######## design 1 ########
[config.mk]
export PLATFORM = sky130hd
export DESIGN_NAME = pc_fetch
export DESIGN_NICKNAME = d
export VERILOG_FILES = /design/src/rtl/cpu_pkg.sv /design/src/rtl/next_pc_calc.sv /design/src/rtl/pc_fetch.sv
export SDC_FILE = /design/constraint.sdc
export NUM_CORES = 1
export LEC_CHECK = 0
export CORE_MARGIN = 2
export CORE_UTILIZATION = 45
export DETAILED_ROUTE_END_ITERATION = 7
export GPL_TIMING_DRIVEN = 0
export PLACE_DENSITY = 0.81
export SLEW_MARGIN = 20
export SYNTH_ARGS = -nofsm -noshare
export SYNTH_HDL_FRONTEND = slang
export SYNTH_SLANG_ARGS = --single-unit
[constraint.sdc]
create_clock -name clk -period 4.2 [get_ports clk]
set_input_delay 1.26 -clock clk [delete_from_list [all_inputs] [get_ports clk]]
set_output_delay 1.26 -clock clk [all_outputs]
set_load 0.02 [all_outputs]
[src/rtl/cpu_pkg.sv]
// Shared CPU front-end types: PC source select, fetch FSM states and PC step.
// Used by the branch resolver, the fetch stage and the next-PC calculator.
package cpu_pkg;

  typedef enum logic [1:0] {
    PCSRC_JR  = 2'b00,
    PCSRC_J   = 2'b01,
    PCSRC_BR  = 2'b10,
    PCSRC_SEQ = 2'b11
  } pcsrc_t;

  typedef enum logic [1:0] {
    IDLE = 2'd0,
    BUSY = 2'd1,
    DROP = 2'd2
  } fetch_state_t;

  localparam logic [31:0] PC_STEP = 32'd4;

  // Branch offsets are encoded in words; this turns one into a signed byte offset.
  function automatic logic [31:0] branch_byte_offset(input logic [15:0] imm16);
    return {{14{imm16[15]}}, imm16, 2'b00};
  endfunction

endpackage

[src/rtl/next_pc_calc.sv]
// Combinational redirect-target calculator for JR, J/JAL and taken branches.
// Reports whether the raw target is not word aligned.
module next_pc_calc
  import cpu_pkg::*;
(
  input  logic [1:0]  pcsrc,
  input  logic [31:0] ex_pc_plus4,
  input  logic [31:0] ex_rs_data,
  input  logic [25:0] ex_jindex,
  input  logic [15:0] ex_imm16,
  output logic [31:0] target,
  output logic        misalign
);

  always_comb begin
    target = ex_pc_plus4;
    case (pcsrc)
      PCSRC_JR:  target = ex_rs_data;
      PCSRC_J:   target = {ex_pc_plus4[31:28], ex_jindex, 2'b00};
      PCSRC_BR:  target = ex_pc_plus4 + branch_byte_offset(ex_imm16);
      default:   target = ex_pc_plus4;
    endcase
  end

  assign misalign = |target[1:0];

endmodule

[src/rtl/pc_fetch.sv]
// Program counter and instruction fetch stage with one outstanding request.
// Optional misaligned-target trap is enabled by defining PC_ALIGN_CHECK_EN.
module pc_fetch
  import cpu_pkg::*;
#(
  parameter logic [31:0] RESET_VECTOR = 32'h0000_0000,
  parameter logic [31:0] EXC_VECTOR   = 32'h0000_0080
) (
  input  logic        clk,
  input  logic        reset,
  input  logic        stall,
  input  logic        ex_valid,
  input  logic [1:0]  PCSrcs,
  input  logic [31:0] ex_pc_plus4,
  input  logic [31:0] ex_rs_data,
  input  logic [25:0] ex_jindex,
  input  logic [15:0] ex_imm16,
  output logic        imem_req,
  output logic [31:0] imem_addr,
  input  logic        imem_gnt,
  input  logic        imem_rvalid,
  input  logic [31:0] imem_rdata,
  output logic        if_valid,
  output logic [31:0] if_instr,
  output logic [31:0] if_pc,
  output logic        misalign_err
);

  fetch_state_t state, state_next;
  logic [31:0]  pc, pc_next;
  logic         if_valid_next;
  logic [31:0]  if_instr_next, if_pc_next;
  logic         misalign_err_next;

  logic         redirect;
  logic [31:0]  raw_target;
  logic         raw_misalign;
  logic [31:0]  redirect_pc;

  next_pc_calc u_next_pc_calc (
    .pcsrc       (PCSrcs),
    .ex_pc_plus4 (ex_pc_plus4),
    .ex_rs_data  (ex_rs_data),
    .ex_jindex   (ex_jindex),
    .ex_imm16    (ex_imm16),
    .target      (raw_target),
    .misalign    (raw_misalign)
  );

  assign redirect = ex_valid && (PCSrcs != PCSRC_SEQ);

`ifdef PC_ALIGN_CHECK_EN
  assign redirect_pc       = raw_misalign ? EXC_VECTOR : raw_target;
  assign misalign_err_next = redirect && raw_misalign;
`else
  // Misaligned targets are silently rounded down to a word boundary.
  assign redirect_pc       = raw_misalign ? {raw_target[31:2], 2'b00} : raw_target;
  assign misalign_err_next = 1'b0;
`endif

  assign imem_addr = pc;

  always_comb begin
    state_next    = state;
    pc_next       = pc;
    if_valid_next = 1'b0;
    if_instr_next = if_instr;
    if_pc_next    = if_pc;
    imem_req      = 1'b0;
    case (state)
      IDLE: begin
        imem_req = !reset && !stall && !redirect;
        if (redirect) begin
          pc_next = redirect_pc;
        end else if (imem_req && imem_gnt) begin
          state_next = BUSY;
        end
      end
      BUSY: begin
        // A redirect makes the outstanding response stale; wait it out in DROP if it has not arrived.
        if (redirect) begin
          pc_next    = redirect_pc;
          state_next = imem_rvalid ? IDLE : DROP;
        end else if (imem_rvalid) begin
          if_valid_next = 1'b1;
          if_instr_next = imem_rdata;
          if_pc_next    = pc;
          pc_next       = pc + PC_STEP;
          state_next    = IDLE;
        end
      end
      DROP: begin
        if (redirect) pc_next = redirect_pc;
        if (imem_rvalid) state_next = IDLE;
      end
      default: state_next = IDLE;
    endcase
  end

  always_ff @(posedge clk) begin
    if (reset) begin
      state        <= IDLE;
      pc           <= RESET_VECTOR;
      if_valid     <= 1'b0;
      if_instr     <= 32'h0;
      if_pc        <= 32'h0;
      misalign_err <= 1'b0;
    end else begin
      state        <= state_next;
      pc           <= pc_next;
      if_valid     <= if_valid_next;
      if_instr     <= if_instr_next;
      if_pc        <= if_pc_next;
      misalign_err <= misalign_err_next;
    end
  end

endmodule

Design 1, routed clock nets over the placement:
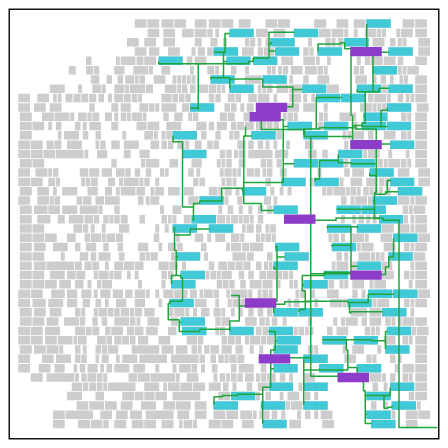
- clock drivers: purple (count 9)
- clock wires: green (length 1160 µm)
- flip-flops: cyan (count 99)
- routed clock nets: 10
Clock Power Share: 0.310
Power Clock: 800 µW
clock latency (worst-skew pair): 0.34 ns

Design 1, placed standard cells:
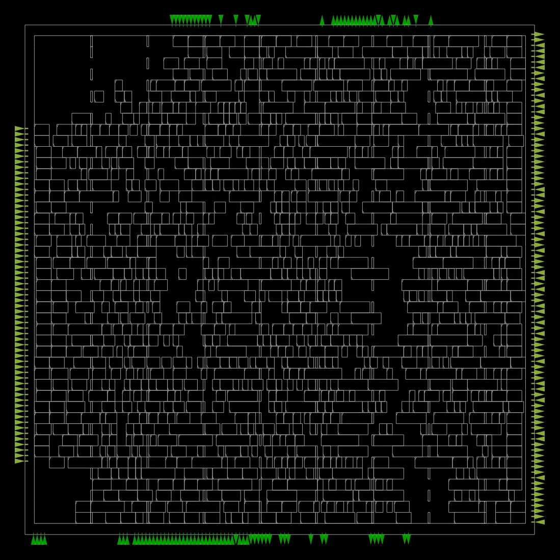
FF+latch count: 99
Util after Layout: 0.658
Layout fillers: 1309
Core Area: 14400 µm²
row cnt: 44

==> impl_metrics.env <==
# source this file to load flow results
export IMPL_cp_top_family="buffers and inverters"
export IMPL_clockBufferDepth=2
export IMPL_final_common_cell="clkdlybuf4s50_1"
export IMPL_met2_usage=0.497
export IMPL_n_all_inverters=9
export IMPL_status="completed"
export IMPL_grt_max_degree=16
export IMPL_ys_types=67
export IMPL_syn_inst=900
export IMPL_signal_buffers=300
export IMPL_worstHoldStart="if_instr[14]"
export IMPL_drc=0
export IMPL_seq_share=0.209
export IMPL_timing_final_ws_setup_ns=0.141
export IMPL_area_delta_synth_final_pct=44.0
export IMPL_rrSetupSlack_ns=1.34
export IMPL_synthAoiAreaFrac=0.250
export IMPL_fp_util=0.457
export IMPL_maxSlewViolCount=0
Design 1, I/O pins on the die edge:
Pins as bars across the die edge, other pins in grey.
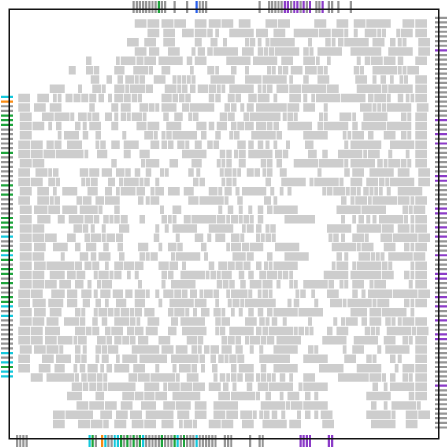
- ex_imm16: cyan (pins 16; direction input; edge 9 left, 7 bottom)
- ex_jindex: green (pins 26; direction input; edge 17 left, 8 bottom, 1 top)
- imem_gnt: blue (pins 1; direction input; edge top)
- if_pc: purple (pins 32; direction output; edge 19 right, 7 top, 6 bottom)
- PCSrcs: orange (pins 2; direction input; edge 1 left, 1 bottom)
- all pins by edge: 89 right, 61 left, 56 bottom, 39 top

worst min-delay path, cell delays in order (launching register included):
cell and delay (ns):
dfxtp_1 0.31, nand2_1 0.05, a21oi_1 0.05
metrics by stage:
step	instance area, µm²	power (µW)	setup TNS [ns]	hold slack [ns]
after global routing	9490	2700	0	0.474
after CTS	9480	2580	0	0.456
final	9490	2580	0	0.452
after global placement	9190	1780	-5.05	0.441
after floorplan	6590	1450	0	0.527
after detailed placement	9190	1780	-4.97	0.447
power by group:
part | internal (µW) | switching [µW]
Clock | 451 | 349
Combinational | 362 | 396
Sequential | 971 | 51.2
Total | 1780 | 797

######## design 2 ########
Design 2, routed clock nets over the placement:
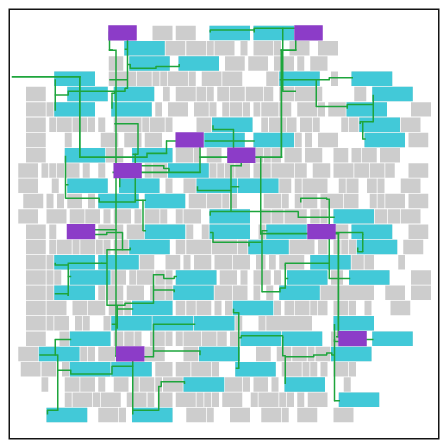
Design 2, nets reached from selected ports:
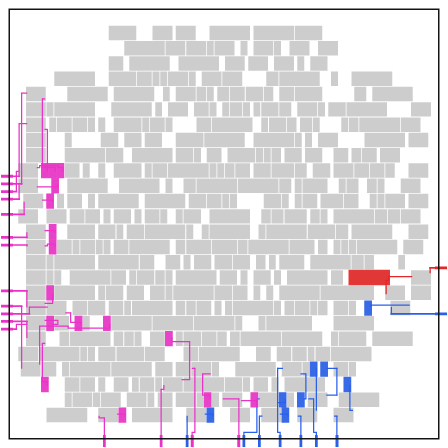
Design 2, I/O pins on the die edge:
Pins as bars across the die edge, other pins in grey.
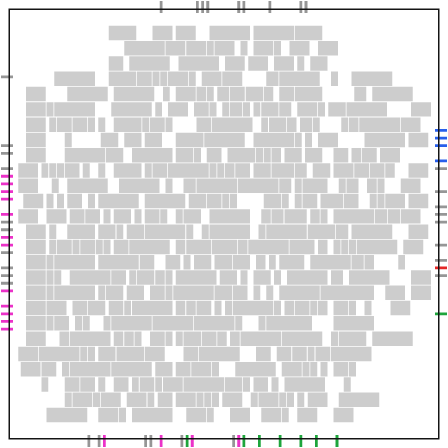
<file path="config.mk">
export PLATFORM = sky130hd
export DESIGN_NAME = ec_dig_err_scan_ctrl
export DESIGN_NICKNAME = d
export VERILOG_FILES = /design/src/rtl/ec_pkg.sv /design/src/rtl/ec_err_tally.sv /design/src/rtl/ec_dig_err_scan_ctrl.sv
export SDC_FILE = /design/constraint.sdc
export NUM_CORES = 1
export LEC_CHECK = 0
export CAP_MARGIN = 20
export CORE_UTILIZATION = 55
export CTS_CLUSTER_SIZE = 28
export DETAILED_ROUTE_END_ITERATION = 10
export GPL_ROUTABILITY_DRIVEN = 0
export GPL_TIMING_DRIVEN = 0
export HOLD_SLACK_MARGIN = 0.15
export PLACE_DENSITY = 0.94
export SLEW_MARGIN = 20
export SYNTH_ARGS = -nofsm -noshare
export SYNTH_HDL_FRONTEND = slang
export SYNTH_HIERARCHICAL = 1
export SYNTH_SLANG_ARGS = --single-unit
</file>
<file path="constraint.sdc">
create_clock -name clk -period 4.1 [get_ports clk]
set_clock_uncertainty 0.15 [all_clocks]
set_input_delay 0.82 -clock clk [delete_from_list [all_inputs] [get_ports clk]]
set_output_delay 0.82 -clock clk [all_outputs]
set_load 0.02 [all_outputs]
</file>
<file path="src/rtl/ec_pkg.sv">
// Shared definitions for the digit sign-code error check path.
// Holds the controller state encoding, the sign-code width and the default
// digit/correction sizing reused by the downstream correction unit.
package ec_pkg;

    localparam int unsigned SIGN_W      = 2;
    localparam int unsigned EC_NUM_DIG  = 8;
    localparam int unsigned EC_MAX_CORR = 2;

    typedef enum logic [1:0] {
        IDLE  = 2'd0,
        SCAN  = 2'd1,
        DRAIN = 2'd2,
        DONE  = 2'd3
    } ec_state_e;

endpackage : ec_pkg

</file>
<file path="src/rtl/ec_err_tally.sv">
// Error mask / count accumulator with word classification.
// Ports:
//   clk, rst_n      clock, synchronous active-low reset
//   clr             start of a new word: zero mask and count
//   acc_en          acc_bit/acc_idx carry a valid comparator result
//   acc_bit         1 when digit acc_idx mismatched
//   acc_idx         digit index of acc_bit
//   fin             last accumulation cycle; flags load from the final count
//   rel             result consumed; flags return to 0
//   err_mask        per-digit error flags
//   err_cnt         number of set bits in err_mask
//   clean / correctable / fatal   classification, valid between fin and rel
module ec_err_tally
    import ec_pkg::*;
#(
    parameter int unsigned NUM_DIG  = EC_NUM_DIG,
    parameter int unsigned MAX_CORR = EC_MAX_CORR,
    parameter int unsigned IDX_W    = $clog2(NUM_DIG),
    parameter int unsigned CNT_W    = $clog2(NUM_DIG + 1)
) (
    input  logic               clk,
    input  logic               rst_n,
    input  logic               clr,
    input  logic               acc_en,
    input  logic               acc_bit,
    input  logic [IDX_W-1:0]   acc_idx,
    input  logic               fin,
    input  logic               rel,
    output logic [NUM_DIG-1:0] err_mask,
    output logic [CNT_W-1:0]   err_cnt,
    output logic               clean,
    output logic               correctable,
    output logic               fatal
);

    // Clamp so the threshold always fits in the count width.
    localparam int unsigned MAX_CORR_EFF = (MAX_CORR > NUM_DIG) ? NUM_DIG : MAX_CORR;
    localparam logic [CNT_W-1:0] CNT_MAX = CNT_W'(NUM_DIG);
    localparam logic [CNT_W-1:0] CORR_MAX = CNT_W'(MAX_CORR_EFF);

    logic [NUM_DIG-1:0] mask_nxt;
    logic [CNT_W-1:0]   cnt_nxt;

    // Next mask/count; the count saturates at NUM_DIG.
    always_comb begin
        mask_nxt = err_mask;
        cnt_nxt  = err_cnt;
        if (clr) begin
            mask_nxt = '0;
            cnt_nxt  = '0;
        end else if (acc_en) begin
            mask_nxt[acc_idx] = acc_bit;
            if (acc_bit && (err_cnt < CNT_MAX)) begin
                cnt_nxt = err_cnt + CNT_W'(1);
            end
        end
    end

    // Mask/count registers; flags load from the count including the final digit.
    always_ff @(posedge clk) begin
        if (!rst_n) begin
            err_mask    <= '0;
            err_cnt     <= '0;
            clean       <= 1'b0;
            correctable <= 1'b0;
            fatal       <= 1'b0;
        end else begin
            err_mask <= mask_nxt;
            err_cnt  <= cnt_nxt;
            if (fin) begin
                clean       <= (cnt_nxt == '0);
                correctable <= (cnt_nxt != '0) && (cnt_nxt <= CORR_MAX);
                fatal       <= (cnt_nxt > CORR_MAX);
            end else if (rel) begin
                clean       <= 1'b0;
                correctable <= 1'b0;
                fatal       <= 1'b0;
            end
        end
    end

endmodule : ec_err_tally

</file>
<file path="src/rtl/ec_dig_err_scan_ctrl.sv">
// Sequencing controller for the per-digit sign-code error check.
// Latches one operand pair, scans one digit per cycle through a registered
// comparator, and presents the error mask, count and classification.
// Ports:
//   clk, rst_n            clock, synchronous active-low reset
//   in_valid / in_ready   operand handshake (in_ready only in IDLE)
//   sign_a, sign_b        packed 2-bit sign codes, digit k at [2k+1:2k]
//   dig_en                per-digit check enable
//   out_valid / out_ready result handshake, result held until accepted
//   err_mask, err_cnt     per-digit errors and their count
//   clean, correctable, fatal  word classification (0 when out_valid = 0)
//   busy                  controller not idle
module ec_dig_err_scan_ctrl
    import ec_pkg::*;
#(
    parameter int unsigned NUM_DIG  = EC_NUM_DIG,
    parameter int unsigned MAX_CORR = EC_MAX_CORR,
    parameter int unsigned IDX_W    = $clog2(NUM_DIG),
    parameter int unsigned CNT_W    = $clog2(NUM_DIG + 1)
) (
    input  logic                      clk,
    input  logic                      rst_n,
    input  logic                      in_valid,
    output logic                      in_ready,
    input  logic [SIGN_W*NUM_DIG-1:0] sign_a,
    input  logic [SIGN_W*NUM_DIG-1:0] sign_b,
    input  logic [NUM_DIG-1:0]        dig_en,
    output logic                      out_valid,
    input  logic                      out_ready,
    output logic [NUM_DIG-1:0]        err_mask,
    output logic [CNT_W-1:0]          err_cnt,
    output logic                      clean,
    output logic                      correctable,
    output logic                      fatal,
    output logic                      busy
);

    localparam logic [IDX_W-1:0] LAST_IDX = IDX_W'(NUM_DIG - 1);

    ec_state_e state;
    ec_state_e state_nxt;

    logic                      in_ready_nxt;
    logic                      out_valid_nxt;
    logic                      busy_nxt;
    logic                      accept_c;
    logic                      release_c;

    logic [SIGN_W*NUM_DIG-1:0] a_q;
    logic [SIGN_W*NUM_DIG-1:0] b_q;
    logic [NUM_DIG-1:0]        en_q;
    logic [IDX_W-1:0]          idx;
    logic [IDX_W-1:0]          idx_d;
    logic                      cmp_ff;
    logic                      pv;
    logic                      dig_err_c;

    // State register and registered handshake/status outputs.
    always_ff @(posedge clk) begin
        if (!rst_n) begin
            state     <= IDLE;
            in_ready  <= 1'b1;
            out_valid <= 1'b0;
            busy      <= 1'b0;
        end else begin
            state     <= state_nxt;
            in_ready  <= in_ready_nxt;
            out_valid <= out_valid_nxt;
            busy      <= busy_nxt;
        end
    end

    // Next state and next-cycle output values.
    always_comb begin
        state_nxt     = state;
        accept_c      = 1'b0;
        release_c     = 1'b0;
        in_ready_nxt  = 1'b0;
        out_valid_nxt = 1'b0;
        busy_nxt      = 1'b0;
        unique case (state)
            IDLE: begin
                if (in_valid && in_ready) begin
                    accept_c  = 1'b1;
                    state_nxt = SCAN;
                end
            end
            SCAN: begin
                if (idx == LAST_IDX) begin
                    state_nxt = DRAIN;
                end
            end
            DRAIN: begin
                state_nxt = DONE;
            end
            DONE: begin
                if (out_valid && out_ready) begin
                    release_c = 1'b1;
                    state_nxt = IDLE;
                end
            end
            default: begin
                state_nxt = IDLE;
            end
        endcase
        in_ready_nxt  = (state_nxt == IDLE);
        out_valid_nxt = (state_nxt == DONE);
        busy_nxt      = (state_nxt != IDLE);
    end

    // Raw 2-bit compare of the digit currently being issued.
    always_comb begin
        dig_err_c = (a_q[idx*SIGN_W +: SIGN_W] != b_q[idx*SIGN_W +: SIGN_W]) && en_q[idx];
    end

    // Operand latch, digit index and the one-cycle comparator stage.
    always_ff @(posedge clk) begin
        if (!rst_n) begin
            a_q    <= '0;
            b_q    <= '0;
            en_q   <= '0;
            idx    <= '0;
            idx_d  <= '0;
            cmp_ff <= 1'b0;
            pv     <= 1'b0;
        end else begin
            if (accept_c) begin
                a_q  <= sign_a;
                b_q  <= sign_b;
                en_q <= dig_en;
                idx  <= '0;
            end else if (state == SCAN) begin
                idx <= idx + IDX_W'(1);
            end
            pv <= (state == SCAN);
            if (state == SCAN) begin
                cmp_ff <= dig_err_c;
                idx_d  <= idx;
            end
        end
    end

    ec_err_tally #(
        .NUM_DIG  (NUM_DIG),
        .MAX_CORR (MAX_CORR),
        .IDX_W    (IDX_W),
        .CNT_W    (CNT_W)
    ) u_tally (
        .clk         (clk),
        .rst_n       (rst_n),
        .clr         (accept_c),
        .acc_en      (pv),
        .acc_bit     (cmp_ff),
        .acc_idx     (idx_d),
        .fin         (state == DRAIN),
        .rel         (release_c),
        .err_mask    (err_mask),
        .err_cnt     (err_cnt),
        .clean       (clean),
        .correctable (correctable),
        .fatal       (fatal)
    );

endmodule : ec_dig_err_scan_ctrl

</file>
==> impl_metrics.env <==
# source this file to load flow results
export IMPL_worst_ep_required_time_ns=4.21
export IMPL_nWellTaps=70
export IMPL_status="completed"
export IMPL_seq_share=0.349
export IMPL_r2r_start="state[0]"
export IMPL_cts_setup_buffers=0
export IMPL_p_clk_uw=508
export IMPL_drt_wirelength_per_cell_um=13.8
export IMPL_yosysChipArea_um2=3030
export IMPL_top_logic_kind="simple AND/OR/NAND/NOR gates"
export IMPL_p_leak_uw=0.00149
export IMPL_cp_arrival_ns=2.66
export IMPL_num_multi_input_gates=256
export IMPL_antenna_found_initial=0
export IMPL_area_leaders="dfxtp_1 (45%), nand2_1 (12%), a21boi_1 (9.7%)"
export IMPL_whs_endpoint="en_q[1]"
export IMPL_tightest_slew_ns=0.456
export IMPL_cts_repair_resized=0
export IMPL_path_clk_slew_ns=0.07
export IMPL_signal_buffers=81
Notes on 'routed clock nets over the placement' of design 2 above:
- clock wires: green (length 763 µm)
- flip-flops: cyan (count 68)
- clock drivers: purple (count 9)
- routed clock nets: 10
- flops lie: widely spread

Notes on 'nets reached from selected ports' of design 2 above:
- dig_en: blue (bits 8; direction input; edge 7 bottom, 1 right; end cells 8; buffers 8; wire 95.1 µm)
- sign_b: magenta (bits 16; direction input; edge 12 left, 4 bottom; end cells 16; buffers 16; wire 225 µm)
- in_ready: red (bits 1; direction output; edge right; end cells 1; buffers 1; wire 9.70 µm)
IO buf count: 61
io pins: 62

Notes on 'I/O pins on the die edge' of design 2 above:
- dig_en: green (pins 8; direction input; edge 7 bottom, 1 right)
- err_cnt: blue (pins 4; direction output; edge right)
- sign_b: magenta (pins 16; direction input; edge 12 left, 4 bottom)
- in_ready: red (pins 1; direction output; edge right)

-- worst max-delay path by stage --
stage	to	from	depth (start not counted)	slack, ns
finish	u_tally/correctable	in_valid	7	1.54
global route	u_tally/err_mask[3]	in_valid	7	1.39
CTS	u_tally/correctable	in_valid	7	1.51
detailed placement	u_tally/correctable	in_valid	7	1.17
global placement	u_tally/correctable	in_valid	7	1.24
floorplan	u_tally/correctable	in_valid	6	1.88
-- worst min-delay path: cells and delay by family, from the launching register on --
kind / cells / cell delay, ns
and+or+nand+nor: 1 / 0.05
AOI/OAI and AO/OA: 1 / 0.05
DFF: 1 / 0.31

######## design 3 ########
<file path="src/rtl/board_pkg.sv">
// Shared definitions for the minesweeper board setup controller.
//   - board geometry and cell bit positions
//   - cell_t storage word, FSM state enum, neighbour lookup result
//   - LFSR step function and neighbour-offset helper
package board_pkg;

  localparam int BOARD_DIM  = 8;
  localparam int CNT_LSB    = 0;
  localparam int CNT_MSB    = 3;
  localparam int REVEAL_BIT = 4;
  localparam int FLAG_BIT   = 5;
  localparam int MINE_BIT   = 6;

  localparam logic [3:0]  CNT_SAT   = 4'd8;
  // Galois feedback for x^16 + x^14 + x^13 + x^11 + 1 (right-shifting form)
  localparam logic [15:0] LFSR_TAPS = 16'hB400;

  typedef logic [8:0] cell_t;

  typedef enum logic [2:0] {
    S_IDLE,
    S_CLEAR,
    S_GEN,
    S_RD,
    S_CHK,
    S_NBR_RD,
    S_NBR_WR,
    S_FIN
  } state_e;

  typedef struct packed {
    logic       valid;
    logic [5:0] addr;
  } nbr_t;

  function automatic logic [15:0] lfsr_next(input logic [15:0] v);
    return (v >> 1) ^ (v[0] ? LFSR_TAPS : 16'h0000);
  endfunction

  // idx 0..7 walks the 3x3 window row-major, skipping the centre.
  // Off-board neighbours come back with valid=0 (no wrap-around).
  function automatic nbr_t nbr_of(input logic [5:0] center, input logic [2:0] idx);
    int   pos;
    int   r;
    int   c;
    nbr_t n;
    pos     = (idx < 3'd4) ? int'(idx) : int'(idx) + 1;
    r       = int'(center[5:3]) + pos / 3 - 1;
    c       = int'(center[2:0]) + pos % 3 - 1;
    n.valid = (r >= 0) && (r < BOARD_DIM) && (c >= 0) && (c < BOARD_DIM);
    n.addr  = n.valid ? 6'(r * BOARD_DIM + c) : center;
    return n;
  endfunction

endpackage

</file>
<file path="src/rtl/board_setup_lfsr16.sv">
// 16-bit Galois LFSR used to draw mine candidates.
//   clk, rst   : clock, async active-low reset (state returns to SEED_DEFAULT)
//   load, seed : load a new seed (takes priority over step)
//   step       : advance one position
//   value      : low six bits of the current state (a board cell index)
module lfsr16
  import board_pkg::*;
#(
  parameter logic [15:0] SEED_DEFAULT = 16'hACE1
) (
  input  logic        clk,
  input  logic        rst,
  input  logic        load,
  input  logic        step,
  input  logic [15:0] seed,
  output logic [5:0]  value
);

  logic [15:0] lfsr_q, lfsr_d;

  always_comb begin
    lfsr_d = lfsr_q;
    if (load)      lfsr_d = seed;
    else if (step) lfsr_d = lfsr_next(lfsr_q);
  end

  always_ff @(posedge clk or negedge rst) begin
    if (!rst) lfsr_q <= SEED_DEFAULT;
    else      lfsr_q <= lfsr_d;
  end

  assign value = lfsr_q[5:0];

endmodule

</file>
<file path="src/rtl/board_setup_ctrl.sv">
// Builds a fresh 8x8 minesweeper board in an external synchronous RAM:
// clears every cell, places mine_count mines at LFSR-drawn positions
// (rejecting duplicates) and bumps the adjacent-mine count of each neighbour.
//   clk, rst              : clock, async active-low reset
//   start                 : one-cycle build request (ignored while not idle)
//   mine_count, seed      : build parameters, captured on accepted start
//   cell_addr/we/wdata    : RAM write port / read address
//   cell_rdata            : RAM read data, one cycle after cell_addr
//   busy, done, err       : status; done/err are one-cycle pulses
//
// state    | meaning
// IDLE     | waiting for start
// CLEAR    | writing zero to cells 0..63
// GEN      | present current LFSR draw as candidate, step LFSR
// RD       | wait for candidate read data
// CHK      | reject duplicate, or mark mine and begin neighbour walk
// NBR_RD   | present next on-board neighbour (off-board ones skipped)
// NBR_WR   | write neighbour back with saturating count+1
// FIN      | done pulse, back to IDLE
module board_setup_ctrl
  import board_pkg::*;
#(
  parameter int          MAX_TRIES    = 255,
  parameter logic [15:0] SEED_DEFAULT = 16'hACE1
) (
  input  logic        clk,
  input  logic        rst,
  input  logic        start,
  input  logic [5:0]  mine_count,
  input  logic [15:0] seed,
  output logic [5:0]  cell_addr,
  input  logic [8:0]  cell_rdata,
  output logic [8:0]  cell_wdata,
  output logic        cell_we,
  output logic        busy,
  output logic        done,
  output logic        err
);

  localparam int            TW        = $clog2(MAX_TRIES + 1);
  localparam logic [TW-1:0] TRIES_MAX = TW'(MAX_TRIES);

  state_e        state_q, state_d;
  logic [5:0]    clr_q, clr_d;
  logic [5:0]    cand_q, cand_d;
  logic [5:0]    mines_q, mines_d;
  logic [2:0]    nbr_q, nbr_d;
  logic [TW-1:0] tries_q, tries_d, tries_inc;
  logic          err_q, err_d;

  logic          lfsr_load, lfsr_step;
  logic [5:0]    lfsr_val;
  logic [15:0]   seed_eff;
  nbr_t          nbr;
  logic [3:0]    cnt_inc;

  assign seed_eff  = (seed == 16'h0000) ? SEED_DEFAULT : seed;
  assign nbr       = nbr_of(cand_q, nbr_q);
  assign tries_inc = tries_q + TW'(1);
  assign cnt_inc   = (cell_rdata[CNT_MSB:CNT_LSB] >= CNT_SAT) ? cell_rdata[CNT_MSB:CNT_LSB]
                                                             : cell_rdata[CNT_MSB:CNT_LSB] + 4'd1;

  lfsr16 #(.SEED_DEFAULT(SEED_DEFAULT)) u_lfsr (
    .clk   (clk),
    .rst   (rst),
    .load  (lfsr_load),
    .step  (lfsr_step),
    .seed  (seed_eff),
    .value (lfsr_val)
  );

  always_comb begin
    state_d    = state_q;
    clr_d      = clr_q;
    cand_d     = cand_q;
    mines_d    = mines_q;
    nbr_d      = nbr_q;
    tries_d    = tries_q;
    err_d      = 1'b0;
    lfsr_load  = 1'b0;
    lfsr_step  = 1'b0;
    cell_addr  = 6'd0;
    cell_wdata = '0;
    cell_we    = 1'b0;

    unique case (state_q)
      S_IDLE: begin
        if (start) begin
          state_d   = S_CLEAR;
          clr_d     = 6'd0;
          mines_d   = mine_count;
          tries_d   = '0;
          lfsr_load = 1'b1;
        end
      end
      S_CLEAR: begin
        cell_addr = clr_q;
        cell_we   = 1'b1;
        clr_d     = clr_q + 6'd1;
        if (clr_q == 6'd63) state_d = (mines_q == 6'd0) ? S_FIN : S_GEN;
      end
      S_GEN: begin
        cell_addr = lfsr_val;
        cand_d    = lfsr_val;
        lfsr_step = 1'b1;
        state_d   = S_RD;
      end
      S_RD: begin
        cell_addr = cand_q;
        state_d   = S_CHK;
      end
      S_CHK: begin
        cell_addr = cand_q;
        if (cell_rdata[MINE_BIT]) begin
          tries_d = tries_inc;
          if (tries_inc == TRIES_MAX) begin
            err_d   = 1'b1;
            state_d = S_IDLE;
          end else begin
            state_d = S_GEN;
          end
        end else begin
          cell_we              = 1'b1;
          cell_wdata           = cell_rdata;
          cell_wdata[MINE_BIT] = 1'b1;
          tries_d              = '0;
          nbr_d                = 3'd0;
          state_d              = S_NBR_RD;
        end
      end
      S_NBR_RD, S_NBR_WR: begin
        // NBR_RD on a valid neighbour only issues the read; every other
        // case (skip or write-back) finishes the current neighbour.
        if (state_q == S_NBR_RD && nbr.valid) begin
          cell_addr = nbr.addr;
          state_d   = S_NBR_WR;
        end else begin
          if (state_q == S_NBR_WR) begin
            cell_addr                    = nbr.addr;
            cell_we                      = 1'b1;
            cell_wdata                   = cell_rdata;
            cell_wdata[CNT_MSB:CNT_LSB]  = cnt_inc;
          end
          nbr_d = nbr_q + 3'd1;
          if (nbr_q == 3'd7) begin
            mines_d = mines_q - 6'd1;
            state_d = (mines_q == 6'd1) ? S_FIN : S_GEN;
          end else begin
            state_d = S_NBR_RD;
          end
        end
      end
      S_FIN: state_d = S_IDLE;
      default: state_d = S_IDLE;
    endcase
  end

  always_ff @(posedge clk or negedge rst) begin
    if (!rst) begin
      state_q <= S_IDLE;
      clr_q   <= 6'd0;
      cand_q  <= 6'd0;
      mines_q <= 6'd0;
      nbr_q   <= 3'd0;
      tries_q <= '0;
      err_q   <= 1'b0;
    end else begin
      state_q <= state_d;
      clr_q   <= clr_d;
      cand_q  <= cand_d;
      mines_q <= mines_d;
      nbr_q   <= nbr_d;
      tries_q <= tries_d;
      err_q   <= err_d;
    end
  end

  assign busy = (state_q != S_IDLE) && (state_q != S_FIN);
  assign done = (state_q == S_FIN);
  assign err  = err_q;

endmodule

</file>
<file path="config.mk">
export PLATFORM = sky130hd
export DESIGN_NAME = board_setup_ctrl
export DESIGN_NICKNAME = d
export VERILOG_FILES = /design/src/rtl/board_pkg.sv /design/src/rtl/board_setup_lfsr16.sv /design/src/rtl/board_setup_ctrl.sv
export SDC_FILE = /design/constraint.sdc
export NUM_CORES = 1
export LEC_CHECK = 0
export ABC_AREA = 1
export CAP_MARGIN = 10
export CORE_MARGIN = 3
export CORE_UTILIZATION = 35
export DETAILED_ROUTE_END_ITERATION = 16
export PLACE_DENSITY_LB_ADDON = 0.2
export RECOVER_POWER = 50
export SYNTH_ARGS = -nofsm -noshare
export SYNTH_HDL_FRONTEND = slang
export SYNTH_SLANG_ARGS = --single-unit
export TNS_END_PERCENT = 100
</file>
<file path="constraint.sdc">
create_clock -name clk -period 10.3 [get_ports clk]
set_input_delay 2.575 -clock clk [delete_from_list [all_inputs] [get_ports clk]]
set_output_delay 2.575 -clock clk [all_outputs]
set_load 0.01 [all_outputs]
</file>
Design 3, placed standard cells:
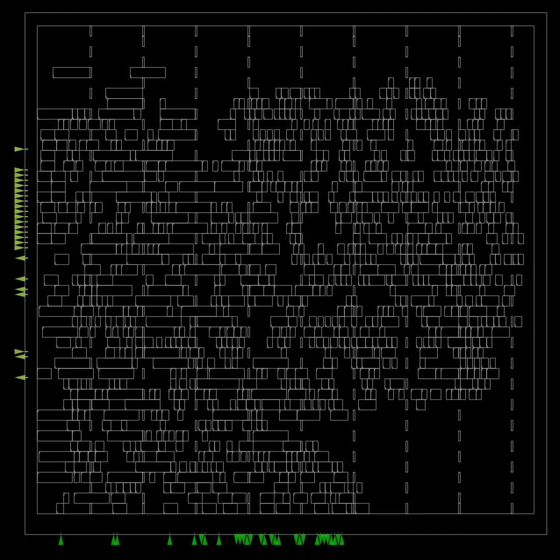
Core Area: 16600 µm²
tapcell count: 220
row cnt: 47

Design 3, wiring by layer:
Bar = 50 µm.
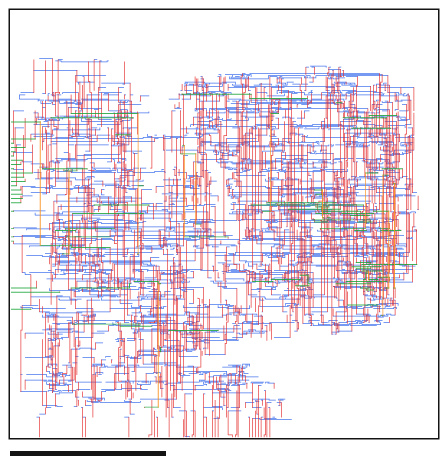
- metal 3: green (wire length 755 µm)
- metal 2: red (wire length 8150 µm)
- metal 1: blue (wire length 7890 µm)
- metal 4: orange (wire length 365 µm)

==> impl_metrics.env <==
# source this file to load flow results
export IMPL_top_usage_layer="met2"
export IMPL_tightest_slew_ns=2.65
export IMPL_status="finished with violations"
export IMPL_cap_violations=1
export IMPL_final_nets=1124
export IMPL_edf_count=0
export IMPL_maxSlewViolCount=50
export IMPL_design_area_um2=6920
export IMPL_slowest_stage="clkdlybuf4s50_1"
export IMPL_xor_area_frac=0.0320
export IMPL_violations="max-capacitance violations, max-slew violations"
export IMPL_numClockSinks=49
export IMPL_htree_levels=2
export IMPL_power_uw=1430
export IMPL_final_cell_mix="nand2_1 (283), inv_1 (182), nor2_1 (98), nand3_1 (72), ha_1 (53)"
export IMPL_yosysMostFrequentCell="nand2_1"
export IMPL_relSlewSlack=-0.769
export IMPL_power_internal_uw=764
export IMPL_gp_congestion=0.980
[critical path: cells and delay by family, from the launching register on]
kind / cells / cell delay, ns
buf+inv: 9 / 1.23
compound gates: 2 / 0.36
simple gates: 19 / 2.65
flops: 1 / 0.47
fa+ha+maj: 7 / 2.06
[power groups by stage]
stage | Combinational [µW] | Clock, µW | Sequential, µW
after floorplan | 655 | 0 | 310
after global placement | 892 | 0 | 327
after detailed placement | 893 | 0 | 327
after CTS | 898 | 222 | 324
after global routing | 1020 | 227 | 334
final | 894 | 217 | 324

######## design 4 ########
### src/rtl/fetch_pkg.sv
// fetch_pkg: shared types and defaults for the instruction-fetch unit.
//   - fetch_state_e : fetch FSM state encoding (idle / request / hold / error)
//   - *_DEF         : default widths, reset PC and wait-state timeout
//   - OPCODE_MSB/LSB: opcode field position inside the instruction register
package fetch_pkg;

   localparam int unsigned ADDR_W_DEF      = 16;
   localparam int unsigned DATA_W_DEF      = 16;
   localparam int unsigned RESET_PC_DEF    = 0;
   localparam int unsigned TIMEOUT_CYC_DEF = 15;

   localparam int unsigned OPCODE_MSB = 15;
   localparam int unsigned OPCODE_LSB = 12;

   typedef enum logic [1:0] {
      StIdle = 2'd0,
      StReq  = 2'd1,
      StHold = 2'd2,
      StErr  = 2'd3
   } fetch_state_e;

endpackage

### src/rtl/fetch_unit_if.sv
// fetch_unit_if: instruction-memory read channel between the fetch unit and memory.
//   mem_req   : read request, held while waiting for data
//   mem_addr  : request address, stable while mem_req=1
//   mem_ack   : read data valid this cycle (may coincide with the first mem_req cycle)
//   mem_rdata : read data, meaningful only when mem_ack=1
// Modports: master (fetch unit side), slave (memory side).
interface fetch_unit_if
   import fetch_pkg::*;
#(
   parameter int unsigned ADDR_W = ADDR_W_DEF,
   parameter int unsigned DATA_W = DATA_W_DEF
);

   logic              mem_req;
   logic [ADDR_W-1:0] mem_addr;
   logic              mem_ack;
   logic [DATA_W-1:0] mem_rdata;

   modport master (
      output mem_req,
      output mem_addr,
      input  mem_ack,
      input  mem_rdata
   );

   modport slave (
      input  mem_req,
      input  mem_addr,
      output mem_ack,
      output mem_rdata
   );

endinterface

### src/rtl/fetch_wdog.sv
// fetch_wdog: wait-state watchdog for the fetch request.
//   clk, reset_n : clock, asynchronous active-low reset
//   in_req       : fetch FSM is in the request state
//   ack          : memory acknowledged this cycle
//   expired      : this is the TIMEOUT_CYC-th consecutive request cycle without ack
// Only instantiated when FETCH_TIMEOUT_EN is defined.
module fetch_wdog #(
   parameter int unsigned TIMEOUT_CYC = 15
) (
   input  logic clk,
   input  logic reset_n,
   input  logic in_req,
   input  logic ack,
   output logic expired
);

   localparam int unsigned CntW = $clog2(TIMEOUT_CYC + 1);

   logic [CntW-1:0] count_q, count_d;

   // Held at zero outside the request state, so every new request starts from zero.
   always_comb begin
      count_d = count_q;
      if (!in_req) begin
         count_d = '0;
      end else if (!ack) begin
         count_d = count_q + CntW'(1);
      end
   end

   always_ff @(posedge clk or negedge reset_n) begin
      if (!reset_n) begin
         count_q <= '0;
      end else begin
         count_q <= count_d;
      end
   end

   // Fires on the cycle whose increment would bring the count to TIMEOUT_CYC.
   assign expired = in_req && !ack && (count_q == CntW'(TIMEOUT_CYC - 1));

endmodule

### src/rtl/fetch_unit.sv
// fetch_unit: instruction-fetch datapath feeding the control unit.
// Owns the PC, the memory request handshake, a one-word fetch buffer and the IR.
//   clk, reset_n : clock, asynchronous active-low reset
//   PC_enable    : start a fetch at the current PC (honoured only when idle)
//   PC_load      : redirect the PC to target_addr
//   target_addr  : branch/jump target
//   IR_load      : move the fetched word into IR
//   mem          : instruction-memory read channel (fetch_unit_if.master)
//   IR, PC       : instruction register, program counter
//   opcode       : IR[15:12] back to the control unit
//   fetch_busy   : request outstanding or IR_load pending
//   fetch_valid  : fetch buffer holds an unconsumed word
//   fetch_err    : sticky wait-state timeout error
// Build option: define FETCH_TIMEOUT_EN to add the wait-state watchdog and the error
// state; otherwise a request waits for ack indefinitely and fetch_err is tied low.
module fetch_unit
   import fetch_pkg::*;
#(
   parameter int unsigned ADDR_W   = ADDR_W_DEF,
   parameter int unsigned DATA_W   = DATA_W_DEF,
   parameter int unsigned RESET_PC = RESET_PC_DEF
`ifdef FETCH_TIMEOUT_EN
   ,
   parameter int unsigned TIMEOUT_CYC = TIMEOUT_CYC_DEF
`endif
) (
   input  logic                             clk,
   input  logic                             reset_n,
   input  logic                             PC_enable,
   input  logic                             PC_load,
   input  logic [ADDR_W-1:0]                target_addr,
   input  logic                             IR_load,
   fetch_unit_if.master                     mem,
   output logic [DATA_W-1:0]                IR,
   output logic [ADDR_W-1:0]                PC,
   output logic [OPCODE_MSB-OPCODE_LSB:0]   opcode,
   output logic                             fetch_busy,
   output logic                             fetch_valid,
   output logic                             fetch_err
);

   fetch_state_e      state_q, state_d;
   logic [ADDR_W-1:0] pc_q, pc_d;
   logic [ADDR_W-1:0] req_addr_q, req_addr_d;
   logic [DATA_W-1:0] ir_q, ir_d;
   logic [DATA_W-1:0] fbuf_q, fbuf_d;
   logic              valid_q, valid_d;
   logic              pending_q, pending_d;
   logic              squash_q, squash_d;

`ifdef FETCH_TIMEOUT_EN
   logic err_q, err_d;
   logic expired;

   fetch_wdog #(
      .TIMEOUT_CYC (TIMEOUT_CYC)
   ) u_wdog (
      .clk     (clk),
      .reset_n (reset_n),
      .in_req  (state_q == StReq),
      .ack     (mem.mem_ack),
      .expired (expired)
   );
`endif

   always_comb begin
      state_d    = state_q;
      pc_d       = pc_q;
      req_addr_d = req_addr_q;
      ir_d       = ir_q;
      fbuf_d     = fbuf_q;
      valid_d    = valid_q;
      pending_d  = pending_q;
      squash_d   = squash_q;
`ifdef FETCH_TIMEOUT_EN
      err_d      = err_q;
`endif

      unique case (state_q)
         StIdle: begin
            // Redirect beats a fetch start in the same cycle.
            if (PC_load) begin
               pc_d = target_addr;
            end else if (PC_enable) begin
               req_addr_d = pc_q;
               state_d    = StReq;
            end
         end

         StReq: begin
            if (PC_load) begin
               // A request in flight cannot be withdrawn: mark its data for discard.
               // If the ack lands on this very cycle the data is simply dropped.
               pc_d      = target_addr;
               pending_d = 1'b0;
               if (mem.mem_ack) begin
                  squash_d = 1'b0;
                  state_d  = StIdle;
               end else begin
                  squash_d = 1'b1;
               end
            end else if (mem.mem_ack) begin
               if (squash_q) begin
                  squash_d = 1'b0;
                  state_d  = StIdle;
               end else begin
                  pc_d = pc_q + ADDR_W'(1);
                  if (IR_load || pending_q) begin
                     ir_d      = mem.mem_rdata;
                     pending_d = 1'b0;
                     state_d   = StIdle;
                  end else begin
                     fbuf_d  = mem.mem_rdata;
                     valid_d = 1'b1;
                     state_d = StHold;
                  end
               end
`ifdef FETCH_TIMEOUT_EN
            end else if (expired) begin
               err_d     = 1'b1;
               pending_d = 1'b0;
               squash_d  = 1'b0;
               state_d   = StErr;
`endif
            end else if (IR_load && !squash_q) begin
               // Remember an early IR_load so the word goes straight to IR on ack.
               pending_d = 1'b1;
            end
         end

         StHold: begin
            if (IR_load) begin
               ir_d = fbuf_q;
            end
            if (PC_load) begin
               pc_d = target_addr;
            end
            if (IR_load || PC_load) begin
               valid_d = 1'b0;
               state_d = StIdle;
            end
         end

         StErr: begin
`ifdef FETCH_TIMEOUT_EN
            if (PC_load) begin
               pc_d    = target_addr;
               err_d   = 1'b0;
               state_d = StIdle;
            end
`else
            state_d = StIdle;
`endif
         end

         default: state_d = StIdle;
      endcase
   end

   always_ff @(posedge clk or negedge reset_n) begin
      if (!reset_n) begin
         state_q    <= StIdle;
         pc_q       <= ADDR_W'(RESET_PC);
         req_addr_q <= '0;
         ir_q       <= '0;
         fbuf_q     <= '0;
         valid_q    <= 1'b0;
         pending_q  <= 1'b0;
         squash_q   <= 1'b0;
      end else begin
         state_q    <= state_d;
         pc_q       <= pc_d;
         req_addr_q <= req_addr_d;
         ir_q       <= ir_d;
         fbuf_q     <= fbuf_d;
         valid_q    <= valid_d;
         pending_q  <= pending_d;
         squash_q   <= squash_d;
      end
   end

`ifdef FETCH_TIMEOUT_EN
   always_ff @(posedge clk or negedge reset_n) begin
      if (!reset_n) begin
         err_q <= 1'b0;
      end else begin
         err_q <= err_d;
      end
   end

   assign fetch_err = err_q;
`else
   assign fetch_err = 1'b0;
`endif

   assign mem.mem_req  = (state_q == StReq);
   assign mem.mem_addr = req_addr_q;
   assign IR           = ir_q;
   assign PC           = pc_q;
   assign opcode       = ir_q[OPCODE_MSB:OPCODE_LSB];
   assign fetch_busy   = (state_q == StReq) || pending_q;
   assign fetch_valid  = valid_q;

endmodule
### src/flat_wrapper.sv
// flat-port wrapper written by rule: the top's interface ports become plain ports
module fetch_unit_flat import fetch_pkg::*;
#(
   parameter int unsigned ADDR_W   = ADDR_W_DEF,
   parameter int unsigned DATA_W   = DATA_W_DEF,
   parameter int unsigned RESET_PC = RESET_PC_DEF

)
  (clk, reset_n, PC_enable, PC_load, target_addr, IR_load, IR, PC, opcode, fetch_busy, fetch_valid, fetch_err, mem_mem_req, mem_mem_addr, mem_mem_ack, mem_mem_rdata);
  fetch_unit_if #(.ADDR_W(ADDR_W), .DATA_W(DATA_W)) mem_i ();
  input  logic clk;
  input  logic reset_n;
  input  logic PC_enable;
  input  logic PC_load;
  input  logic [ADDR_W-1:0] target_addr;
  input  logic IR_load;
  output logic [DATA_W-1:0] IR;
  output logic [ADDR_W-1:0] PC;
  output logic [OPCODE_MSB-OPCODE_LSB:0] opcode;
  output logic fetch_busy;
  output logic fetch_valid;
  output logic fetch_err;
  output wire logic [$bits(mem_i.mem_req)-1:0] mem_mem_req;
  output wire logic [$bits(mem_i.mem_addr)-1:0] mem_mem_addr;
  input wire logic [$bits(mem_i.mem_ack)-1:0] mem_mem_ack;
  input wire logic [$bits(mem_i.mem_rdata)-1:0] mem_mem_rdata;
  assign mem_mem_req = mem_i.mem_req;
  assign mem_mem_addr = mem_i.mem_addr;
  assign mem_i.mem_ack = mem_mem_ack;
  assign mem_i.mem_rdata = mem_mem_rdata;
  fetch_unit #(.ADDR_W(ADDR_W), .DATA_W(DATA_W), .RESET_PC(RESET_PC)) u_core (.clk(clk), .reset_n(reset_n), .PC_enable(PC_enable), .PC_load(PC_load), .target_addr(target_addr), .IR_load(IR_load), .mem(mem_i), .IR(IR), .PC(PC), .opcode(opcode), .fetch_busy(fetch_busy), .fetch_valid(fetch_valid), .fetch_err(fetch_err));
endmodule
### config.mk
export PLATFORM = sky130hd
export DESIGN_NAME = fetch_unit_flat
export DESIGN_NICKNAME = d
export VERILOG_FILES = /design/src/rtl/fetch_pkg.sv /design/src/rtl/fetch_unit_if.sv /design/src/rtl/fetch_wdog.sv /design/src/rtl/fetch_unit.sv /design/src/flat_wrapper.sv
export SDC_FILE = /design/constraint.sdc
export NUM_CORES = 1
export LEC_CHECK = 0
export CORE_ASPECT_RATIO = 0.9
export CORE_UTILIZATION = 48
export DETAILED_ROUTE_END_ITERATION = 8
export PLACE_DENSITY = 0.81
export SYNTH_ARGS = -nofsm -noshare
export SYNTH_HDL_FRONTEND = slang
export SYNTH_HIERARCHICAL = 1
export SYNTH_SLANG_ARGS = --single-unit
export TNS_END_PERCENT = 100
### constraint.sdc
create_clock -name clk -period 3.3 [get_ports clk]
set_clock_uncertainty 0.2 [all_clocks]
set_input_delay 0.66 -clock clk [delete_from_list [all_inputs] [get_ports clk]]
set_output_delay 0.66 -clock clk [all_outputs]
set_load 0.01 [all_outputs]
==> impl_metrics.env <==
# source this file to load flow results
export IMPL_cts_repair_resized=0
export IMPL_warnings=26
export IMPL_clk_share=0.0428
export IMPL_drc=1
export IMPL_dp_cells=459
export IMPL_p_clk_uw=662
export IMPL_xor_area_frac=0
export IMPL_yosys_most_used_dff="dfrtp_1"
export IMPL_wirelength_met1_um=3440
export IMPL_met3_length_um=399
export IMPL_fin_crit_sh=0.791
export IMPL_nWellTaps=90
export IMPL_p_comb_uw=1140
export IMPL_status="finished with violations"
export IMPL_violations="design-rule violations"
export IMPL_first_iter_violations=151
export IMPL_yosysMostFrequentCell="dfrtp_1"
export IMPL_finalHoldViolCount=0
export IMPL_timing_final_ws_setup_ns=0.690
export IMPL_tightest_slew_ns=1.02
export IMPL_coreArea_um2=6590
==> how the worst max path moves through the flow <==
stage | to | slack (ns) | cells past startpoint
floorplan | u_core/fbuf_q[10] | 0.94 | 6
global placement | u_core/IR[2] | 0.55 | 5
detailed placement | u_core/IR[3] | 0.43 | 5
CTS | mem_mem_req | 0.67 | 3
global route | mem_mem_req | 0.61 | 3
finish | mem_mem_req | 0.69 | 3
==> sequential cells by signal, summed over array words and instances (netlist names) <==
signal and flops:
u_core/PC 16, u_core/pending_q 1, u_core/fbuf_q 16, u_core/state_q 2
u_core/mem.mem_addr 16, u_core/IR 16, u_core/squash_q 1, u_core/fetch_valid 1
Design 4, I/O pins on the die edge:
Pins as bars across the die edge, other pins in grey.
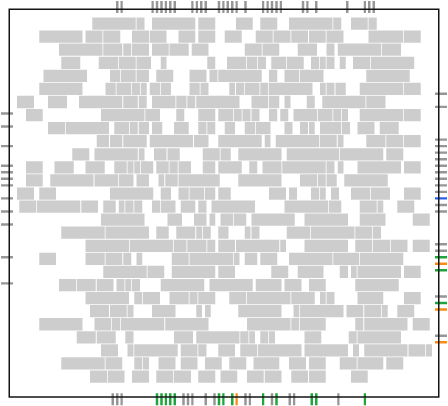
- IR: green (pins 16; direction output; edge 13 bottom, 3 right)
- PC_enable: blue (pins 1; direction input; edge right)
- opcode: orange (pins 4; direction output; edge 3 right, 1 bottom)
- all pins by edge: 30 top, 28 bottom, 24 right, 12 left

Design 4, nets reached from selected ports:
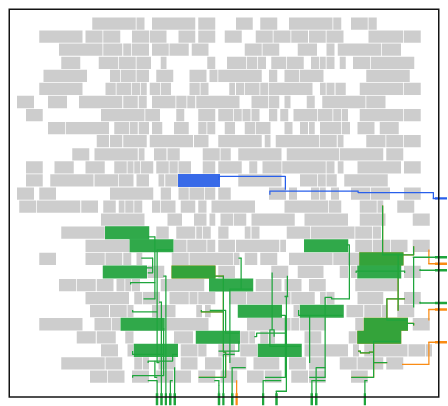
- IR: green (bits 16; direction output; edge 13 bottom, 3 right; end cells 16; buffers 16; wire 514 µm)
- opcode: orange (bits 4; direction output; edge 3 right, 1 bottom; end cells 4; buffers 4; wire 125 µm)
- PC_enable: blue (bits 1; direction input; edge right; end cells 1; buffers 1; wire 54.1 µm)


######## design 5 ########
Design 5, I/O pins on the die edge:
Pins as bars across the die edge, other pins in grey.
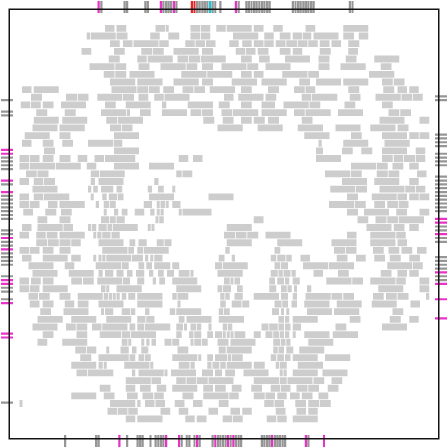
Design 5, routed clock nets over the placement:
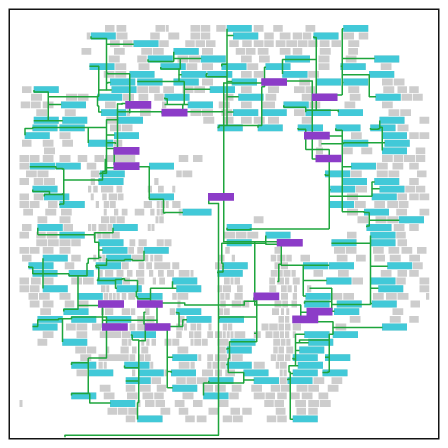
**src/rtl/inst_fetch_unit.sv**
```systemverilog
// Fetch-side initiator: drives imem_addr from the PC and queues {ins,pc} pairs for decode.
// Latency: a fetched word is presented on out_* one cycle after the edge that captured it.
// Backpressure: out_ready=0 holds the head; fetch stalls (pc holds) once the FIFO is full.
module inst_fetch_unit #(
  parameter int          DEPTH    = 2,
  parameter logic [31:0] RESET_PC = 32'h0
) (
  input  logic                     clk,
  input  logic                     reset,
  input  logic                     fetch_en,
  output logic [31:0]              imem_addr,
  input  logic [31:0]              imem_ins,
  input  logic                     redirect_valid,
  input  logic [31:0]              redirect_pc,
  output logic                     out_valid,
  input  logic                     out_ready,
  output logic [31:0]              out_ins,
  output logic [31:0]              out_pc,
  output logic                     align_err,
  output logic [$clog2(DEPTH):0]   count
);

  localparam int PW = $clog2(DEPTH);
  localparam int CW = PW + 1;

  logic [31:0]   r_pc;
  logic [31:0]   r_ins_mem [DEPTH];
  logic [31:0]   r_pc_mem  [DEPTH];
  logic [PW-1:0] r_rd_ptr;
  logic [PW-1:0] r_wr_ptr;
  logic [CW-1:0] r_count;
  logic          r_align_err;

  logic          w_pop;
  logic          w_push;
  logic          w_not_full;

  // Handshake decode: pop only when the head is valid; push needs room or a same-cycle pop.
  always_comb begin
    w_not_full = (r_count < CW'(DEPTH));
    w_pop      = out_valid & out_ready;
    w_push     = fetch_en & ~redirect_valid & (w_not_full | w_pop);
  end

  assign imem_addr = r_pc;
  assign out_valid = (r_count != '0);
  assign out_ins   = r_ins_mem[r_rd_ptr];
  assign out_pc    = r_pc_mem[r_rd_ptr];
  assign align_err = r_align_err;
  assign count     = r_count;

  // PC register: redirect wins over sequential fetch; low address bits are forced to word alignment.
  always_ff @(posedge clk or posedge reset) begin
    if (reset) begin
      r_pc        <= RESET_PC;
      r_align_err <= 1'b0;
    end else begin
      r_align_err <= redirect_valid & (redirect_pc[1:0] != 2'b00);
      if (redirect_valid) begin
        r_pc <= {redirect_pc[31:2], 2'b00};
      end else if (w_push) begin
        r_pc <= r_pc + 32'd4;
      end
    end
  end

  // FIFO storage: written at the tail on push; cleared on reset so the idle head reads zero.
  always_ff @(posedge clk or posedge reset) begin
    if (reset) begin
      for (int i = 0; i < DEPTH; i++) begin
        r_ins_mem[i] <= '0;
        r_pc_mem[i]  <= '0;
      end
    end else if (w_push) begin
      r_ins_mem[r_wr_ptr] <= imem_ins;
      r_pc_mem[r_wr_ptr]  <= r_pc;
    end
  end

  // FIFO pointers and occupancy: a redirect flushes everything, including a same-cycle pop.
  always_ff @(posedge clk or posedge reset) begin
    if (reset) begin
      r_rd_ptr <= '0;
      r_wr_ptr <= '0;
      r_count  <= '0;
    end else if (redirect_valid) begin
      r_rd_ptr <= '0;
      r_wr_ptr <= '0;
      r_count  <= '0;
    end else begin
      if (w_push) r_wr_ptr <= r_wr_ptr + PW'(1);
      if (w_pop)  r_rd_ptr <= r_rd_ptr + PW'(1);
      case ({w_push, w_pop})
        2'b10:   r_count <= r_count + CW'(1);
        2'b01:   r_count <= r_count - CW'(1);
        default: r_count <= r_count;
      endcase
    end
  end

endmodule
```
**config.mk**
```make
export PLATFORM = sky130hd
export DESIGN_NAME = inst_fetch_unit
export DESIGN_NICKNAME = d
export VERILOG_FILES = /design/src/rtl/inst_fetch_unit.sv
export SDC_FILE = /design/constraint.sdc
export NUM_CORES = 1
export LEC_CHECK = 0
export CAP_MARGIN = 20
export CORE_MARGIN = 3
export CORE_UTILIZATION = 35
export CTS_CLUSTER_DIAMETER = 100
export CTS_CLUSTER_SIZE = 8
export DETAILED_ROUTE_END_ITERATION = 6
export PLACE_DENSITY = 0.66
export SLEW_MARGIN = 10
export SYNTH_ARGS = -nofsm -noshare
export SYNTH_HDL_FRONTEND = slang
export SYNTH_SLANG_ARGS = --single-unit
```
**constraint.sdc**
```tcl
create_clock -name clk -period 6.7 [get_ports clk]
set_clock_uncertainty 0.15 [all_clocks]
set_input_delay 1.34 -clock clk [delete_from_list [all_inputs] [get_ports clk]]
set_output_delay 1.34 -clock clk [all_outputs]
set_load 0.01 [all_outputs]
```
==> impl_metrics.env <==
# source this file to load flow results
export IMPL_cts_repair_resized=0
export IMPL_synth_top_cell_by_area="dfrtp_1"
export IMPL_seq_share=0.402
export IMPL_gp_congestion=0.800
export IMPL_grt_pass1_wl_um=31100
export IMPL_rows=52
export IMPL_cap_violations=0
export IMPL_slowest_delay_ns=0.91
export IMPL_whs_path_depth=2
export IMPL_synth_area_per_cell_um2=12.6
export IMPL_whs_endpoint="r_pc_mem[14]"
export IMPL_yosysChipArea_um2=7470
export IMPL_status="completed"
export IMPL_nonClkBufAreaFrac=0.169
export IMPL_grt_max_degree=99
export IMPL_async_flop_share=1.00
## Picture notes: 'I/O pins on the die edge' of design 5
- out_valid: cyan (pins 1; direction output; edge top)
- count: red (pins 2; direction output; edge top)
- out_pc: magenta (pins 32; direction output; edge 11 left, 10 bottom, 7 right, 4 top)
- all pins by edge: 47 top, 46 bottom, 39 left, 37 right

## Picture notes: 'routed clock nets over the placement' of design 5
- clock wires: green (length 2130 µm)
- flip-flops: cyan (count 159)
- clock drivers: purple (count 17)
- routed clock nets: 18
- flops lie: widely spread
Power Clock: 943 µW
Clock Power Share: 0.296
clock latency (worst-skew pair): 0.42 ns

[metrics by stage]
| stage | std cells | cell area, µm² |
|---|---|---|
| final | 1024 | 9900 |
| after global routing | 1024 | 9900 |
| after CTS | 1024 | 9890 |
| after detailed placement | 992 | 9320 |
| after global placement | 992 | 9320 |
| after floorplan | 594 | 7480 |
[routing by layer]
metal	share of wire	vias to the layer above	routed length (µm)
li1	-	2454	-
met3	0.047	22	902
met5	0	-	0
met1	0.43	2717	8330
met2	0.51	150	9780
met4	0.017	0	325

######## design 6 ########
## config.mk

```make
export PLATFORM = sky130hd
export DESIGN_NAME = ped_request_in
export DESIGN_NICKNAME = d
export VERILOG_FILES = /design/src/rtl/ped_request_in.sv
export SDC_FILE = /design/constraint.sdc
export NUM_CORES = 1
export LEC_CHECK = 0
export CORE_MARGIN = 4
export CORE_UTILIZATION = 40
export DETAILED_ROUTE_END_ITERATION = 16
export PLACE_DENSITY = 0.6
export SYNTH_ARGS = -nofsm -noshare
export SYNTH_HDL_FRONTEND = slang
export SYNTH_SLANG_ARGS = --single-unit
```

## constraint.sdc

```tcl
create_clock -name sys_clk -period 2.64 [get_ports sys_clk]
set_clock_uncertainty 0.1 [all_clocks]
set_input_delay 0.528 -clock sys_clk [delete_from_list [all_inputs] [get_ports sys_clk]]
set_output_delay 0.528 -clock sys_clk [all_outputs]
set_load 0.02 [all_outputs]
```

## src/rtl/ped_request_in.sv

```systemverilog
// ped_request_in
//
// Pedestrian push-button front end for the traffic-light sequencer.
// The raw active-low button is synchronised into sys_clk and debounced.
// Each debounced press raises a pedestrian request. The request is held
// until the sequencer acknowledges it. A hold-off window then discards
// further presses, so pedestrians cannot starve vehicle traffic.
//
// Optional feature macro: PED_LONGPRESS_EN
//   Defined   : ped_long pulses once per press after LONGPRESS_CYCLES of hold.
//   Undefined : ped_long is tied to 0 and the press-duration counter is absent.
//
// Ports
//   sys_clk    in   system clock
//   sys_rst_n  in   asynchronous active-low reset
//   btn_n      in   raw button, low = pressed, asynchronous to sys_clk
//   req_ack    in   sequencer acknowledge, level-sampled
//   ped_req    out  pending pedestrian request, held until acknowledged
//   btn_level  out  debounced button state, 1 = pressed
//   btn_press  out  one-cycle pulse on the debounced press edge
//   ped_long   out  one-cycle long-press pulse
module ped_request_in #(
    parameter int DEBOUNCE_CYCLES  = 640_000,
    parameter int HOLDOFF_CYCLES   = 32_000_000,
    parameter int LONGPRESS_CYCLES = 96_000_000
) (
    input  logic sys_clk,
    input  logic sys_rst_n,
    input  logic btn_n,
    input  logic req_ack,
    output logic ped_req,
    output logic btn_level,
    output logic btn_press,
    output logic ped_long
);

    // Counters are at least 1 bit wide so a parameter of 1 still elaborates.
    localparam int DB_W = (DEBOUNCE_CYCLES > 1) ? $clog2(DEBOUNCE_CYCLES) : 1;
    localparam int HO_W = (HOLDOFF_CYCLES > 1) ? $clog2(HOLDOFF_CYCLES) : 1;

    localparam logic [DB_W-1:0] DB_LAST = DB_W'(DEBOUNCE_CYCLES - 1);
    localparam logic [HO_W-1:0] HO_LAST = HO_W'(HOLDOFF_CYCLES - 1);

    typedef enum logic [1:0] {
        ST_IDLE    = 2'd0,
        ST_PENDING = 2'd1,
        ST_HOLDOFF = 2'd2
    } state_t;

    // ------------------------------------------------------------------
    // Two-flop synchroniser; the inversion happens on the way in so both
    // flops reset to "released".
    // ------------------------------------------------------------------
    logic sync1_q;
    logic sync2_q;

    always_ff @(posedge sys_clk or negedge sys_rst_n) begin
        if (!sys_rst_n) begin
            sync1_q <= 1'b0;
            sync2_q <= 1'b0;
        end else begin
            sync1_q <= ~btn_n;
            sync2_q <= sync1_q;
        end
    end

    // ------------------------------------------------------------------
    // Debounce: the counter only advances while the synchronised input
    // disagrees with the accepted level, and any agreement restarts it.
    // ------------------------------------------------------------------
    logic [DB_W-1:0] db_cnt_q;
    logic [DB_W-1:0] db_cnt_d;
    logic            level_q;
    logic            level_d;
    logic            press_q;
    logic            press_d;

    always_comb begin
        db_cnt_d = db_cnt_q;
        level_d  = level_q;
        press_d  = 1'b0;
        if (sync2_q == level_q) begin
            db_cnt_d = '0;
        end else if (db_cnt_q == DB_LAST) begin
            level_d  = ~level_q;
            db_cnt_d = '0;
            // Only the released-to-pressed transition produces a pulse.
            press_d  = ~level_q;
        end else begin
            db_cnt_d = db_cnt_q + 1'b1;
        end
    end

    always_ff @(posedge sys_clk or negedge sys_rst_n) begin
        if (!sys_rst_n) begin
            db_cnt_q <= '0;
            level_q  <= 1'b0;
            press_q  <= 1'b0;
        end else begin
            db_cnt_q <= db_cnt_d;
            level_q  <= level_d;
            press_q  <= press_d;
        end
    end

    assign btn_level = level_q;
    assign btn_press = press_q;

    // ------------------------------------------------------------------
    // Request FSM. The case arms are evaluated against the current state,
    // so an ack in PENDING beats a coincident press, and a press in the
    // final HOLDOFF cycle is dropped.
    // ------------------------------------------------------------------
    state_t          state_q;
    logic [HO_W-1:0] hold_cnt_q;
    logic            req_q;

    always_ff @(posedge sys_clk or negedge sys_rst_n) begin
        if (!sys_rst_n) begin
            state_q    <= ST_IDLE;
            hold_cnt_q <= '0;
            req_q      <= 1'b0;
        end else begin
            case (state_q)
                ST_IDLE: begin
                    if (press_q) begin
                        state_q <= ST_PENDING;
                        req_q   <= 1'b1;
                    end
                end
                ST_PENDING: begin
                    // Extra presses are absorbed; there is no queue.
                    if (req_ack) begin
                        state_q    <= ST_HOLDOFF;
                        hold_cnt_q <= '0;
                        req_q      <= 1'b0;
                    end
                end
                ST_HOLDOFF: begin
                    if (hold_cnt_q == HO_LAST) begin
                        state_q <= ST_IDLE;
                    end else begin
                        hold_cnt_q <= hold_cnt_q + 1'b1;
                    end
                end
                default: begin
                    state_q <= ST_IDLE;
                    req_q   <= 1'b0;
                end
            endcase
        end
    end

    assign ped_req = req_q;

    // ------------------------------------------------------------------
    // Long-press detector
    // ------------------------------------------------------------------
`ifdef PED_LONGPRESS_EN
    localparam int LP_W = (LONGPRESS_CYCLES > 1) ? $clog2(LONGPRESS_CYCLES) : 1;
    localparam logic [LP_W-1:0] LP_LAST = LP_W'(LONGPRESS_CYCLES - 1);
    // The pulse is registered, so it is armed one count early and appears
    // in the same cycle the counter shows LONGPRESS_CYCLES-1.
    localparam logic [LP_W-1:0] LP_ARM  = LP_W'(LONGPRESS_CYCLES - 2);

    logic [LP_W-1:0] lp_cnt_q;
    logic            long_q;

    always_ff @(posedge sys_clk or negedge sys_rst_n) begin
        if (!sys_rst_n) begin
            lp_cnt_q <= '0;
            long_q   <= 1'b0;
        end else if (!level_q) begin
            lp_cnt_q <= '0;
            long_q   <= 1'b0;
        end else begin
            long_q <= (lp_cnt_q == LP_ARM);
            // Saturate at the terminal count: one pulse per press.
            if (lp_cnt_q != LP_LAST) begin
                lp_cnt_q <= lp_cnt_q + 1'b1;
            end
        end
    end

    assign ped_long = long_q;
`else
    assign ped_long = 1'b0;
`endif

endmodule
```

Design 6, register map, names as in the netlist:
Other sequential cells in the stronger grey, the rest of the logic in the fainter grey.
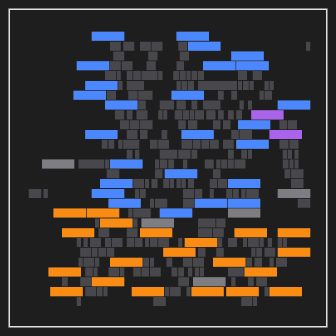
- state_q: purple (flops 2)
- hold_cnt_q: blue (flops 25)
- db_cnt_q: orange (flops 20)
- not coloured: 5
Seq power: 806 µW
Util after Layout: 0.475
sequential cell area: 1300 µm²
Seq area share: 0.454

==> impl_metrics.env <==
# source this file to load flow results
export IMPL_cp_common_cell="and4_4"
export IMPL_antenna_cells=0
export IMPL_largest_reg_flops=25
export IMPL_postSynthSeqShare=0.514
export IMPL_tightest_slew_ns=0.624
export IMPL_synth_top_cell_by_area="dfrtp_1"
export IMPL_highest_layer="met4"
export IMPL_finalHoldViolCount=0
export IMPL_hp_class="in -> async"
export IMPL_period_minus_slack_ns=2.10
export IMPL_warnings=26
export IMPL_end_kind="register"
export IMPL_final_cell_mix="dfrtp_1 (52), nor2_1 (30), nand2_1 (25), nand3_1 (20)"
export IMPL_r2r_start="hold_cnt_q[7]"
export IMPL_comb_share=0.406
export IMPL_seq_cells=52
export IMPL_p_leak_uw=0.00124
export IMPL_yosysChipArea_um2=2530
export IMPL_reg_top3="hold_cnt_q x25, db_cnt_q x20, state_q x2"
export IMPL_numClockSinks=52
export IMPL_switching_share=0.216
export IMPL_die_h_um=87.5
export IMPL_chipArea_um2=7660
export IMPL_status="completed"
export IMPL_cp_top_family="simple AND/OR/NAND/NOR gates"
export IMPL_switchingPower_uw=302
export IMPL_path_clk_slew_ns=0.09
export IMPL_yosys_most_used_dff="dfrtp_1"
export IMPL_grt_pass1_wl_um=8840
export IMPL_cts_setup_buffers=0
-- power by group through the flow --
stage               combinational (µW)  clock (µW)  sequential, µW
finish                            37.1         558             806
CTS                               38.9         571             806
global placement                  38.3           0             821
detailed placement                38.8           0             822
floorplan                         12.1           0             821
global route                      42.7         602             807
-- cell families (layout without fill, tap and decap cells) --
logic type / after synthesis / count (layout)
other cells: 1 / 1
xor+xnor: 21 / 21
buf+inv: 16 / 36
compound gates: 39 / 39
simple gates: 123 / 123
flops: 52 / 52
mux: 5 / 5
fa+ha+maj: 2 / 2

######## design 7 ########
`config.mk`:
```
export PLATFORM = sky130hd
export DESIGN_NAME = dec_rlwe
export DESIGN_NICKNAME = d
export VERILOG_FILES = /design/src/rtl/pqc_pkg.sv /design/src/rtl/mod_mul_p.sv /design/src/rtl/dec_rlwe.sv
export SDC_FILE = /design/constraint.sdc
export NUM_CORES = 1
export LEC_CHECK = 0
export CAP_MARGIN = 20
export CORE_ASPECT_RATIO = 0.9
export CORE_UTILIZATION = 69
export CTS_BUF_LIST = sky130_fd_sc_hd__clkbuf_4 sky130_fd_sc_hd__clkbuf_8
export DETAILED_ROUTE_END_ITERATION = 10
export PLACE_DENSITY_LB_ADDON = 0.1
export REMOVE_ABC_BUFFERS = 1
export SYNTH_ARGS = -nofsm -noshare
export SYNTH_HDL_FRONTEND = slang
export SYNTH_SLANG_ARGS = --single-unit
```
`constraint.sdc`:
```
create_clock -name clk -period 40.8 [get_ports clk]
set_clock_uncertainty 0.2 [all_clocks]
set_input_delay 6.12 -clock clk [delete_from_list [all_inputs] [get_ports clk]]
set_output_delay 6.12 -clock clk [all_outputs]
set_load 0.05 [all_outputs]
```
`src/rtl/pqc_pkg.sv`:
```
// Shared ring-LWE definitions: default ring parameters, engine FSM states and
// the decode thresholds that split Z_p into "0" and "1" regions.
package pqc_pkg;

  localparam int P_MOD  = 32'sd17;
  localparam int LOG_P  = 32'sd5;
  localparam int N_RING = 32'sd8;
  localparam int LOG_N  = 32'sd3;

  typedef enum logic [1:0] {
    IDLE = 2'd0,
    LOAD = 2'd1,
    MUL  = 2'd2,
    DONE = 2'd3
  } state_t;

  function automatic int q_low(input int pm);
    return pm / 32'sd4;
  endfunction

  function automatic int q_high(input int pm);
    return (32'sd3 * pm) / 32'sd4;
  endfunction

  localparam int Q1 = q_low(P_MOD);
  localparam int Q3 = q_high(P_MOD);

endpackage

```
`src/rtl/mod_mul_p.sv`:
```
// Combinational modular multiplier: r = (a*b) mod p on logP-bit residues.
module mod_mul_p
  import pqc_pkg::*;
#(
  parameter int p    = P_MOD,
  parameter int logP = LOG_P
) (
  input  logic [logP-1:0] a,
  input  logic [logP-1:0] b,
  output logic [logP-1:0] r
);

  localparam logic [2*logP-1:0] P_WIDE = (2*logP)'(p);

  logic [2*logP-1:0] prod_s;
  logic [2*logP-1:0] rem_s;

  // full-width product followed by constant-modulus reduction
  always_comb begin
    prod_s = {{logP{1'b0}}, a} * {{logP{1'b0}}, b};
    rem_s  = prod_s % P_WIDE;
    r      = rem_s[logP-1:0];
  end

endmodule

```
`src/rtl/dec_rlwe.sv`:
```
// Serial ring-LWE decryption: loads s, c0, c1 one coefficient per cycle,
// forms v = c0 + c1*s in Z_p[x]/(x^N+1) term by term and slices v to bits.
module dec_rlwe
  import pqc_pkg::*;
#(
  parameter int p    = P_MOD,
  parameter int logP = LOG_P,
  parameter int N    = N_RING,
  parameter int logN = LOG_N
) (
  input  logic            clk,
  input  logic            reset,
  input  logic            start,
  input  logic            key_ready,
  input  logic [logP-1:0] sec_key,
  input  logic            cipher_ready,
  input  logic [logP-1:0] cipher_c0,
  input  logic [logP-1:0] cipher_c1,
  output logic [N-1:0]    message,
  output logic            msg_valid,
  output logic            busy
);

  localparam logic [logN:0]   CNT_FULL = (logN+1)'(N);
  localparam logic [logN:0]   CNT_LAST = (logN+1)'(N - 32'sd1);
  localparam logic [logN:0]   CNT_ONE  = (logN+1)'(32'sd1);
  localparam logic [logN-1:0] IDX_LAST = logN'(N - 32'sd1);
  localparam logic [logN-1:0] IDX_ONE  = logN'(32'sd1);
  localparam logic [logP:0]   P_EXT    = (logP+1)'(p);
  localparam logic [logP:0]   Q1_W     = (logP+1)'(q_low(p));
  localparam logic [logP:0]   Q3_W     = (logP+1)'(q_high(p));

  state_t state_r, state_next_s;

  logic [logP-1:0] s_r  [N];
  logic [logP-1:0] c0_r [N];
  logic [logP-1:0] c1_r [N];

  logic [logN:0]   kcnt_r, ccnt_r;
  logic [logN-1:0] i_r, j_r;
  logic [logP-1:0] acc_r;
  logic [N-1:0]    shadow_r;
  logic [N-1:0]    message_r;
  logic            msg_valid_r;
  logic            busy_r;

  logic            clr_s, ld_key_s, ld_ciph_s, mul_s, fin_s;
  logic            k_done_s, c_done_s, last_i_s, last_j_s;
  logic [logN-1:0] s_idx_s;
  logic [logP-1:0] prod_s;
  logic [logP:0]   sum_s, sum_red_s, v_sum_s, v_red_s;
  logic [logP-1:0] acc_next_s;
  logic            bit_s;
  logic [N-1:0]    shadow_next_s;

  assign last_i_s = (i_r == IDX_LAST);
  assign last_j_s = (j_r == IDX_LAST);
  assign fin_s    = mul_s && last_i_s && last_j_s;
  // a stream is complete once its counter is full after this cycle's capture
  assign k_done_s = (kcnt_r == CNT_FULL) || (ld_key_s && (kcnt_r == CNT_LAST));
  assign c_done_s = (ccnt_r == CNT_FULL) || (ld_ciph_s && (ccnt_r == CNT_LAST));
  assign s_idx_s  = i_r - j_r;

  mod_mul_p #(.p(p), .logP(logP)) u_mul (
    .a (c1_r[j_r]),
    .b (s_r[s_idx_s]),
    .r (prod_s)
  );

  // FSM state register
  always_ff @(posedge clk or negedge reset) begin
    if (!reset) begin
      state_r <= IDLE;
    end else begin
      state_r <= state_next_s;
    end
  end

  // FSM next-state logic
  always_comb begin
    state_next_s = state_r;
    case (state_r)
      IDLE: if (start) state_next_s = LOAD; else state_next_s = IDLE;
      LOAD: if (k_done_s && c_done_s) state_next_s = MUL; else state_next_s = LOAD;
      MUL:  if (fin_s) state_next_s = DONE; else state_next_s = MUL;
      DONE: state_next_s = IDLE;
      default: state_next_s = IDLE;
    endcase
  end

  // FSM control strobes
  always_comb begin
    clr_s     = 1'b0;
    ld_key_s  = 1'b0;
    ld_ciph_s = 1'b0;
    mul_s     = 1'b0;
    case (state_r)
      IDLE: clr_s = start;
      LOAD: begin
        ld_key_s  = key_ready && (kcnt_r != CNT_FULL);
        ld_ciph_s = cipher_ready && (ccnt_r != CNT_FULL);
      end
      MUL:  mul_s = 1'b1;
      DONE: clr_s = 1'b0;
      default: clr_s = 1'b0;
    endcase
  end

  // signed accumulate (negacyclic wrap subtracts), final add of c0 and threshold decode
  always_comb begin
    if (j_r <= i_r) begin
      sum_s = {1'b0, acc_r} + {1'b0, prod_s};
    end else begin
      sum_s = {1'b0, acc_r} + P_EXT - {1'b0, prod_s};
    end
    if (sum_s >= P_EXT) begin
      sum_red_s = sum_s - P_EXT;
    end else begin
      sum_red_s = sum_s;
    end
    acc_next_s = sum_red_s[logP-1:0];
    v_sum_s    = {1'b0, c0_r[i_r]} + {1'b0, acc_next_s};
    if (v_sum_s >= P_EXT) begin
      v_red_s = v_sum_s - P_EXT;
    end else begin
      v_red_s = v_sum_s;
    end
    bit_s              = (v_red_s > Q1_W) && (v_red_s <= Q3_W);
    shadow_next_s      = shadow_r;
    shadow_next_s[i_r] = bit_s;
  end

  // load counters, accumulator and MUL indices
  always_ff @(posedge clk or negedge reset) begin
    if (!reset) begin
      kcnt_r <= '0;
      ccnt_r <= '0;
      acc_r  <= '0;
      i_r    <= '0;
      j_r    <= '0;
    end else if (clr_s) begin
      kcnt_r <= '0;
      ccnt_r <= '0;
      acc_r  <= '0;
      i_r    <= '0;
      j_r    <= '0;
    end else begin
      if (ld_key_s) kcnt_r <= kcnt_r + CNT_ONE;
      if (ld_ciph_s) ccnt_r <= ccnt_r + CNT_ONE;
      if (mul_s) begin
        j_r <= j_r + IDX_ONE;
        if (last_j_s) begin
          acc_r <= '0;
          i_r   <= i_r + IDX_ONE;
        end else begin
          acc_r <= acc_next_s;
        end
      end
    end
  end

  // coefficient storage
  always_ff @(posedge clk or negedge reset) begin
    if (!reset) begin
      for (int k = 0; k < N; k++) begin
        s_r[k]  <= '0;
        c0_r[k] <= '0;
        c1_r[k] <= '0;
      end
    end else begin
      if (ld_key_s) s_r[kcnt_r[logN-1:0]] <= sec_key;
      if (ld_ciph_s) begin
        c0_r[ccnt_r[logN-1:0]] <= cipher_c0;
        c1_r[ccnt_r[logN-1:0]] <= cipher_c1;
      end
    end
  end

  // registered outputs; message lands together with the DONE-cycle valid pulse
  always_ff @(posedge clk or negedge reset) begin
    if (!reset) begin
      shadow_r    <= '0;
      message_r   <= '0;
      msg_valid_r <= 1'b0;
      busy_r      <= 1'b0;
    end else begin
      if (mul_s && last_j_s) shadow_r <= shadow_next_s;
      if (fin_s) message_r <= shadow_next_s;
      msg_valid_r <= fin_s;
      busy_r      <= (state_next_s != IDLE);
    end
  end

  assign message   = message_r;
  assign msg_valid = msg_valid_r;
  assign busy      = busy_r;

endmodule

```
Design 7, nets reached from selected ports:
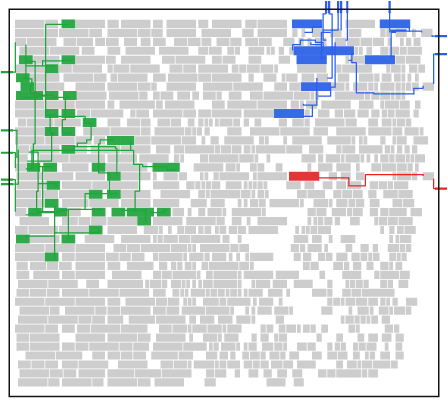
- message: blue (bits 8; direction output; edge 6 top, 2 right; end cells 8; buffers 8; wire 217 µm)
- cipher_c1: green (bits 5; direction input; edge left; end cells 40; buffers 5; wire 522 µm)
- msg_valid: red (bits 1; direction output; edge right; end cells 1; buffers 1; wire 41.4 µm)

Design 7, wiring by layer:
Bar = 50 µm.
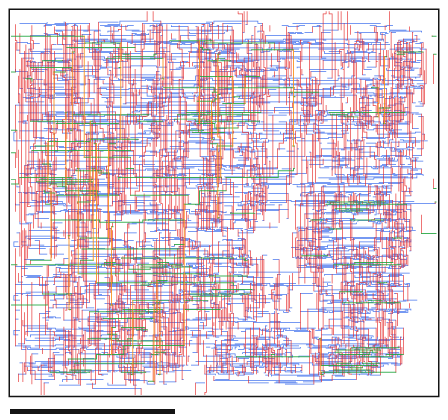
- metal 3: green (wire length 1640 µm)
- metal 2: red (wire length 11700 µm)
- metal 1: blue (wire length 10600 µm)
- metal 4: orange (wire length 703 µm)

## logic make-up after synthesis
family	count (synthesis)	synth area share
adders and majority gates	71	0.0971
and+or+nand+nor	202	0.0987
buffers and inverters	75	0.0282
xor gates and xnor gates	35	0.0331
DFF	159	0.392
AOI/OAI and AO/OA	192	0.141
muxes	172	0.210
## sequential cells by signal, summed over array words and instances, names as in the netlist
name,count
j_r,3
busy,1
msg_valid,1
ccnt_r,4
c1_r,40
shadow_r,8
c0_r,40
message,8
s_r,40
i_r,3
kcnt_r,4
state_r,2
acc_r,5
==> impl_metrics.env <==
# source this file to load flow results
export IMPL_yosys_most_used_dff="dfrtp_1"
export IMPL_fp_util=0.715
export IMPL_hp_class="reg -> reg"
export IMPL_hold_buffers=0
export IMPL_async_flop_share=1.00
export IMPL_warnings=39
export IMPL_critPathCapture="message[3]"
export IMPL_cts_setup_buffers=0
export IMPL_antenna_left=0
export IMPL_final_nets=1023
export IMPL_critPathBufInv=5
export IMPL_p_per_area_nw_per_um2=26.4
export IMPL_top_usage_layer="met2"
export IMPL_first_iter_violations=534
export IMPL_cp_common_cell="ha_1"
export IMPL_max_freq_mhz=60.4
export IMPL_edf_count=0
export IMPL_comb_share=0.532
export IMPL_status="completed"
export IMPL_whs_endpoint="message[1]"
export IMPL_setup_viol=0
export IMPL_maxPowerGroup="sequential cells"
export IMPL_rr_endpoint="message[3]"
export IMPL_r2r_start="j_r[0]"

######## design 8 ########
[src/rtl/i2c_master_seq_pkg.sv]
// Shared encodings for the I2C register-access master: states, byte indices,
// ACK/NACK bus levels and the default SCL quarter divider.
package i2c_master_seq_pkg;

  typedef enum logic [2:0] {
    S_IDLE, S_START, S_BIT, S_ACK, S_RSTART, S_STOP, S_DONE
  } state_e;

  localparam int QTR_DIV_DEF = 31;

  localparam logic [1:0] B_DEVW = 2'd0;  // dev + W
  localparam logic [1:0] B_REG  = 2'd1;
  localparam logic [1:0] B_DATA = 2'd2;  // wdata, or dev + R when reading
  localparam logic [1:0] B_RDAT = 2'd3;

  localparam logic I2C_ACK  = 1'b0;
  localparam logic I2C_NACK = 1'b1;

endpackage

[src/rtl/i2c_qtick.sv]
// SCL quarter-period divider: one-cycle tick every QTR_DIV+1 enabled cycles,
// synchronous restart to zero. Holding en_i freezes the count.
module i2c_qtick #(
  parameter int QTR_DIV = 31,
  parameter int QW      = 8
) (
  input  logic clk_i,
  input  logic rst_i,
  input  logic en_i,
  input  logic restart_i,
  output logic tick_o
);

  localparam logic [QW-1:0] TOP = QW'(QTR_DIV);

  logic [QW-1:0] cnt_q, cnt_d;

  always_comb begin
    cnt_d = cnt_q;
    if (restart_i)  cnt_d = '0;
    else if (en_i)  cnt_d = (cnt_q == TOP) ? '0 : cnt_q + QW'(1);
  end

  assign tick_o = en_i & ~restart_i & (cnt_q == TOP);

  always_ff @(posedge clk_i or posedge rst_i) begin
    if (rst_i) cnt_q <= '0;
    else       cnt_q <= cnt_d;
  end

endmodule

[src/rtl/i2c_master_seq.sv]
// Command-driven I2C master: register write (dev+W, reg, data) and register
// read (dev+W, reg, Sr, dev+R, data+NACK). Define I2C_CLK_STRETCH_EN to
// honour slave clock stretching during the SCL-high quarter.
module i2c_master_seq
  import i2c_master_seq_pkg::*;
#(
  parameter int QTR_DIV = QTR_DIV_DEF,
  parameter int QW      = 8
) (
  input  logic       clk_25,
  input  logic       reset,
  input  logic       cmd_valid,
  output logic       cmd_ready,
  input  logic       cmd_rw,
  input  logic [6:0] cmd_dev,
  input  logic [7:0] cmd_reg,
  input  logic [7:0] cmd_wdata,
  output logic       rsp_valid,
  output logic [7:0] rsp_rdata,
  output logic       rsp_nack,
  output logic       busy,
  output logic       scl_oe,
  output logic       sda_oe,
  input  logic       scl_in,
  input  logic       sda_in
);

  state_e      state_q, state_d;
  logic [1:0]  q_q, q_d;
  logic [2:0]  bit_q, bit_d;
  logic [1:0]  byte_q, byte_d;
  logic [7:0]  shift_q, shift_d;
  logic        nack_q, nack_d;
  logic        rw_q;
  logic [6:0]  dev_q;
  logic [7:0]  reg_q, wdata_q;
  logic        scl_oe_q, sda_oe_q, scl_d, sda_d;
  logic [7:0]  rsp_rdata_q;
  logic        rsp_nack_q;
  logic        accept, qtick, stretch_hold;

  assign cmd_ready = (state_q == S_IDLE);
  assign busy      = (state_q != S_IDLE);
  assign accept    = cmd_valid & cmd_ready;
  assign rsp_valid = (state_q == S_DONE);
  assign rsp_rdata = rsp_rdata_q;
  assign rsp_nack  = rsp_nack_q;
  assign scl_oe    = scl_oe_q;
  assign sda_oe    = sda_oe_q;

`ifdef I2C_CLK_STRETCH_EN
  // Freeze the quarter while we have released SCL but the slave still holds it.
  assign stretch_hold = (state_q == S_BIT || state_q == S_ACK || state_q == S_RSTART) &&
                        (q_q == 2'd2) && !scl_oe_q && !scl_in;
`else
  logic scl_in_unused;
  assign scl_in_unused = scl_in;
  assign stretch_hold  = 1'b0;
`endif

  i2c_qtick #(.QTR_DIV(QTR_DIV), .QW(QW)) u_qtick (
    .clk_i     (clk_25),
    .rst_i     (reset),
    .en_i      (busy & ~stretch_hold),
    .restart_i (accept),
    .tick_o    (qtick)
  );

  always_ff @(posedge clk_25 or posedge reset) begin
    if (reset) begin
      state_q     <= S_IDLE;
      q_q         <= '0;
      bit_q       <= '0;
      byte_q      <= '0;
      shift_q     <= '0;
      nack_q      <= 1'b0;
      rw_q        <= 1'b0;
      dev_q       <= '0;
      reg_q       <= '0;
      wdata_q     <= '0;
      scl_oe_q    <= 1'b0;
      sda_oe_q    <= 1'b0;
      rsp_rdata_q <= '0;
      rsp_nack_q  <= 1'b0;
    end else begin
      state_q  <= state_d;
      q_q      <= q_d;
      bit_q    <= bit_d;
      byte_q   <= byte_d;
      shift_q  <= shift_d;
      nack_q   <= nack_d;
      scl_oe_q <= scl_d;
      sda_oe_q <= sda_d;
      if (accept) begin
        rw_q    <= cmd_rw;
        dev_q   <= cmd_dev;
        reg_q   <= cmd_reg;
        wdata_q <= cmd_wdata;
      end
      if (state_d == S_DONE && state_q != S_DONE) begin
        rsp_rdata_q <= (rw_q && !nack_q) ? shift_q : 8'h00;
        rsp_nack_q  <= nack_q;
      end
    end
  end

  always_comb begin
    state_d = state_q;
    q_d     = q_q;
    bit_d   = bit_q;
    byte_d  = byte_q;
    shift_d = shift_q;
    nack_d  = nack_q;
    case (state_q)
      S_IDLE: if (accept) begin
        state_d = S_START;
        q_d     = '0;
        bit_d   = '0;
        byte_d  = B_DEVW;
        shift_d = {cmd_dev, 1'b0};
        nack_d  = 1'b0;
      end
      S_DONE: state_d = S_IDLE;
      default: if (qtick) begin
        q_d = q_q + 2'd1;
        if (q_q == 2'd3) begin
          case (state_q)
            S_START: state_d = S_BIT;
            S_BIT: begin
              shift_d = {shift_q[6:0], sda_in};
              bit_d   = bit_q + 3'd1;
              if (bit_q == 3'd7) state_d = S_ACK;
            end
            S_ACK: begin
              state_d = S_BIT;
              byte_d  = byte_q + 2'd1;
              if (byte_q != B_RDAT && sda_in == I2C_NACK) begin
                state_d = S_STOP;
                nack_d  = 1'b1;
              end else begin
                case (byte_q)
                  B_DEVW: shift_d = reg_q;
                  B_REG:  if (rw_q) state_d = S_RSTART; else shift_d = wdata_q;
                  B_DATA: if (rw_q) shift_d = 8'hFF; else state_d = S_STOP;
                  default: state_d = S_STOP;
                endcase
              end
            end
            S_RSTART: begin
              state_d = S_BIT;
              shift_d = {dev_q, 1'b1};
            end
            S_STOP:  state_d = S_DONE;
            default: ;
          endcase
        end
      end
    endcase
  end

  // Pin levels for the quarter being entered; registered so they move only on ticks.
  always_comb begin
    scl_d = scl_oe_q;
    sda_d = sda_oe_q;
    if (qtick) begin
      case (state_d)
        S_START: begin
          if (q_d == 2'd2) sda_d = 1'b1;
          if (q_d == 2'd3) scl_d = 1'b1;
        end
        S_BIT: begin
          if (q_d == 2'd0) begin
            scl_d = 1'b1;
            sda_d = (rw_q && byte_d == B_RDAT) ? 1'b0 : ~shift_d[7];
          end
          if (q_d == 2'd2) scl_d = 1'b0;
        end
        S_ACK: begin
          if (q_d == 2'd0) begin scl_d = 1'b1; sda_d = 1'b0; end
          if (q_d == 2'd2) scl_d = 1'b0;
        end
        S_RSTART: begin
          if (q_d == 2'd0) begin scl_d = 1'b1; sda_d = 1'b0; end
          if (q_d == 2'd1) scl_d = 1'b0;
          if (q_d == 2'd2) sda_d = 1'b1;
          if (q_d == 2'd3) scl_d = 1'b1;
        end
        S_STOP: begin
          if (q_d == 2'd0) begin scl_d = 1'b1; sda_d = 1'b1; end
          if (q_d == 2'd1) scl_d = 1'b0;
          if (q_d == 2'd3) sda_d = 1'b0;
        end
        default: begin scl_d = 1'b0; sda_d = 1'b0; end
      endcase
    end
  end

endmodule
[config.mk]
export PLATFORM = sky130hd
export DESIGN_NAME = i2c_master_seq
export DESIGN_NICKNAME = d
export VERILOG_FILES = /design/src/rtl/i2c_master_seq_pkg.sv /design/src/rtl/i2c_qtick.sv /design/src/rtl/i2c_master_seq.sv
export SDC_FILE = /design/constraint.sdc
export NUM_CORES = 1
export LEC_CHECK = 0
export CORE_UTILIZATION = 52
export CTS_BUF_LIST = sky130_fd_sc_hd__clkbuf_8
export DETAILED_ROUTE_END_ITERATION = 8
export GPL_TIMING_DRIVEN = 0
export PLACE_DENSITY = 0.83
export SLEW_MARGIN = 20
export SYNTH_ARGS = -nofsm -noshare
export SYNTH_HDL_FRONTEND = slang
export SYNTH_SLANG_ARGS = --single-unit
[constraint.sdc]
create_clock -name clk_25 -period 2.7 [get_ports clk_25]
set_clock_uncertainty 0.2 [all_clocks]
set_input_delay 0.54 -clock clk_25 [delete_from_list [all_inputs] [get_ports clk_25]]
set_output_delay 0.54 -clock clk_25 [all_outputs]
set_load 0.1 [all_outputs]
Design 8, routed clock nets over the placement:
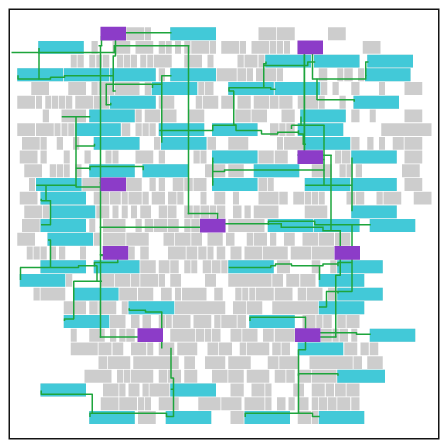
- clock wires: green (length 858 µm)
- flip-flops: cyan (count 62)
- clock drivers: purple (count 9)
- flops lie: widely spread
Power Clock: 765 µW
Clock Power Share: 0.403
clock latency (worst-skew pair): 0.35 ns

Design 8, wiring by layer:
Bar = 20 µm.
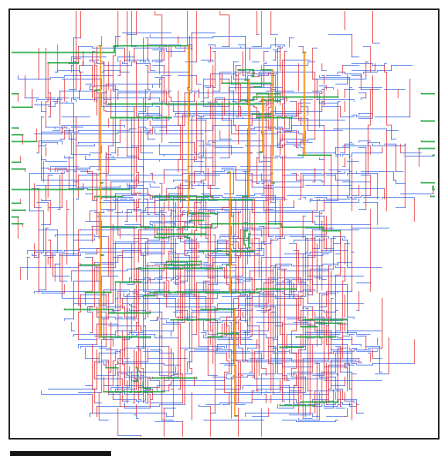
- metal 2: red (wire length 4160 µm)
- metal 3: green (wire length 542 µm)
- metal 4: orange (wire length 213 µm)
- metal 1: blue (wire length 4130 µm)

==> impl_metrics.env <==
# source this file to load flow results
export IMPL_path_class="reg -> reg"
export IMPL_timing_final_ws_setup_ns=-0.270
export IMPL_finalHoldViolCount=0
export IMPL_pre_cts_ws_ns=-0.752
export IMPL_logic_area_um2=1920
export IMPL_syn_inst=400
export IMPL_postSynthSeqShare=0.434
export IMPL_fa_ha_area_frac=0.0385
export IMPL_power_internal_uw=1420
export IMPL_seq_share=0.347
export IMPL_final_cells=543
export IMPL_flop_area_um2=1550
export IMPL_tightest_slew_ns=0.968
export IMPL_violations="design-rule violations, negative setup slack"
export IMPL_status="finished with violations"
export IMPL_maxSlewViolCount=0
export IMPL_numClockSinks=62
export IMPL_netlist_area_leader_share=0.434
export IMPL_grt_max_degree=59
export IMPL_cp_arrival_ns=3.01
export IMPL_setup_viol=2
export IMPL_drc=1
export IMPL_yosysMostFrequentCell="nand2_1"
export IMPL_design_area_um2=4470
export IMPL_synth_warnings=0
export IMPL_syn_nets=440
export IMPL_ios=43
export IMPL_end_kind="register"
export IMPL_coreArea_um2=6490
export IMPL_wl_um=9050
critical path, stage by stage (launching register included):
cell and delay, ns:
dfrtp_1 0.41, ha_4 0.16, or4b_4 0.49, o21ai_2 0.14, a21oi_2 0.09, nor2_4 0.14, ha_2 0.19, and2b_2 0.22
a221o_1 0.29, o21ai_1 0.13, o21ai_1 0.09, mux2_4 0.27
layer usage:
metal | up-vias | wire [µm]
met3 | 19 | 541
met2 | 147 | 4160
met1 | 1589 | 4130
met5 | - | 0
met4 | 0 | 212
li1 | 1545 | -

######## design 9 ########
Design 9, placed standard cells:
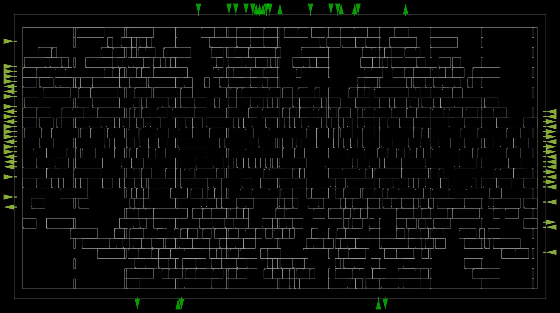
**src/rtl/position_mover.sv**
```systemverilog
// Registered sprite position with a buffered turn request, advanced once per move tick.
// Arena edges either wrap (tunnel) or clamp per axis.
module position_mover #(
    parameter int unsigned COORD_W   = 10,
    parameter int unsigned SPEED_W   = 8,
    parameter int unsigned X_MIN     = 0,
    parameter int unsigned X_MAX     = 639,
    parameter int unsigned Y_MIN     = 0,
    parameter int unsigned Y_MAX     = 479,
    parameter int unsigned WRAP_X    = 1,
    parameter int unsigned WRAP_Y    = 0,
    parameter int unsigned START_X   = 320,
    parameter int unsigned START_Y   = 240,
    parameter int unsigned TURN_HOLD = 8
) (
    input  logic               i_clk,
    input  logic               i_rst,
    input  logic               i_load,
    input  logic [COORD_W-1:0] i_xpos_load,
    input  logic [COORD_W-1:0] i_ypos_load,
    input  logic               i_move_tick,
    input  logic [3:0]         i_legal_moves,
    input  logic [3:0]         i_dir_req,
    input  logic [SPEED_W-1:0] i_speed,
    output logic [COORD_W-1:0] o_xpos,
    output logic [COORD_W-1:0] o_ypos,
    output logic [3:0]         o_curr_dir,
    output logic               o_moving,
    output logic               o_blocked,
    output logic               o_wrapped
);

    localparam int unsigned AW     = COORD_W + 1;
    localparam int unsigned HOLD_W = (TURN_HOLD < 1) ? 1 : $clog2(TURN_HOLD + 1);
    localparam int unsigned X_SPAN = X_MAX - X_MIN + 1;
    localparam int unsigned Y_SPAN = Y_MAX - Y_MIN + 1;

    // Encoding chosen so moving/blocked are direct state register bits.
    typedef enum logic [1:0] {
        S_IDLE    = 2'b00,
        S_MOVING  = 2'b01,
        S_BLOCKED = 2'b10
    } state_t;

    state_t              r_state,   w_state_nxt;
    logic [COORD_W-1:0]  r_xpos,    w_xpos_nxt;
    logic [COORD_W-1:0]  r_ypos,    w_ypos_nxt;
    logic [3:0]          r_dir,     w_dir_nxt;
    logic [3:0]          r_pending, w_pending_nxt;
    logic [HOLD_W-1:0]   r_hold,    w_hold_nxt;
    logic                r_wrapped, w_wrapped_nxt;

    logic [AW-1:0] w_spd, w_x, w_y;
    logic          w_x_lo, w_x_hi, w_y_lo, w_y_hi;
    logic          w_req_ok, w_pend_hit, w_dir_hit;
    logic [3:0]    w_step_dir;

    // Bound tests at one extra bit so pos+speed cannot overflow.
    assign w_spd  = AW'(i_speed);
    assign w_x    = AW'(r_xpos);
    assign w_y    = AW'(r_ypos);
    assign w_x_lo = w_x < (AW'(X_MIN) + w_spd);
    assign w_x_hi = (w_x + w_spd) > AW'(X_MAX);
    assign w_y_lo = w_y < (AW'(Y_MIN) + w_spd);
    assign w_y_hi = (w_y + w_spd) > AW'(Y_MAX);

    assign w_req_ok   = (i_dir_req != 4'd0) && ((i_dir_req & (i_dir_req - 4'd1)) == 4'd0);
    assign w_pend_hit = (r_pending & i_legal_moves) != 4'd0;
    assign w_dir_hit  = (r_dir & i_legal_moves) != 4'd0;

    always_ff @(posedge i_clk) begin
        if (i_rst) begin
            r_state   <= S_IDLE;
            r_xpos    <= COORD_W'(START_X);
            r_ypos    <= COORD_W'(START_Y);
            r_dir     <= 4'd0;
            r_pending <= 4'd0;
            r_hold    <= '0;
            r_wrapped <= 1'b0;
        end else begin
            r_state   <= w_state_nxt;
            r_xpos    <= w_xpos_nxt;
            r_ypos    <= w_ypos_nxt;
            r_dir     <= w_dir_nxt;
            r_pending <= w_pending_nxt;
            r_hold    <= w_hold_nxt;
            r_wrapped <= w_wrapped_nxt;
        end
    end

    always_comb begin
        w_state_nxt   = r_state;
        w_xpos_nxt    = r_xpos;
        w_ypos_nxt    = r_ypos;
        w_dir_nxt     = r_dir;
        w_pending_nxt = r_pending;
        w_hold_nxt    = r_hold;
        w_wrapped_nxt = 1'b0;
        w_step_dir    = 4'd0;

        if (i_load) begin
            w_state_nxt   = S_IDLE;
            w_xpos_nxt    = i_xpos_load;
            w_ypos_nxt    = i_ypos_load;
            w_dir_nxt     = 4'd0;
            w_pending_nxt = 4'd0;
            w_hold_nxt    = '0;
        end else begin
            if (i_move_tick) begin
                if (w_pend_hit) begin
                    w_dir_nxt     = r_pending;
                    w_pending_nxt = 4'd0;
                    w_hold_nxt    = '0;
                    w_step_dir    = r_pending;
                end else begin
                    if (w_dir_hit) begin
                        w_step_dir = r_dir;
                    end else begin
                        w_state_nxt = (r_dir != 4'd0) ? S_BLOCKED : S_IDLE;
                    end
                    // A buffered turn ages by one tick whenever it is not taken.
                    if (r_pending != 4'd0) begin
                        if (r_hold <= HOLD_W'(1)) begin
                            w_pending_nxt = 4'd0;
                            w_hold_nxt    = '0;
                        end else begin
                            w_hold_nxt = r_hold - HOLD_W'(1);
                        end
                    end
                end

                if (w_step_dir != 4'd0) begin
                    w_state_nxt = S_MOVING;
                    if (w_step_dir[0]) begin
                        if (!w_x_lo) begin
                            w_xpos_nxt = COORD_W'(w_x - w_spd);
                        end else if (WRAP_X != 0) begin
                            w_xpos_nxt    = COORD_W'(w_x + AW'(X_SPAN) - w_spd);
                            w_wrapped_nxt = 1'b1;
                        end else begin
                            w_xpos_nxt  = COORD_W'(X_MIN);
                            w_state_nxt = S_BLOCKED;
                        end
                    end else if (w_step_dir[1]) begin
                        if (!w_x_hi) begin
                            w_xpos_nxt = COORD_W'(w_x + w_spd);
                        end else if (WRAP_X != 0) begin
                            w_xpos_nxt    = COORD_W'(w_x + w_spd - AW'(X_SPAN));
                            w_wrapped_nxt = 1'b1;
                        end else begin
                            w_xpos_nxt  = COORD_W'(X_MAX);
                            w_state_nxt = S_BLOCKED;
                        end
                    end else if (w_step_dir[2]) begin
                        if (!w_y_lo) begin
                            w_ypos_nxt = COORD_W'(w_y - w_spd);
                        end else if (WRAP_Y != 0) begin
                            w_ypos_nxt    = COORD_W'(w_y + AW'(Y_SPAN) - w_spd);
                            w_wrapped_nxt = 1'b1;
                        end else begin
                            w_ypos_nxt  = COORD_W'(Y_MIN);
                            w_state_nxt = S_BLOCKED;
                        end
                    end else begin
                        if (!w_y_hi) begin
                            w_ypos_nxt = COORD_W'(w_y + w_spd);
                        end else if (WRAP_Y != 0) begin
                            w_ypos_nxt    = COORD_W'(w_y + w_spd - AW'(Y_SPAN));
                            w_wrapped_nxt = 1'b1;
                        end else begin
                            w_ypos_nxt  = COORD_W'(Y_MAX);
                            w_state_nxt = S_BLOCKED;
                        end
                    end
                end
            end

            // New request overrides; a tick this cycle already used the old one.
            if (w_req_ok) begin
                w_pending_nxt = i_dir_req;
                w_hold_nxt    = HOLD_W'(TURN_HOLD);
            end
        end
    end

    assign o_xpos     = r_xpos;
    assign o_ypos     = r_ypos;
    assign o_curr_dir = r_dir;
    assign o_moving   = r_state[0];
    assign o_blocked  = r_state[1];
    assign o_wrapped  = r_wrapped;

endmodule

```
**config.mk**
```make
export PLATFORM = sky130hd
export DESIGN_NAME = position_mover
export DESIGN_NICKNAME = d
export VERILOG_FILES = /design/src/rtl/position_mover.sv
export SDC_FILE = /design/constraint.sdc
export NUM_CORES = 1
export LEC_CHECK = 0
export CAP_MARGIN = 0
export CORE_AREA = 2 2 142 75
export DETAILED_ROUTE_END_ITERATION = 6
export DIE_AREA = 0 0 144 77
export PLACE_DENSITY = 0.66
export SLEW_MARGIN = 20
export SYNTH_ARGS = -nofsm -noshare
export SYNTH_HDL_FRONTEND = slang
export SYNTH_SLANG_ARGS = --single-unit
```
**constraint.sdc**
```tcl
create_clock -name i_clk -period 5.2 [get_ports i_clk]
set_clock_uncertainty 0.2 [all_clocks]
set_input_delay 1.3 -clock i_clk [delete_from_list [all_inputs] [get_ports i_clk]]
set_output_delay 1.3 -clock i_clk [all_outputs]
set_load 0.02 [all_outputs]
```
==> impl_metrics.env <==
# source this file to load flow results
export IMPL_status="completed"
export IMPL_ys_cells=567
export IMPL_comb_share=0.628
export IMPL_fin_tns_setup_ns=0
export IMPL_edf_count=0
export IMPL_clock_latency_late_pin_ns=0.29
export IMPL_netlist_area_um2=4290
export IMPL_top_logic_kind="AND-OR/OR-AND gates"
export IMPL_fp_util=0.435
export IMPL_critPathCapture="r_state[1]"
export IMPL_cts_buffers=5
export IMPL_n_clock_buffer=5
export IMPL_period_minus_slack_ns=4.61
export IMPL_antenna_found_initial=0
export IMPL_num_multi_input_gates=463
export IMPL_pwr_share_comb=0.444
export IMPL_ys_ff=35
export IMPL_start_kind="input port"
About 'placed standard cells' of design 9:
Layout fillers: 947
Util after Layout: 0.537
row cnt: 26

==> synthesized netlist by cell type, drive strengths merged (7+ instances only) <==
library cell,n
xor2,10
a22o,7
o211ai,7
mux2i,8
nor3,14
dfxtp,35
xnor2,16
nand2,36
nor2,51
ha,46
nor2b,18
o31ai,9
or2,8
and3,7
a31oi,9
nand3,12
fa,11
o21ai,38
inv,45
nand2b,10
a21oi,42
clkbuf,19
a211oi,11
==> layer usage <==
layer	global-route usage	up-vias	part of all wire
met2	0.348	243	0.37
met5	0	-	0
li1	-	2186	-
met1	0.414	2136	0.50
met4	0.0422	0	0.0067
met3	0.0881	9	0.13

######## design 10 ########
--- config.mk ---
export PLATFORM = sky130hd
export DESIGN_NAME = fuel_pump_ctrl
export DESIGN_NICKNAME = d
export VERILOG_FILES = /design/src/rtl/fuel_pump_ctrl.sv
export SDC_FILE = /design/constraint.sdc
export NUM_CORES = 1
export LEC_CHECK = 0
export ABC_CLOCK_PERIOD_IN_PS = 3000
export CAP_MARGIN = 10
export CORE_MARGIN = 4
export CORE_UTILIZATION = 55
export CTS_BUF_LIST = sky130_fd_sc_hd__clkbuf_8
export DETAILED_ROUTE_END_ITERATION = 10
export GPL_TIMING_DRIVEN = 0
export PLACE_DENSITY = 0.76
export SLEW_MARGIN = 40
export SYNTH_ARGS = -nofsm -noshare
export SYNTH_HDL_FRONTEND = slang
export SYNTH_SLANG_ARGS = --single-unit
export TNS_END_PERCENT = 1
--- constraint.sdc ---
create_clock -name clk_i -period 3 [get_ports clk_i]
set_input_delay 0.3 -clock clk_i [delete_from_list [all_inputs] [get_ports clk_i]]
set_output_delay 0.3 -clock clk_i [all_outputs]
set_load 0.005 [all_outputs]
--- src/rtl/fuel_pump_ctrl.sv ---
// Multi-pump fuel immobiliser controller.
// The pumps are enabled only after ignition, the hidden switch and the brake
// have been held high together long enough to arm. Once armed, the pumps start
// one after another to limit inrush current. Repeated failed arming attempts
// put the controller into a timed lockout, and the alarm core can force a
// shutdown at any time outside lockout.
// Optional feature: define FUEL_PUMP_PRIME_EN to run pump 0 for a short prime
// pulse after key-on while the controller is still idle.
module fuel_pump_ctrl #(
    parameter int NUM_PUMPS      = 2,
    parameter int ARM_CYCLES     = 16,
    parameter int STAGGER_CYCLES = 8,
    parameter int MAX_TRIES      = 3,
    parameter int LOCKOUT_CYCLES = 1024,
    parameter int PRIME_CYCLES   = 32
) (
    input  logic                 clk_i,
    input  logic                 rst_n_i,
    input  logic                 ignition_i,
    input  logic                 switch_i,
    input  logic                 brake_i,
    input  logic                 alarm_i,
    output logic [NUM_PUMPS-1:0] status_o,
    output logic                 running_o,
    output logic                 locked_o
);

    // Each counter is sized for the largest value it ever has to hold.
    localparam int RUN_MAX = (NUM_PUMPS - 1) * STAGGER_CYCLES;
    localparam int AW = (ARM_CYCLES > 2) ? $clog2(ARM_CYCLES - 1) : 1;
    localparam int RW = (RUN_MAX > 0) ? $clog2(RUN_MAX + 1) : 1;
    localparam int FW = $clog2(MAX_TRIES + 1);
    localparam int LW = (LOCKOUT_CYCLES > 1) ? $clog2(LOCKOUT_CYCLES) : 1;

    // The edge that leaves IDLE is the first of the ARM_CYCLES go edges.
    // arm_cnt therefore counts the go edges seen while in ARMING, and RUN is
    // taken on the edge where arm_cnt has reached ARM_CYCLES-2.
    localparam logic [AW-1:0] ARM_LAST  = AW'((ARM_CYCLES > 1) ? ARM_CYCLES - 2 : 0);
    localparam logic [RW-1:0] RUN_SAT   = RW'(RUN_MAX);
    localparam logic [FW-1:0] FAIL_MAX  = FW'(MAX_TRIES);
    localparam logic [LW-1:0] LOCK_LAST = LW'(LOCKOUT_CYCLES - 1);

    typedef enum logic [1:0] {
        ST_IDLE    = 2'd0,
        ST_ARMING  = 2'd1,
        ST_RUN     = 2'd2,
        ST_LOCKOUT = 2'd3
    } state_t;

    state_t          state_q, state_d;
    logic [AW-1:0]   arm_cnt_q, arm_cnt_d;
    logic [RW-1:0]   run_cnt_q, run_cnt_d;
    logic [FW-1:0]   fail_cnt_q, fail_cnt_d;
    logic [LW-1:0]   lock_cnt_q, lock_cnt_d;
    logic            go;
    logic            prime_active;

    assign go = ignition_i & switch_i & brake_i;

    // State and counter registers.
    always_ff @(posedge clk_i or negedge rst_n_i) begin
        if (!rst_n_i) begin
            state_q    <= ST_IDLE;
            arm_cnt_q  <= '0;
            run_cnt_q  <= '0;
            fail_cnt_q <= '0;
            lock_cnt_q <= '0;
        end else begin
            state_q    <= state_d;
            arm_cnt_q  <= arm_cnt_d;
            run_cnt_q  <= run_cnt_d;
            fail_cnt_q <= fail_cnt_d;
            lock_cnt_q <= lock_cnt_d;
        end
    end

    // Next-state and counter update; alarm outranks the state rules except in LOCKOUT.
    always_comb begin
        state_d    = state_q;
        arm_cnt_d  = arm_cnt_q;
        run_cnt_d  = run_cnt_q;
        fail_cnt_d = fail_cnt_q;
        lock_cnt_d = lock_cnt_q;
        unique case (state_q)
            ST_IDLE: begin
                if (go && !alarm_i) begin
                    if (ARM_CYCLES == 1) begin
                        state_d    = ST_RUN;
                        run_cnt_d  = '0;
                        fail_cnt_d = '0;
                    end else begin
                        state_d   = ST_ARMING;
                        arm_cnt_d = '0;
                    end
                end
            end
            ST_ARMING: begin
                if (alarm_i) begin
                    state_d = ST_IDLE;
                end else if (!go) begin
                    // One failure per aborted attempt; the counter saturates.
                    if (fail_cnt_q >= FAIL_MAX - FW'(1)) begin
                        fail_cnt_d = FAIL_MAX;
                        state_d    = ST_LOCKOUT;
                        lock_cnt_d = '0;
                    end else begin
                        fail_cnt_d = fail_cnt_q + FW'(1);
                        state_d    = ST_IDLE;
                    end
                end else if (arm_cnt_q == ARM_LAST) begin
                    state_d    = ST_RUN;
                    run_cnt_d  = '0;
                    fail_cnt_d = '0;
                end else if (arm_cnt_q != {AW{1'b1}}) begin
                    arm_cnt_d = arm_cnt_q + AW'(1);
                end
            end
            ST_RUN: begin
                if (!ignition_i || alarm_i) begin
                    state_d = ST_IDLE;
                end else if (run_cnt_q < RUN_SAT) begin
                    run_cnt_d = run_cnt_q + RW'(1);
                end
            end
            ST_LOCKOUT: begin
                if (lock_cnt_q == LOCK_LAST) begin
                    state_d    = ST_IDLE;
                    fail_cnt_d = '0;
                end else begin
                    lock_cnt_d = lock_cnt_q + LW'(1);
                end
            end
            default: state_d = ST_IDLE;
        endcase
    end

`ifdef FUEL_PUMP_PRIME_EN
    localparam int PW = $clog2(PRIME_CYCLES + 1);

    logic          ign_q;
    logic [PW-1:0] prime_cnt_q, prime_cnt_d;

    // Prime counter: loaded on key-on in IDLE, cancelled by alarm, key-off or leaving IDLE.
    always_comb begin
        prime_cnt_d = prime_cnt_q;
        if (state_q != ST_IDLE || state_d != ST_IDLE || alarm_i || !ignition_i) begin
            prime_cnt_d = '0;
        end else if (!ign_q) begin
            prime_cnt_d = PW'(PRIME_CYCLES);
        end else if (prime_cnt_q != '0) begin
            prime_cnt_d = prime_cnt_q - PW'(1);
        end
    end

    // Key-on edge detector and prime counter registers.
    always_ff @(posedge clk_i or negedge rst_n_i) begin
        if (!rst_n_i) begin
            ign_q       <= 1'b0;
            prime_cnt_q <= '0;
        end else begin
            ign_q       <= ignition_i;
            prime_cnt_q <= prime_cnt_d;
        end
    end

    assign prime_active = (state_q == ST_IDLE) && (prime_cnt_q != '0);
`else
    assign prime_active = 1'b0;
`endif

    // Outputs decoded purely from registered state.
    always_comb begin
        running_o = (state_q == ST_RUN);
        locked_o  = (state_q == ST_LOCKOUT);
        for (int k = 0; k < NUM_PUMPS; k++) begin
            status_o[k] = (state_q == ST_RUN) && (run_cnt_q >= RW'(k * STAGGER_CYCLES));
        end
        if (prime_active) begin
            status_o[0] = 1'b1;
        end
    end

endmodule
Design 10, wiring by layer:
Bar = 20 µm.
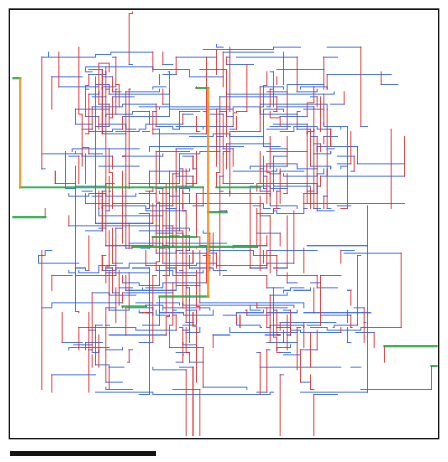
- metal 3: green (wire length 81.2 µm)
- metal 4: orange (wire length 43.5 µm)
- metal 1: blue (wire length 1390 µm)
- metal 2: red (wire length 1320 µm)

==> impl_metrics.env <==
# source this file to load flow results
export IMPL_grt_max_degree=23
export IMPL_hp_class="in -> async"
export IMPL_fin_worst_skew_ns=0.00122
export IMPL_num_multi_input_gates=115
export IMPL_status="finished with violations"
export IMPL_maxPowerGroup="sequential cells"
export IMPL_slowest_delay_ns=0.52
export IMPL_cts_root_buffer="clkbuf_8"
export IMPL_drc=0
export IMPL_vias=1196
export IMPL_seq_cells=22
export IMPL_rr_endpoint="lock_cnt_q[1]"
export IMPL_timing_final_ws_setup_ns=0.818
export IMPL_drt_wirelength_per_cell_um=14.4
export IMPL_wl_met2_um=1320
export IMPL_power_internal_uw=515
export IMPL_violations="negative hold slack"
export IMPL_syn_inst=154
export IMPL_finalHoldViolCount=22
export IMPL_yosys_area_share_simple=0.217
export IMPL_tightest_slew_ns=0.497
export IMPL_hold_ws_ns=-0.0112
export IMPL_logic_area_um2=764
export IMPL_top_usage_layer="met2"
export IMPL_top_logic_kind="simple AND/OR/NAND/NOR gates"
export IMPL_p_comb_uw=141
export IMPL_pwr_share_comb=0.193
export IMPL_clkPwrFrac=0.298
-- synth_stat cells, types with 2 or more instances --
master / n
or3_1: 2
ha_1: 5
clkbuf_1: 3
o21ai_0: 6
o31ai_1: 2
a41o_1: 2
o211ai_1: 5
nor3_1: 3
nand4_1: 3
nand2_1: 23
a21oi_1: 5
dfrtp_1: 22
nand3_1: 6
nor2_1: 6
buf_4: 2
xor2_1: 5
and3_1: 3
nor4_1: 2
nand2b_1: 2
nand3b_1: 2
buf_6: 3
inv_1: 8
nor3b_1: 2
xnor2_1: 2
a21o_1: 2
mux2i_1: 3
a32oi_1: 2

######## design 11 ########
Design 11, I/O pins on the die edge:
Pins as bars across the die edge, other pins in grey.
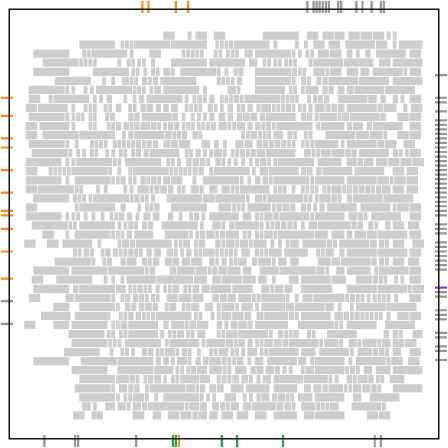
Design 11, placed standard cells:
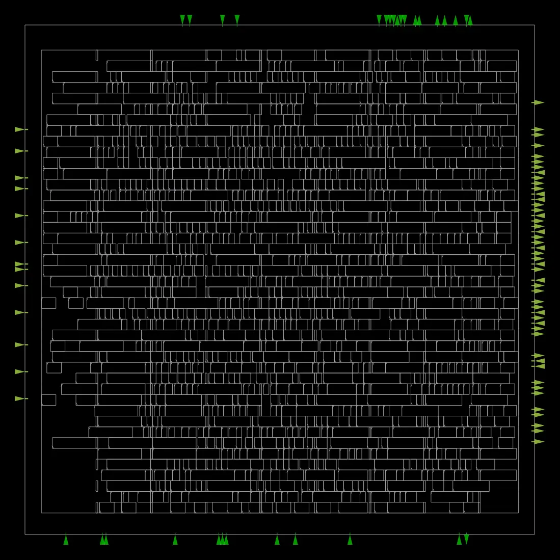
Design 11, nets reached from selected ports:
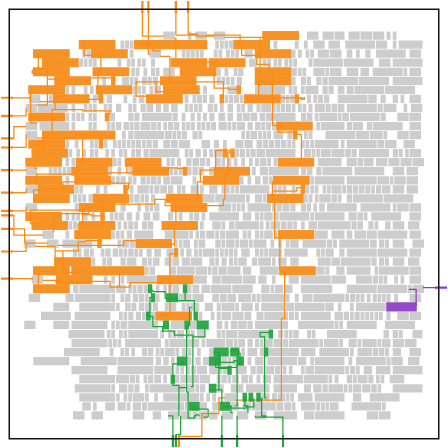
[src/rtl/mem_write_buffer.sv]
// Posted write buffer in front of the 32x16 Memory: queues write-backs, forwards
// same-address reads, gives read misses priority. Optional macro: WB_COALESCE_EN.
module mem_write_buffer #(
  parameter int DEPTH = 4
) (
  input  logic        clk,
  input  logic        rst,
  input  logic        wr_req,
  input  logic [4:0]  wr_addr,
  input  logic [15:0] wr_data,
  output logic        wr_full,
  input  logic        rd_req,
  input  logic [4:0]  rd_addr,
  output logic [15:0] rd_data,
  output logic        rd_valid,
  output logic        rd_busy,
  output logic        empty,
  output logic [4:0]  mem_addr,
  output logic [15:0] mem_wdata,
  output logic        memread,
  output logic        memwrite,
  input  logic [15:0] mem_rdata,
  input  logic        mem_done
);

  localparam int PW = $clog2(DEPTH);
  localparam int CW = $clog2(DEPTH + 1);

  typedef enum logic [1:0] {IDLE = 2'd0, MWRITE = 2'd1, MREAD = 2'd2} state_t;
  state_t state, state_next;

  logic [4:0]    q_addr   [DEPTH];
  logic [15:0]   q_data   [DEPTH];
  logic [PW-1:0] slot_idx [DEPTH];
  logic [PW-1:0] head, tail;
  logic [CW-1:0] count, count_next;
  logic [4:0]    rd_addr_lat;
  logic [DEPTH-1:0] live, fwd_match;
  logic          fwd_hit, coal_hit;
  logic [15:0]   fwd_data, hit_data, head_wdata;
  logic [PW-1:0] coal_idx;
  logic          wr_acc, wr_alloc, rd_acc, same_wr, rd_hit, deq;

  function automatic logic [PW-1:0] slot(input logic [PW-1:0] base, input int k);
    int s;
    s = int'(base) + k;
    return (s >= DEPTH) ? PW'(s - DEPTH) : PW'(s);
  endfunction

  // slot_idx[k] is the entry k places behind the head (k=0 oldest)
  for (genvar k = 0; k < DEPTH; k++) begin : g_match
    assign slot_idx[k]  = slot(head, k);
    assign live[k]      = (CW'(k) < count);
    assign fwd_match[k] = live[k] && (q_addr[slot_idx[k]] == rd_addr);
  end

  // newest matching queued entry wins
  always_comb begin
    fwd_data = 16'h0000;
    for (int k = 0; k < DEPTH; k++) begin
      fwd_data = fwd_match[k] ? q_data[slot_idx[k]] : fwd_data;
    end
  end
  assign fwd_hit = |fwd_match;

`ifdef WB_COALESCE_EN
  logic [DEPTH-1:0] coal_match;
  for (genvar k = 0; k < DEPTH; k++) begin : g_coal
    assign coal_match[k] = live[k] && (q_addr[slot_idx[k]] == wr_addr) &&
                           ((k != 0) || (state != MWRITE));
  end

  // pick the newest entry eligible for an in-place overwrite
  always_comb begin
    coal_idx = {PW{1'b0}};
    for (int k = 0; k < DEPTH; k++) begin
      coal_idx = coal_match[k] ? slot_idx[k] : coal_idx;
    end
  end
  assign coal_hit = |coal_match;
`else
  assign coal_hit = 1'b0;
  assign coal_idx = {PW{1'b0}};
`endif

  assign wr_acc   = wr_req && (!wr_full || coal_hit);
  assign wr_alloc = wr_acc && !coal_hit;
  assign rd_acc   = rd_req && !rd_busy;
  assign same_wr  = wr_acc && (wr_addr == rd_addr);
  assign rd_hit   = fwd_hit || same_wr;
  assign hit_data = same_wr ? wr_data : fwd_data;
  assign deq      = (state == MWRITE) && mem_done;
  // a head overwritten on the very edge its drain launches must launch the new data
  assign head_wdata = (wr_acc && coal_hit && (coal_idx == head)) ? wr_data : q_data[head];
  assign empty    = (count == {CW{1'b0}}) && (state != MWRITE);

  // occupancy bookkeeping
  always_comb begin
    count_next = count;
    case ({wr_alloc, deq})
      2'b10:   count_next = count + CW'(1);
      2'b01:   count_next = count - CW'(1);
      default: count_next = count;
    endcase
  end

  // next-state: a pending read miss beats queued writes
  always_comb begin
    state_next = state;
    case (state)
      IDLE: begin
        if (rd_busy) begin
          state_next = MREAD;
        end else if (count != {CW{1'b0}}) begin
          state_next = MWRITE;
        end else begin
          state_next = IDLE;
        end
      end
      MWRITE:  state_next = mem_done ? IDLE : MWRITE;
      MREAD:   state_next = mem_done ? IDLE : MREAD;
      default: state_next = IDLE;
    endcase
  end

  // FSM, pointers, read response and registered memory-side controls
  always_ff @(posedge clk or posedge rst) begin
    if (rst) begin
      state       <= IDLE;
      head        <= {PW{1'b0}};
      tail        <= {PW{1'b0}};
      count       <= {CW{1'b0}};
      wr_full     <= 1'b0;
      rd_valid    <= 1'b0;
      rd_busy     <= 1'b0;
      rd_data     <= 16'h0000;
      rd_addr_lat <= 5'd0;
      mem_addr    <= 5'd0;
      mem_wdata   <= 16'h0000;
      memread     <= 1'b0;
      memwrite    <= 1'b0;
    end else begin
      state    <= state_next;
      count    <= count_next;
      wr_full  <= (count_next == CW'(DEPTH));
      rd_valid <= 1'b0;
      if (wr_alloc) tail <= slot(tail, 1);
      if (deq)      head <= slot(head, 1);

      if (rd_acc && rd_hit) begin
        rd_valid <= 1'b1;
        rd_data  <= hit_data;
      end else if (rd_acc) begin
        rd_busy     <= 1'b1;
        rd_addr_lat <= rd_addr;
      end else if ((state == MREAD) && mem_done) begin
        rd_valid <= 1'b1;
        rd_data  <= mem_rdata;
        rd_busy  <= 1'b0;
      end

      if ((state == IDLE) && (state_next == MREAD)) begin
        memread  <= 1'b1;
        mem_addr <= rd_addr_lat;
      end else if ((state == IDLE) && (state_next == MWRITE)) begin
        memwrite  <= 1'b1;
        mem_addr  <= q_addr[head];
        mem_wdata <= head_wdata;
      end else if ((state != IDLE) && mem_done) begin
        memread  <= 1'b0;
        memwrite <= 1'b0;
      end
    end
  end

  // entry storage; validity is tracked by head/count, so no reset needed
  always_ff @(posedge clk) begin
    if (wr_alloc) begin
      q_addr[tail] <= wr_addr;
      q_data[tail] <= wr_data;
    end else if (wr_acc) begin
      q_data[coal_idx] <= wr_data;
    end
  end

endmodule

[config.mk]
export PLATFORM = sky130hd
export DESIGN_NAME = mem_write_buffer
export DESIGN_NICKNAME = d
export VERILOG_FILES = /design/src/rtl/mem_write_buffer.sv
export SDC_FILE = /design/constraint.sdc
export NUM_CORES = 1
export LEC_CHECK = 0
export ABC_AREA = 1
export CAP_MARGIN = 40
export CORE_MARGIN = 4
export CORE_UTILIZATION = 57
export DETAILED_ROUTE_END_ITERATION = 16
export PLACE_DENSITY = 0.8
export SKIP_LAST_GASP = 1
export SYNTH_ARGS = -nofsm -noshare
export SYNTH_HDL_FRONTEND = slang
export SYNTH_SLANG_ARGS = --single-unit
export TNS_END_PERCENT = 10
[constraint.sdc]
create_clock -name clk -period 2.4 [get_ports clk]
set_input_delay 0.48 -clock clk [delete_from_list [all_inputs] [get_ports clk]]
set_output_delay 0.48 -clock clk [all_outputs]
set_load 0.02 [all_outputs]
==> impl_metrics.env <==
# source this file to load flow results
export IMPL_critPathCapture="rd_data[4]"
export IMPL_rrSetupSlack_ns=-0.06
export IMPL_synthAoiAreaFrac=0.111
export IMPL_status="finished with violations"
export IMPL_flop_area_um2=3930
export IMPL_setup_viol=15
export IMPL_met3_length_um=3550
export IMPL_yosysChipArea_um2=8310
export IMPL_n_clock_buffer=26
export IMPL_path_clk_slew_ns=0.06
export IMPL_chipArea_um2=16600
export IMPL_seqPwrFrac=0.234
export IMPL_violations="negative setup slack"
export IMPL_timing_final_ws_setup_ns=-0.0644
export IMPL_p_clk_uw=2720
About 'I/O pins on the die edge' of design 11:
- rd_busy: purple (pins 1; direction output; edge right)
- wr_data: orange (pins 16; direction input; edge 11 left, 4 top, 1 bottom)
- rd_addr: green (pins 5; direction input; edge bottom)

About 'placed standard cells' of design 11:
Core Area: 14100 µm²
tapcell count: 180
Seq area share: 0.350
Util after Layout: 0.797
Post-Layout Cell Count: 1461

About 'nets reached from selected ports' of design 11:
- rd_addr: green (bits 5; direction input; edge bottom; end cells 27; buffers 11; wire 310 µm)
- rd_busy: purple (bits 1; direction output; edge right; end cells 1; buffers 1; wire 10.9 µm)
- wr_data: orange (bits 16; direction input; edge 11 left, 4 top, 1 bottom; end cells 80; buffers 16; wire 1150 µm)

-- Yosys cell counts (all sizes together) (3+ instances only) --
library cell	count	area share
o211ai	8	0.0072
nor2	104	0.047
clkbuf	23	0.010
nor3	3	0.0018
nand4	13	0.0098
inv	82	0.037
a31oi	4	0.0030
nand3	71	0.046
edfxtp	84	0.30
ha	10	0.015
nand2	443	0.20
xor2	6	0.0072
mux2i	6	0.0072
buf	37	0.027
a21oi	34	0.020
dfrtp	56	0.17
o21ai	125	0.077

######## design 12 ########
<file path="src/rtl/btn_conditioner.sv">
// Push-button conditioning for the pong game top.
// Each raw button is brought into the clk domain through a two-flop chain,
// debounced, and turned into a clean level plus one-cycle press, release and
// auto-repeat pulses. All bits are handled independently with no priority.
module btn_conditioner #(
  parameter int N_BTN           = 5,
  parameter int DEBOUNCE_CYCLES = 1000000,
  parameter int REPEAT_DELAY    = 50000000,
  parameter int REPEAT_PERIOD   = 10000000,
  parameter int CNT_W           = 26
) (
  input  logic             clk,
  input  logic             reset,
  input  logic [N_BTN-1:0] btn_in,
  output logic [N_BTN-1:0] btn_level,
  output logic [N_BTN-1:0] btn_press,
  output logic [N_BTN-1:0] btn_release,
  output logic [N_BTN-1:0] btn_repeat,
  output logic             btn_any
);

  // Terminal counts. Each counter restarts at zero on its terminal value,
  // so a CNT_W-bit counter never wraps.
  localparam logic [CNT_W-1:0] DEB_LAST = CNT_W'(DEBOUNCE_CYCLES - 1);
  localparam logic [CNT_W-1:0] DLY_LAST = CNT_W'(REPEAT_DELAY - 1);
  localparam logic [CNT_W-1:0] PER_LAST = CNT_W'(REPEAT_PERIOD - 1);
  localparam logic [CNT_W-1:0] ONE      = CNT_W'(1);

  // Auto-repeat phase: waiting out the long initial delay, or the short period.
  typedef enum logic {
    PH_DELAY  = 1'b0,
    PH_PERIOD = 1'b1
  } phase_e;

  // Synchroniser chain.
  logic [N_BTN-1:0] s1_q, s1_d;
  logic [N_BTN-1:0] s2_q, s2_d;

  // Debounced level and its one-cycle-delayed copy for edge detection.
  logic [N_BTN-1:0] level_q, level_d;
  logic [N_BTN-1:0] level_dly_q, level_dly_d;

  // Registered pulse outputs.
  logic [N_BTN-1:0] press_q, press_d;
  logic [N_BTN-1:0] release_q, release_d;
  logic [N_BTN-1:0] repeat_q, repeat_d;

  // Per-button counters and repeat phase.
  logic [CNT_W-1:0] dcnt_q [N_BTN];
  logic [CNT_W-1:0] dcnt_d [N_BTN];
  logic [CNT_W-1:0] rcnt_q [N_BTN];
  logic [CNT_W-1:0] rcnt_d [N_BTN];
  phase_e           phase_q [N_BTN];
  phase_e           phase_d [N_BTN];

  // Next-state logic: synchronise, debounce, detect edges, schedule repeats.
  // NOTE: every signal written here gets a default first so no path leaves it
  // unassigned; that is what keeps this block free of inferred latches.
  always_comb begin
    s1_d        = btn_in;
    s2_d        = s1_q;
    level_d     = level_q;
    level_dly_d = level_q;
    press_d     = level_q & ~level_dly_q;
    release_d   = ~level_q & level_dly_q;
    repeat_d    = '0;
    for (int i = 0; i < N_BTN; i++) begin
      dcnt_d[i]  = dcnt_q[i];
      rcnt_d[i]  = rcnt_q[i];
      phase_d[i] = phase_q[i];

      // Debounce: the level only follows s2 after DEBOUNCE_CYCLES
      // consecutive disagreeing samples; any agreement restarts the count.
      if (s2_q[i] == level_q[i]) begin
        dcnt_d[i] = '0;
      end else if (dcnt_q[i] == DEB_LAST) begin
        level_d[i] = s2_q[i];
        dcnt_d[i]  = '0;
      end else begin
        dcnt_d[i] = dcnt_q[i] + ONE;
      end

      // Auto-repeat: the press itself is the first repeat pulse, then one
      // after the initial delay, then one every period while still held.
      if (press_d[i]) begin
        repeat_d[i] = 1'b1;
        rcnt_d[i]   = '0;
        phase_d[i]  = PH_DELAY;
      end else if (level_q[i]) begin
        if (phase_q[i] == PH_DELAY && rcnt_q[i] == DLY_LAST) begin
          repeat_d[i] = 1'b1;
          rcnt_d[i]   = '0;
          phase_d[i]  = PH_PERIOD;
        end else if (phase_q[i] == PH_PERIOD && rcnt_q[i] == PER_LAST) begin
          repeat_d[i] = 1'b1;
          rcnt_d[i]   = '0;
        end else begin
          rcnt_d[i] = rcnt_q[i] + ONE;
        end
      end else begin
        rcnt_d[i]  = '0;
        phase_d[i] = PH_DELAY;
      end
    end
  end

  // State registers; everything clears asynchronously on reset.
  // NOTE: state is updated with non-blocking assignments only, so every flop
  // samples the pre-edge value of every other flop regardless of code order.
  always_ff @(posedge clk or posedge reset) begin
    if (reset) begin
      s1_q        <= '0;
      s2_q        <= '0;
      level_q     <= '0;
      level_dly_q <= '0;
      press_q     <= '0;
      release_q   <= '0;
      repeat_q    <= '0;
      // NOTE: the counter arrays are real flops, not RAM, and must be
      // cleared so a reset mid-count discards any partial count.
      for (int i = 0; i < N_BTN; i++) begin
        dcnt_q[i]  <= '0;
        rcnt_q[i]  <= '0;
        phase_q[i] <= PH_DELAY;
      end
    end else begin
      s1_q        <= s1_d;
      s2_q        <= s2_d;
      level_q     <= level_d;
      level_dly_q <= level_dly_d;
      press_q     <= press_d;
      release_q   <= release_d;
      repeat_q    <= repeat_d;
      for (int i = 0; i < N_BTN; i++) begin
        dcnt_q[i]  <= dcnt_d[i];
        rcnt_q[i]  <= rcnt_d[i];
        phase_q[i] <= phase_d[i];
      end
    end
  end

  assign btn_level   = level_q;
  assign btn_press   = press_q;
  assign btn_release = release_q;
  assign btn_repeat  = repeat_q;
  assign btn_any     = |level_q;

endmodule

</file>
<file path="config.mk">
export PLATFORM = sky130hd
export DESIGN_NAME = btn_conditioner
export DESIGN_NICKNAME = d
export VERILOG_FILES = /design/src/rtl/btn_conditioner.sv
export SDC_FILE = /design/constraint.sdc
export NUM_CORES = 1
export LEC_CHECK = 0
export ABC_AREA = 0
export CAP_MARGIN = 10
export CORE_MARGIN = 2
export CORE_UTILIZATION = 45
export CTS_CLUSTER_DIAMETER = 120
export DETAILED_ROUTE_END_ITERATION = 16
export SLEW_MARGIN = 10
export SYNTH_ARGS = -nofsm -noshare
export SYNTH_HDL_FRONTEND = slang
export SYNTH_SLANG_ARGS = --single-unit
</file>
<file path="constraint.sdc">
create_clock -name clk -period 13.15 [get_ports clk]
set_input_delay 1.9725 -clock clk [delete_from_list [all_inputs] [get_ports clk]]
set_output_delay 1.9725 -clock clk [all_outputs]
set_load 0.03 [all_outputs]
</file>
Design 12, routed clock nets over the placement:
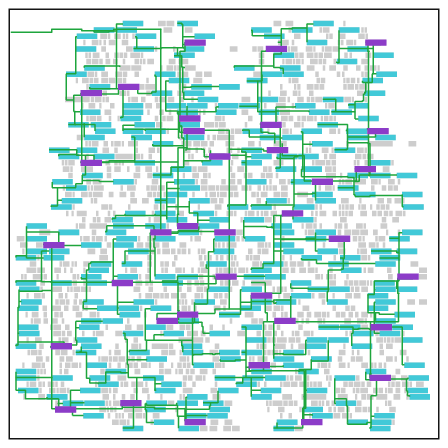
- clock drivers: purple (count 35)
- clock wires: green (length 4070 µm)
- flip-flops: cyan (count 300)
- routed clock nets: 36
- flops lie: widely spread

==> impl_metrics.env <==
# source this file to load flow results
export IMPL_postSynthSeqShare=0.515
export IMPL_power_uw=1980
export IMPL_logic_area_um2=6740
export IMPL_fp_util=0.460
export IMPL_flop_area_um2=7510
export IMPL_cp_top_family="buffers and inverters"
export IMPL_max_freq_mhz=254
export IMPL_cts_repair_resized=0
export IMPL_status="completed"
export IMPL_worstHoldStart="s1_q[2]"
export IMPL_area_leaders="dfrtp_1 (51%), xor2_1 (8.6%), nor2_1 (8.2%)"
export IMPL_clock_latency_late_pin_ns=0.52
export IMPL_via_per_inst=5.33
export IMPL_relSlewSlack=0.294
export IMPL_num_multi_input_gates=1102
export IMPL_peakVddDrop_mv=0.0762
## cells by family after synthesis
group	share of synthesized area
and+or+nand+nor	0.289
DFF	0.515
xor gates and xnor gates	0.146
buffers and inverters	0.0231
AOI/OAI and AO/OA	0.0102
adders and majority gates	0.0129
muxes	0.00386
## metal layers
metal / vias up / part of all wire / GRT usage
met4: 0 / 0.023 / 0.0502
met3: 42 / 0.030 / 0.0258
met1: 4979 / 0.50 / 0.256
met2: 116 / 0.44 / 0.266
li1: 5067 / - / -
met5: - / 0 / 0

######## design 13 ########
Design 13, placed standard cells:
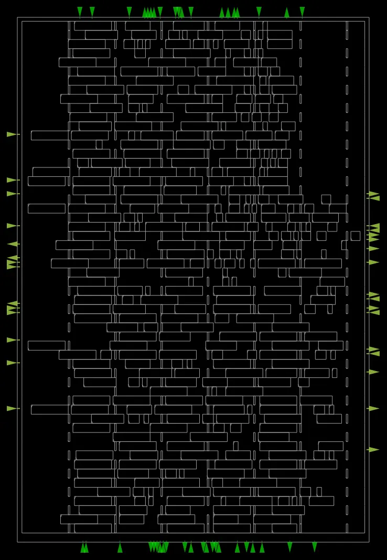
Design 13, routed clock nets over the placement:
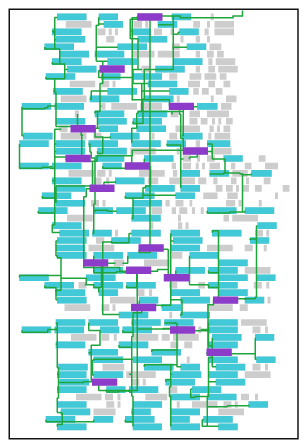
<file path="src/rtl/aha_en_rate_bridge_pkg.sv">
// Shared definitions for the full-rate to clock-enable bridge and its enable-period checker.
package aha_en_rate_bridge_pkg;

  // Ceiling log2, used to size pointers and counters.
  function automatic int clog2(input int value);
    int result;
    result = 0;
    while ((1 << result) < value) result++;
    return result;
  endfunction

  // Enable periods the platform enable generator can produce (By2CLKEN .. By32CLKEN).
  localparam int NUM_RATIOS = 5;
  localparam int LEGAL_RATIOS [NUM_RATIOS] = '{2, 4, 8, 16, 32};

  function automatic bit is_legal_ratio(input int ratio);
    bit legal;
    legal = 1'b0;
    for (int i = 0; i < NUM_RATIOS; i++) begin
      if (LEGAL_RATIOS[i] == ratio) legal = 1'b1;
    end
    return legal;
  endfunction

  // M_DATA reset value, replicated to DATA_W.
  localparam logic M_DATA_RST_BIT = 1'b0;

  typedef enum logic {
    CHK_IDLE,
    CHK_RUN
  } chk_state_t;

endpackage

</file>
<file path="src/rtl/aha_en_period_check.sv">
// Measures spacing between CLKEN pulses and raises a sticky EN_ERR when it differs from RATIO.
module aha_en_period_check
  import aha_en_rate_bridge_pkg::*;
#(
  parameter int RATIO = 2
) (
  input  logic CLK,
  input  logic RESETn,
  input  logic CLKEN,
  output logic EN_ERR
);

  localparam int CW = clog2(RATIO) + 1;
  localparam logic [CW-1:0] RATIO_CNT = CW'(RATIO);

  chk_state_t state, state_n;
  logic [CW-1:0] cnt, cnt_n;
  logic err_n;

  always_ff @(posedge CLK) begin
    if (!RESETn) begin
      state  <= CHK_IDLE;
      cnt    <= '0;
      EN_ERR <= 1'b0;
    end else begin
      state  <= state_n;
      cnt    <= cnt_n;
      EN_ERR <= err_n;
    end
  end

  // cnt holds the cycles elapsed since the last pulse; a missing pulse is flagged
  // on the edge where it was due, and the counter then parks at RATIO.
  always_comb begin
    state_n = state;
    cnt_n   = cnt;
    err_n   = EN_ERR;
    case (state)
      CHK_IDLE: begin
        if (CLKEN) begin
          state_n = CHK_RUN;
          cnt_n   = CW'(1);
        end
      end
      CHK_RUN: begin
        if (CLKEN) begin
          if (cnt != RATIO_CNT) err_n = 1'b1;
          cnt_n = CW'(1);
        end else if (cnt == RATIO_CNT) begin
          err_n = 1'b1;
        end else begin
          cnt_n = cnt + CW'(1);
        end
      end
      default: state_n = CHK_IDLE;
    endcase
  end

endmodule

</file>
<file path="src/rtl/aha_en_rate_bridge.sv">
// Full-rate valid/ready FIFO feeding an output register that advances only on CLKEN.
// Optional enable-period checker built when AHA_EN_RATE_CHECK_EN is defined.
module aha_en_rate_bridge
  import aha_en_rate_bridge_pkg::*;
#(
  parameter int DATA_W = 32,
  parameter int DEPTH  = 4,
  parameter int RATIO  = 2
) (
  input  logic              CLK,
  input  logic              RESETn,
  input  logic              CLKEN,
  input  logic              S_VALID,
  output logic              S_READY,
  input  logic [DATA_W-1:0] S_DATA,
  output logic              M_VALID,
  input  logic              M_READY,
  output logic [DATA_W-1:0] M_DATA,
  output logic              EN_ERR
);

  localparam int AW = clog2(DEPTH);
  localparam logic [AW:0] FULL_CNT = (AW + 1)'(DEPTH);

  logic [DATA_W-1:0] mem [DEPTH];
  logic [AW-1:0]     wr_ptr, rd_ptr;
  logic [AW:0]       count;
  logic              wr_en, pop, fifo_empty;

  assign fifo_empty = (count == '0);
  assign S_READY    = (count != FULL_CNT);
  assign wr_en      = S_VALID && S_READY;
  // Uses the registered count, so a word written this cycle waits for the next CLKEN.
  assign pop        = CLKEN && (!M_VALID || M_READY) && !fifo_empty;

  always_ff @(posedge CLK) begin
    if (wr_en) mem[wr_ptr] <= S_DATA;
  end

  always_ff @(posedge CLK) begin
    if (!RESETn) begin
      wr_ptr <= '0;
      rd_ptr <= '0;
      count  <= '0;
    end else begin
      if (wr_en) wr_ptr <= wr_ptr + AW'(1);
      if (pop)   rd_ptr <= rd_ptr + AW'(1);
      case ({wr_en, pop})
        2'b10:   count <= count + (AW + 1)'(1);
        2'b01:   count <= count - (AW + 1)'(1);
        default: count <= count;
      endcase
    end
  end

  // Output register only moves on enable cycles so the slow side sees stable values.
  always_ff @(posedge CLK) begin
    if (!RESETn) begin
      M_VALID <= 1'b0;
      M_DATA  <= {DATA_W{M_DATA_RST_BIT}};
    end else if (CLKEN) begin
      if (pop) begin
        M_VALID <= 1'b1;
        M_DATA  <= mem[rd_ptr];
      end else if (M_VALID && M_READY) begin
        M_VALID <= 1'b0;
      end
    end
  end

`ifdef AHA_EN_RATE_CHECK_EN
  aha_en_period_check #(
    .RATIO(RATIO)
  ) u_period_check (
    .CLK   (CLK),
    .RESETn(RESETn),
    .CLKEN (CLKEN),
    .EN_ERR(EN_ERR)
  );
`else
  assign EN_ERR = 1'b0;
`endif

endmodule

</file>
<file path="config.mk">
export PLATFORM = sky130hd
export DESIGN_NAME = aha_en_rate_bridge
export DESIGN_NICKNAME = d
export VERILOG_FILES = /design/src/rtl/aha_en_rate_bridge_pkg.sv /design/src/rtl/aha_en_period_check.sv /design/src/rtl/aha_en_rate_bridge.sv
export SDC_FILE = /design/constraint.sdc
export NUM_CORES = 1
export LEC_CHECK = 0
export CELL_PAD_IN_SITES_DETAIL_PLACEMENT = 1
export CELL_PAD_IN_SITES_GLOBAL_PLACEMENT = 1
export CORE_ASPECT_RATIO = 1.5
export CORE_MARGIN = 1
export CORE_UTILIZATION = 40
export DETAILED_ROUTE_END_ITERATION = 8
export DONT_BUFFER_PORTS = 1
export GPL_TIMING_DRIVEN = 0
export PLACE_DENSITY = 0.72
export SYNTH_ARGS = -nofsm -noshare
export SYNTH_HDL_FRONTEND = slang
export SYNTH_SLANG_ARGS = --single-unit
</file>
<file path="constraint.sdc">
create_clock -name CLK -period 2.3 [get_ports CLK]
set_input_delay 0.46 -clock CLK [delete_from_list [all_inputs] [get_ports CLK]]
set_output_delay 0.46 -clock CLK [all_outputs]
set_load 0.02 [all_outputs]
</file>
==> impl_metrics.env <==
# source this file to load flow results
export IMPL_reg2regPathDepth=9
export IMPL_fill_cells=1468
export IMPL_top_cells_by_count="edfxtp_1 (128), dfxtp_1 (40), nand2_1 (34), o2bb2ai_1 (32), mux4_1 (26)"
export IMPL_signal_buffers=34
export IMPL_met2_usage=0.294
export IMPL_cp_top_family="simple AND/OR/NAND/NOR gates"
export IMPL_synth_warnings=0
export IMPL_rrSetupSlack_ns=0.09
export IMPL_status="completed"
export IMPL_n_all_inverters=8
export IMPL_drc=0
export IMPL_p_leak_uw=0.00243
export IMPL_pre_cts_ws_ns=-0.366
export IMPL_synth_area_per_cell_um2=19.0
export IMPL_yosysMostFrequentCell="edfxtp_1"
export IMPL_tightest_slew_ns=0.635
export IMPL_grt_overflow=0
Notes on 'placed standard cells' of design 13 above:
FF+latch count: 168
Seq area share: 0.630
row cnt: 56
tapcell count: 203

Notes on 'routed clock nets over the placement' of design 13 above:
- flip-flops: cyan (count 168)
- clock wires: green (length 1920 µm)
- clock drivers: purple (count 17)
- routed clock nets: 18
Clock Power Share: 0.329
final setup skew: 0.0150 ns
clock latency (worst-skew pair): 0.43 ns

-- cell usage in the layout, fill, tap and decap left out, types with 3 or more instances in the layout --
cell type and instances:
edfxtp_1 128, inv_6 4, clkbuf_16 17, inv_1 6, clkbuf_1 7, dfxtp_1 36, buf_4 10, o2bb2ai_1 32
a21oi_1 4, mux4_2 6, buf_12 4, clkinv_4 4, and3_2 4, mux4_1 26, nand2_1 33, buf_2 7
nor2_1 3, ha_1 4, buf_6 5, dfxtp_2 3
-- registers in the layout (all words and copies together), names as in the netlist --
register	flops
M_DATA	32
M_VALID	1
rd_ptr	2
wr_ptr	2
count	3
mem	128

######## design 14 ########
`src/rtl/mips_pkg.sv`:
```
// Shared definitions for the MIPS memory subsystem: FSM state encoding, port ids,
// and the word-address legality check used by the memory arbiter.
package mips_pkg;
    localparam int WORD_BYTES = 4;

    typedef enum logic [1:0] {ST_IDLE, ST_ACCESS, ST_RESP} state_t;
    typedef enum logic {PORT_I = 1'b0, PORT_D = 1'b1} port_t;

    // Misaligned or past the last full word of the memory.
    function automatic logic addr_bad(input logic [31:0] addr, input logic [31:0] memsize);
        return (addr[1:0] != 2'b00) || (addr > memsize - 32'(WORD_BYTES));
    endfunction
endpackage

```
`src/rtl/mem_arbiter_if.sv`:
```
// Core-side fetch/data ports plus the memory-side bus of the memory arbiter.
interface mem_arbiter_if;
    logic        i_req;
    logic [31:0] i_addr;
    logic        i_ack;
    logic [31:0] i_rdata;
    logic        i_err;
    logic        d_req;
    logic        d_we;
    logic [31:0] d_addr;
    logic [31:0] d_wdata;
    logic        d_ack;
    logic [31:0] d_rdata;
    logic        d_err;
    logic        mem_read;
    logic [31:0] mem_raddr;
    logic [31:0] mem_rdata;
    logic        mem_write;
    logic [31:0] mem_waddr;
    logic [31:0] mem_wdata;

    modport slave (
        input  i_req, i_addr, d_req, d_we, d_addr, d_wdata, mem_rdata,
        output i_ack, i_rdata, i_err, d_ack, d_rdata, d_err,
               mem_read, mem_raddr, mem_write, mem_waddr, mem_wdata
    );

    modport master (
        output i_req, i_addr, d_req, d_we, d_addr, d_wdata, mem_rdata,
        input  i_ack, i_rdata, i_err, d_ack, d_rdata, d_err,
               mem_read, mem_raddr, mem_write, mem_waddr, mem_wdata
    );
endinterface

```
`src/rtl/mem_arbiter.sv`:
```
// Round-robin arbiter sharing one word memory between the fetch and data ports;
// one access at a time, IDLE -> ACCESS -> RESP, single-cycle ack on the winning port.
module mem_arbiter
    import mips_pkg::*;
#(
    parameter int MEMSIZE = 1024
) (
    input  logic          clk,
    input  logic          rst,
    mem_arbiter_if.slave  bus
);
    state_t      state, state_nx;
    port_t       last_gnt, cmd_port, gnt;
    logic        cmd_we, cmd_err, resp_err;
    logic [31:0] cmd_addr, cmd_wdata, resp_rdata;
    logic        gnt_we;
    logic [31:0] gnt_addr, gnt_wdata;
    logic        any_req, rd_en, wr_en;

    assign any_req = bus.i_req | bus.d_req;
    assign rd_en   = (state == ST_ACCESS) && !cmd_err && !cmd_we;
    assign wr_en   = (state == ST_ACCESS) && !cmd_err && cmd_we;

    // On conflict the port that did not win last time gets the grant.
    always_comb begin
        if (bus.i_req && bus.d_req) gnt = (last_gnt == PORT_D) ? PORT_I : PORT_D;
        else if (bus.i_req)         gnt = PORT_I;
        else                        gnt = PORT_D;
        gnt_we    = (gnt == PORT_D) && bus.d_we;
        gnt_addr  = (gnt == PORT_I) ? bus.i_addr : bus.d_addr;
        gnt_wdata = (gnt == PORT_D) ? bus.d_wdata : '0;
    end

    always_ff @(posedge clk) begin
        if (rst) begin
            state      <= ST_IDLE;
            last_gnt   <= PORT_D;
            cmd_port   <= PORT_I;
            cmd_we     <= 1'b0;
            cmd_err    <= 1'b0;
            cmd_addr   <= '0;
            cmd_wdata  <= '0;
            resp_rdata <= '0;
            resp_err   <= 1'b0;
        end else begin
            state <= state_nx;
            if (state == ST_IDLE && any_req) begin
                last_gnt  <= gnt;
                cmd_port  <= gnt;
                cmd_we    <= gnt_we;
                cmd_addr  <= gnt_addr;
                cmd_wdata <= gnt_wdata;
                cmd_err   <= addr_bad(gnt_addr, 32'(MEMSIZE));
            end
            if (state == ST_ACCESS) begin
                resp_rdata <= rd_en ? bus.mem_rdata : '0;
                resp_err   <= cmd_err;
            end
        end
    end

    // Outputs are forced low during reset so a write caught in ACCESS never commits.
    always_comb begin
        state_nx      = state;
        bus.i_ack     = 1'b0;
        bus.i_rdata   = '0;
        bus.i_err     = 1'b0;
        bus.d_ack     = 1'b0;
        bus.d_rdata   = '0;
        bus.d_err     = 1'b0;
        bus.mem_read  = 1'b0;
        bus.mem_raddr = '0;
        bus.mem_write = 1'b0;
        bus.mem_waddr = '0;
        bus.mem_wdata = '0;
        case (state)
            ST_IDLE:   if (any_req) state_nx = ST_ACCESS;
            ST_ACCESS: begin
                state_nx = ST_RESP;
                if (!rst) begin
                    bus.mem_read  = rd_en;
                    bus.mem_raddr = rd_en ? cmd_addr : '0;
                    bus.mem_write = wr_en;
                    bus.mem_waddr = wr_en ? cmd_addr : '0;
                    bus.mem_wdata = wr_en ? cmd_wdata : '0;
                end
            end
            ST_RESP: begin
                state_nx = ST_IDLE;
                if (!rst) begin
                    if (cmd_port == PORT_I) begin
                        bus.i_ack   = 1'b1;
                        bus.i_rdata = resp_rdata;
                        bus.i_err   = resp_err;
                    end else begin
                        bus.d_ack   = 1'b1;
                        bus.d_rdata = resp_rdata;
                        bus.d_err   = resp_err;
                    end
                end
            end
            default:   state_nx = ST_IDLE;
        endcase
    end
endmodule

```
`src/flat_wrapper.sv`:
```
// flat-port wrapper written by rule: the top's interface ports become plain ports
module mem_arbiter_flat import mips_pkg::*;
#(
    parameter int MEMSIZE = 1024
)
  (clk, rst, bus_i_req, bus_i_addr, bus_d_req, bus_d_we, bus_d_addr, bus_d_wdata, bus_mem_rdata, bus_i_ack, bus_i_rdata, bus_i_err, bus_d_ack, bus_d_rdata, bus_d_err, bus_mem_read, bus_mem_raddr, bus_mem_write, bus_mem_waddr, bus_mem_wdata);
  mem_arbiter_if bus_i ();
  input  logic clk;
  input  logic rst;
  input wire logic [$bits(bus_i.i_req)-1:0] bus_i_req;
  input wire logic [$bits(bus_i.i_addr)-1:0] bus_i_addr;
  input wire logic [$bits(bus_i.d_req)-1:0] bus_d_req;
  input wire logic [$bits(bus_i.d_we)-1:0] bus_d_we;
  input wire logic [$bits(bus_i.d_addr)-1:0] bus_d_addr;
  input wire logic [$bits(bus_i.d_wdata)-1:0] bus_d_wdata;
  input wire logic [$bits(bus_i.mem_rdata)-1:0] bus_mem_rdata;
  output wire logic [$bits(bus_i.i_ack)-1:0] bus_i_ack;
  output wire logic [$bits(bus_i.i_rdata)-1:0] bus_i_rdata;
  output wire logic [$bits(bus_i.i_err)-1:0] bus_i_err;
  output wire logic [$bits(bus_i.d_ack)-1:0] bus_d_ack;
  output wire logic [$bits(bus_i.d_rdata)-1:0] bus_d_rdata;
  output wire logic [$bits(bus_i.d_err)-1:0] bus_d_err;
  output wire logic [$bits(bus_i.mem_read)-1:0] bus_mem_read;
  output wire logic [$bits(bus_i.mem_raddr)-1:0] bus_mem_raddr;
  output wire logic [$bits(bus_i.mem_write)-1:0] bus_mem_write;
  output wire logic [$bits(bus_i.mem_waddr)-1:0] bus_mem_waddr;
  output wire logic [$bits(bus_i.mem_wdata)-1:0] bus_mem_wdata;
  assign bus_i.i_req = bus_i_req;
  assign bus_i.i_addr = bus_i_addr;
  assign bus_i.d_req = bus_d_req;
  assign bus_i.d_we = bus_d_we;
  assign bus_i.d_addr = bus_d_addr;
  assign bus_i.d_wdata = bus_d_wdata;
  assign bus_i.mem_rdata = bus_mem_rdata;
  assign bus_i_ack = bus_i.i_ack;
  assign bus_i_rdata = bus_i.i_rdata;
  assign bus_i_err = bus_i.i_err;
  assign bus_d_ack = bus_i.d_ack;
  assign bus_d_rdata = bus_i.d_rdata;
  assign bus_d_err = bus_i.d_err;
  assign bus_mem_read = bus_i.mem_read;
  assign bus_mem_raddr = bus_i.mem_raddr;
  assign bus_mem_write = bus_i.mem_write;
  assign bus_mem_waddr = bus_i.mem_waddr;
  assign bus_mem_wdata = bus_i.mem_wdata;
  mem_arbiter #(.MEMSIZE(MEMSIZE)) u_core (.clk(clk), .rst(rst), .bus(bus_i));
endmodule
```
`config.mk`:
```
export PLATFORM = sky130hd
export DESIGN_NAME = mem_arbiter_flat
export DESIGN_NICKNAME = d
export VERILOG_FILES = /design/src/rtl/mips_pkg.sv /design/src/rtl/mem_arbiter_if.sv /design/src/rtl/mem_arbiter.sv /design/src/flat_wrapper.sv
export SDC_FILE = /design/constraint.sdc
export NUM_CORES = 1
export LEC_CHECK = 0
export ABC_AREA = 1
export CORE_MARGIN = 2
export CORE_UTILIZATION = 31
export CTS_CLUSTER_DIAMETER = 100
export DETAILED_ROUTE_END_ITERATION = 7
export GPL_TIMING_DRIVEN = 0
export PLACE_DENSITY = 0.68
export SETUP_SLACK_MARGIN = 0.4
export SYNTH_ARGS = -nofsm -noshare
export SYNTH_HDL_FRONTEND = slang
export SYNTH_SLANG_ARGS = --single-unit
```
`constraint.sdc`:
```
create_clock -name clk -period 3.7 [get_ports clk]
set_clock_uncertainty 0.2 [all_clocks]
set_input_delay 0.925 -clock clk [delete_from_list [all_inputs] [get_ports clk]]
set_output_delay 0.925 -clock clk [all_outputs]
set_load 0.02 [all_outputs]
```
Design 14, routed clock nets over the placement:
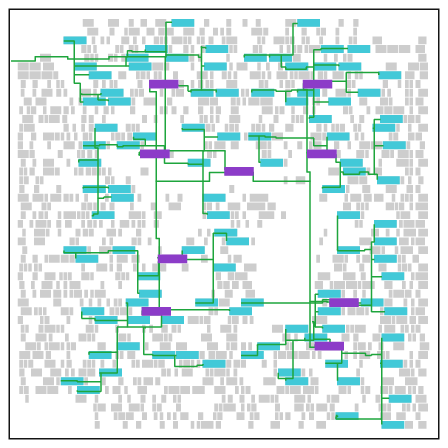
- clock drivers: purple (count 9)
- flip-flops: cyan (count 103)
- clock wires: green (length 1360 µm)
- routed clock nets: 10
- flops lie: widely spread
Power Clock: 887 µW
clock latency (worst-skew pair): 0.34 ns
Clock Power Share: 0.331

==> impl_metrics.env <==
# source this file to load flow results
export IMPL_coreArea_um2=16500
export IMPL_cts_tree="done"
export IMPL_path_class="in -> out"
export IMPL_wl_um=19300
export IMPL_met3_length_um=1250
export IMPL_use_met1=0.251
export IMPL_drc=0
export IMPL_synth_warnings=0
export IMPL_warnings=27
export IMPL_whs_path_depth=2
export IMPL_status="completed"
export IMPL_fin_crit_sh=0.854
export IMPL_top_usage_layer="met2"
export IMPL_cts_root_buffer="clkbuf_16"
export IMPL_ys_cells=815
export IMPL_drive_above_1_share=0.190
export IMPL_grt_overflow=0
export IMPL_ys_types=25
export IMPL_p_leak_uw=0.00382
export IMPL_worstHoldStart="u_core.cmd_wdata[18]"
export IMPL_start_kind="input port"
export IMPL_yosysChipArea_um2=5170
export IMPL_via_per_inst=4.47
export IMPL_nWellTaps=220
export IMPL_largest_class="non-clock buffers"
export IMPL_seq_share=0.249
export IMPL_yosys_most_used_dff="dfxtp_1"
Design 14, I/O pins on the die edge:
Pins as bars across the die edge, other pins in grey.
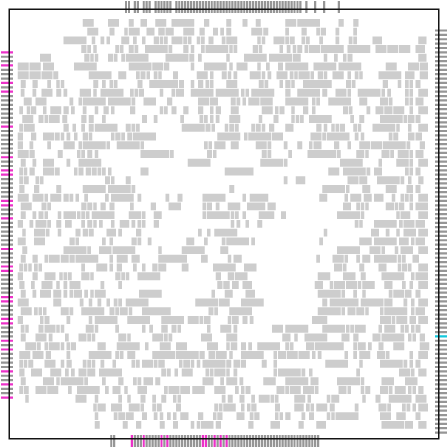
- bus_d_addr: magenta (pins 32; direction input; edge 23 left, 9 bottom)
- bus_mem_read: cyan (pins 1; direction output; edge right)
die height: 133 µm
Die W: 133 µm
IO buf count: 297

-- worst max-delay path: cells and delay by family --
| kind | cells | cell delay [ns] |
|---|---|---|
| simple gates | 3 | 0.31 |
| buf+inv | 5 | 0.80 |
-- cells by family after synthesis --
logic type | after synthesis | share of synthesized area
flip-flops | 103 | 0.398
AND/OR/NAND/NOR | 386 | 0.295
buffers and inverters | 198 | 0.158
AND-OR/OR-AND | 128 | 0.148
-- where the power goes --
part           total, µW  internal (µW)  leakage, µW  switching [µW]
registers           1230           1200     0.000846            34.8
clock network        887            471     0.000125             417
logic                567            249      0.00285             318
total               2690           1920      0.00382             769

######## design 15 ########
`src/rtl/instruction_fetch_unit.sv`:
```
// Program counter and fetch control feeding a 1-cycle registered instruction
// memory. Pairs each returned word with its PC, valid flag and fault flag.
module instruction_fetch_unit #(
   parameter logic [31:0] RESET_PC  = 32'h0000_0000,
   parameter int unsigned MEM_BYTES = 256
) (
   input  logic        clk,
   input  logic        rst_n,
   input  logic        stall,
   input  logic        redirect_valid,
   input  logic [31:0] redirect_target,
   output logic [31:0] read_address,
   output logic [31:0] if_pc,
   output logic [31:0] if_pc_plus4,
   output logic        if_valid,
   output logic        if_fault,
   output logic [31:0] fetch_count
);

   // Highest legal word address; anything above it faults.
   localparam logic [31:0] LAST_WORD = 32'(MEM_BYTES - 4);

   logic [31:0] pc;
   logic [31:0] sel_addr;
   logic        hold;
   logic        out_of_range;

   // Hold only when the decoder stalls on a real word and no redirect overrides it.
   assign hold         = stall && if_valid && !redirect_valid;
   assign out_of_range = (sel_addr > LAST_WORD);

   // Select the fetch address: reset, redirect, held word, then sequential pc.
   always_comb begin
      sel_addr = pc;
      if (!rst_n) begin
         sel_addr = RESET_PC;
      end else if (redirect_valid) begin
         sel_addr = {redirect_target[31:2], 2'b00};
      end else if (stall && if_valid) begin
         sel_addr = if_pc;
      end
   end

   assign read_address = sel_addr;
   assign if_pc_plus4  = if_pc + 32'd4;

   // Fetch state update: reset, hold, or deliver/fault on the selected address.
   always_ff @(posedge clk) begin
      if (!rst_n) begin
         pc          <= RESET_PC;
         if_pc       <= '0;
         if_valid    <= 1'b0;
         if_fault    <= 1'b0;
         fetch_count <= '0;
      end else if (!hold) begin
         if_pc <= sel_addr;
         if (out_of_range) begin
            // pc parks on the bad address so the fault repeats until redirect/reset.
            if_valid <= 1'b0;
            if_fault <= 1'b1;
            pc       <= sel_addr;
         end else begin
            if_valid    <= 1'b1;
            if_fault    <= 1'b0;
            pc          <= sel_addr + 32'd4;
            fetch_count <= fetch_count + 32'd1;
         end
      end
   end

endmodule

```
`config.mk`:
```
export PLATFORM = sky130hd
export DESIGN_NAME = instruction_fetch_unit
export DESIGN_NICKNAME = d
export VERILOG_FILES = /design/src/rtl/instruction_fetch_unit.sv
export SDC_FILE = /design/constraint.sdc
export NUM_CORES = 1
export LEC_CHECK = 0
export ABC_AREA = 1
export CELL_PAD_IN_SITES_DETAIL_PLACEMENT = 1
export CELL_PAD_IN_SITES_GLOBAL_PLACEMENT = 1
export CORE_MARGIN = 2
export CORE_UTILIZATION = 29
export CTS_BUF_LIST = sky130_fd_sc_hd__clkbuf_16
export DETAILED_ROUTE_END_ITERATION = 16
export PLACE_DENSITY_LB_ADDON = 0.08
export RECOVER_POWER = 50
export SYNTH_ARGS = -nofsm -noshare
export SYNTH_HDL_FRONTEND = slang
export SYNTH_SLANG_ARGS = --single-unit
```
`constraint.sdc`:
```
create_clock -name clk -period 4.7 [get_ports clk]
set_input_delay 0.705 -clock clk [delete_from_list [all_inputs] [get_ports clk]]
set_output_delay 0.705 -clock clk [all_outputs]
set_load 0.02 [all_outputs]
```
Design 15, I/O pins on the die edge:
Pins as bars across the die edge, other pins in grey.
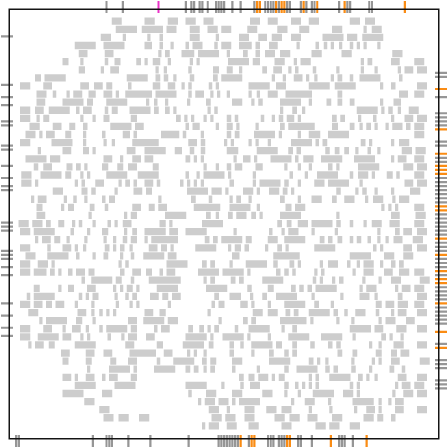
- if_pc: orange (pins 32; direction output; edge 16 right, 9 top, 7 bottom)
- if_fault: magenta (pins 1; direction output; edge top)

==> impl_metrics.env <==
# source this file to load flow results
export IMPL_wl_met2_um=9130
export IMPL_yosys_most_used_dff="dfxtp_1"
export IMPL_syn_nets=858
export IMPL_area_delta_synth_final_pct=35.9
export IMPL_clk_share=0.0375
export IMPL_slowest_delay_ns=0.57
export IMPL_syn_inst=819
export IMPL_final_nets=1000
export IMPL_cap_violations=0
export IMPL_met2_usage=0.321
export IMPL_cts_root_buffer="clkbuf_16"
export IMPL_n_clock_buffer=9
export IMPL_peakVddDrop_mv=0.165
export IMPL_pwr_share_comb=0.155
export IMPL_cts_repair_resized=0
export IMPL_rows=51
export IMPL_ys_ff=96
export IMPL_ys_cells=819
export IMPL_reg2regPathDepth=17
export IMPL_maxSlewViolCount=0
export IMPL_nonClkBufAreaFrac=0.220
export IMPL_netlist_area_leader_share=0.339
export IMPL_status="completed"
export IMPL_first_iter_violations=240
export IMPL_flop_area_um2=1920
Design 15, wiring by layer:
Bar = 50 µm.
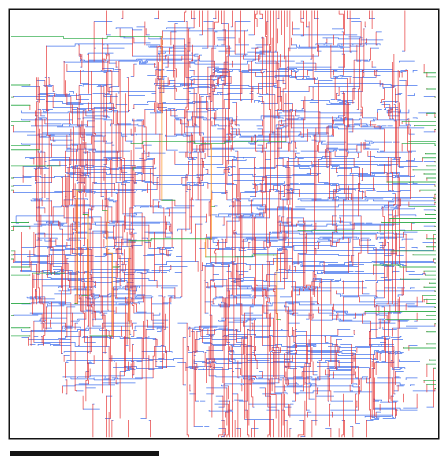
- metal 1: blue (wire length 8940 µm)
- metal 3: green (wire length 652 µm)
- metal 2: red (wire length 9130 µm)
- metal 4: orange (wire length 257 µm)

-- cell families after synthesis --
| group | count (synthesis) | share of synthesized area |
|---|---|---|
| fa+ha+maj | 3 | 0.00662 |
| xor+xnor | 59 | 0.0911 |
| compound gates | 92 | 0.103 |
| simple gates | 436 | 0.352 |
| flops | 96 | 0.339 |
| buf+inv | 133 | 0.108 |

######## design 16 ########
`config.mk`:
```
export PLATFORM = sky130hd
export DESIGN_NAME = fetch_queue
export DESIGN_NICKNAME = d
export VERILOG_FILES = /design/src/rtl/fetch_queue.sv
export SDC_FILE = /design/constraint.sdc
export NUM_CORES = 1
export LEC_CHECK = 0
export ABC_AREA = 1
export ABC_CLOCK_PERIOD_IN_PS = 3420
export CAP_MARGIN = 15
export CORE_MARGIN = 2
export CORE_UTILIZATION = 45
export DETAILED_ROUTE_END_ITERATION = 10
export PLACE_DENSITY_LB_ADDON = 0.12
export SLEW_MARGIN = 10
export SYNTH_ARGS = -nofsm -noshare
export SYNTH_HDL_FRONTEND = slang
export SYNTH_SLANG_ARGS = --single-unit
```
`constraint.sdc`:
```
create_clock -name clk -period 3.42 [get_ports clk]
set_input_delay 0.513 -clock clk [delete_from_list [all_inputs] [get_ports clk]]
set_output_delay 0.513 -clock clk [all_outputs]
set_load 0.01 [all_outputs]
```
`src/rtl/fetch_queue.sv`:
```
// Instruction fetch engine feeding a DEPTH-entry in-order buffer toward decode.
// Latency: first deq_valid two cycles after reset release or redirect; one instruction per cycle at steady state.
// Backpressure: fetch issue stalls when buffered + in-flight words would reach DEPTH; redirect flushes everything.
module fetch_queue #(
  parameter int          DEPTH      = 4,
  parameter logic [31:0] RESET_PC   = 32'h0,
  parameter int          IMEM_BYTES = 1024
) (
  input  logic                     clk,
  input  logic                     rstn,
  output logic [31:0]              pc,
  input  logic [31:0]              instr,
  input  logic                     stop,
  input  logic                     redirect,
  input  logic [31:0]              redirect_pc,
  output logic                     deq_valid,
  input  logic                     deq_ready,
  output logic [31:0]              deq_instr,
  output logic [31:0]              deq_pc,
  output logic [$clog2(DEPTH):0]   count,
  output logic                     halted
);

  localparam int AW = $clog2(DEPTH);
  localparam int CW = AW + 1;

  typedef logic [AW-1:0] ptr_t;
  typedef logic [CW-1:0] cnt_t;
  typedef logic [CW:0]   occ_t;

  typedef enum logic {FETCH = 1'b0, HALT = 1'b1} state_t;

  localparam occ_t        DEPTH_OCC = occ_t'(DEPTH);
  localparam logic [32:0] IMEM_LIM  = 33'(IMEM_BYTES);

  state_t      state;
  state_t      state_nxt;
  logic        inflight;
  logic [31:0] req_pc;
  ptr_t        head;
  ptr_t        tail;
  cnt_t        cnt;

  logic [31:0] buf_instr [DEPTH];
  logic [31:0] buf_pc    [DEPTH];

  logic pc_oob;
  logic room;
  logic issue;
  logic enq;
  logic deq;

  // Issue only while there is guaranteed space for the word coming back,
  // counting the one already in flight, so the buffer can never overflow.
  assign pc_oob = ({1'b0, pc} >= IMEM_LIM);
  assign room   = (({1'b0, cnt} + {{CW{1'b0}}, inflight}) < DEPTH_OCC);
  assign issue  = (state == FETCH) && !redirect && !pc_oob && room;
  assign enq    = inflight && !stop && !redirect;
  assign deq    = deq_valid && deq_ready;

  assign count     = cnt;
  assign deq_valid = (cnt != '0) && !redirect;
  assign deq_instr = (cnt != '0) ? buf_instr[head] : 32'h0;
  assign deq_pc    = (cnt != '0) ? buf_pc[head]    : 32'h0;

  // State register
  always_ff @(posedge clk or negedge rstn) begin
    if (!rstn) begin
      state <= FETCH;
    end else begin
      state <= state_nxt;
    end
  end

  // Next state: redirect always restarts fetch; end marker or running off memory halts
  always_comb begin
    state_nxt = state;
    if (redirect) begin
      state_nxt = FETCH;
    end else if (state == FETCH && ((inflight && stop) || pc_oob)) begin
      state_nxt = HALT;
    end
  end

  // State-derived outputs
  always_comb begin
    halted = 1'b0;
    if (state == HALT) begin
      halted = 1'b1;
    end
  end

  // Fetch address, in-flight tracking and buffer bookkeeping; redirect wins over everything
  always_ff @(posedge clk or negedge rstn) begin
    if (!rstn) begin
      pc       <= RESET_PC;
      inflight <= 1'b0;
      req_pc   <= 32'h0;
      head     <= '0;
      tail     <= '0;
      cnt      <= '0;
    end else if (redirect) begin
      pc       <= redirect_pc & ~32'h3;
      inflight <= 1'b0;
      head     <= '0;
      tail     <= '0;
      cnt      <= '0;
    end else begin
      inflight <= issue;
      if (issue) begin
        req_pc <= pc;
        pc     <= pc + 32'd4;
      end
      if (enq) begin
        tail <= tail + 1'b1;
      end
      if (deq) begin
        head <= head + 1'b1;
      end
      case ({enq, deq})
        2'b10:   cnt <= cnt + 1'b1;
        2'b01:   cnt <= cnt - 1'b1;
        default: cnt <= cnt;
      endcase
    end
  end

  // Entry storage; contents are masked at the outputs while empty, so no reset
  always_ff @(posedge clk) begin
    if (enq) begin
      buf_instr[tail] <= instr;
      buf_pc[tail]    <= req_pc;
    end
  end

endmodule
```
Design 16, routed clock nets over the placement:
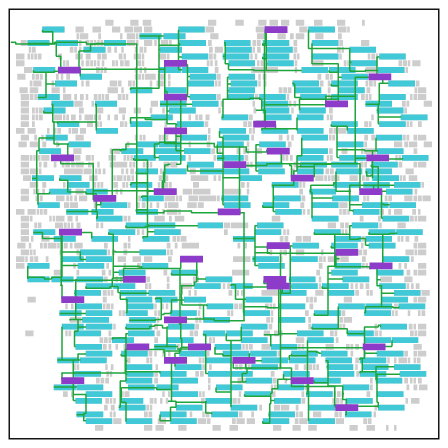
- clock drivers: purple (count 35)
- flip-flops: cyan (count 317)
- clock wires: green (length 3630 µm)
- routed clock nets: 36
Clock Power Share: 0.310
Power Clock: 3500 µW
final setup skew: 0.0135 ns
clock latency (worst-skew pair): 0.50 ns

==> impl_metrics.env <==
# source this file to load flow results
export IMPL_pre_cts_ws_ns=0.834
export IMPL_cts_setup_buffers=0
export IMPL_highest_layer="met4"
export IMPL_rsz0062_at_grt="no"
export IMPL_pwr_share_comb=0.310
export IMPL_status="completed"
export IMPL_power_internal_uw=7890
export IMPL_htree_levels=2
export IMPL_cts_root_buffer="clkbuf_16"
export IMPL_yosys_most_used_dff="edfxtp_1"
export IMPL_synth_warnings=0
export IMPL_critPathBufInv=2
export IMPL_grt_pass1_wl_um=43100
export IMPL_max_freq_mhz=332
export IMPL_critPathCapture="deq_pc[6]"
export IMPL_chipArea_um2=29700
export IMPL_ys_cells=1119
export IMPL_cts_buffers=35
export IMPL_cp_top_family="buffers and inverters"
export IMPL_cp_common_cell="nor2_1"
export IMPL_wirelength_met1_um=11900
export IMPL_relSlewSlack=0.366
export IMPL_grt_overflow=0
export IMPL_yosys_area_share_simple=0.144
export IMPL_yosysMostFrequentCell="nor2_1"
## final cells by class
class,count,area [µm²]
fillers,2269,11900
flip-flops and latches,317,9180
multi-input cells,687,3080
repair buffers,187,1920
clock buffers,53,1000
well taps,378,473
inverters,52,199
clock inverters,9,73.8
## sequential cells by signal, indices dropped and copies added, names as in the netlist
signal and count:
count 3, buf_pc 120, inflight 1, buf_instr 128, pc 30, state 1, req_pc 30, head 2
tail 2
## layer usage
metal | vias up | global-route usage
met3 | 32 | 0.0506
met4 | 0 | 0.0475
met5 | - | 0
met1 | 3948 | 0.239
li1 | 4108 | -
met2 | 214 | 0.321

######## design 17 ########
Design 17, nets reached from selected ports:
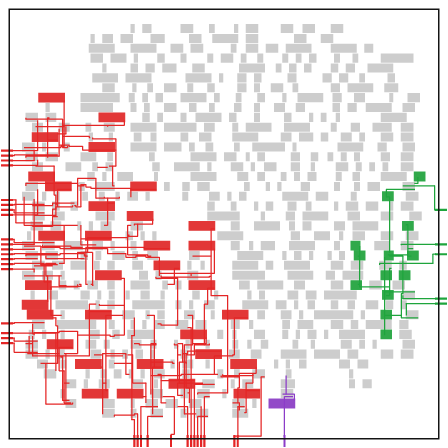
## src/rtl/pipe_ctrl_pkg.sv

```systemverilog
// Shared types for the pipeline stall/flush sequencer: FSM states and the
// per-cycle pipeline register control word with its canonical values.
package pipe_ctrl_pkg;

   typedef enum logic [1:0] {
      RUN      = 2'd0,
      MEM_WAIT = 2'd1,
      ERROR    = 2'd2
   } pctrl_state_t;

   typedef struct packed {
      logic pc_en;
      logic if_id_en;
      logic if_id_flush;
      logic id_ex_en;
      logic id_ex_flush;
      logic ex_mem_en;
   } pipe_ctl_t;

   // Everything frozen, nothing cleared.
   localparam pipe_ctl_t NOP_CTL = '{pc_en: 1'b0, if_id_en: 1'b0, if_id_flush: 1'b0,
                                     id_ex_en: 1'b0, id_ex_flush: 1'b0, ex_mem_en: 1'b0};
   localparam pipe_ctl_t RUN_CTL = '{pc_en: 1'b1, if_id_en: 1'b1, if_id_flush: 1'b0,
                                     id_ex_en: 1'b1, id_ex_flush: 1'b0, ex_mem_en: 1'b1};
   // Hold PC and IF/ID, push a bubble into EX while the load moves on.
   localparam pipe_ctl_t LOAD_USE_CTL = '{pc_en: 1'b0, if_id_en: 1'b0, if_id_flush: 1'b0,
                                          id_ex_en: 1'b1, id_ex_flush: 1'b1, ex_mem_en: 1'b1};
   // Redirect PC and squash the two younger instructions in IF/ID and ID/EX.
   localparam pipe_ctl_t BRANCH_CTL = '{pc_en: 1'b1, if_id_en: 1'b1, if_id_flush: 1'b1,
                                        id_ex_en: 1'b1, id_ex_flush: 1'b1, ex_mem_en: 1'b1};

endpackage

```

## src/rtl/load_use_detect.sv

```systemverilog
// Combinational load-use hazard comparator between the ID instruction's
// source registers and the destination of a load sitting in EX.
module load_use_detect (
   input  logic [4:0] id_rs1_addr_i,
   input  logic [4:0] id_rs2_addr_i,
   input  logic       id_uses_rs1_i,
   input  logic       id_uses_rs2_i,
   input  logic       ex_mem_read_i,
   input  logic [4:0] ex_rd_addr_i,
   output logic       load_use_o
);

   logic rs1_hit;
   logic rs2_hit;

   assign rs1_hit = id_uses_rs1_i && (id_rs1_addr_i == ex_rd_addr_i);
   assign rs2_hit = id_uses_rs2_i && (id_rs2_addr_i == ex_rd_addr_i);

   // x0 is hardwired to zero, so a load targeting it never creates a dependency.
   assign load_use_o = ex_mem_read_i && (ex_rd_addr_i != 5'd0) && (rs1_hit || rs2_hit);

endmodule

```

## src/rtl/pipeline_hazard_ctrl.sv

```systemverilog
// Central stall/flush sequencer for the 5-stage pipeline: resolves load-use,
// taken-branch and data-memory wait hazards, with a wait watchdog and counters.
module pipeline_hazard_ctrl #(
   parameter int unsigned MEM_TIMEOUT = 255,
   parameter int unsigned CNT_W       = 32
) (
   input  logic             clk,
   input  logic             rst,
   input  logic [4:0]       id_rs1_addr,
   input  logic [4:0]       id_rs2_addr,
   input  logic             id_uses_rs1,
   input  logic             id_uses_rs2,
   input  logic             ex_mem_read,
   input  logic [4:0]       ex_rd_addr,
   input  logic             ex_branch_taken,
   input  logic             mem_req,
   input  logic             mem_ready,
   output logic             pc_en,
   output logic             if_id_en,
   output logic             if_id_flush,
   output logic             id_ex_en,
   output logic             id_ex_flush,
   output logic             ex_mem_en,
   output logic             mem_timeout,
   output logic [CNT_W-1:0] stall_cnt,
   output logic [CNT_W-1:0] flush_cnt
);

   import pipe_ctrl_pkg::*;

   localparam int unsigned     WAIT_W   = (MEM_TIMEOUT < 2) ? 1 : $clog2(MEM_TIMEOUT + 1);
   localparam logic [WAIT_W-1:0] WAIT_MAX = WAIT_W'(MEM_TIMEOUT);

   pctrl_state_t      state_q, state_d;
   logic [WAIT_W-1:0] wait_cnt_q, wait_cnt_d;
   logic [CNT_W-1:0]  stall_cnt_q, stall_cnt_d;
   logic [CNT_W-1:0]  flush_cnt_q, flush_cnt_d;
   logic              mem_timeout_q, mem_timeout_d;

   logic      load_use;
   logic      mem_stall;
   logic      branch_accept;
   pipe_ctl_t ctl;

   function automatic logic [CNT_W-1:0] sat_inc(input logic [CNT_W-1:0] v);
      return (&v) ? v : v + CNT_W'(1);
   endfunction

   load_use_detect u_load_use_detect (
      .id_rs1_addr_i (id_rs1_addr),
      .id_rs2_addr_i (id_rs2_addr),
      .id_uses_rs1_i (id_uses_rs1),
      .id_uses_rs2_i (id_uses_rs2),
      .ex_mem_read_i (ex_mem_read),
      .ex_rd_addr_i  (ex_rd_addr),
      .load_use_o    (load_use)
   );

   assign mem_stall = mem_req && !mem_ready;

   always_comb begin
      state_d       = state_q;
      wait_cnt_d    = wait_cnt_q;
      mem_timeout_d = mem_timeout_q;
      ctl           = NOP_CTL;
      branch_accept = 1'b0;
      if (!rst) begin
         case (state_q)
            ERROR: begin
               ctl = NOP_CTL;
            end
            default: begin
               if (mem_stall) begin
                  // Branch and load-use decisions wait: the frozen registers keep presenting them.
                  ctl = NOP_CTL;
                  if (state_q == RUN) begin
                     state_d    = MEM_WAIT;
                     wait_cnt_d = WAIT_W'(1);
                  end else if (wait_cnt_q == WAIT_MAX) begin
                     state_d       = ERROR;
                     mem_timeout_d = 1'b1;
                  end else begin
                     wait_cnt_d = wait_cnt_q + WAIT_W'(1);
                  end
               end else begin
                  state_d    = RUN;
                  wait_cnt_d = '0;
                  if (ex_branch_taken) begin
                     ctl           = BRANCH_CTL;
                     branch_accept = 1'b1;
                  end else if (load_use) begin
                     ctl = LOAD_USE_CTL;
                  end else begin
                     ctl = RUN_CTL;
                  end
               end
            end
         endcase
      end
   end

   always_comb begin
      stall_cnt_d = ctl.pc_en   ? stall_cnt_q : sat_inc(stall_cnt_q);
      flush_cnt_d = branch_accept ? sat_inc(flush_cnt_q) : flush_cnt_q;
   end

   always_ff @(posedge clk) begin
      if (rst) begin
         state_q       <= RUN;
         wait_cnt_q    <= '0;
         stall_cnt_q   <= '0;
         flush_cnt_q   <= '0;
         mem_timeout_q <= 1'b0;
      end else begin
         state_q       <= state_d;
         wait_cnt_q    <= wait_cnt_d;
         stall_cnt_q   <= stall_cnt_d;
         flush_cnt_q   <= flush_cnt_d;
         mem_timeout_q <= mem_timeout_d;
      end
   end

   assign pc_en       = ctl.pc_en;
   assign if_id_en    = ctl.if_id_en;
   assign if_id_flush = ctl.if_id_flush;
   assign id_ex_en    = ctl.id_ex_en;
   assign id_ex_flush = ctl.id_ex_flush;
   assign ex_mem_en   = ctl.ex_mem_en;
   assign mem_timeout = mem_timeout_q;
   assign stall_cnt   = stall_cnt_q;
   assign flush_cnt   = flush_cnt_q;

endmodule

```

## config.mk

```make
export PLATFORM = sky130hd
export DESIGN_NAME = pipeline_hazard_ctrl
export DESIGN_NICKNAME = d
export VERILOG_FILES = /design/src/rtl/pipe_ctrl_pkg.sv /design/src/rtl/load_use_detect.sv /design/src/rtl/pipeline_hazard_ctrl.sv
export SDC_FILE = /design/constraint.sdc
export NUM_CORES = 1
export LEC_CHECK = 0
export CAP_MARGIN = 20
export CELL_PAD_IN_SITES_DETAIL_PLACEMENT = 2
export CELL_PAD_IN_SITES_GLOBAL_PLACEMENT = 2
export CORE_MARGIN = 3
export CORE_UTILIZATION = 32
export DETAILED_ROUTE_END_ITERATION = 8
export HOLD_SLACK_MARGIN = 0.06
export PLACE_DENSITY = 0.89
export RECOVER_POWER = 25
export SYNTH_ARGS = -nofsm -noshare
export SYNTH_HDL_FRONTEND = slang
export SYNTH_SLANG_ARGS = --single-unit
```

## constraint.sdc

```tcl
create_clock -name clk -period 6.2 [get_ports clk]
set_clock_uncertainty 0.2 [all_clocks]
set_input_delay 0.62 -clock clk [delete_from_list [all_inputs] [get_ports clk]]
set_output_delay 0.62 -clock clk [all_outputs]
set_load 0.005 [all_outputs]
```

==> impl_metrics.env <==
# source this file to load flow results
export IMPL_status="completed"
export IMPL_slowest_delay_ns=0.63
export IMPL_p_comb_uw=74.5
export IMPL_cts_root_buffer="clkbuf_16"
export IMPL_area_delta_synth_final_pct=34.0
export IMPL_yosys_most_used_dff="dfxtp_1"
export IMPL_pwr_share_comb=0.063
export IMPL_rsz0062_at_grt="no"
export IMPL_final_cell_mix="dfxtp_1 (75), clkdlybuf4s50_1 (59), nor2_1 (54), xnor2_1 (40), a21oi_1 (34)"
export IMPL_worst_ep_required_time_ns=5.38
export IMPL_edf_count=0
export IMPL_synth_warnings=0
export IMPL_max_freq_mhz=256
export IMPL_syn_nets=496
export IMPL_cts_repair_resized=0
export IMPL_critical_path_max_fanout=15
export IMPL_met3_length_um=460
export IMPL_yosys_area_share_simple=0.340
export IMPL_design_area_um2=5380
export IMPL_top_cells_by_count="dfxtp_1 (75), nor2_1 (54), xnor2_1 (40), a21oi_1 (34), nand2_1 (32)"
export IMPL_critPathBufInv=2
export IMPL_cap_violations=0
export IMPL_end_kind="primary output"
export IMPL_cp_arrival_ns=3.08
export IMPL_synth_top_cell_by_area="dfxtp_1"
export IMPL_slowest_stage="clkdlybuf4s50_1"
## Picture notes: 'nets reached from selected ports' of design 17
- ex_rd_addr: green (bits 5; direction input; edge right; end cells 13; buffers 5; wire 200 µm)
- mem_timeout: purple (bits 1; direction output; edge bottom; end cells 1; buffers 1; wire 23.4 µm)
- flush_cnt: red (bits 32; direction output; edge 19 left, 13 bottom; end cells 32; buffers 32; wire 1780 µm)
io pins: 94
IO buf count: 93

[final cells by class]
cell class                 count  area, µm²  area share
multi-input combinational    364       2330       0.434
sequential                    75       1500       0.279
timing repair buffer          96        948       0.176
clock buffer                  10        239      0.0444
tap                          168        210      0.0391
clock inverter                 6        113      0.0209
inverter                       8       31.3     0.00582
[worst paths after layout]
kind,to,depth (start not counted),start,slack (ns)
setup reg to reg,flush_cnt[6],8,flush_cnt[0],3.18
hold reg to reg,mem_timeout,2,mem_timeout,0.28
hold / removal,mem_timeout,2,mem_timeout,0.28
setup / recovery,if_id_en,6,ex_rd_addr[1],2.30

######## design 18 ########
Design 18, routed clock nets over the placement:
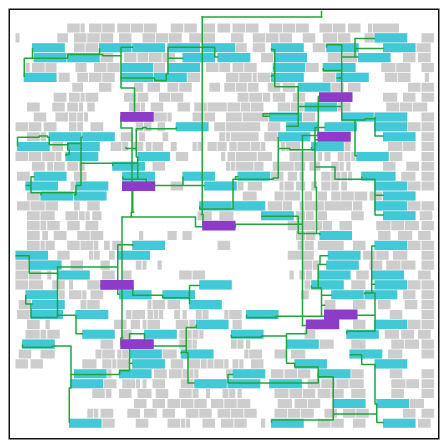
Design 18, placed standard cells:
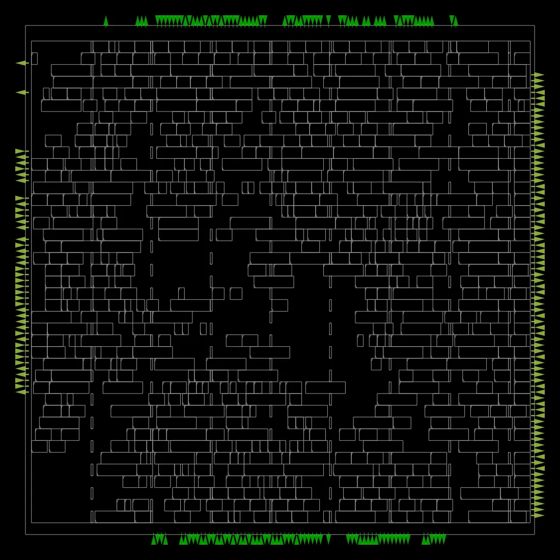
--- src/rtl/lsu_mem_req.sv ---
// Load/store request sequencer feeding a latency-programmable memory controller.
// Checks alignment, drives word-aligned requests with byte masks, and returns extended load data.
module lsu_mem_req #(
  parameter int unsigned LATENCY = 1
) (
  input  logic        clk,
  input  logic        rst_n,
  input  logic        req_valid,
  output logic        req_ready,
  input  logic        req_wen,
  input  logic [2:0]  req_func3,
  input  logic [31:0] req_addr,
  input  logic [31:0] req_wdata,
  output logic        resp_valid,
  input  logic        resp_ready,
  output logic [31:0] resp_rdata,
  output logic        resp_err,
  output logic        mem_valid,
  output logic        mem_wen,
  output logic [31:0] mem_raddr,
  output logic [31:0] mem_waddr,
  output logic [31:0] mem_wdata,
  output logic [7:0]  mem_wmask,
  input  logic [31:0] mem_rdata
);

  localparam int unsigned CW = $clog2(LATENCY + 1);

  typedef enum logic [1:0] {
    S_IDLE,
    S_ACCESS,
    S_RESP
  } state_e;

  state_e        state_q, state_d;
  logic [CW-1:0] cnt_q, cnt_d;
  logic          store_q, store_d;
  logic [2:0]    func3_q, func3_d;
  logic [1:0]    off_q, off_d;

  logic          req_ready_q, req_ready_d;
  logic          resp_valid_q, resp_valid_d;
  logic          resp_err_q, resp_err_d;
  logic [31:0]   resp_rdata_q, resp_rdata_d;
  logic          mem_valid_q, mem_valid_d;
  logic          mem_wen_q, mem_wen_d;
  logic [31:0]   mem_addr_q, mem_addr_d;
  logic [31:0]   mem_wdata_q, mem_wdata_d;
  logic [3:0]    mem_wmask_q, mem_wmask_d;

  logic          req_legal;
  logic          last_beat;
  logic [31:0]   st_wdata;
  logic [3:0]    st_wmask;
  logic [31:0]   ld_shift;
  logic [31:0]   ld_data;

  assign last_beat = (cnt_q == CW'(1));
  assign ld_shift  = mem_rdata >> {off_q, 3'b000};

  // NOTE: every always_comb assigns its outputs a default first, so no path can infer a latch.
  always_comb begin
    req_legal = 1'b0;
    case (req_func3)
      3'b000:  req_legal = 1'b1;
      3'b001:  req_legal = ~req_addr[0];
      3'b010:  req_legal = (req_addr[1:0] == 2'b00);
      3'b100:  req_legal = ~req_wen;
      3'b101:  req_legal = ~req_wen & ~req_addr[0];
      default: req_legal = 1'b0;
    endcase
  end

  // Store lanes: data replicated across the word, mask selects the addressed bytes.
  always_comb begin
    st_wdata = req_wdata;
    st_wmask = 4'b1111;
    case (req_func3[1:0])
      2'b00: begin
        st_wdata = {4{req_wdata[7:0]}};
        st_wmask = 4'b0001 << req_addr[1:0];
      end
      2'b01: begin
        st_wdata = {2{req_wdata[15:0]}};
        st_wmask = 4'b0011 << req_addr[1:0];
      end
      default: ;
    endcase
  end

  always_comb begin
    ld_data = mem_rdata;
    case (func3_q)
      3'b000:  ld_data = {{24{ld_shift[7]}}, ld_shift[7:0]};
      3'b100:  ld_data = {24'h0, ld_shift[7:0]};
      3'b001:  ld_data = {{16{ld_shift[15]}}, ld_shift[15:0]};
      3'b101:  ld_data = {16'h0, ld_shift[15:0]};
      default: ld_data = mem_rdata;
    endcase
  end

  // Next-state logic.
  always_comb begin
    state_d = state_q;
    cnt_d   = cnt_q;
    store_d = store_q;
    func3_d = func3_q;
    off_d   = off_q;
    case (state_q)
      S_IDLE: begin
        if (req_valid) begin
          store_d = req_wen;
          func3_d = req_func3;
          off_d   = req_addr[1:0];
          if (req_legal) begin
            state_d = S_ACCESS;
            cnt_d   = CW'(LATENCY);
          end else begin
            state_d = S_RESP;
          end
        end
      end
      S_ACCESS: begin
        if (last_beat) state_d = S_RESP;
        else           cnt_d   = cnt_q - CW'(1);
      end
      S_RESP: begin
        if (resp_ready) state_d = S_IDLE;
      end
      default: state_d = S_IDLE;
    endcase
  end

  // Registered-output logic: computes what every output shows in the next state.
  always_comb begin
    req_ready_d  = (state_d == S_IDLE);
    resp_valid_d = resp_valid_q;
    resp_err_d   = resp_err_q;
    resp_rdata_d = resp_rdata_q;
    mem_valid_d  = 1'b0;
    mem_wen_d    = 1'b0;
    mem_wmask_d  = 4'b0000;
    mem_addr_d   = mem_addr_q;
    mem_wdata_d  = mem_wdata_q;
    case (state_q)
      S_IDLE: begin
        if (req_valid) begin
          if (req_legal) begin
            mem_valid_d = 1'b1;
            mem_wen_d   = req_wen;
            mem_addr_d  = {req_addr[31:2], 2'b00};
            if (req_wen) begin
              mem_wdata_d = st_wdata;
              mem_wmask_d = st_wmask;
            end
          end else begin
            resp_valid_d = 1'b1;
            resp_err_d   = 1'b1;
            resp_rdata_d = 32'h0;
          end
        end
      end
      S_ACCESS: begin
        // A store writes only in its first beat; a load holds valid until the sampling beat.
        mem_valid_d = ~store_q & ~last_beat;
        if (last_beat) begin
          resp_valid_d = 1'b1;
          resp_err_d   = 1'b0;
          resp_rdata_d = store_q ? 32'h0 : ld_data;
        end
      end
      S_RESP: begin
        if (resp_ready) resp_valid_d = 1'b0;
      end
      default: ;
    endcase
  end

  // NOTE: sequential state uses non-blocking assignments so all flops update from pre-edge values.
  always_ff @(posedge clk or negedge rst_n) begin
    if (!rst_n) begin
      state_q      <= S_IDLE;
      cnt_q        <= '0;
      store_q      <= 1'b0;
      func3_q      <= 3'b000;
      off_q        <= 2'b00;
      req_ready_q  <= 1'b1;
      resp_valid_q <= 1'b0;
      resp_err_q   <= 1'b0;
      resp_rdata_q <= 32'h0;
      mem_valid_q  <= 1'b0;
      mem_wen_q    <= 1'b0;
      mem_addr_q   <= 32'h0;
      mem_wdata_q  <= 32'h0;
      mem_wmask_q  <= 4'b0000;
    end else begin
      state_q      <= state_d;
      cnt_q        <= cnt_d;
      store_q      <= store_d;
      func3_q      <= func3_d;
      off_q        <= off_d;
      req_ready_q  <= req_ready_d;
      resp_valid_q <= resp_valid_d;
      resp_err_q   <= resp_err_d;
      resp_rdata_q <= resp_rdata_d;
      mem_valid_q  <= mem_valid_d;
      mem_wen_q    <= mem_wen_d;
      mem_addr_q   <= mem_addr_d;
      mem_wdata_q  <= mem_wdata_d;
      mem_wmask_q  <= mem_wmask_d;
    end
  end

  assign req_ready  = req_ready_q;
  assign resp_valid = resp_valid_q;
  assign resp_err   = resp_err_q;
  assign resp_rdata = resp_rdata_q;
  assign mem_valid  = mem_valid_q;
  assign mem_wen    = mem_wen_q;
  assign mem_raddr  = mem_addr_q;
  assign mem_waddr  = mem_addr_q;
  assign mem_wdata  = mem_wdata_q;
  assign mem_wmask  = {4'b0000, mem_wmask_q};

endmodule

--- config.mk ---
export PLATFORM = sky130hd
export DESIGN_NAME = lsu_mem_req
export DESIGN_NICKNAME = d
export VERILOG_FILES = /design/src/rtl/lsu_mem_req.sv
export SDC_FILE = /design/constraint.sdc
export NUM_CORES = 1
export LEC_CHECK = 0
export CAP_MARGIN = 10
export CORE_UTILIZATION = 40
export DETAILED_ROUTE_END_ITERATION = 10
export PLACE_DENSITY = 0.77
export SLEW_MARGIN = 15
export SYNTH_ARGS = -nofsm -noshare
export SYNTH_HDL_FRONTEND = slang
export SYNTH_SLANG_ARGS = --single-unit
--- constraint.sdc ---
create_clock -name clk -period 2.15 [get_ports clk]
set_input_delay 0.645 -clock clk [delete_from_list [all_inputs] [get_ports clk]]
set_output_delay 0.645 -clock clk [all_outputs]
set_load 0.02 [all_outputs]
==> impl_metrics.env <==
# source this file to load flow results
export IMPL_antenna_cells=0
export IMPL_drt_wirelength_per_cell_um=17.1
export IMPL_crit_path_cell_trace="clkdlybuf4s50_1"
export IMPL_end_kind="primary output"
export IMPL_status="completed"
export IMPL_pwr_share_comb=0.492
export IMPL_finish_utilization=0.631
export IMPL_rsz0062_at_grt="no"
export IMPL_numClockSinks=112
export IMPL_max_freq_mhz=475
export IMPL_wl_um=14500
export IMPL_start_kind="register"
export IMPL_design_area_um2=8120
export IMPL_power_uw=9900
export IMPL_maxPowerGroup="combinational cells"
export IMPL_timing_final_ws_setup_ns=0.0459
export IMPL_worst_ep_required_time_ns=1.50
Notes on 'routed clock nets over the placement' of design 18 above:
- clock wires: green (length 1320 µm)
- clock drivers: purple (count 9)
- flip-flops: cyan (count 112)
- flops lie: widely spread
- routed clock nets: 10
clock latency (worst-skew pair): 0.35 ns
Clock Power Share: 0.161
final setup skew: 0.00827 ns
Power Clock: 1600 µW

Notes on 'placed standard cells' of design 18 above:
row cnt: 41
Seq area share: 0.345

[worst min path at each step]
stage                                to  slack (ns)     startpoint  cells after the start
after floorplan                   cnt_q        0.35          rst_n                      0
after global placement    mem_wdata[13]        0.46  mem_wdata[13]                      2
after detailed placement  mem_wdata[30]        0.47  mem_wdata[30]                      2
after CTS                  mem_raddr[4]        0.40          rst_n                      2
after global routing       mem_raddr[4]        0.40          rst_n                      2
final                      mem_raddr[4]        0.30          rst_n                      2

######## design 19 ########
[src/rtl/reg_cut_pkg.sv]
// ============================================================================
//  Module   : reg_cut_pkg
//  Purpose  : Shared types and constants for the regbus register cut with
//             optional downstream timeout (REG_CUT_TIMEOUT_EN).
//  Revision : 1.0 - initial release
// ============================================================================
`default_nettype none

package reg_cut_pkg;

  // Controller states.
  typedef enum logic [1:0] {
    IDLE = 2'd0,
    BUSY = 2'd1,
    RESP = 2'd2
  } state_e;

  // Read data returned on a transaction aborted by timeout.
  localparam logic [31:0] TimeoutRdata = 32'hDEAD_BEEF;

  // Regbus request.
  typedef struct packed {
    logic [31:0] addr;
    logic        write;
    logic [31:0] wdata;
    logic [3:0]  wstrb;
    logic        valid;
  } reg_req_t;

  // Regbus response.
  typedef struct packed {
    logic [31:0] rdata;
    logic        error;
    logic        ready;
  } reg_rsp_t;

endpackage

`default_nettype wire

[src/rtl/reg_cut_timer.sv]
// ============================================================================
//  Module   : reg_cut_timer
//  Purpose  : Downstream wait counter with expiry flag. Used only when
//             REG_CUT_TIMEOUT_EN is defined.
//  Revision : 1.0 - initial release
// ============================================================================
`default_nettype none

module reg_cut_timer #(
  parameter int unsigned TIMEOUT_CYCLES = 256
) (
  input  logic clk_i,
  input  logic rst_ni,
  input  logic i_clear,
  input  logic i_count,
  output logic o_expired
);

  localparam int unsigned     CNT_W   = $clog2(TIMEOUT_CYCLES + 1);
  localparam logic [CNT_W-1:0] c_limit = CNT_W'(TIMEOUT_CYCLES - 1);

  logic [CNT_W-1:0] r_count;

  // Count waiting cycles; cleared whenever no transaction is outstanding.
  always_ff @(posedge clk_i or negedge rst_ni) begin
    if (!rst_ni) begin
      r_count <= '0;
    end else if (i_clear) begin
      r_count <= '0;
    end else if (i_count && (r_count != c_limit)) begin
      r_count <= r_count + 1'b1;
    end
  end

  assign o_expired = (r_count == c_limit);

endmodule

`default_nettype wire

[src/rtl/reg_cut_timeout.sv]
// ============================================================================
//  Module   : reg_cut_timeout
//  Purpose  : Full timing cut for a regbus link. The request is registered,
//             forwarded downstream, and the response is registered before
//             being returned upstream. Define REG_CUT_TIMEOUT_EN to abort
//             transactions the downstream side does not answer in time.
//  Revision : 1.0 - initial release
// ============================================================================
`default_nettype none

module reg_cut_timeout
  import reg_cut_pkg::*;
#(
  // Defaults are the package regbus structs so the block elaborates standalone.
  parameter type         reg_req_t     = reg_cut_pkg::reg_req_t,
  parameter type         reg_rsp_t     = reg_cut_pkg::reg_rsp_t,
  parameter int unsigned TimeoutCycles = 256
) (
  input  logic     clk_i,
  input  logic     rst_ni,
  input  reg_req_t req_i,
  output reg_rsp_t rsp_o,
  output reg_req_t req_o,
  input  reg_rsp_t rsp_i,
  output logic     timeout_o
);

  state_e      r_state;
  state_e      w_state_next;

  logic [31:0] r_addr;
  logic        r_write;
  logic [31:0] r_wdata;
  logic [3:0]  r_wstrb;
  logic [31:0] r_rdata;
  logic        r_error;

  logic        w_accept;
  logic        w_done;
  logic        w_expire;

`ifdef REG_CUT_TIMEOUT_EN
  logic w_timer_clear;
  logic w_timer_count;
  logic w_timer_expired;
  logic r_timeout;

  assign w_timer_clear = (r_state != BUSY);
  assign w_timer_count = (r_state == BUSY) && !rsp_i.ready;

  reg_cut_timer #(
    .TIMEOUT_CYCLES (TimeoutCycles)
  ) u_timer (
    .clk_i     (clk_i),
    .rst_ni    (rst_ni),
    .i_clear   (w_timer_clear),
    .i_count   (w_timer_count),
    .o_expired (w_timer_expired)
  );

  // A real response arriving on the limit cycle wins over the timeout.
  assign w_expire = (r_state == BUSY) && w_timer_expired && !rsp_i.ready;

  // One-cycle pulse coinciding with the aborted response.
  always_ff @(posedge clk_i or negedge rst_ni) begin
    if (!rst_ni) begin
      r_timeout <= 1'b0;
    end else begin
      r_timeout <= w_expire;
    end
  end

  assign timeout_o = r_timeout;
`else
  logic w_unused_cfg;

  assign w_expire     = 1'b0;
  assign timeout_o    = 1'b0;
  assign w_unused_cfg = (TimeoutCycles < 32'd2);
`endif

  // State register.
  always_ff @(posedge clk_i or negedge rst_ni) begin
    if (!rst_ni) begin
      r_state <= IDLE;
    end else begin
      r_state <= w_state_next;
    end
  end

  // Next-state logic and register load enables.
  always_comb begin
    w_state_next = r_state;
    w_accept     = 1'b0;
    w_done       = 1'b0;
    case (r_state)
      IDLE: begin
        if (req_i.valid) begin
          w_accept     = 1'b1;
          w_state_next = BUSY;
        end
      end
      BUSY: begin
        if (rsp_i.ready || w_expire) begin
          w_done       = 1'b1;
          w_state_next = RESP;
        end
      end
      RESP: begin
        w_state_next = IDLE;
      end
      default: begin
        w_state_next = IDLE;
      end
    endcase
  end

  // Request and response capture registers.
  always_ff @(posedge clk_i or negedge rst_ni) begin
    if (!rst_ni) begin
      r_addr  <= '0;
      r_write <= 1'b0;
      r_wdata <= '0;
      r_wstrb <= '0;
      r_rdata <= '0;
      r_error <= 1'b0;
    end else begin
      if (w_accept) begin
        r_addr  <= req_i.addr;
        r_write <= req_i.write;
        r_wdata <= req_i.wdata;
        r_wstrb <= req_i.wstrb;
      end
      if (w_done) begin
        r_rdata <= w_expire ? TimeoutRdata : rsp_i.rdata;
        r_error <= w_expire | rsp_i.error;
      end
    end
  end

  // Outputs driven purely from registered state.
  always_comb begin
    req_o       = '0;
    req_o.addr  = r_addr;
    req_o.write = r_write;
    req_o.wdata = r_wdata;
    req_o.wstrb = r_wstrb;
    req_o.valid = (r_state == BUSY);

    rsp_o       = '0;
    rsp_o.rdata = r_rdata;
    rsp_o.error = r_error;
    rsp_o.ready = (r_state == RESP);
  end

endmodule

`default_nettype wire
[config.mk]
export PLATFORM = sky130hd
export DESIGN_NAME = reg_cut_timeout
export DESIGN_NICKNAME = d
export VERILOG_FILES = /design/src/rtl/reg_cut_pkg.sv /design/src/rtl/reg_cut_timer.sv /design/src/rtl/reg_cut_timeout.sv
export SDC_FILE = /design/constraint.sdc
export NUM_CORES = 1
export LEC_CHECK = 0
export ABC_AREA = 1
export CAP_MARGIN = 15
export CORE_UTILIZATION = 44
export CTS_CLUSTER_SIZE = 20
export DETAILED_ROUTE_END_ITERATION = 10
export PLACE_DENSITY = 0.87
export SYNTH_ARGS = -nofsm -noshare
export SYNTH_HDL_FRONTEND = slang
export SYNTH_HIERARCHICAL = 1
export SYNTH_SLANG_ARGS = --single-unit
[constraint.sdc]
create_clock -name clk_i -period 1.9 [get_ports clk_i]
set_input_delay 0.38 -clock clk_i [delete_from_list [all_inputs] [get_ports clk_i]]
set_output_delay 0.38 -clock clk_i [all_outputs]
set_load 0.02 [all_outputs]
Design 19, I/O pins on the die edge:
Pins as bars across the die edge, other pins in grey.
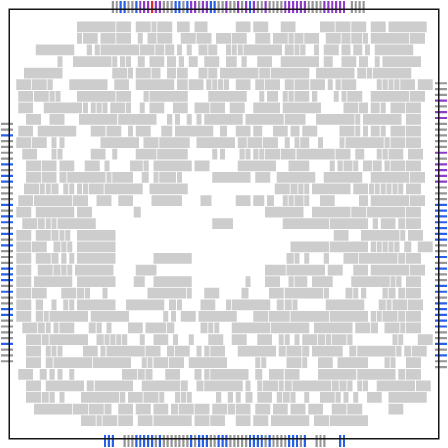
- rsp_i: purple (pins 34; direction input; edge 26 top, 8 right)
- req_o: blue (pins 70; direction output; edge 27 bottom, 18 right, 16 left, 9 top)
- timeout_o: red (pins 1; direction output; edge top)
- all pins by edge: 64 top, 55 bottom, 50 right, 42 left

Design 19, nets reached from selected ports:
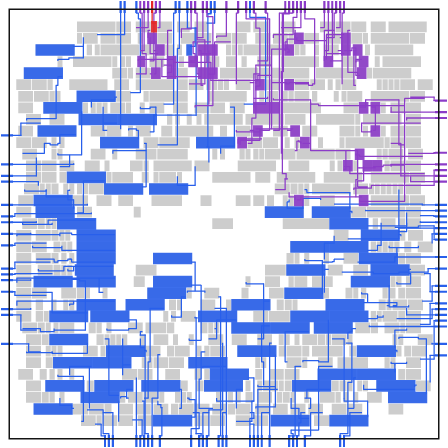
- req_o: blue (bits 70; direction output; edge 27 bottom, 18 right, 16 left, 9 top; end cells 70; buffers 70; wire 1990 µm)
- timeout_o: red (bits 1; direction output; edge top; end cells 1; buffers 0; wire 3.80 µm)
- rsp_i: purple (bits 34; direction input; edge 26 top, 8 right; end cells 35; buffers 36; wire 1080 µm)
io pins: 211
IO buf count: 209

Design 19, wiring by layer:
Bar = 20 µm.
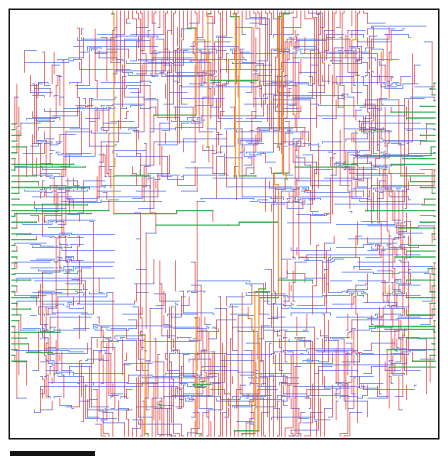
- metal 1: blue (wire length 4680 µm)
- metal 4: orange (wire length 392 µm)
- metal 3: green (wire length 609 µm)
- metal 2: red (wire length 5780 µm)
GRT Resource Usage Total: 0.230
Routed WL: 11500 µm

[state kept, by name, indices dropped and copies added, names as in the netlist]
name / count
r_write: 1
r_error: 1
r_rdata: 32
r_wdata: 32
r_addr: 32
r_wstrb: 4
r_state: 2
[cell type report]
type                            count  area [µm²]  share of cell area
Multi-Input combinational cell    313        1430               0.216
Clock inverter                      4        55.1             0.00829
Inverter                            3        13.8             0.00207
Tap cell                          129         161              0.0243
Timing Repair Buffer              222        2230               0.336
Sequential cell                   104        2600               0.392
Antenna cell                        1        2.50            0.000377
Clock buffer                       11         141              0.0213
==> impl_metrics.env <==
# source this file to load flow results
export IMPL_status="completed"
export IMPL_fp_util=0.458
export IMPL_highest_layer="met4"
export IMPL_clock_latency_late_pin_ns=0.35
export IMPL_switchingPower_uw=4000
export IMPL_p_leak_uw=0.00319
export IMPL_start_kind="register"
export IMPL_yosys_area_share_simple=0.334
export IMPL_pre_cts_ws_ns=0.224
export IMPL_clockBufferDepth=2
export IMPL_cts_tree="done"
export IMPL_p_comb_uw=5080
export IMPL_chipArea_um2=10100
export IMPL_numClockSinks=104
export IMPL_coreArea_um2=9330
export IMPL_xor_area_frac=0
export IMPL_final_nets=759
export IMPL_syn_nets=565
export IMPL_drt_wirelength_per_cell_um=14.6
export IMPL_cp_top_family="buffers and inverters"
export IMPL_antenna_left=0
export IMPL_drc=0
export IMPL_rrSetupSlack_ns=0.31
export IMPL_syn_inst=459
export IMPL_use_met1=0.288
export IMPL_first_iter_violations=134
export IMPL_final_cell_mix="nand2_1 (205), clkdlybuf4s50_1 (205), dfrtp_1 (104), nand3_1 (59), nand4_1 (33)"

######## design 20 ########
### src/rtl/sasa_lm_scheduler.sv
// Leading-match scheduler: latches a CAM OR-match vector and issues its set bits highest index first.
// Optional top-k early termination is compiled in with `SASA_LM_SCHED_TOPK_EN.
`ifndef SASA_CAM_len
`define SASA_CAM_len 256
`endif

module sasa_lm_scheduler #(
  parameter int LEN = `SASA_CAM_len,
  parameter int IW  = $clog2(LEN)
) (
  input  logic           clk,
  input  logic           rst_n,
  input  logic           start_valid,
  output logic           start_ready,
  input  logic [LEN-1:0] or_match_vector,
  input  logic [7:0]     topk,
  input  logic           abort,
  output logic           out_valid,
  input  logic           out_ready,
  output logic [IW-1:0]  out_index,
  output logic [LEN-1:0] out_onehot,
  output logic           out_last,
  output logic [8:0]     lm_counter,
  output logic           done,
  output logic           busy
);

  typedef enum logic [1:0] {IDLE, ISSUE, DONE} state_t;

  state_t         state;
  logic [LEN-1:0] rem;
  logic [LEN-1:0] rem_clr;
  logic [IW-1:0]  start_idx;
  logic [IW-1:0]  next_idx;
  logic           start_single;
  logic           next_single;
  logic           start_limit;
  logic           next_limit;

  function automatic logic [IW-1:0] highest_bit(input logic [LEN-1:0] vec);
    logic [IW-1:0] idx;
    idx = '0;
    for (int i = 0; i < LEN; i++) begin
      if (vec[i]) idx = IW'(i);
    end
    return idx;
  endfunction

  function automatic logic one_bit(input logic [LEN-1:0] vec);
    return (vec != '0) && ((vec & (vec - LEN'(1))) == '0);
  endfunction

  function automatic logic [LEN-1:0] onehot_of(input logic [IW-1:0] idx);
    return LEN'(1) << idx;
  endfunction

  // The next issue is precomputed from rem with the current bit removed, so outputs stay registered.
  assign rem_clr      = rem & ~out_onehot;
  assign start_idx    = highest_bit(or_match_vector);
  assign next_idx     = highest_bit(rem_clr);
  assign start_single = one_bit(or_match_vector);
  assign next_single  = one_bit(rem_clr);

`ifdef SASA_LM_SCHED_TOPK_EN
  logic [7:0] k;
  assign start_limit = (topk == 8'd1);
  assign next_limit  = (k != 8'd0) && ({1'b0, k} == lm_counter + 9'd2);
`else
  logic unused_topk;
  assign unused_topk = ^topk;
  assign start_limit = 1'b0;
  assign next_limit  = 1'b0;
`endif

  assign start_ready = (state == IDLE);
  assign busy        = (state != IDLE);

  always_ff @(posedge clk or negedge rst_n) begin
    if (!rst_n) begin
      state      <= IDLE;
      rem        <= '0;
      lm_counter <= '0;
      out_valid  <= 1'b0;
      out_index  <= '0;
      out_onehot <= '0;
      out_last   <= 1'b0;
      done       <= 1'b0;
`ifdef SASA_LM_SCHED_TOPK_EN
      k          <= '0;
`endif
    end else begin
      done <= 1'b0;
      case (state)
        IDLE: begin
          if (start_valid) begin
            rem        <= or_match_vector;
            lm_counter <= '0;
`ifdef SASA_LM_SCHED_TOPK_EN
            k          <= topk;
`endif
            if (or_match_vector == '0) begin
              state <= DONE;
              done  <= 1'b1;
            end else begin
              state      <= ISSUE;
              out_valid  <= 1'b1;
              out_index  <= start_idx;
              out_onehot <= onehot_of(start_idx);
              out_last   <= start_single || start_limit;
            end
          end
        end
        ISSUE: begin
          // Abort wins over a same-cycle handshake, so the counter is left untouched.
          if (abort) begin
            state      <= IDLE;
            rem        <= '0;
            out_valid  <= 1'b0;
            out_index  <= '0;
            out_onehot <= '0;
            out_last   <= 1'b0;
          end else if (out_ready) begin
            rem        <= rem_clr;
            lm_counter <= lm_counter + 9'd1;
            if (out_last) begin
              state      <= DONE;
              done       <= 1'b1;
              out_valid  <= 1'b0;
              out_index  <= '0;
              out_onehot <= '0;
              out_last   <= 1'b0;
            end else begin
              out_index  <= next_idx;
              out_onehot <= onehot_of(next_idx);
              out_last   <= next_single || next_limit;
            end
          end
        end
        DONE: begin
          state <= IDLE;
          rem   <= '0;
        end
        default: state <= IDLE;
      endcase
    end
  end

endmodule
### config.mk
export PLATFORM = sky130hd
export DESIGN_NAME = sasa_lm_scheduler
export DESIGN_NICKNAME = d
export VERILOG_FILES = /design/src/rtl/sasa_lm_scheduler.sv
export SDC_FILE = /design/constraint.sdc
export NUM_CORES = 2
export LEC_CHECK = 0
export CAP_MARGIN = 20
export CORE_MARGIN = 1.5
export CORE_UTILIZATION = 30
export CTS_CLUSTER_SIZE = 8
export DETAILED_ROUTE_END_ITERATION = 6
export GPL_ROUTABILITY_DRIVEN = 0
export PLACE_DENSITY_LB_ADDON = 0.15
export SLEW_MARGIN = 5
export SYNTH_ARGS = -nofsm -noshare
export SYNTH_HDL_FRONTEND = slang
export SYNTH_SLANG_ARGS = --single-unit
### constraint.sdc
create_clock -name clk -period 11.8 [get_ports clk]
set_input_delay 2.36 -clock clk [delete_from_list [all_inputs] [get_ports clk]]
set_output_delay 2.36 -clock clk [all_outputs]
set_load 0.01 [all_outputs]
Design 20, nets reached from selected ports:
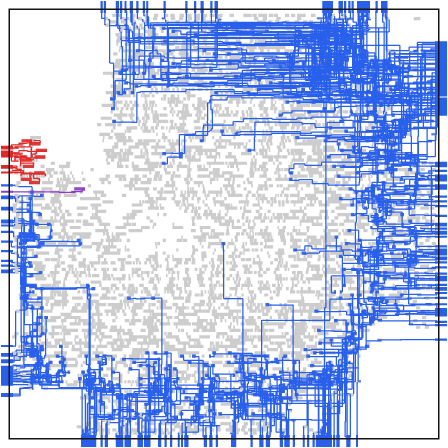
- out_valid: purple (bits 1; direction output; edge left; end cells 1; buffers 1; wire 68.9 µm)
- lm_counter: red (bits 9; direction output; edge left; end cells 9; buffers 9; wire 349 µm)
- or_match_vector: blue (bits 256; direction input; edge 93 right, 81 bottom, 48 top, 34 left; end cells 1008; buffers 272; wire 41.3 mm)
IO buf count: 538
io pins: 547

==> impl_metrics.env <==
# source this file to load flow results
export IMPL_status="finished with violations"
export IMPL_violations="design-rule violations"
export IMPL_antenna_cells=12
export IMPL_finish_utilization=0.376
export IMPL_maxPowerGroup="combinational cells"
export IMPL_cts_repair_resized=0
export IMPL_drc=21
export IMPL_seq_cells=534
export IMPL_place_detailed_hpwl_um=199000
export IMPL_edf_count=0
export IMPL_synthAoiAreaFrac=0.315
export IMPL_n_all_inverters=90
export IMPL_fin_tns_setup_ns=0
export IMPL_nonClkBufAreaFrac=0.129
export IMPL_relSlewSlack=0.106
export IMPL_chipWidth_um=362
export IMPL_clockBufferDepth=3
export IMPL_critical_path_max_fanout=10
export IMPL_logic_area_um2=23900
Design 20, routed clock nets over the placement:
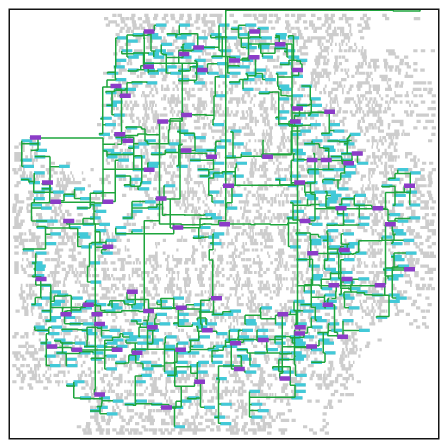
- flip-flops: cyan (count 534)
- clock drivers: purple (count 78)
- clock wires: green (length 9330 µm)
- routed clock nets: 79
Power Clock: 2130 µW
Clock Power Share: 0.198

## sequential cells by signal (all words and copies together) (netlist names)
register	flops
out_index	8
lm_counter	9
out_onehot	256
rem	256
state	2
out_valid	1
done	1
out_last	1
## critical path, delay by kind of cell
family	cells	cell delay, ns
simple gates	8	4.51
compound gates	4	1.92
buf+inv	1	0.63
## routing by layer
layer  global-route usage  part of all wire  vias up
met5                    0           0.00027        -
met4                0.242             0.078       12
met3                0.116              0.13      752
met2                0.544              0.41     3681
met1                0.487              0.39    23498
li1                     -                 -    19619

######## design 21 ########
Design 21, routed clock nets over the placement:
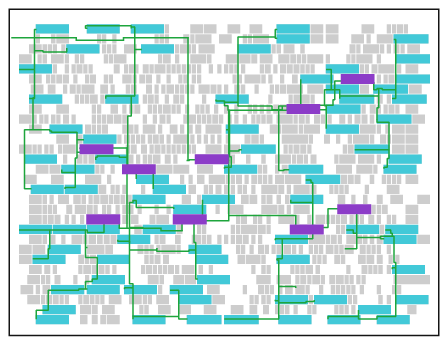
Design 21, placed standard cells:
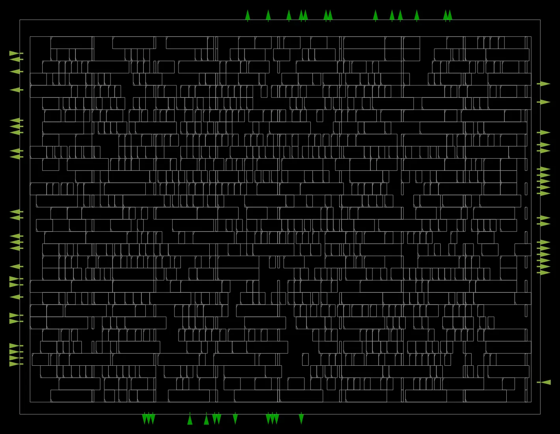
--- src/rtl/gate_delay_monitor.sv ---
// gate_delay_monitor
//   Clocked measurement harness for behavioural logic cells. Each sample
//   toggles stim_out into the cell input, then counts clock edges until the
//   synchronised cell output shows the expected polarity. Per-run min, max
//   and saturating sum of the measured delays are kept for readout.
//
// Ports
//   clk          measurement clock
//   rstb         asynchronous active-low reset
//   start        begin a run (sampled only in IDLE)
//   n_samp       number of edges to measure, captured at start
//   resp_in      cell output, asynchronous to clk
//   stim_out     drives the cell input
//   busy         high in any state other than IDLE
//   done         one-cycle pulse at the end of a run
//   timeout_err  set when a sample timed out; cleared at the next start
//   samp_cnt     completed samples in the current/last run
//   dly_min      smallest recorded delay (all ones if none)
//   dly_max      largest recorded delay
//   dly_sum      saturating sum of recorded delays
//
// State | meaning
// IDLE  | waiting for start; statistics hold their last values
// WAIT  | stimulus edge issued, counting until the response matches
// GAP   | one cycle between samples; decides next edge or end of run
// FIN   | one cycle with done asserted, then back to IDLE
module gate_delay_monitor #(
  parameter int N_CNT    = 12,
  parameter int N_ACC    = 20,
  parameter int N_SAMP_W = 8,
  parameter int TIMEOUT  = 1000,
  parameter bit INV      = 1'b1
) (
  input  logic                clk,
  input  logic                rstb,
  input  logic                start,
  input  logic [N_SAMP_W-1:0] n_samp,
  input  logic                resp_in,
  output logic                stim_out,
  output logic                busy,
  output logic                done,
  output logic                timeout_err,
  output logic [N_SAMP_W-1:0] samp_cnt,
  output logic [N_CNT-1:0]    dly_min,
  output logic [N_CNT-1:0]    dly_max,
  output logic [N_ACC-1:0]    dly_sum
);

  typedef enum logic [1:0] {S_IDLE, S_WAIT, S_GAP, S_FIN} state_t;

  // Sum is formed wide enough to hold both operands plus a carry so the
  // saturation test cannot be fooled when N_ACC is narrower than N_CNT.
  localparam int W_SUM = ((N_ACC > N_CNT) ? N_ACC : N_CNT) + 1;
  localparam logic [N_CNT-1:0] CNT_ONES = {N_CNT{1'b1}};
  localparam logic [N_ACC-1:0] ACC_MAX  = {N_ACC{1'b1}};
  localparam logic [N_CNT-1:0] TO_CNT   = N_CNT'(TIMEOUT);

  state_t              r_state;
  logic [1:0]          r_sync;
  logic                r_stim;
  logic                r_busy;
  logic                r_done;
  logic                r_terr;
  logic [N_SAMP_W-1:0] r_nsamp;
  logic [N_SAMP_W-1:0] r_samp;
  logic [N_CNT-1:0]    r_cnt;
  logic [N_CNT-1:0]    r_min;
  logic [N_CNT-1:0]    r_max;
  logic [N_ACC-1:0]    r_sum;

  logic                w_resp_s;
  logic                w_exp;
  logic                w_match;
  logic [N_CNT-1:0]    w_cnt_nxt;
  logic [W_SUM-1:0]    w_sum_wide;
  logic [N_ACC-1:0]    w_sum_sat;

  // Two-flop synchroniser; its latency is part of every measured delay.
  // Reset to INV so an idle inverting cell (stim 0 -> resp 1) looks settled.
  always_ff @(posedge clk or negedge rstb) begin
    if (!rstb) begin
      r_sync <= {2{INV}};
    end else begin
      r_sync <= {r_sync[0], resp_in};
    end
  end

  assign w_resp_s   = r_sync[1];
  assign w_exp      = r_stim ^ INV;
  assign w_match    = (w_resp_s == w_exp);
  assign w_cnt_nxt  = r_cnt + N_CNT'(1);
  assign w_sum_wide = W_SUM'(r_sum) + W_SUM'(w_cnt_nxt);
  assign w_sum_sat  = (w_sum_wide > W_SUM'(ACC_MAX)) ? ACC_MAX
                                                     : w_sum_wide[N_ACC-1:0];

  always_ff @(posedge clk or negedge rstb) begin
    if (!rstb) begin
      r_state <= S_IDLE;
      r_stim  <= 1'b0;
      r_busy  <= 1'b0;
      r_done  <= 1'b0;
      r_terr  <= 1'b0;
      r_nsamp <= '0;
      r_samp  <= '0;
      r_cnt   <= '0;
      r_min   <= CNT_ONES;
      r_max   <= '0;
      r_sum   <= '0;
    end else begin
      r_done <= 1'b0;
      case (r_state)
        S_IDLE: begin
          if (start) begin
            r_samp  <= '0;
            r_min   <= CNT_ONES;
            r_max   <= '0;
            r_sum   <= '0;
            r_terr  <= 1'b0;
            r_nsamp <= n_samp;
            r_cnt   <= '0;
            r_busy  <= 1'b1;
            if (n_samp != '0) begin
              r_stim  <= ~r_stim;
              r_state <= S_WAIT;
            end else begin
              r_done  <= 1'b1;
              r_state <= S_FIN;
            end
          end
        end
        S_WAIT: begin
          r_cnt <= w_cnt_nxt;
          // A match on the timeout edge is still recorded.
          if (w_match) begin
            if (w_cnt_nxt < r_min) r_min <= w_cnt_nxt;
            if (w_cnt_nxt > r_max) r_max <= w_cnt_nxt;
            r_sum   <= w_sum_sat;
            r_samp  <= r_samp + N_SAMP_W'(1);
            r_state <= S_GAP;
          end else if (w_cnt_nxt == TO_CNT) begin
            r_terr  <= 1'b1;
            r_done  <= 1'b1;
            r_state <= S_FIN;
          end
        end
        S_GAP: begin
          if (r_samp == r_nsamp) begin
            r_done  <= 1'b1;
            r_state <= S_FIN;
          end else begin
            r_stim  <= ~r_stim;
            r_cnt   <= '0;
            r_state <= S_WAIT;
          end
        end
        S_FIN: begin
          r_busy  <= 1'b0;
          r_state <= S_IDLE;
        end
        default: begin
          r_busy  <= 1'b0;
          r_state <= S_IDLE;
        end
      endcase
    end
  end

  assign stim_out    = r_stim;
  assign busy        = r_busy;
  assign done        = r_done;
  assign timeout_err = r_terr;
  assign samp_cnt    = r_samp;
  assign dly_min     = r_min;
  assign dly_max     = r_max;
  assign dly_sum     = r_sum;

endmodule

--- config.mk ---
export PLATFORM = sky130hd
export DESIGN_NAME = gate_delay_monitor
export DESIGN_NICKNAME = d
export VERILOG_FILES = /design/src/rtl/gate_delay_monitor.sv
export SDC_FILE = /design/constraint.sdc
export NUM_CORES = 1
export LEC_CHECK = 0
export ABC_AREA = 1
export ABC_CLOCK_PERIOD_IN_PS = 6100
export CAP_MARGIN = 20
export CORE_ASPECT_RATIO = 0.75
export CORE_MARGIN = 2
export CORE_UTILIZATION = 59
export CTS_BUF_LIST = sky130_fd_sc_hd__clkbuf_8 sky130_fd_sc_hd__clkbuf_16
export DETAILED_ROUTE_END_ITERATION = 6
export PLACE_DENSITY_LB_ADDON = 0.1
export SYNTH_ARGS = -nofsm -noshare
export SYNTH_HDL_FRONTEND = slang
export SYNTH_SLANG_ARGS = --single-unit
--- constraint.sdc ---
create_clock -name clk -period 6.1 [get_ports clk]
set_input_delay 0.915 -clock clk [delete_from_list [all_inputs] [get_ports clk]]
set_output_delay 0.915 -clock clk [all_outputs]
set_load 0.01 [all_outputs]
==> impl_metrics.env <==
# source this file to load flow results
export IMPL_drc=0
export IMPL_clockBufferDepth=2
export IMPL_drt_wirelength_per_cell_um=14.7
export IMPL_path_clk_slew_ns=0.06
export IMPL_finalHoldViolCount=0
export IMPL_chipWidth_um=116
export IMPL_final_common_cell="nand2_1"
export IMPL_worst_ep_required_time_ns=6.33
export IMPL_critical_path_max_fanout=13
export IMPL_yosysChipArea_um2=5560
export IMPL_path_class="reg -> reg"
export IMPL_path_depth=16
export IMPL_p_comb_uw=1080
export IMPL_status="completed"
export IMPL_seq_share=0.306
export IMPL_n_clock_buffer=10
export IMPL_grt_pass1_vias=5047
export IMPL_timing_final_ws_setup_ns=2.81
export IMPL_antenna_found_initial=0
export IMPL_synth_warnings=0
export IMPL_tightest_slew_ns=0.767
export IMPL_switchingPower_uw=1020
export IMPL_clk_share=0.0419
Notes on 'routed clock nets over the placement' of design 21 above:
- clock wires: green (length 1070 µm)
- clock drivers: purple (count 9)
- flip-flops: cyan (count 80)
- flops lie: widely spread
- routed clock nets: 10
Power Clock: 505 µW
clock latency (worst-skew pair): 0.34 ns
final setup skew: 0.00778 ns
Clock Power Share: 0.209

Notes on 'placed standard cells' of design 21 above:
FF+latch count: 80
tapcell count: 128
Util after Layout: 0.724

==> worst max-delay path by stage <==
stage | endpoint | slack (ns)
6_report | dly_max[3] | 2.81
3_3_place_gp | dly_max[7] | 3.01
3_5_place_dp | dly_max[3] | 2.89
2_1_floorplan | dly_sum[13] | 3.76
5_1_grt | dly_max[2] | 2.50
4_1_cts | dly_max[3] | 2.89
==> sequential cells by signal (all words and copies together), names as in the netlist <==
register,count
dly_sum,20
dly_max,12
dly_min,12
r_cnt,12
r_nsamp,8
samp_cnt,8
r_state,2
r_sync,2
busy,1
done,1
stim_out,1
timeout_err,1

######## design 22 ########
$ cat config.mk
export PLATFORM = sky130hd
export DESIGN_NAME = data_mem_sync
export DESIGN_NICKNAME = d
export VERILOG_FILES = /design/src/rtl/data_mem_pkg.sv /design/src/rtl/data_mem_array.sv /design/src/rtl/data_mem_sync.sv
export SDC_FILE = /design/constraint.sdc
export NUM_CORES = 1
export LEC_CHECK = 0
export CORE_MARGIN = 1.5
export CORE_UTILIZATION = 66
export DETAILED_ROUTE_END_ITERATION = 12
export GPL_TIMING_DRIVEN = 0
export PLACE_DENSITY = 0.86
export SKIP_LAST_GASP = 1
export SLEW_MARGIN = 30
export SYNTH_ARGS = -nofsm -noshare
export SYNTH_HDL_FRONTEND = slang
export SYNTH_HIERARCHICAL = 1
export SYNTH_SLANG_ARGS = --single-unit
export TNS_END_PERCENT = 10
$ cat constraint.sdc
create_clock -name clk -period 8.25 [get_ports clk]
set_input_delay 2.475 -clock clk [delete_from_list [all_inputs] [get_ports clk]]
set_output_delay 2.475 -clock clk [all_outputs]
set_load 0.05 [all_outputs]
$ cat src/rtl/data_mem_pkg.sv
// Shared types and default sizing for the synchronous data memory block.
// The FSM state type lives here so the top and any future siblings agree on encoding.
package data_mem_pkg;

    localparam int DEF_DATA_W = 16;
    localparam int DEF_ADDR_W = 8;
    localparam int DEF_DEPTH  = 32;

    typedef enum logic [1:0] {
        CLEAR = 2'd0,
        IDLE  = 2'd1,
        RESP  = 2'd2
    } memState_e;

endpackage

$ cat src/rtl/data_mem_array.sv
// Single-port word RAM with per-byte write mask and a registered read port.
// Holds no reset on purpose; only the controller's CLEAR pass zeroes it.
module data_mem_array #(
    parameter int DATA_W = 16,
    parameter int DEPTH  = 32,
    parameter int IDX_W  = 5
) (
    input  logic                  clk,
    input  logic                  readEn,
    input  logic                  writeEn,
    input  logic [IDX_W-1:0]      idx,
    input  logic [DATA_W/8-1:0]   byteEn,
    input  logic [DATA_W-1:0]     wData,
    output logic [DATA_W-1:0]     rdData
);

    localparam int NUM_BYTES = DATA_W / 8;

    logic [DATA_W-1:0] mem [DEPTH];

    // The read output only moves on a read strobe, so it stays stable through RESP.
    always_ff @(posedge clk) begin
        if (writeEn) begin
            for (int b = 0; b < NUM_BYTES; b++) begin
                if (byteEn[b]) begin
                    mem[idx][8*b +: 8] <= wData[8*b +: 8];
                end
            end
        end
        if (readEn) begin
            rdData <= mem[idx];
        end
    end

endmodule

$ cat src/rtl/data_mem_sync.sv
// Request/response controller around data_mem_array: post-reset clear, handshake,
// one read in flight, and error pulses for bad addresses or read+write collisions.
module data_mem_sync
    import data_mem_pkg::*;
#(
    parameter int DATA_W         = DEF_DATA_W,
    parameter int ADDR_W         = DEF_ADDR_W,
    parameter int DEPTH          = DEF_DEPTH,
    parameter int CLEAR_ON_RESET = 1
) (
    input  logic                  clk,
    input  logic                  rst_n,
    input  logic                  req_valid,
    output logic                  req_ready,
    input  logic                  MemRead,
    input  logic                  MemWrite,
    input  logic [ADDR_W-1:0]     addr,
    input  logic [DATA_W-1:0]     wData,
    input  logic [DATA_W/8-1:0]   byte_en,
    output logic [DATA_W-1:0]     rData,
    output logic                  rvalid,
    output logic                  err,
    output logic                  init_done
);

    localparam int NUM_BYTES = DATA_W / 8;
    localparam int IDX_W     = (DEPTH > 1) ? $clog2(DEPTH) : 1;
    localparam logic [IDX_W-1:0]  LAST_IDX = IDX_W'(DEPTH - 1);
    localparam logic [ADDR_W:0]   DEPTH_L  = (ADDR_W + 1)'(DEPTH);
    localparam memState_e         RESET_STATE = (CLEAR_ON_RESET != 0) ? CLEAR : IDLE;

    memState_e               state;
    memState_e               nextState;
    logic [IDX_W-1:0]        clearIdx;
    logic                    initDone;
    logic                    initDoneNext;
    logic                    respOob;
    logic [DATA_W-1:0]       rDataHold;
    logic                    accept;
    logic                    inRange;
    logic                    errNext;
    logic                    ramRe;
    logic                    ramWe;
    logic [IDX_W-1:0]        ramIdx;
    logic [NUM_BYTES-1:0]    ramBe;
    logic [DATA_W-1:0]       ramWData;
    logic [DATA_W-1:0]       ramQ;

    assign inRange   = ({1'b0, addr} < DEPTH_L);
    assign req_ready = (state == IDLE) && initDone;
    assign accept    = req_valid && req_ready;
    assign rvalid    = (state == RESP);
    assign init_done = initDone;
    // During RESP the fresh RAM word is shown directly; afterwards the held copy keeps it stable.
    assign rData     = (state == RESP) ? (respOob ? '0 : ramQ) : rDataHold;

    always_ff @(posedge clk or negedge rst_n) begin
        if (!rst_n) begin
            state <= RESET_STATE;
        end else begin
            state <= nextState;
        end
    end

    // Next state plus steering of the single RAM port between the clear pass and requests.
    always_comb begin
        nextState    = state;
        initDoneNext = initDone;
        ramRe        = 1'b0;
        ramWe        = 1'b0;
        ramIdx       = addr[IDX_W-1:0];
        ramBe        = byte_en;
        ramWData     = wData;
        errNext      = accept && ((MemRead && MemWrite) || ((MemRead || MemWrite) && !inRange));
        case (state)
            CLEAR: begin
                ramWe    = 1'b1;
                ramIdx   = clearIdx;
                ramBe    = '1;
                ramWData = '0;
                if (clearIdx == LAST_IDX) begin
                    nextState    = IDLE;
                    initDoneNext = 1'b1;
                end
            end
            IDLE: begin
                initDoneNext = 1'b1;
                if (accept && MemRead) begin
                    nextState = RESP;
                    ramRe     = inRange;
                end else if (accept && MemWrite && inRange) begin
                    ramWe = 1'b1;
                end
            end
            RESP: begin
                nextState = IDLE;
            end
            default: begin
                nextState = IDLE;
            end
        endcase
    end

    always_ff @(posedge clk or negedge rst_n) begin
        if (!rst_n) begin
            clearIdx  <= '0;
            initDone  <= 1'b0;
            err       <= 1'b0;
            respOob   <= 1'b0;
            rDataHold <= '0;
        end else begin
            err      <= errNext;
            initDone <= initDoneNext;
            if ((state == CLEAR) && (clearIdx != LAST_IDX)) begin
                clearIdx <= clearIdx + IDX_W'(1);
            end
            if ((state == IDLE) && accept && MemRead) begin
                respOob <= !inRange;
            end
            if (state == RESP) begin
                rDataHold <= rData;
            end
        end
    end

    data_mem_array #(
        .DATA_W (DATA_W),
        .DEPTH  (DEPTH),
        .IDX_W  (IDX_W)
    ) uArray (
        .clk     (clk),
        .readEn  (ramRe),
        .writeEn (ramWe),
        .idx     (ramIdx),
        .byteEn  (ramBe),
        .wData   (ramWData),
        .rdData  (ramQ)
    );

endmodule

Design 22, wiring by layer:
Bar = 50 µm.
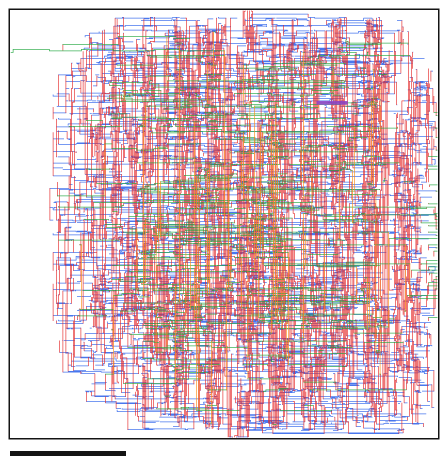
- metal 1: blue (wire length 18500 µm)
- metal 2: red (wire length 26.9 mm)
- metal 4: orange (wire length 2720 µm)
- metal 3: green (wire length 6440 µm)
- metal 5: purple (wire length 12.0 µm)

Design 22, nets reached from selected ports:
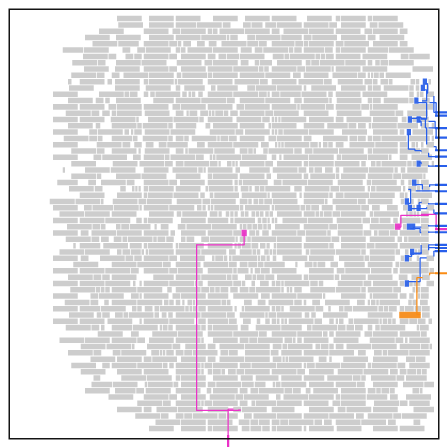
- err: orange (bits 1; direction output; edge right; end cells 1; buffers 1; wire 23.7 µm)
- rData: blue (bits 16; direction output; edge right; end cells 16; buffers 16; wire 213 µm)
- byte_en: magenta (bits 2; direction input; edge 1 bottom, 1 right; end cells 2; buffers 2; wire 162 µm)
io pins: 51
IO buf count: 50

Design 22, routed clock nets over the placement:
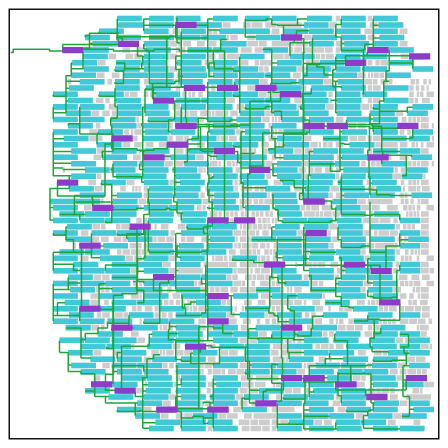
- flip-flops: cyan (count 554)
- clock wires: green (length 5380 µm)
- clock drivers: purple (count 51)
- flops lie: widely spread
clock latency (worst-skew pair): 0.57 ns
final setup skew: 0.0191 ns
Clock Power Share: 0.262

-- kinds of logic after synthesis --
| logic type | after synthesis |
|---|---|
| compound gates | 164 |
| mux | 264 |
| flops | 554 |
| xor+xnor | 3 |
| fa+ha+maj | 2 |
| buf+inv | 77 |
| simple gates | 213 |
-- routing by layer --
metal / global-route usage / wire [µm] / vias up
li1: - / - / 5283
met2: 0.551 / 26900 / 1078
met1: 0.402 / 18500 / 6400
met5: 0 / 11 / -
met3: 0.0747 / 6440 / 214
met4: 0.148 / 2720 / 2
==> impl_metrics.env <==
# source this file to load flow results
export IMPL_seq_cell_power_uw=3610
export IMPL_rows=66
export IMPL_grt_max_degree=33
export IMPL_fill_cells=1639
export IMPL_relSlewSlack=0.299
export IMPL_seq_share=0.665
export IMPL_largest_class="flip-flops and latches"
export IMPL_grt_pass1_vias=12770
export IMPL_die_h_um=185
export IMPL_status="completed"
export IMPL_edf_count=528
export IMPL_xor_area_frac=0.00121
export IMPL_worstHoldStart="rDataHold[14]"
export IMPL_cp_top_family="simple AND/OR/NAND/NOR gates"
export IMPL_synthAoiAreaFrac=0.0455
export IMPL_yosys_most_used_dff="edfxtp_1"
export IMPL_warnings=26
export IMPL_maxSlewViolCount=0

######## design 23 ########
Design 23, placed standard cells:
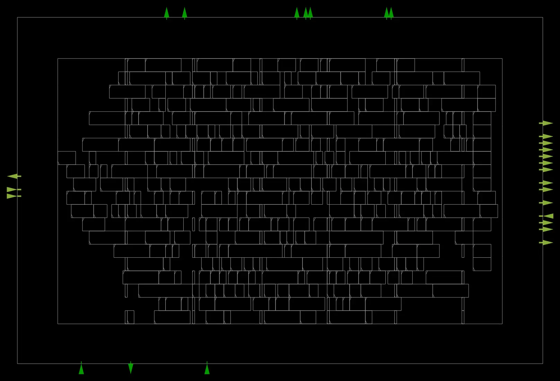
Design 23, wiring by layer:
Bar = 20 µm.
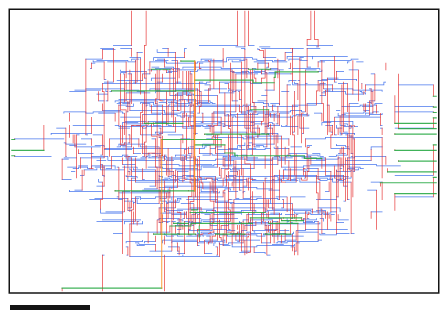
$ cat src/rtl/rbg_acc_ctrl_if.sv
// Beam-sum valid stream in, accumulator strobes and slot counters out.
// slave: the sequencer. master: the side driving the stream.
interface rbg_acc_ctrl_if #(
  parameter int RBG_IDX_W = 8
);
  logic                 i_tvalid;
  logic [1:0]           i_rbg_size;
  logic                 o_acc_en;
  logic                 o_acc_load;
  logic                 o_sum_capture;
  logic                 o_rbg_partial;
  logic                 o_acc_clr;
  logic [RBG_IDX_W-1:0] o_rbg_idx;
  logic [1:0]           o_blk_num;
  logic [2:0]           o_sym_num;
  logic                 o_sym_done;
  logic                 o_sym1_done;
  logic                 o_cfg_err;
  logic                 o_busy;

  modport master (
    output i_tvalid, i_rbg_size,
    input  o_acc_en, o_acc_load, o_sum_capture, o_rbg_partial, o_acc_clr, o_rbg_idx,
           o_blk_num, o_sym_num, o_sym_done, o_sym1_done, o_cfg_err, o_busy
  );

  modport slave (
    input  i_tvalid, i_rbg_size,
    output o_acc_en, o_acc_load, o_sum_capture, o_rbg_partial, o_acc_clr, o_rbg_idx,
           o_blk_num, o_sym_num, o_sym_done, o_sym1_done, o_cfg_err, o_busy
  );
endinterface

$ cat src/rtl/rbg_acc_ctrl.sv
// Sequencer for the per-beam RBG accumulators: load/enable/capture/clear strobes plus block/symbol tracking.
// Optional feature macro RBG_ACC_CTRL_PARTIAL_FLUSH_EN: capture a partial RBG at block end instead of dropping it.
module rbg_acc_ctrl #(
  parameter int BLK_PER_SYM = 4,
  parameter int NUM_SYM     = 7,
  parameter int RE_CNT_W    = 16,
  parameter int RBG_IDX_W   = 8
) (
  input  logic          i_clk,
  input  logic          i_reset,
  rbg_acc_ctrl_if.slave bus
);
  typedef enum logic [1:0] {IDLE, RUN, FLUSH} state_t;

  localparam logic [1:0]           BLK_LAST = 2'(BLK_PER_SYM - 1);
  localparam logic [2:0]           SYM_LAST = 3'(NUM_SYM - 1);
  localparam logic [RBG_IDX_W-1:0] IDX_MAX  = '1;

  state_t               state_reg;
  logic [RE_CNT_W-1:0]  re_cnt_reg;
  logic [RE_CNT_W-1:0]  n_last_reg;
  logic [RBG_IDX_W-1:0] rbg_idx_reg;
  logic [RBG_IDX_W-1:0] cap_idx_reg;
  logic [RBG_IDX_W-1:0] idx_out_reg;
  logic                 cap_pend_reg;
  logic                 acc_en_reg;
  logic                 acc_load_reg;
  logic                 sum_capture_reg;
  logic                 rbg_partial_reg;
  logic                 acc_clr_reg;
  logic [1:0]           blk_num_reg;
  logic [2:0]           sym_num_reg;
  logic                 sym_done_reg;
  logic                 sym1_done_reg;
  logic                 cfg_err_reg;
  logic                 busy_reg;
  logic [RBG_IDX_W-1:0] rbg_idx_inc;

  assign rbg_idx_inc = (rbg_idx_reg == IDX_MAX) ? rbg_idx_reg : rbg_idx_reg + RBG_IDX_W'(1);

  // Last RE count of an RBG; code 11 falls back to 48 and raises the config error.
  function automatic logic [RE_CNT_W-1:0] rbg_last(input logic [1:0] code);
    case (code)
      2'b01:   rbg_last = RE_CNT_W'(95);
      2'b10:   rbg_last = RE_CNT_W'(191);
      default: rbg_last = RE_CNT_W'(47);
    endcase
  endfunction

  always_ff @(posedge i_clk) begin
    if (i_reset) begin
      state_reg       <= IDLE;
      re_cnt_reg      <= '0;
      n_last_reg      <= '0;
      rbg_idx_reg     <= '0;
      cap_idx_reg     <= '0;
      idx_out_reg     <= '0;
      cap_pend_reg    <= 1'b0;
      acc_en_reg      <= 1'b0;
      acc_load_reg    <= 1'b0;
      sum_capture_reg <= 1'b0;
      rbg_partial_reg <= 1'b0;
      acc_clr_reg     <= 1'b0;
      blk_num_reg     <= '0;
      sym_num_reg     <= '0;
      sym_done_reg    <= 1'b0;
      sym1_done_reg   <= 1'b0;
      cfg_err_reg     <= 1'b0;
      busy_reg        <= 1'b0;
    end else begin
      acc_en_reg      <= 1'b0;
      acc_load_reg    <= 1'b0;
      rbg_partial_reg <= 1'b0;
      acc_clr_reg     <= 1'b0;
      sym_done_reg    <= 1'b0;
      cap_pend_reg    <= 1'b0;
      // Full-RBG capture is one cycle behind the last RE so the accumulator has absorbed it.
      sum_capture_reg <= cap_pend_reg;
      if (cap_pend_reg) begin
        idx_out_reg <= cap_idx_reg;
      end

      case (state_reg)
        IDLE: begin
          if (bus.i_tvalid) begin
            state_reg    <= RUN;
            busy_reg     <= 1'b1;
            n_last_reg   <= rbg_last(bus.i_rbg_size);
            if (bus.i_rbg_size == 2'b11) begin
              cfg_err_reg <= 1'b1;
            end
            acc_en_reg   <= 1'b1;
            acc_load_reg <= 1'b1;
            re_cnt_reg   <= RE_CNT_W'(1);
            rbg_idx_reg  <= '0;
          end
        end

        RUN: begin
          if (bus.i_tvalid) begin
            acc_en_reg   <= 1'b1;
            acc_load_reg <= (re_cnt_reg == '0);
            if (re_cnt_reg == n_last_reg) begin
              re_cnt_reg   <= '0;
              cap_pend_reg <= 1'b1;
              cap_idx_reg  <= rbg_idx_reg;
              rbg_idx_reg  <= rbg_idx_inc;
            end else begin
              re_cnt_reg <= re_cnt_reg + RE_CNT_W'(1);
            end
          end else begin
            state_reg   <= FLUSH;
            acc_clr_reg <= 1'b1;
`ifdef RBG_ACC_CTRL_PARTIAL_FLUSH_EN
            if (re_cnt_reg != '0) begin
              sum_capture_reg <= 1'b1;
              rbg_partial_reg <= 1'b1;
              idx_out_reg     <= rbg_idx_reg;
              rbg_idx_reg     <= rbg_idx_inc;
            end
`endif
            if (blk_num_reg == BLK_LAST) begin
              blk_num_reg  <= '0;
              sym_done_reg <= 1'b1;
              sym_num_reg  <= (sym_num_reg == SYM_LAST) ? 3'd0 : sym_num_reg + 3'd1;
              if (sym_num_reg == 3'd0) begin
                sym1_done_reg <= 1'b1;
              end
            end else begin
              blk_num_reg <= blk_num_reg + 2'd1;
            end
          end
        end

        FLUSH: begin
          // Valid during this cycle is a protocol violation and is dropped.
          state_reg <= IDLE;
          busy_reg  <= 1'b0;
        end

        default: begin
          state_reg <= IDLE;
          busy_reg  <= 1'b0;
        end
      endcase
    end
  end

  assign bus.o_acc_en      = acc_en_reg;
  assign bus.o_acc_load    = acc_load_reg;
  assign bus.o_sum_capture = sum_capture_reg;
  assign bus.o_rbg_partial = rbg_partial_reg;
  assign bus.o_acc_clr     = acc_clr_reg;
  assign bus.o_rbg_idx     = idx_out_reg;
  assign bus.o_blk_num     = blk_num_reg;
  assign bus.o_sym_num     = sym_num_reg;
  assign bus.o_sym_done    = sym_done_reg;
  assign bus.o_sym1_done   = sym1_done_reg;
  assign bus.o_cfg_err     = cfg_err_reg;
  assign bus.o_busy        = busy_reg;
endmodule
$ cat src/flat_wrapper.sv
// flat-port wrapper written by rule: the top's interface ports become plain ports
module rbg_acc_ctrl_flat 
#(
  parameter int BLK_PER_SYM = 4,
  parameter int NUM_SYM     = 7,
  parameter int RE_CNT_W    = 16,
  parameter int RBG_IDX_W   = 8
)
  (i_clk, i_reset, bus_i_tvalid, bus_i_rbg_size, bus_o_acc_en, bus_o_acc_load, bus_o_sum_capture, bus_o_rbg_partial, bus_o_acc_clr, bus_o_rbg_idx, bus_o_blk_num, bus_o_sym_num, bus_o_sym_done, bus_o_sym1_done, bus_o_cfg_err, bus_o_busy);
  rbg_acc_ctrl_if #(.RBG_IDX_W(RBG_IDX_W)) bus_i ();
  input  logic i_clk;
  input  logic i_reset;
  input wire logic [$bits(bus_i.i_tvalid)-1:0] bus_i_tvalid;
  input wire logic [$bits(bus_i.i_rbg_size)-1:0] bus_i_rbg_size;
  output wire logic [$bits(bus_i.o_acc_en)-1:0] bus_o_acc_en;
  output wire logic [$bits(bus_i.o_acc_load)-1:0] bus_o_acc_load;
  output wire logic [$bits(bus_i.o_sum_capture)-1:0] bus_o_sum_capture;
  output wire logic [$bits(bus_i.o_rbg_partial)-1:0] bus_o_rbg_partial;
  output wire logic [$bits(bus_i.o_acc_clr)-1:0] bus_o_acc_clr;
  output wire logic [$bits(bus_i.o_rbg_idx)-1:0] bus_o_rbg_idx;
  output wire logic [$bits(bus_i.o_blk_num)-1:0] bus_o_blk_num;
  output wire logic [$bits(bus_i.o_sym_num)-1:0] bus_o_sym_num;
  output wire logic [$bits(bus_i.o_sym_done)-1:0] bus_o_sym_done;
  output wire logic [$bits(bus_i.o_sym1_done)-1:0] bus_o_sym1_done;
  output wire logic [$bits(bus_i.o_cfg_err)-1:0] bus_o_cfg_err;
  output wire logic [$bits(bus_i.o_busy)-1:0] bus_o_busy;
  assign bus_i.i_tvalid = bus_i_tvalid;
  assign bus_i.i_rbg_size = bus_i_rbg_size;
  assign bus_o_acc_en = bus_i.o_acc_en;
  assign bus_o_acc_load = bus_i.o_acc_load;
  assign bus_o_sum_capture = bus_i.o_sum_capture;
  assign bus_o_rbg_partial = bus_i.o_rbg_partial;
  assign bus_o_acc_clr = bus_i.o_acc_clr;
  assign bus_o_rbg_idx = bus_i.o_rbg_idx;
  assign bus_o_blk_num = bus_i.o_blk_num;
  assign bus_o_sym_num = bus_i.o_sym_num;
  assign bus_o_sym_done = bus_i.o_sym_done;
  assign bus_o_sym1_done = bus_i.o_sym1_done;
  assign bus_o_cfg_err = bus_i.o_cfg_err;
  assign bus_o_busy = bus_i.o_busy;
  rbg_acc_ctrl #(.BLK_PER_SYM(BLK_PER_SYM), .NUM_SYM(NUM_SYM), .RE_CNT_W(RE_CNT_W), .RBG_IDX_W(RBG_IDX_W)) u_core (.i_clk(i_clk), .i_reset(i_reset), .bus(bus_i));
endmodule
$ cat config.mk
export PLATFORM = sky130hd
export DESIGN_NAME = rbg_acc_ctrl_flat
export DESIGN_NICKNAME = d
export VERILOG_FILES = /design/src/rtl/rbg_acc_ctrl_if.sv /design/src/rtl/rbg_acc_ctrl.sv /design/src/flat_wrapper.sv
export SDC_FILE = /design/constraint.sdc
export NUM_CORES = 1
export LEC_CHECK = 0
export CORE_ASPECT_RATIO = 0.6
export CORE_MARGIN = 8
export CORE_UTILIZATION = 54
export DETAILED_ROUTE_END_ITERATION = 10
export GPL_ROUTABILITY_DRIVEN = 0
export PLACE_DENSITY = 0.81
export SLEW_MARGIN = 5
export SYNTH_ARGS = -nofsm -noshare
export SYNTH_HDL_FRONTEND = slang
export SYNTH_SLANG_ARGS = --single-unit
$ cat constraint.sdc
create_clock -name i_clk -period 2.3 [get_ports i_clk]
set_input_delay 0.46 -clock i_clk [delete_from_list [all_inputs] [get_ports i_clk]]
set_output_delay 0.46 -clock i_clk [all_outputs]
set_load 0.05 [all_outputs]
==> impl_metrics.env <==
# source this file to load flow results
export IMPL_port_buffers=25
export IMPL_status="completed"
export IMPL_drt_wirelength_per_cell_um=14.2
export IMPL_nonClkBufAreaFrac=0.106
export IMPL_clkPwrFrac=0.489
export IMPL_grt_met3_usage=0.0671
export IMPL_worst_ep_required_time_ns=2.51
export IMPL_n_clock_buffer=13
export IMPL_numClockSinks=61
export IMPL_yosys_area_share_simple=0.261
export IMPL_timing_final_ws_setup_ns=0.186
export IMPL_logic_area_um2=1400
export IMPL_antenna_cells=0
export IMPL_fin_tns_setup_ns=0
export IMPL_synthAoiAreaFrac=0.116
export IMPL_maxSlewViolCount=0
Notes on 'placed standard cells' of design 23 above:
Seq area share: 0.366
Post-Layout Cell Count: 414
tapcell count: 66
FF+latch count: 61

Notes on 'wiring by layer' of design 23 above:
- metal 3: green (wire length 390 µm)
- metal 4: orange (wire length 70.0 µm)
- metal 1: blue (wire length 2910 µm)
- metal 2: red (wire length 2520 µm)

-- power groups by stage --
stage	clock network (µW)	logic, µW	registers, µW
floorplan	0	93.7	1130
global placement	0	172	1110
detailed placement	0	176	1110
CTS	1220	178	1090
global route	1270	193	1090
finish	1210	178	1090
-- placed cells by master (no fill, tap or decap), drive strengths merged, types with 9 or more instances in the layout --
master / synthesis / final
mux2i: 16 / 16
nor3: 9 / 9
nand2: 19 / 19
dfxtp: 61 / 61
clkbuf: 13 / 13
nand3: 13 / 13
a21oi: 23 / 23
o21ai: 11 / 11
nor2: 50 / 50
clkdlybuf4s50: 0 / 25
buf: 7 / 14

######## design 24 ########
Design 24, nets reached from selected ports:
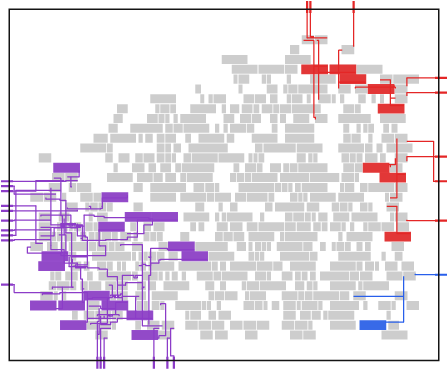
Design 24, wiring by layer:
Bar = 20 µm.
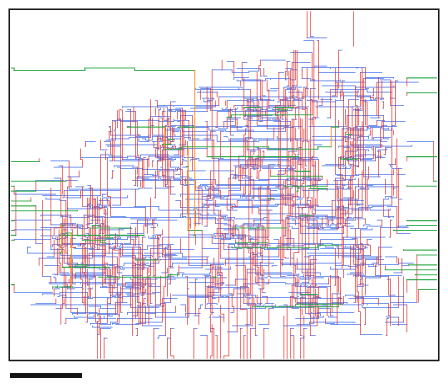
Design 24, I/O pins on the die edge:
Pins as bars across the die edge, other pins in grey.
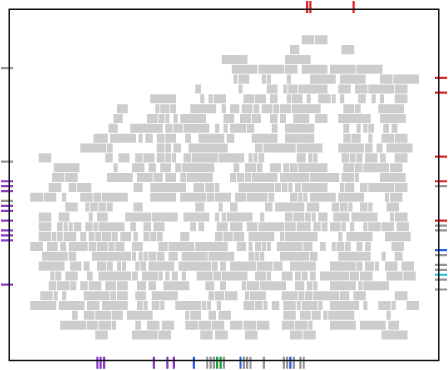
<file path="config.mk">
export PLATFORM = sky130hd
export DESIGN_NAME = sentinel_monitor_mc
export DESIGN_NICKNAME = d
export VERILOG_FILES = /design/src/rtl/sentinel_monitor_mc.sv
export SDC_FILE = /design/constraint.sdc
export NUM_CORES = 1
export LEC_CHECK = 0
export CORE_ASPECT_RATIO = 0.8
export CORE_MARGIN = 5
export CORE_UTILIZATION = 45
export DETAILED_ROUTE_END_ITERATION = 12
export PLACE_DENSITY = 0.75
export RECOVER_POWER = 50
export SETUP_SLACK_MARGIN = 0.4
export SLEW_MARGIN = 25
export SYNTH_ARGS = -nofsm -noshare
export SYNTH_HDL_FRONTEND = slang
export SYNTH_SLANG_ARGS = --single-unit
</file>
<file path="constraint.sdc">
create_clock -name clk -period 5.3 [get_ports clk]
set_clock_uncertainty 0.05 [all_clocks]
set_input_delay 1.06 -clock clk [delete_from_list [all_inputs] [get_ports clk]]
set_output_delay 1.06 -clock clk [all_outputs]
set_load 0.03 [all_outputs]
</file>
<file path="src/rtl/sentinel_monitor_mc.sv">
// Multi-channel sentinel monitor: per-channel glitch filter FSM,
// saturating audit counters, first-cause latch and clear.
// Ports: clk, rst_n (sync, active-low), status_in (2 bits/channel),
// clr_valid/clr_ch/clr_all clears, rd_valid_in/rd_ch read request;
// ch_active/ch_latched/alert_any/latched_any status, total_count,
// rd_valid_out/rd_count/rd_cause/rd_latched registered read data.
module sentinel_monitor_mc #(
  parameter int NUM_CH  = 4,
  parameter int CNT_W   = 8,
  parameter int TOT_W   = 16,
  parameter int PERSIST = 1,
  parameter int CH_W    = $clog2(NUM_CH)
) (
  input  logic                clk,
  input  logic                rst_n,
  input  logic [2*NUM_CH-1:0] status_in,
  input  logic                clr_valid,
  input  logic [CH_W-1:0]     clr_ch,
  input  logic                clr_all,
  input  logic                rd_valid_in,
  input  logic [CH_W-1:0]     rd_ch,
  output logic [NUM_CH-1:0]   ch_active,
  output logic [NUM_CH-1:0]   ch_latched,
  output logic                alert_any,
  output logic                latched_any,
  output logic [TOT_W-1:0]    total_count,
  output logic                rd_valid_out,
  output logic [CNT_W-1:0]    rd_count,
  output logic [1:0]          rd_cause,
  output logic                rd_latched
);

  typedef enum logic [1:0] {
    IDLE   = 2'd0,
    PEND   = 2'd1,
    ACTIVE = 2'd2
  } st_e;

  st_e              st_q    [NUM_CH];
  st_e              st_d    [NUM_CH];
  logic [7:0]       pc_q    [NUM_CH];
  logic [7:0]       pc_d    [NUM_CH];
  logic [CNT_W-1:0] cnt_q   [NUM_CH];
  logic [CNT_W-1:0] cnt_d   [NUM_CH];
  logic [1:0]       cause_q [NUM_CH];
  logic [1:0]       cause_d [NUM_CH];
  logic [NUM_CH-1:0] lat_q;
  logic [NUM_CH-1:0] lat_d;
  logic [NUM_CH-1:0] conf;
  logic [TOT_W-1:0]  tot_q;
  logic [TOT_W-1:0]  tot_d;
  logic [TOT_W:0]    add;
  logic [TOT_W:0]    sum;

  logic             rv_q;
  logic [CNT_W-1:0] rcnt_q, rcnt_d;
  logic [1:0]       rcause_q, rcause_d;
  logic             rlat_q, rlat_d;

  // FSM next state; conf marks the edge a violation is confirmed
  always_comb begin
    for (int c = 0; c < NUM_CH; c++) begin
      st_d[c] = st_q[c];
      pc_d[c] = pc_q[c];
      conf[c] = 1'b0;
      unique case (st_q[c])
        IDLE: begin
          if (status_in[2*c +: 2] != 2'b00) begin
            if (PERSIST == 1) begin
              st_d[c] = ACTIVE;
              conf[c] = 1'b1;
            end else begin
              st_d[c] = PEND;
              pc_d[c] = 8'd1;
            end
          end
        end
        PEND: begin
          if (status_in[2*c +: 2] == 2'b00) begin
            st_d[c] = IDLE;
            pc_d[c] = 8'd0;
          end else if (pc_q[c] + 8'd1 == 8'(PERSIST)) begin
            st_d[c] = ACTIVE;
            pc_d[c] = 8'd0;
            conf[c] = 1'b1;
          end else begin
            pc_d[c] = pc_q[c] + 8'd1;
          end
        end
        ACTIVE: begin
          if (status_in[2*c +: 2] == 2'b00)
            st_d[c] = IDLE;
        end
        default: begin
          st_d[c] = IDLE;
          pc_d[c] = 8'd0;
        end
      endcase
    end
  end

  // Audit state: clear first, then a same-edge confirm lands on top
  always_comb begin
    for (int c = 0; c < NUM_CH; c++) begin
      cnt_d[c]   = cnt_q[c];
      cause_d[c] = cause_q[c];
      lat_d[c]   = lat_q[c];
      if (clr_all || (clr_valid && clr_ch == CH_W'(c))) begin
        cnt_d[c]   = '0;
        cause_d[c] = 2'b00;
        lat_d[c]   = 1'b0;
      end
      if (conf[c]) begin
        if (cnt_d[c] != '1)
          cnt_d[c] = cnt_d[c] + CNT_W'(1);
        if (!lat_d[c])
          cause_d[c] = status_in[2*c +: 2];
        lat_d[c] = 1'b1;
      end
    end
  end

  // Total: sum has one guard bit, so a set MSB means overflow
  always_comb begin
    add = '0;
    for (int c = 0; c < NUM_CH; c++)
      add = add + {{TOT_W{1'b0}}, conf[c]};
    sum = {1'b0, (clr_all ? '0 : tot_q)} + add;
    tot_d = sum[TOT_W] ? '1 : sum[TOT_W-1:0];
  end

  // Read mux over pre-update state; unmatched channel gives zeros
  always_comb begin
    rcnt_d   = '0;
    rcause_d = 2'b00;
    rlat_d   = 1'b0;
    for (int c = 0; c < NUM_CH; c++) begin
      if (rd_ch == CH_W'(c)) begin
        rcnt_d   = cnt_q[c];
        rcause_d = cause_q[c];
        rlat_d   = lat_q[c];
      end
    end
  end

  always_ff @(posedge clk) begin
    if (!rst_n) begin
      for (int c = 0; c < NUM_CH; c++) begin
        st_q[c]    <= IDLE;
        pc_q[c]    <= 8'd0;
        cnt_q[c]   <= '0;
        cause_q[c] <= 2'b00;
      end
      lat_q    <= '0;
      tot_q    <= '0;
      rv_q     <= 1'b0;
      rcnt_q   <= '0;
      rcause_q <= 2'b00;
      rlat_q   <= 1'b0;
    end else begin
      for (int c = 0; c < NUM_CH; c++) begin
        st_q[c]    <= st_d[c];
        pc_q[c]    <= pc_d[c];
        cnt_q[c]   <= cnt_d[c];
        cause_q[c] <= cause_d[c];
      end
      lat_q <= lat_d;
      tot_q <= tot_d;
      rv_q  <= rd_valid_in;
      if (rd_valid_in) begin
        rcnt_q   <= rcnt_d;
        rcause_q <= rcause_d;
        rlat_q   <= rlat_d;
      end
    end
  end

  always_comb begin
    for (int c = 0; c < NUM_CH; c++)
      ch_active[c] = (st_q[c] == ACTIVE);
    ch_latched   = lat_q;
    alert_any    = |ch_active;
    latched_any  = |lat_q;
    total_count  = tot_q;
    rd_valid_out = rv_q;
    rd_count     = rcnt_q;
    rd_cause     = rcause_q;
    rd_latched   = rlat_q;
  end

endmodule

</file>
==> impl_metrics.env <==
# source this file to load flow results
export IMPL_status="finished with violations"
export IMPL_violations="max-capacitance violations, max-slew violations"
export IMPL_yosysMostFrequentCell="dfxtp_1"
export IMPL_edf_count=0
export IMPL_peakVddDrop_mv=0.208
export IMPL_top_cells_by_count="dfxtp_1 (76), nor2_1 (42), nand2_1 (36), nand3_1 (27), a21oi_1 (22)"
export IMPL_ys_ff=76
export IMPL_final_cells=629
export IMPL_timing_final_ws_setup_ns=0.969
export IMPL_antenna_found_initial=0
export IMPL_gp_congestion=0.889
export IMPL_maxSlewViolCount=46
export IMPL_synth_warnings=0
export IMPL_p_comb_uw=541
export IMPL_pwr_share_comb=0.287
export IMPL_highest_layer="met4"
export IMPL_p_clk_uw=655
export IMPL_syn_nets=494
export IMPL_met2_usage=0.290
export IMPL_async_flop_share=0
export IMPL_path_clk_slew_ns=0.06
export IMPL_place_detailed_hpwl_um=7550
export IMPL_chipArea_um2=11400
export IMPL_final_nets=539
export IMPL_cap_violations=1
export IMPL_relSlewSlack=-0.452
Notes on 'nets reached from selected ports' of design 24 above:
- rd_latched: blue (bits 1; direction output; edge right; end cells 1; buffers 1; wire 37.5 µm)
- rd_count: red (bits 8; direction output; edge 5 right, 3 top; end cells 8; buffers 8; wire 227 µm)
- total_count: purple (bits 16; direction output; edge 10 left, 6 bottom; end cells 16; buffers 16; wire 829 µm)

Notes on 'wiring by layer' of design 24 above:
- metal 2: red (wire length 4820 µm)
- metal 3: green (wire length 609 µm)
- metal 1: blue (wire length 4810 µm)
- metal 4: orange (wire length 103 µm)
via count: 3680
GRT Resource Usage Total: 0.185
Routed WL: 10300 µm
WL/cell: 16.4 µm

Notes on 'I/O pins on the die edge' of design 24 above:
- clr_ch: green (pins 2; direction input; edge bottom)
- rd_count: red (pins 8; direction output; edge 5 right, 3 top)
- ch_latched: blue (pins 4; direction output; edge 3 bottom, 1 right)
- total_count: purple (pins 16; direction output; edge 10 left, 6 bottom)
- rd_latched: cyan (pins 1; direction output; edge right)
- all pins by edge: 24 bottom, 15 right, 13 left, 3 top

[cells by family (layout without fill, tap and decap cells)]
family	Yosys count	after routing	synth area share
xor+xnor	21	21	0.0436
fa+ha+maj	13	13	0.0421
compound gates	83	83	0.142
buf+inv	40	90	0.0465
simple gates	199	199	0.256
mux	32	32	0.109
flops	76	76	0.360
[cell type report]
cell class | count | share of cell area
Clock buffer | 10 | 0.0448
Inverter | 18 | 0.0132
Sequential cell | 76 | 0.298
Clock inverter | 6 | 0.0174
Tap cell | 115 | 0.0282
Timing Repair Buffer | 56 | 0.108
Multi-Input combinational cell | 348 | 0.490

######## design 25 ########
Design 25, routed clock nets over the placement:
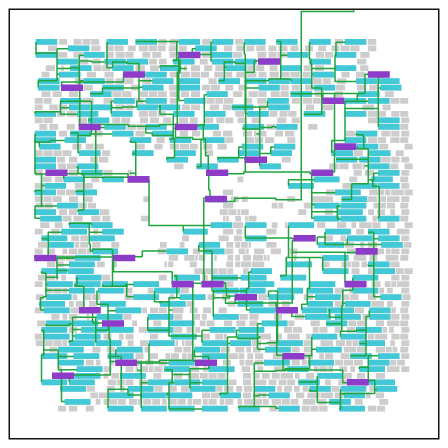
[src/rtl/refill_cache_dados.sv]
// rtl/refill_cache_dados.sv - read-miss line refill and write-through store buffer for the data cache
module refill_cache_dados #(
    parameter int LINHAS   = 32,
    parameter int PALAVRAS = 4,
    parameter int WB_DEPTH = 2
) (
    input  logic                       clock,
    input  logic                       reset,
    input  logic                       miss_req,
    input  logic [31:0]                miss_addr,
    input  logic                       sw_req,
    input  logic [31:0]                sw_addr,
    input  logic [31:0]                sw_data,
    output logic                       sw_ready,
    output logic                       mem_req,
    output logic                       mem_we,
    output logic [31:0]                mem_addr,
    output logic [31:0]                mem_wdata,
    input  logic                       mem_ack,
    input  logic [31:0]                mem_rdata,
    output logic                       fill_valid,
    output logic [$clog2(LINHAS)-1:0]  fill_index,
    output logic [31-$clog2(LINHAS)-$clog2(PALAVRAS)-2:0] fill_tag,
    output logic [PALAVRAS*32-1:0]     fill_data,
    output logic                       busy
);

    localparam int IDX_W = $clog2(LINHAS);
    localparam int K_W   = $clog2(PALAVRAS);
    localparam int OFF_W = K_W + 2;
    localparam int PTR_W = (WB_DEPTH > 1) ? $clog2(WB_DEPTH) : 1;
    localparam int CNT_W = $clog2(WB_DEPTH + 1);

    localparam logic [K_W-1:0]   K_LAST  = K_W'(PALAVRAS - 1);
    localparam logic [PTR_W-1:0] PTR_END = PTR_W'(WB_DEPTH - 1);
    localparam logic [CNT_W-1:0] WB_FULL = CNT_W'(WB_DEPTH);

    localparam logic [1:0] IDLE   = 2'd0;
    localparam logic [1:0] DRAIN  = 2'd1;
    localparam logic [1:0] REFILL = 2'd2;
    localparam logic [1:0] FILL   = 2'd3;

    logic [1:0]       state;
    logic [31:OFF_W]  lat_line;
    logic [K_W-1:0]   k_q;
    logic [31:0]      line_q [PALAVRAS];

    logic [31:0]      wb_addr [WB_DEPTH];
    logic [31:0]      wb_data [WB_DEPTH];
    logic [PTR_W-1:0] rd_ptr;
    logic [PTR_W-1:0] wr_ptr;
    logic [CNT_W-1:0] wb_count;
    logic             push;
    logic             pop;

    // Byte offset inside a line never selects anything: the whole line is fetched.
    logic unused_offset_bits;
    assign unused_offset_bits = ^miss_addr[OFF_W-1:0];

    // Full buffer refuses the store even if the head drains this same cycle.
    assign sw_ready = (wb_count < WB_FULL);
    assign push     = sw_req && sw_ready;
    assign pop      = (state == DRAIN) && mem_ack;

    assign busy       = (state != IDLE);
    assign fill_valid = (state == FILL);
    assign fill_index = lat_line[IDX_W+OFF_W-1:OFF_W];
    assign fill_tag   = lat_line[31:IDX_W+OFF_W];

    // Flatten the assembled line, word k at bits [32k+31:32k].
    always_comb begin
        fill_data = '0;
        for (int i = 0; i < PALAVRAS; i++) begin
            fill_data[32*i +: 32] = line_q[i];
        end
    end

    // Memory port is driven only in DRAIN and REFILL, so reset drops mem_req at once.
    always_comb begin
        mem_req   = 1'b0;
        mem_we    = 1'b0;
        mem_addr  = '0;
        mem_wdata = '0;
        case (state)
            DRAIN: begin
                mem_req   = 1'b1;
                mem_we    = 1'b1;
                mem_addr  = wb_addr[rd_ptr];
                mem_wdata = wb_data[rd_ptr];
            end
            REFILL: begin
                mem_req  = 1'b1;
                mem_addr = {lat_line, k_q, 2'b00};
            end
            default: ;
        endcase
    end

    // Store buffer payload; only pointers and count need a reset.
    always_ff @(posedge clock) begin
        if (push) begin
            wb_addr[wr_ptr] <= sw_addr;
            wb_data[wr_ptr] <= sw_data;
        end
    end

    // Store buffer pointers and occupancy.
    always_ff @(posedge clock or negedge reset) begin
        if (!reset) begin
            rd_ptr   <= '0;
            wr_ptr   <= '0;
            wb_count <= '0;
        end else begin
            if (push) begin
                wr_ptr <= (wr_ptr == PTR_END) ? '0 : wr_ptr + 1'b1;
            end
            if (pop) begin
                rd_ptr <= (rd_ptr == PTR_END) ? '0 : rd_ptr + 1'b1;
            end
            case ({push, pop})
                2'b10:   wb_count <= wb_count + 1'b1;
                2'b01:   wb_count <= wb_count - 1'b1;
                default: wb_count <= wb_count;
            endcase
        end
    end

    // Controller: drain every buffered store before refilling, so a missed line sees prior stores.
    always_ff @(posedge clock or negedge reset) begin
        if (!reset) begin
            state    <= IDLE;
            lat_line <= '0;
            k_q      <= '0;
            for (int i = 0; i < PALAVRAS; i++) begin
                line_q[i] <= '0;
            end
        end else begin
            case (state)
                IDLE: begin
                    if (wb_count != '0) begin
                        state <= DRAIN;
                    end else if (miss_req) begin
                        lat_line <= miss_addr[31:OFF_W];
                        k_q      <= '0;
                        state    <= REFILL;
                    end
                end
                DRAIN: begin
                    if (mem_ack) begin
                        state <= IDLE;
                    end
                end
                REFILL: begin
                    if (mem_ack) begin
                        line_q[k_q] <= mem_rdata;
                        if (k_q == K_LAST) begin
                            state <= FILL;
                        end else begin
                            k_q <= k_q + 1'b1;
                        end
                    end
                end
                default: begin
                    state <= IDLE;
                end
            endcase
        end
    end

endmodule

[config.mk]
export PLATFORM = sky130hd
export DESIGN_NAME = refill_cache_dados
export DESIGN_NICKNAME = d
export VERILOG_FILES = /design/src/rtl/refill_cache_dados.sv
export SDC_FILE = /design/constraint.sdc
export NUM_CORES = 1
export LEC_CHECK = 0
export CORE_MARGIN = 10
export CORE_UTILIZATION = 47
export DETAILED_ROUTE_END_ITERATION = 6
export PLACE_DENSITY = 0.87
export SLEW_MARGIN = 15
export SYNTH_ARGS = -nofsm -noshare
export SYNTH_HDL_FRONTEND = slang
export SYNTH_SLANG_ARGS = --single-unit
[constraint.sdc]
create_clock -name clock -period 4.7 [get_ports clock]
set_input_delay 0.705 -clock clock [delete_from_list [all_inputs] [get_ports clock]]
set_output_delay 0.705 -clock clock [all_outputs]
set_load 0.02 [all_outputs]
==> impl_metrics.env <==
# source this file to load flow results
export IMPL_relSlewSlack=0.281
export IMPL_status="completed"
export IMPL_critPathCapture="mem_addr[17]"
export IMPL_design_area_um2=16500
export IMPL_cp_top_family="buffers and inverters"
export IMPL_flop_area_um2=7950
export IMPL_grt_max_degree=92
export IMPL_worstSetupStartpoint="state[0]"
export IMPL_rrSetupSlack_ns=1.97
export IMPL_hold_buffers=0
export IMPL_fp_util=0.480
export IMPL_grt_pass1_vias=7735
export IMPL_syn_inst=697
export IMPL_synth_area_per_cell_um2=16.8
export IMPL_wl_um=31500
export IMPL_power_internal_uw=7450
export IMPL_path_clk_slew_ns=0.06
export IMPL_grt_met3_usage=0.0557
export IMPL_gp_congestion=0.756
export IMPL_p_comb_uw=5050
export IMPL_seq_cell_power_uw=4060
export IMPL_critical_path_max_fanout=19
export IMPL_yosysChipArea_um2=11700
export IMPL_seqPwrFrac=0.356
export IMPL_finalHoldViolCount=0
export IMPL_htree_levels=1
About 'routed clock nets over the placement' of design 25:
- flip-flops: cyan (count 292)
- clock wires: green (length 3400 µm)
- clock drivers: purple (count 31)
- routed clock nets: 32

-- cell type report --
type                       instances  area share
antenna                            4    0.000605
clock buffer                      49      0.0559
clock inverter                     6     0.00242
inverter                           7     0.00159
multi-input combinational        360       0.215
sequential                       292       0.481
tap                              324      0.0245
timing repair buffer             364       0.219
-- state kept, by name, summed over array words and instances, names as in the netlist --
register / count
fill_data: 128
wb_addr: 64
wb_data: 64
lat_line: 28
k_q: 2
state: 2
wb_count: 2
rd_ptr: 1
wr_ptr: 1


==> layout pictures side by side <==
Wiring by layer.
picture 1
Bar = 20 µm.
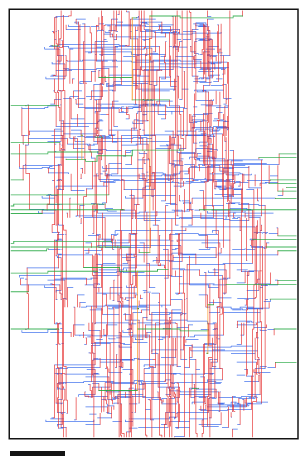
picture 2
Bar = 50 µm.
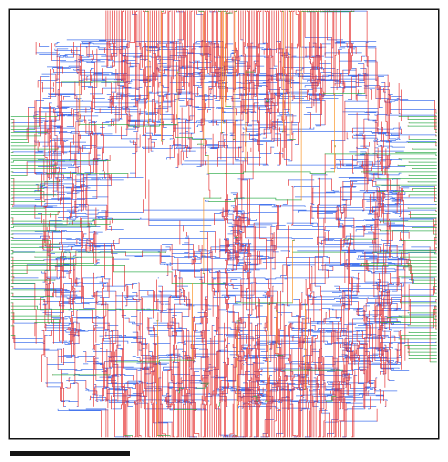
picture 3
Bar = 50 µm.
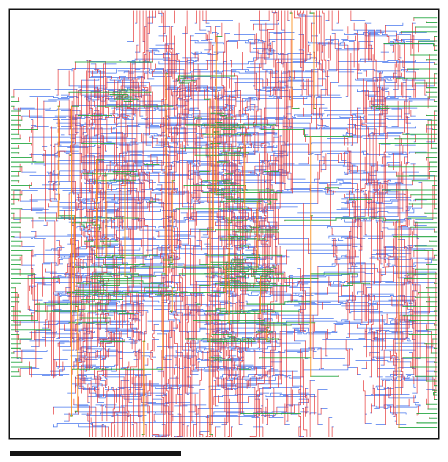
picture 4
Bar = 20 µm.
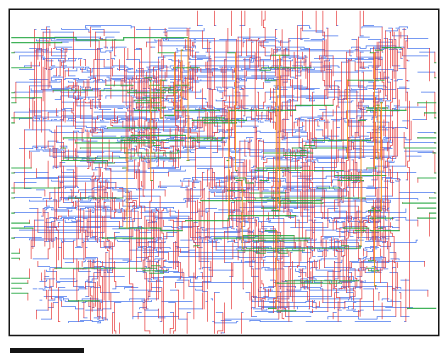
picture 5
Bar = 20 µm.
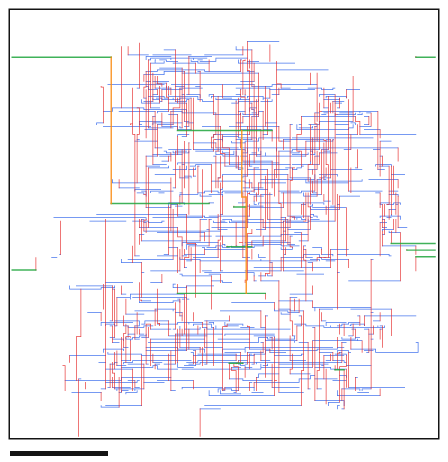
picture 6
Bar = 50 µm.
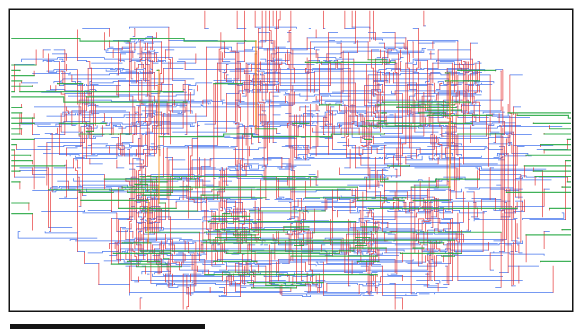
Design 9 is picture 6.
Design 25 is picture 2.
Design 13 is picture 1.
Design 1 is picture 3.
Design 21 is picture 4.
Design 6 is picture 5.
The one with the most wire is picture 2.


==> notes/layouts.md <==
Pictures saved along the way, in no particular order.

Nets reached from selected ports.
image #1
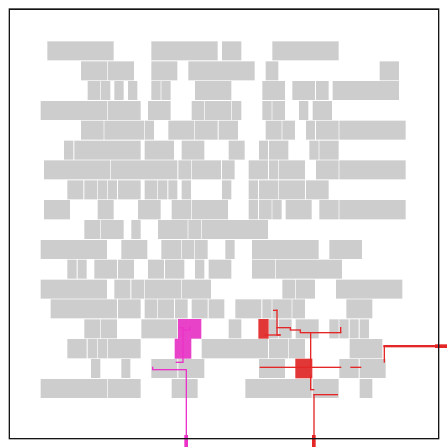
image #2
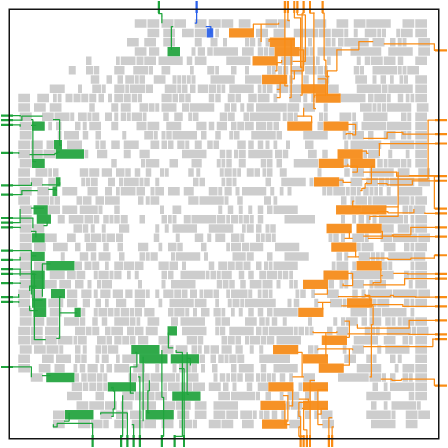
image #3
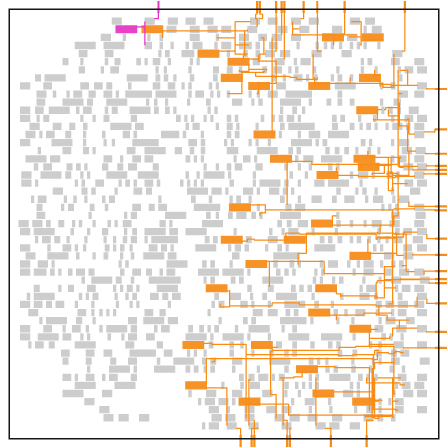
image #4
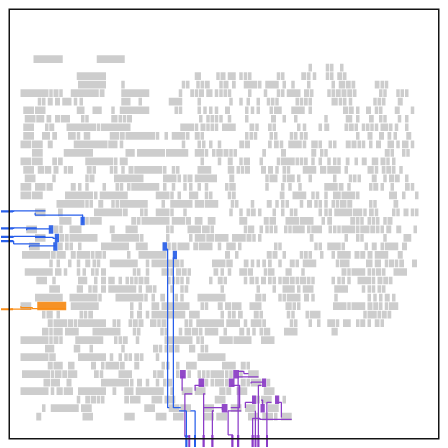
image #5
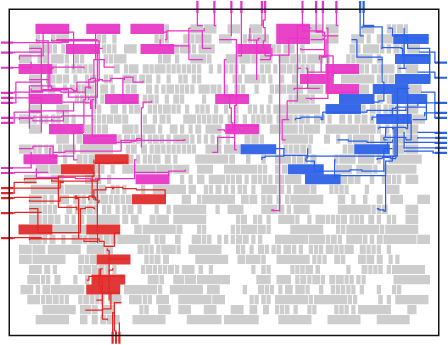
image #6
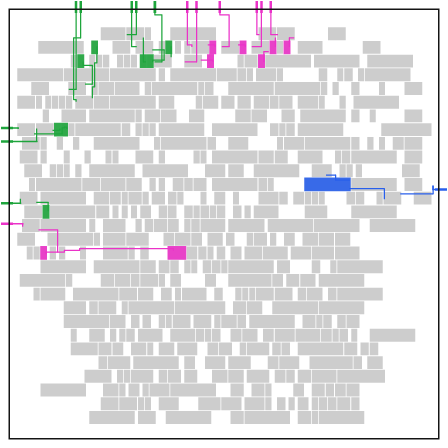
Image #5 is design 21.
Image #3 is design 15.
Image #4 is design 3.
Image #2 is design 1.
Image #6 is design 8.
Image #1 is design 10.
The one with the fewest cells is image #1.

No activity file was given, so power comes from the tool's default toggle rates.
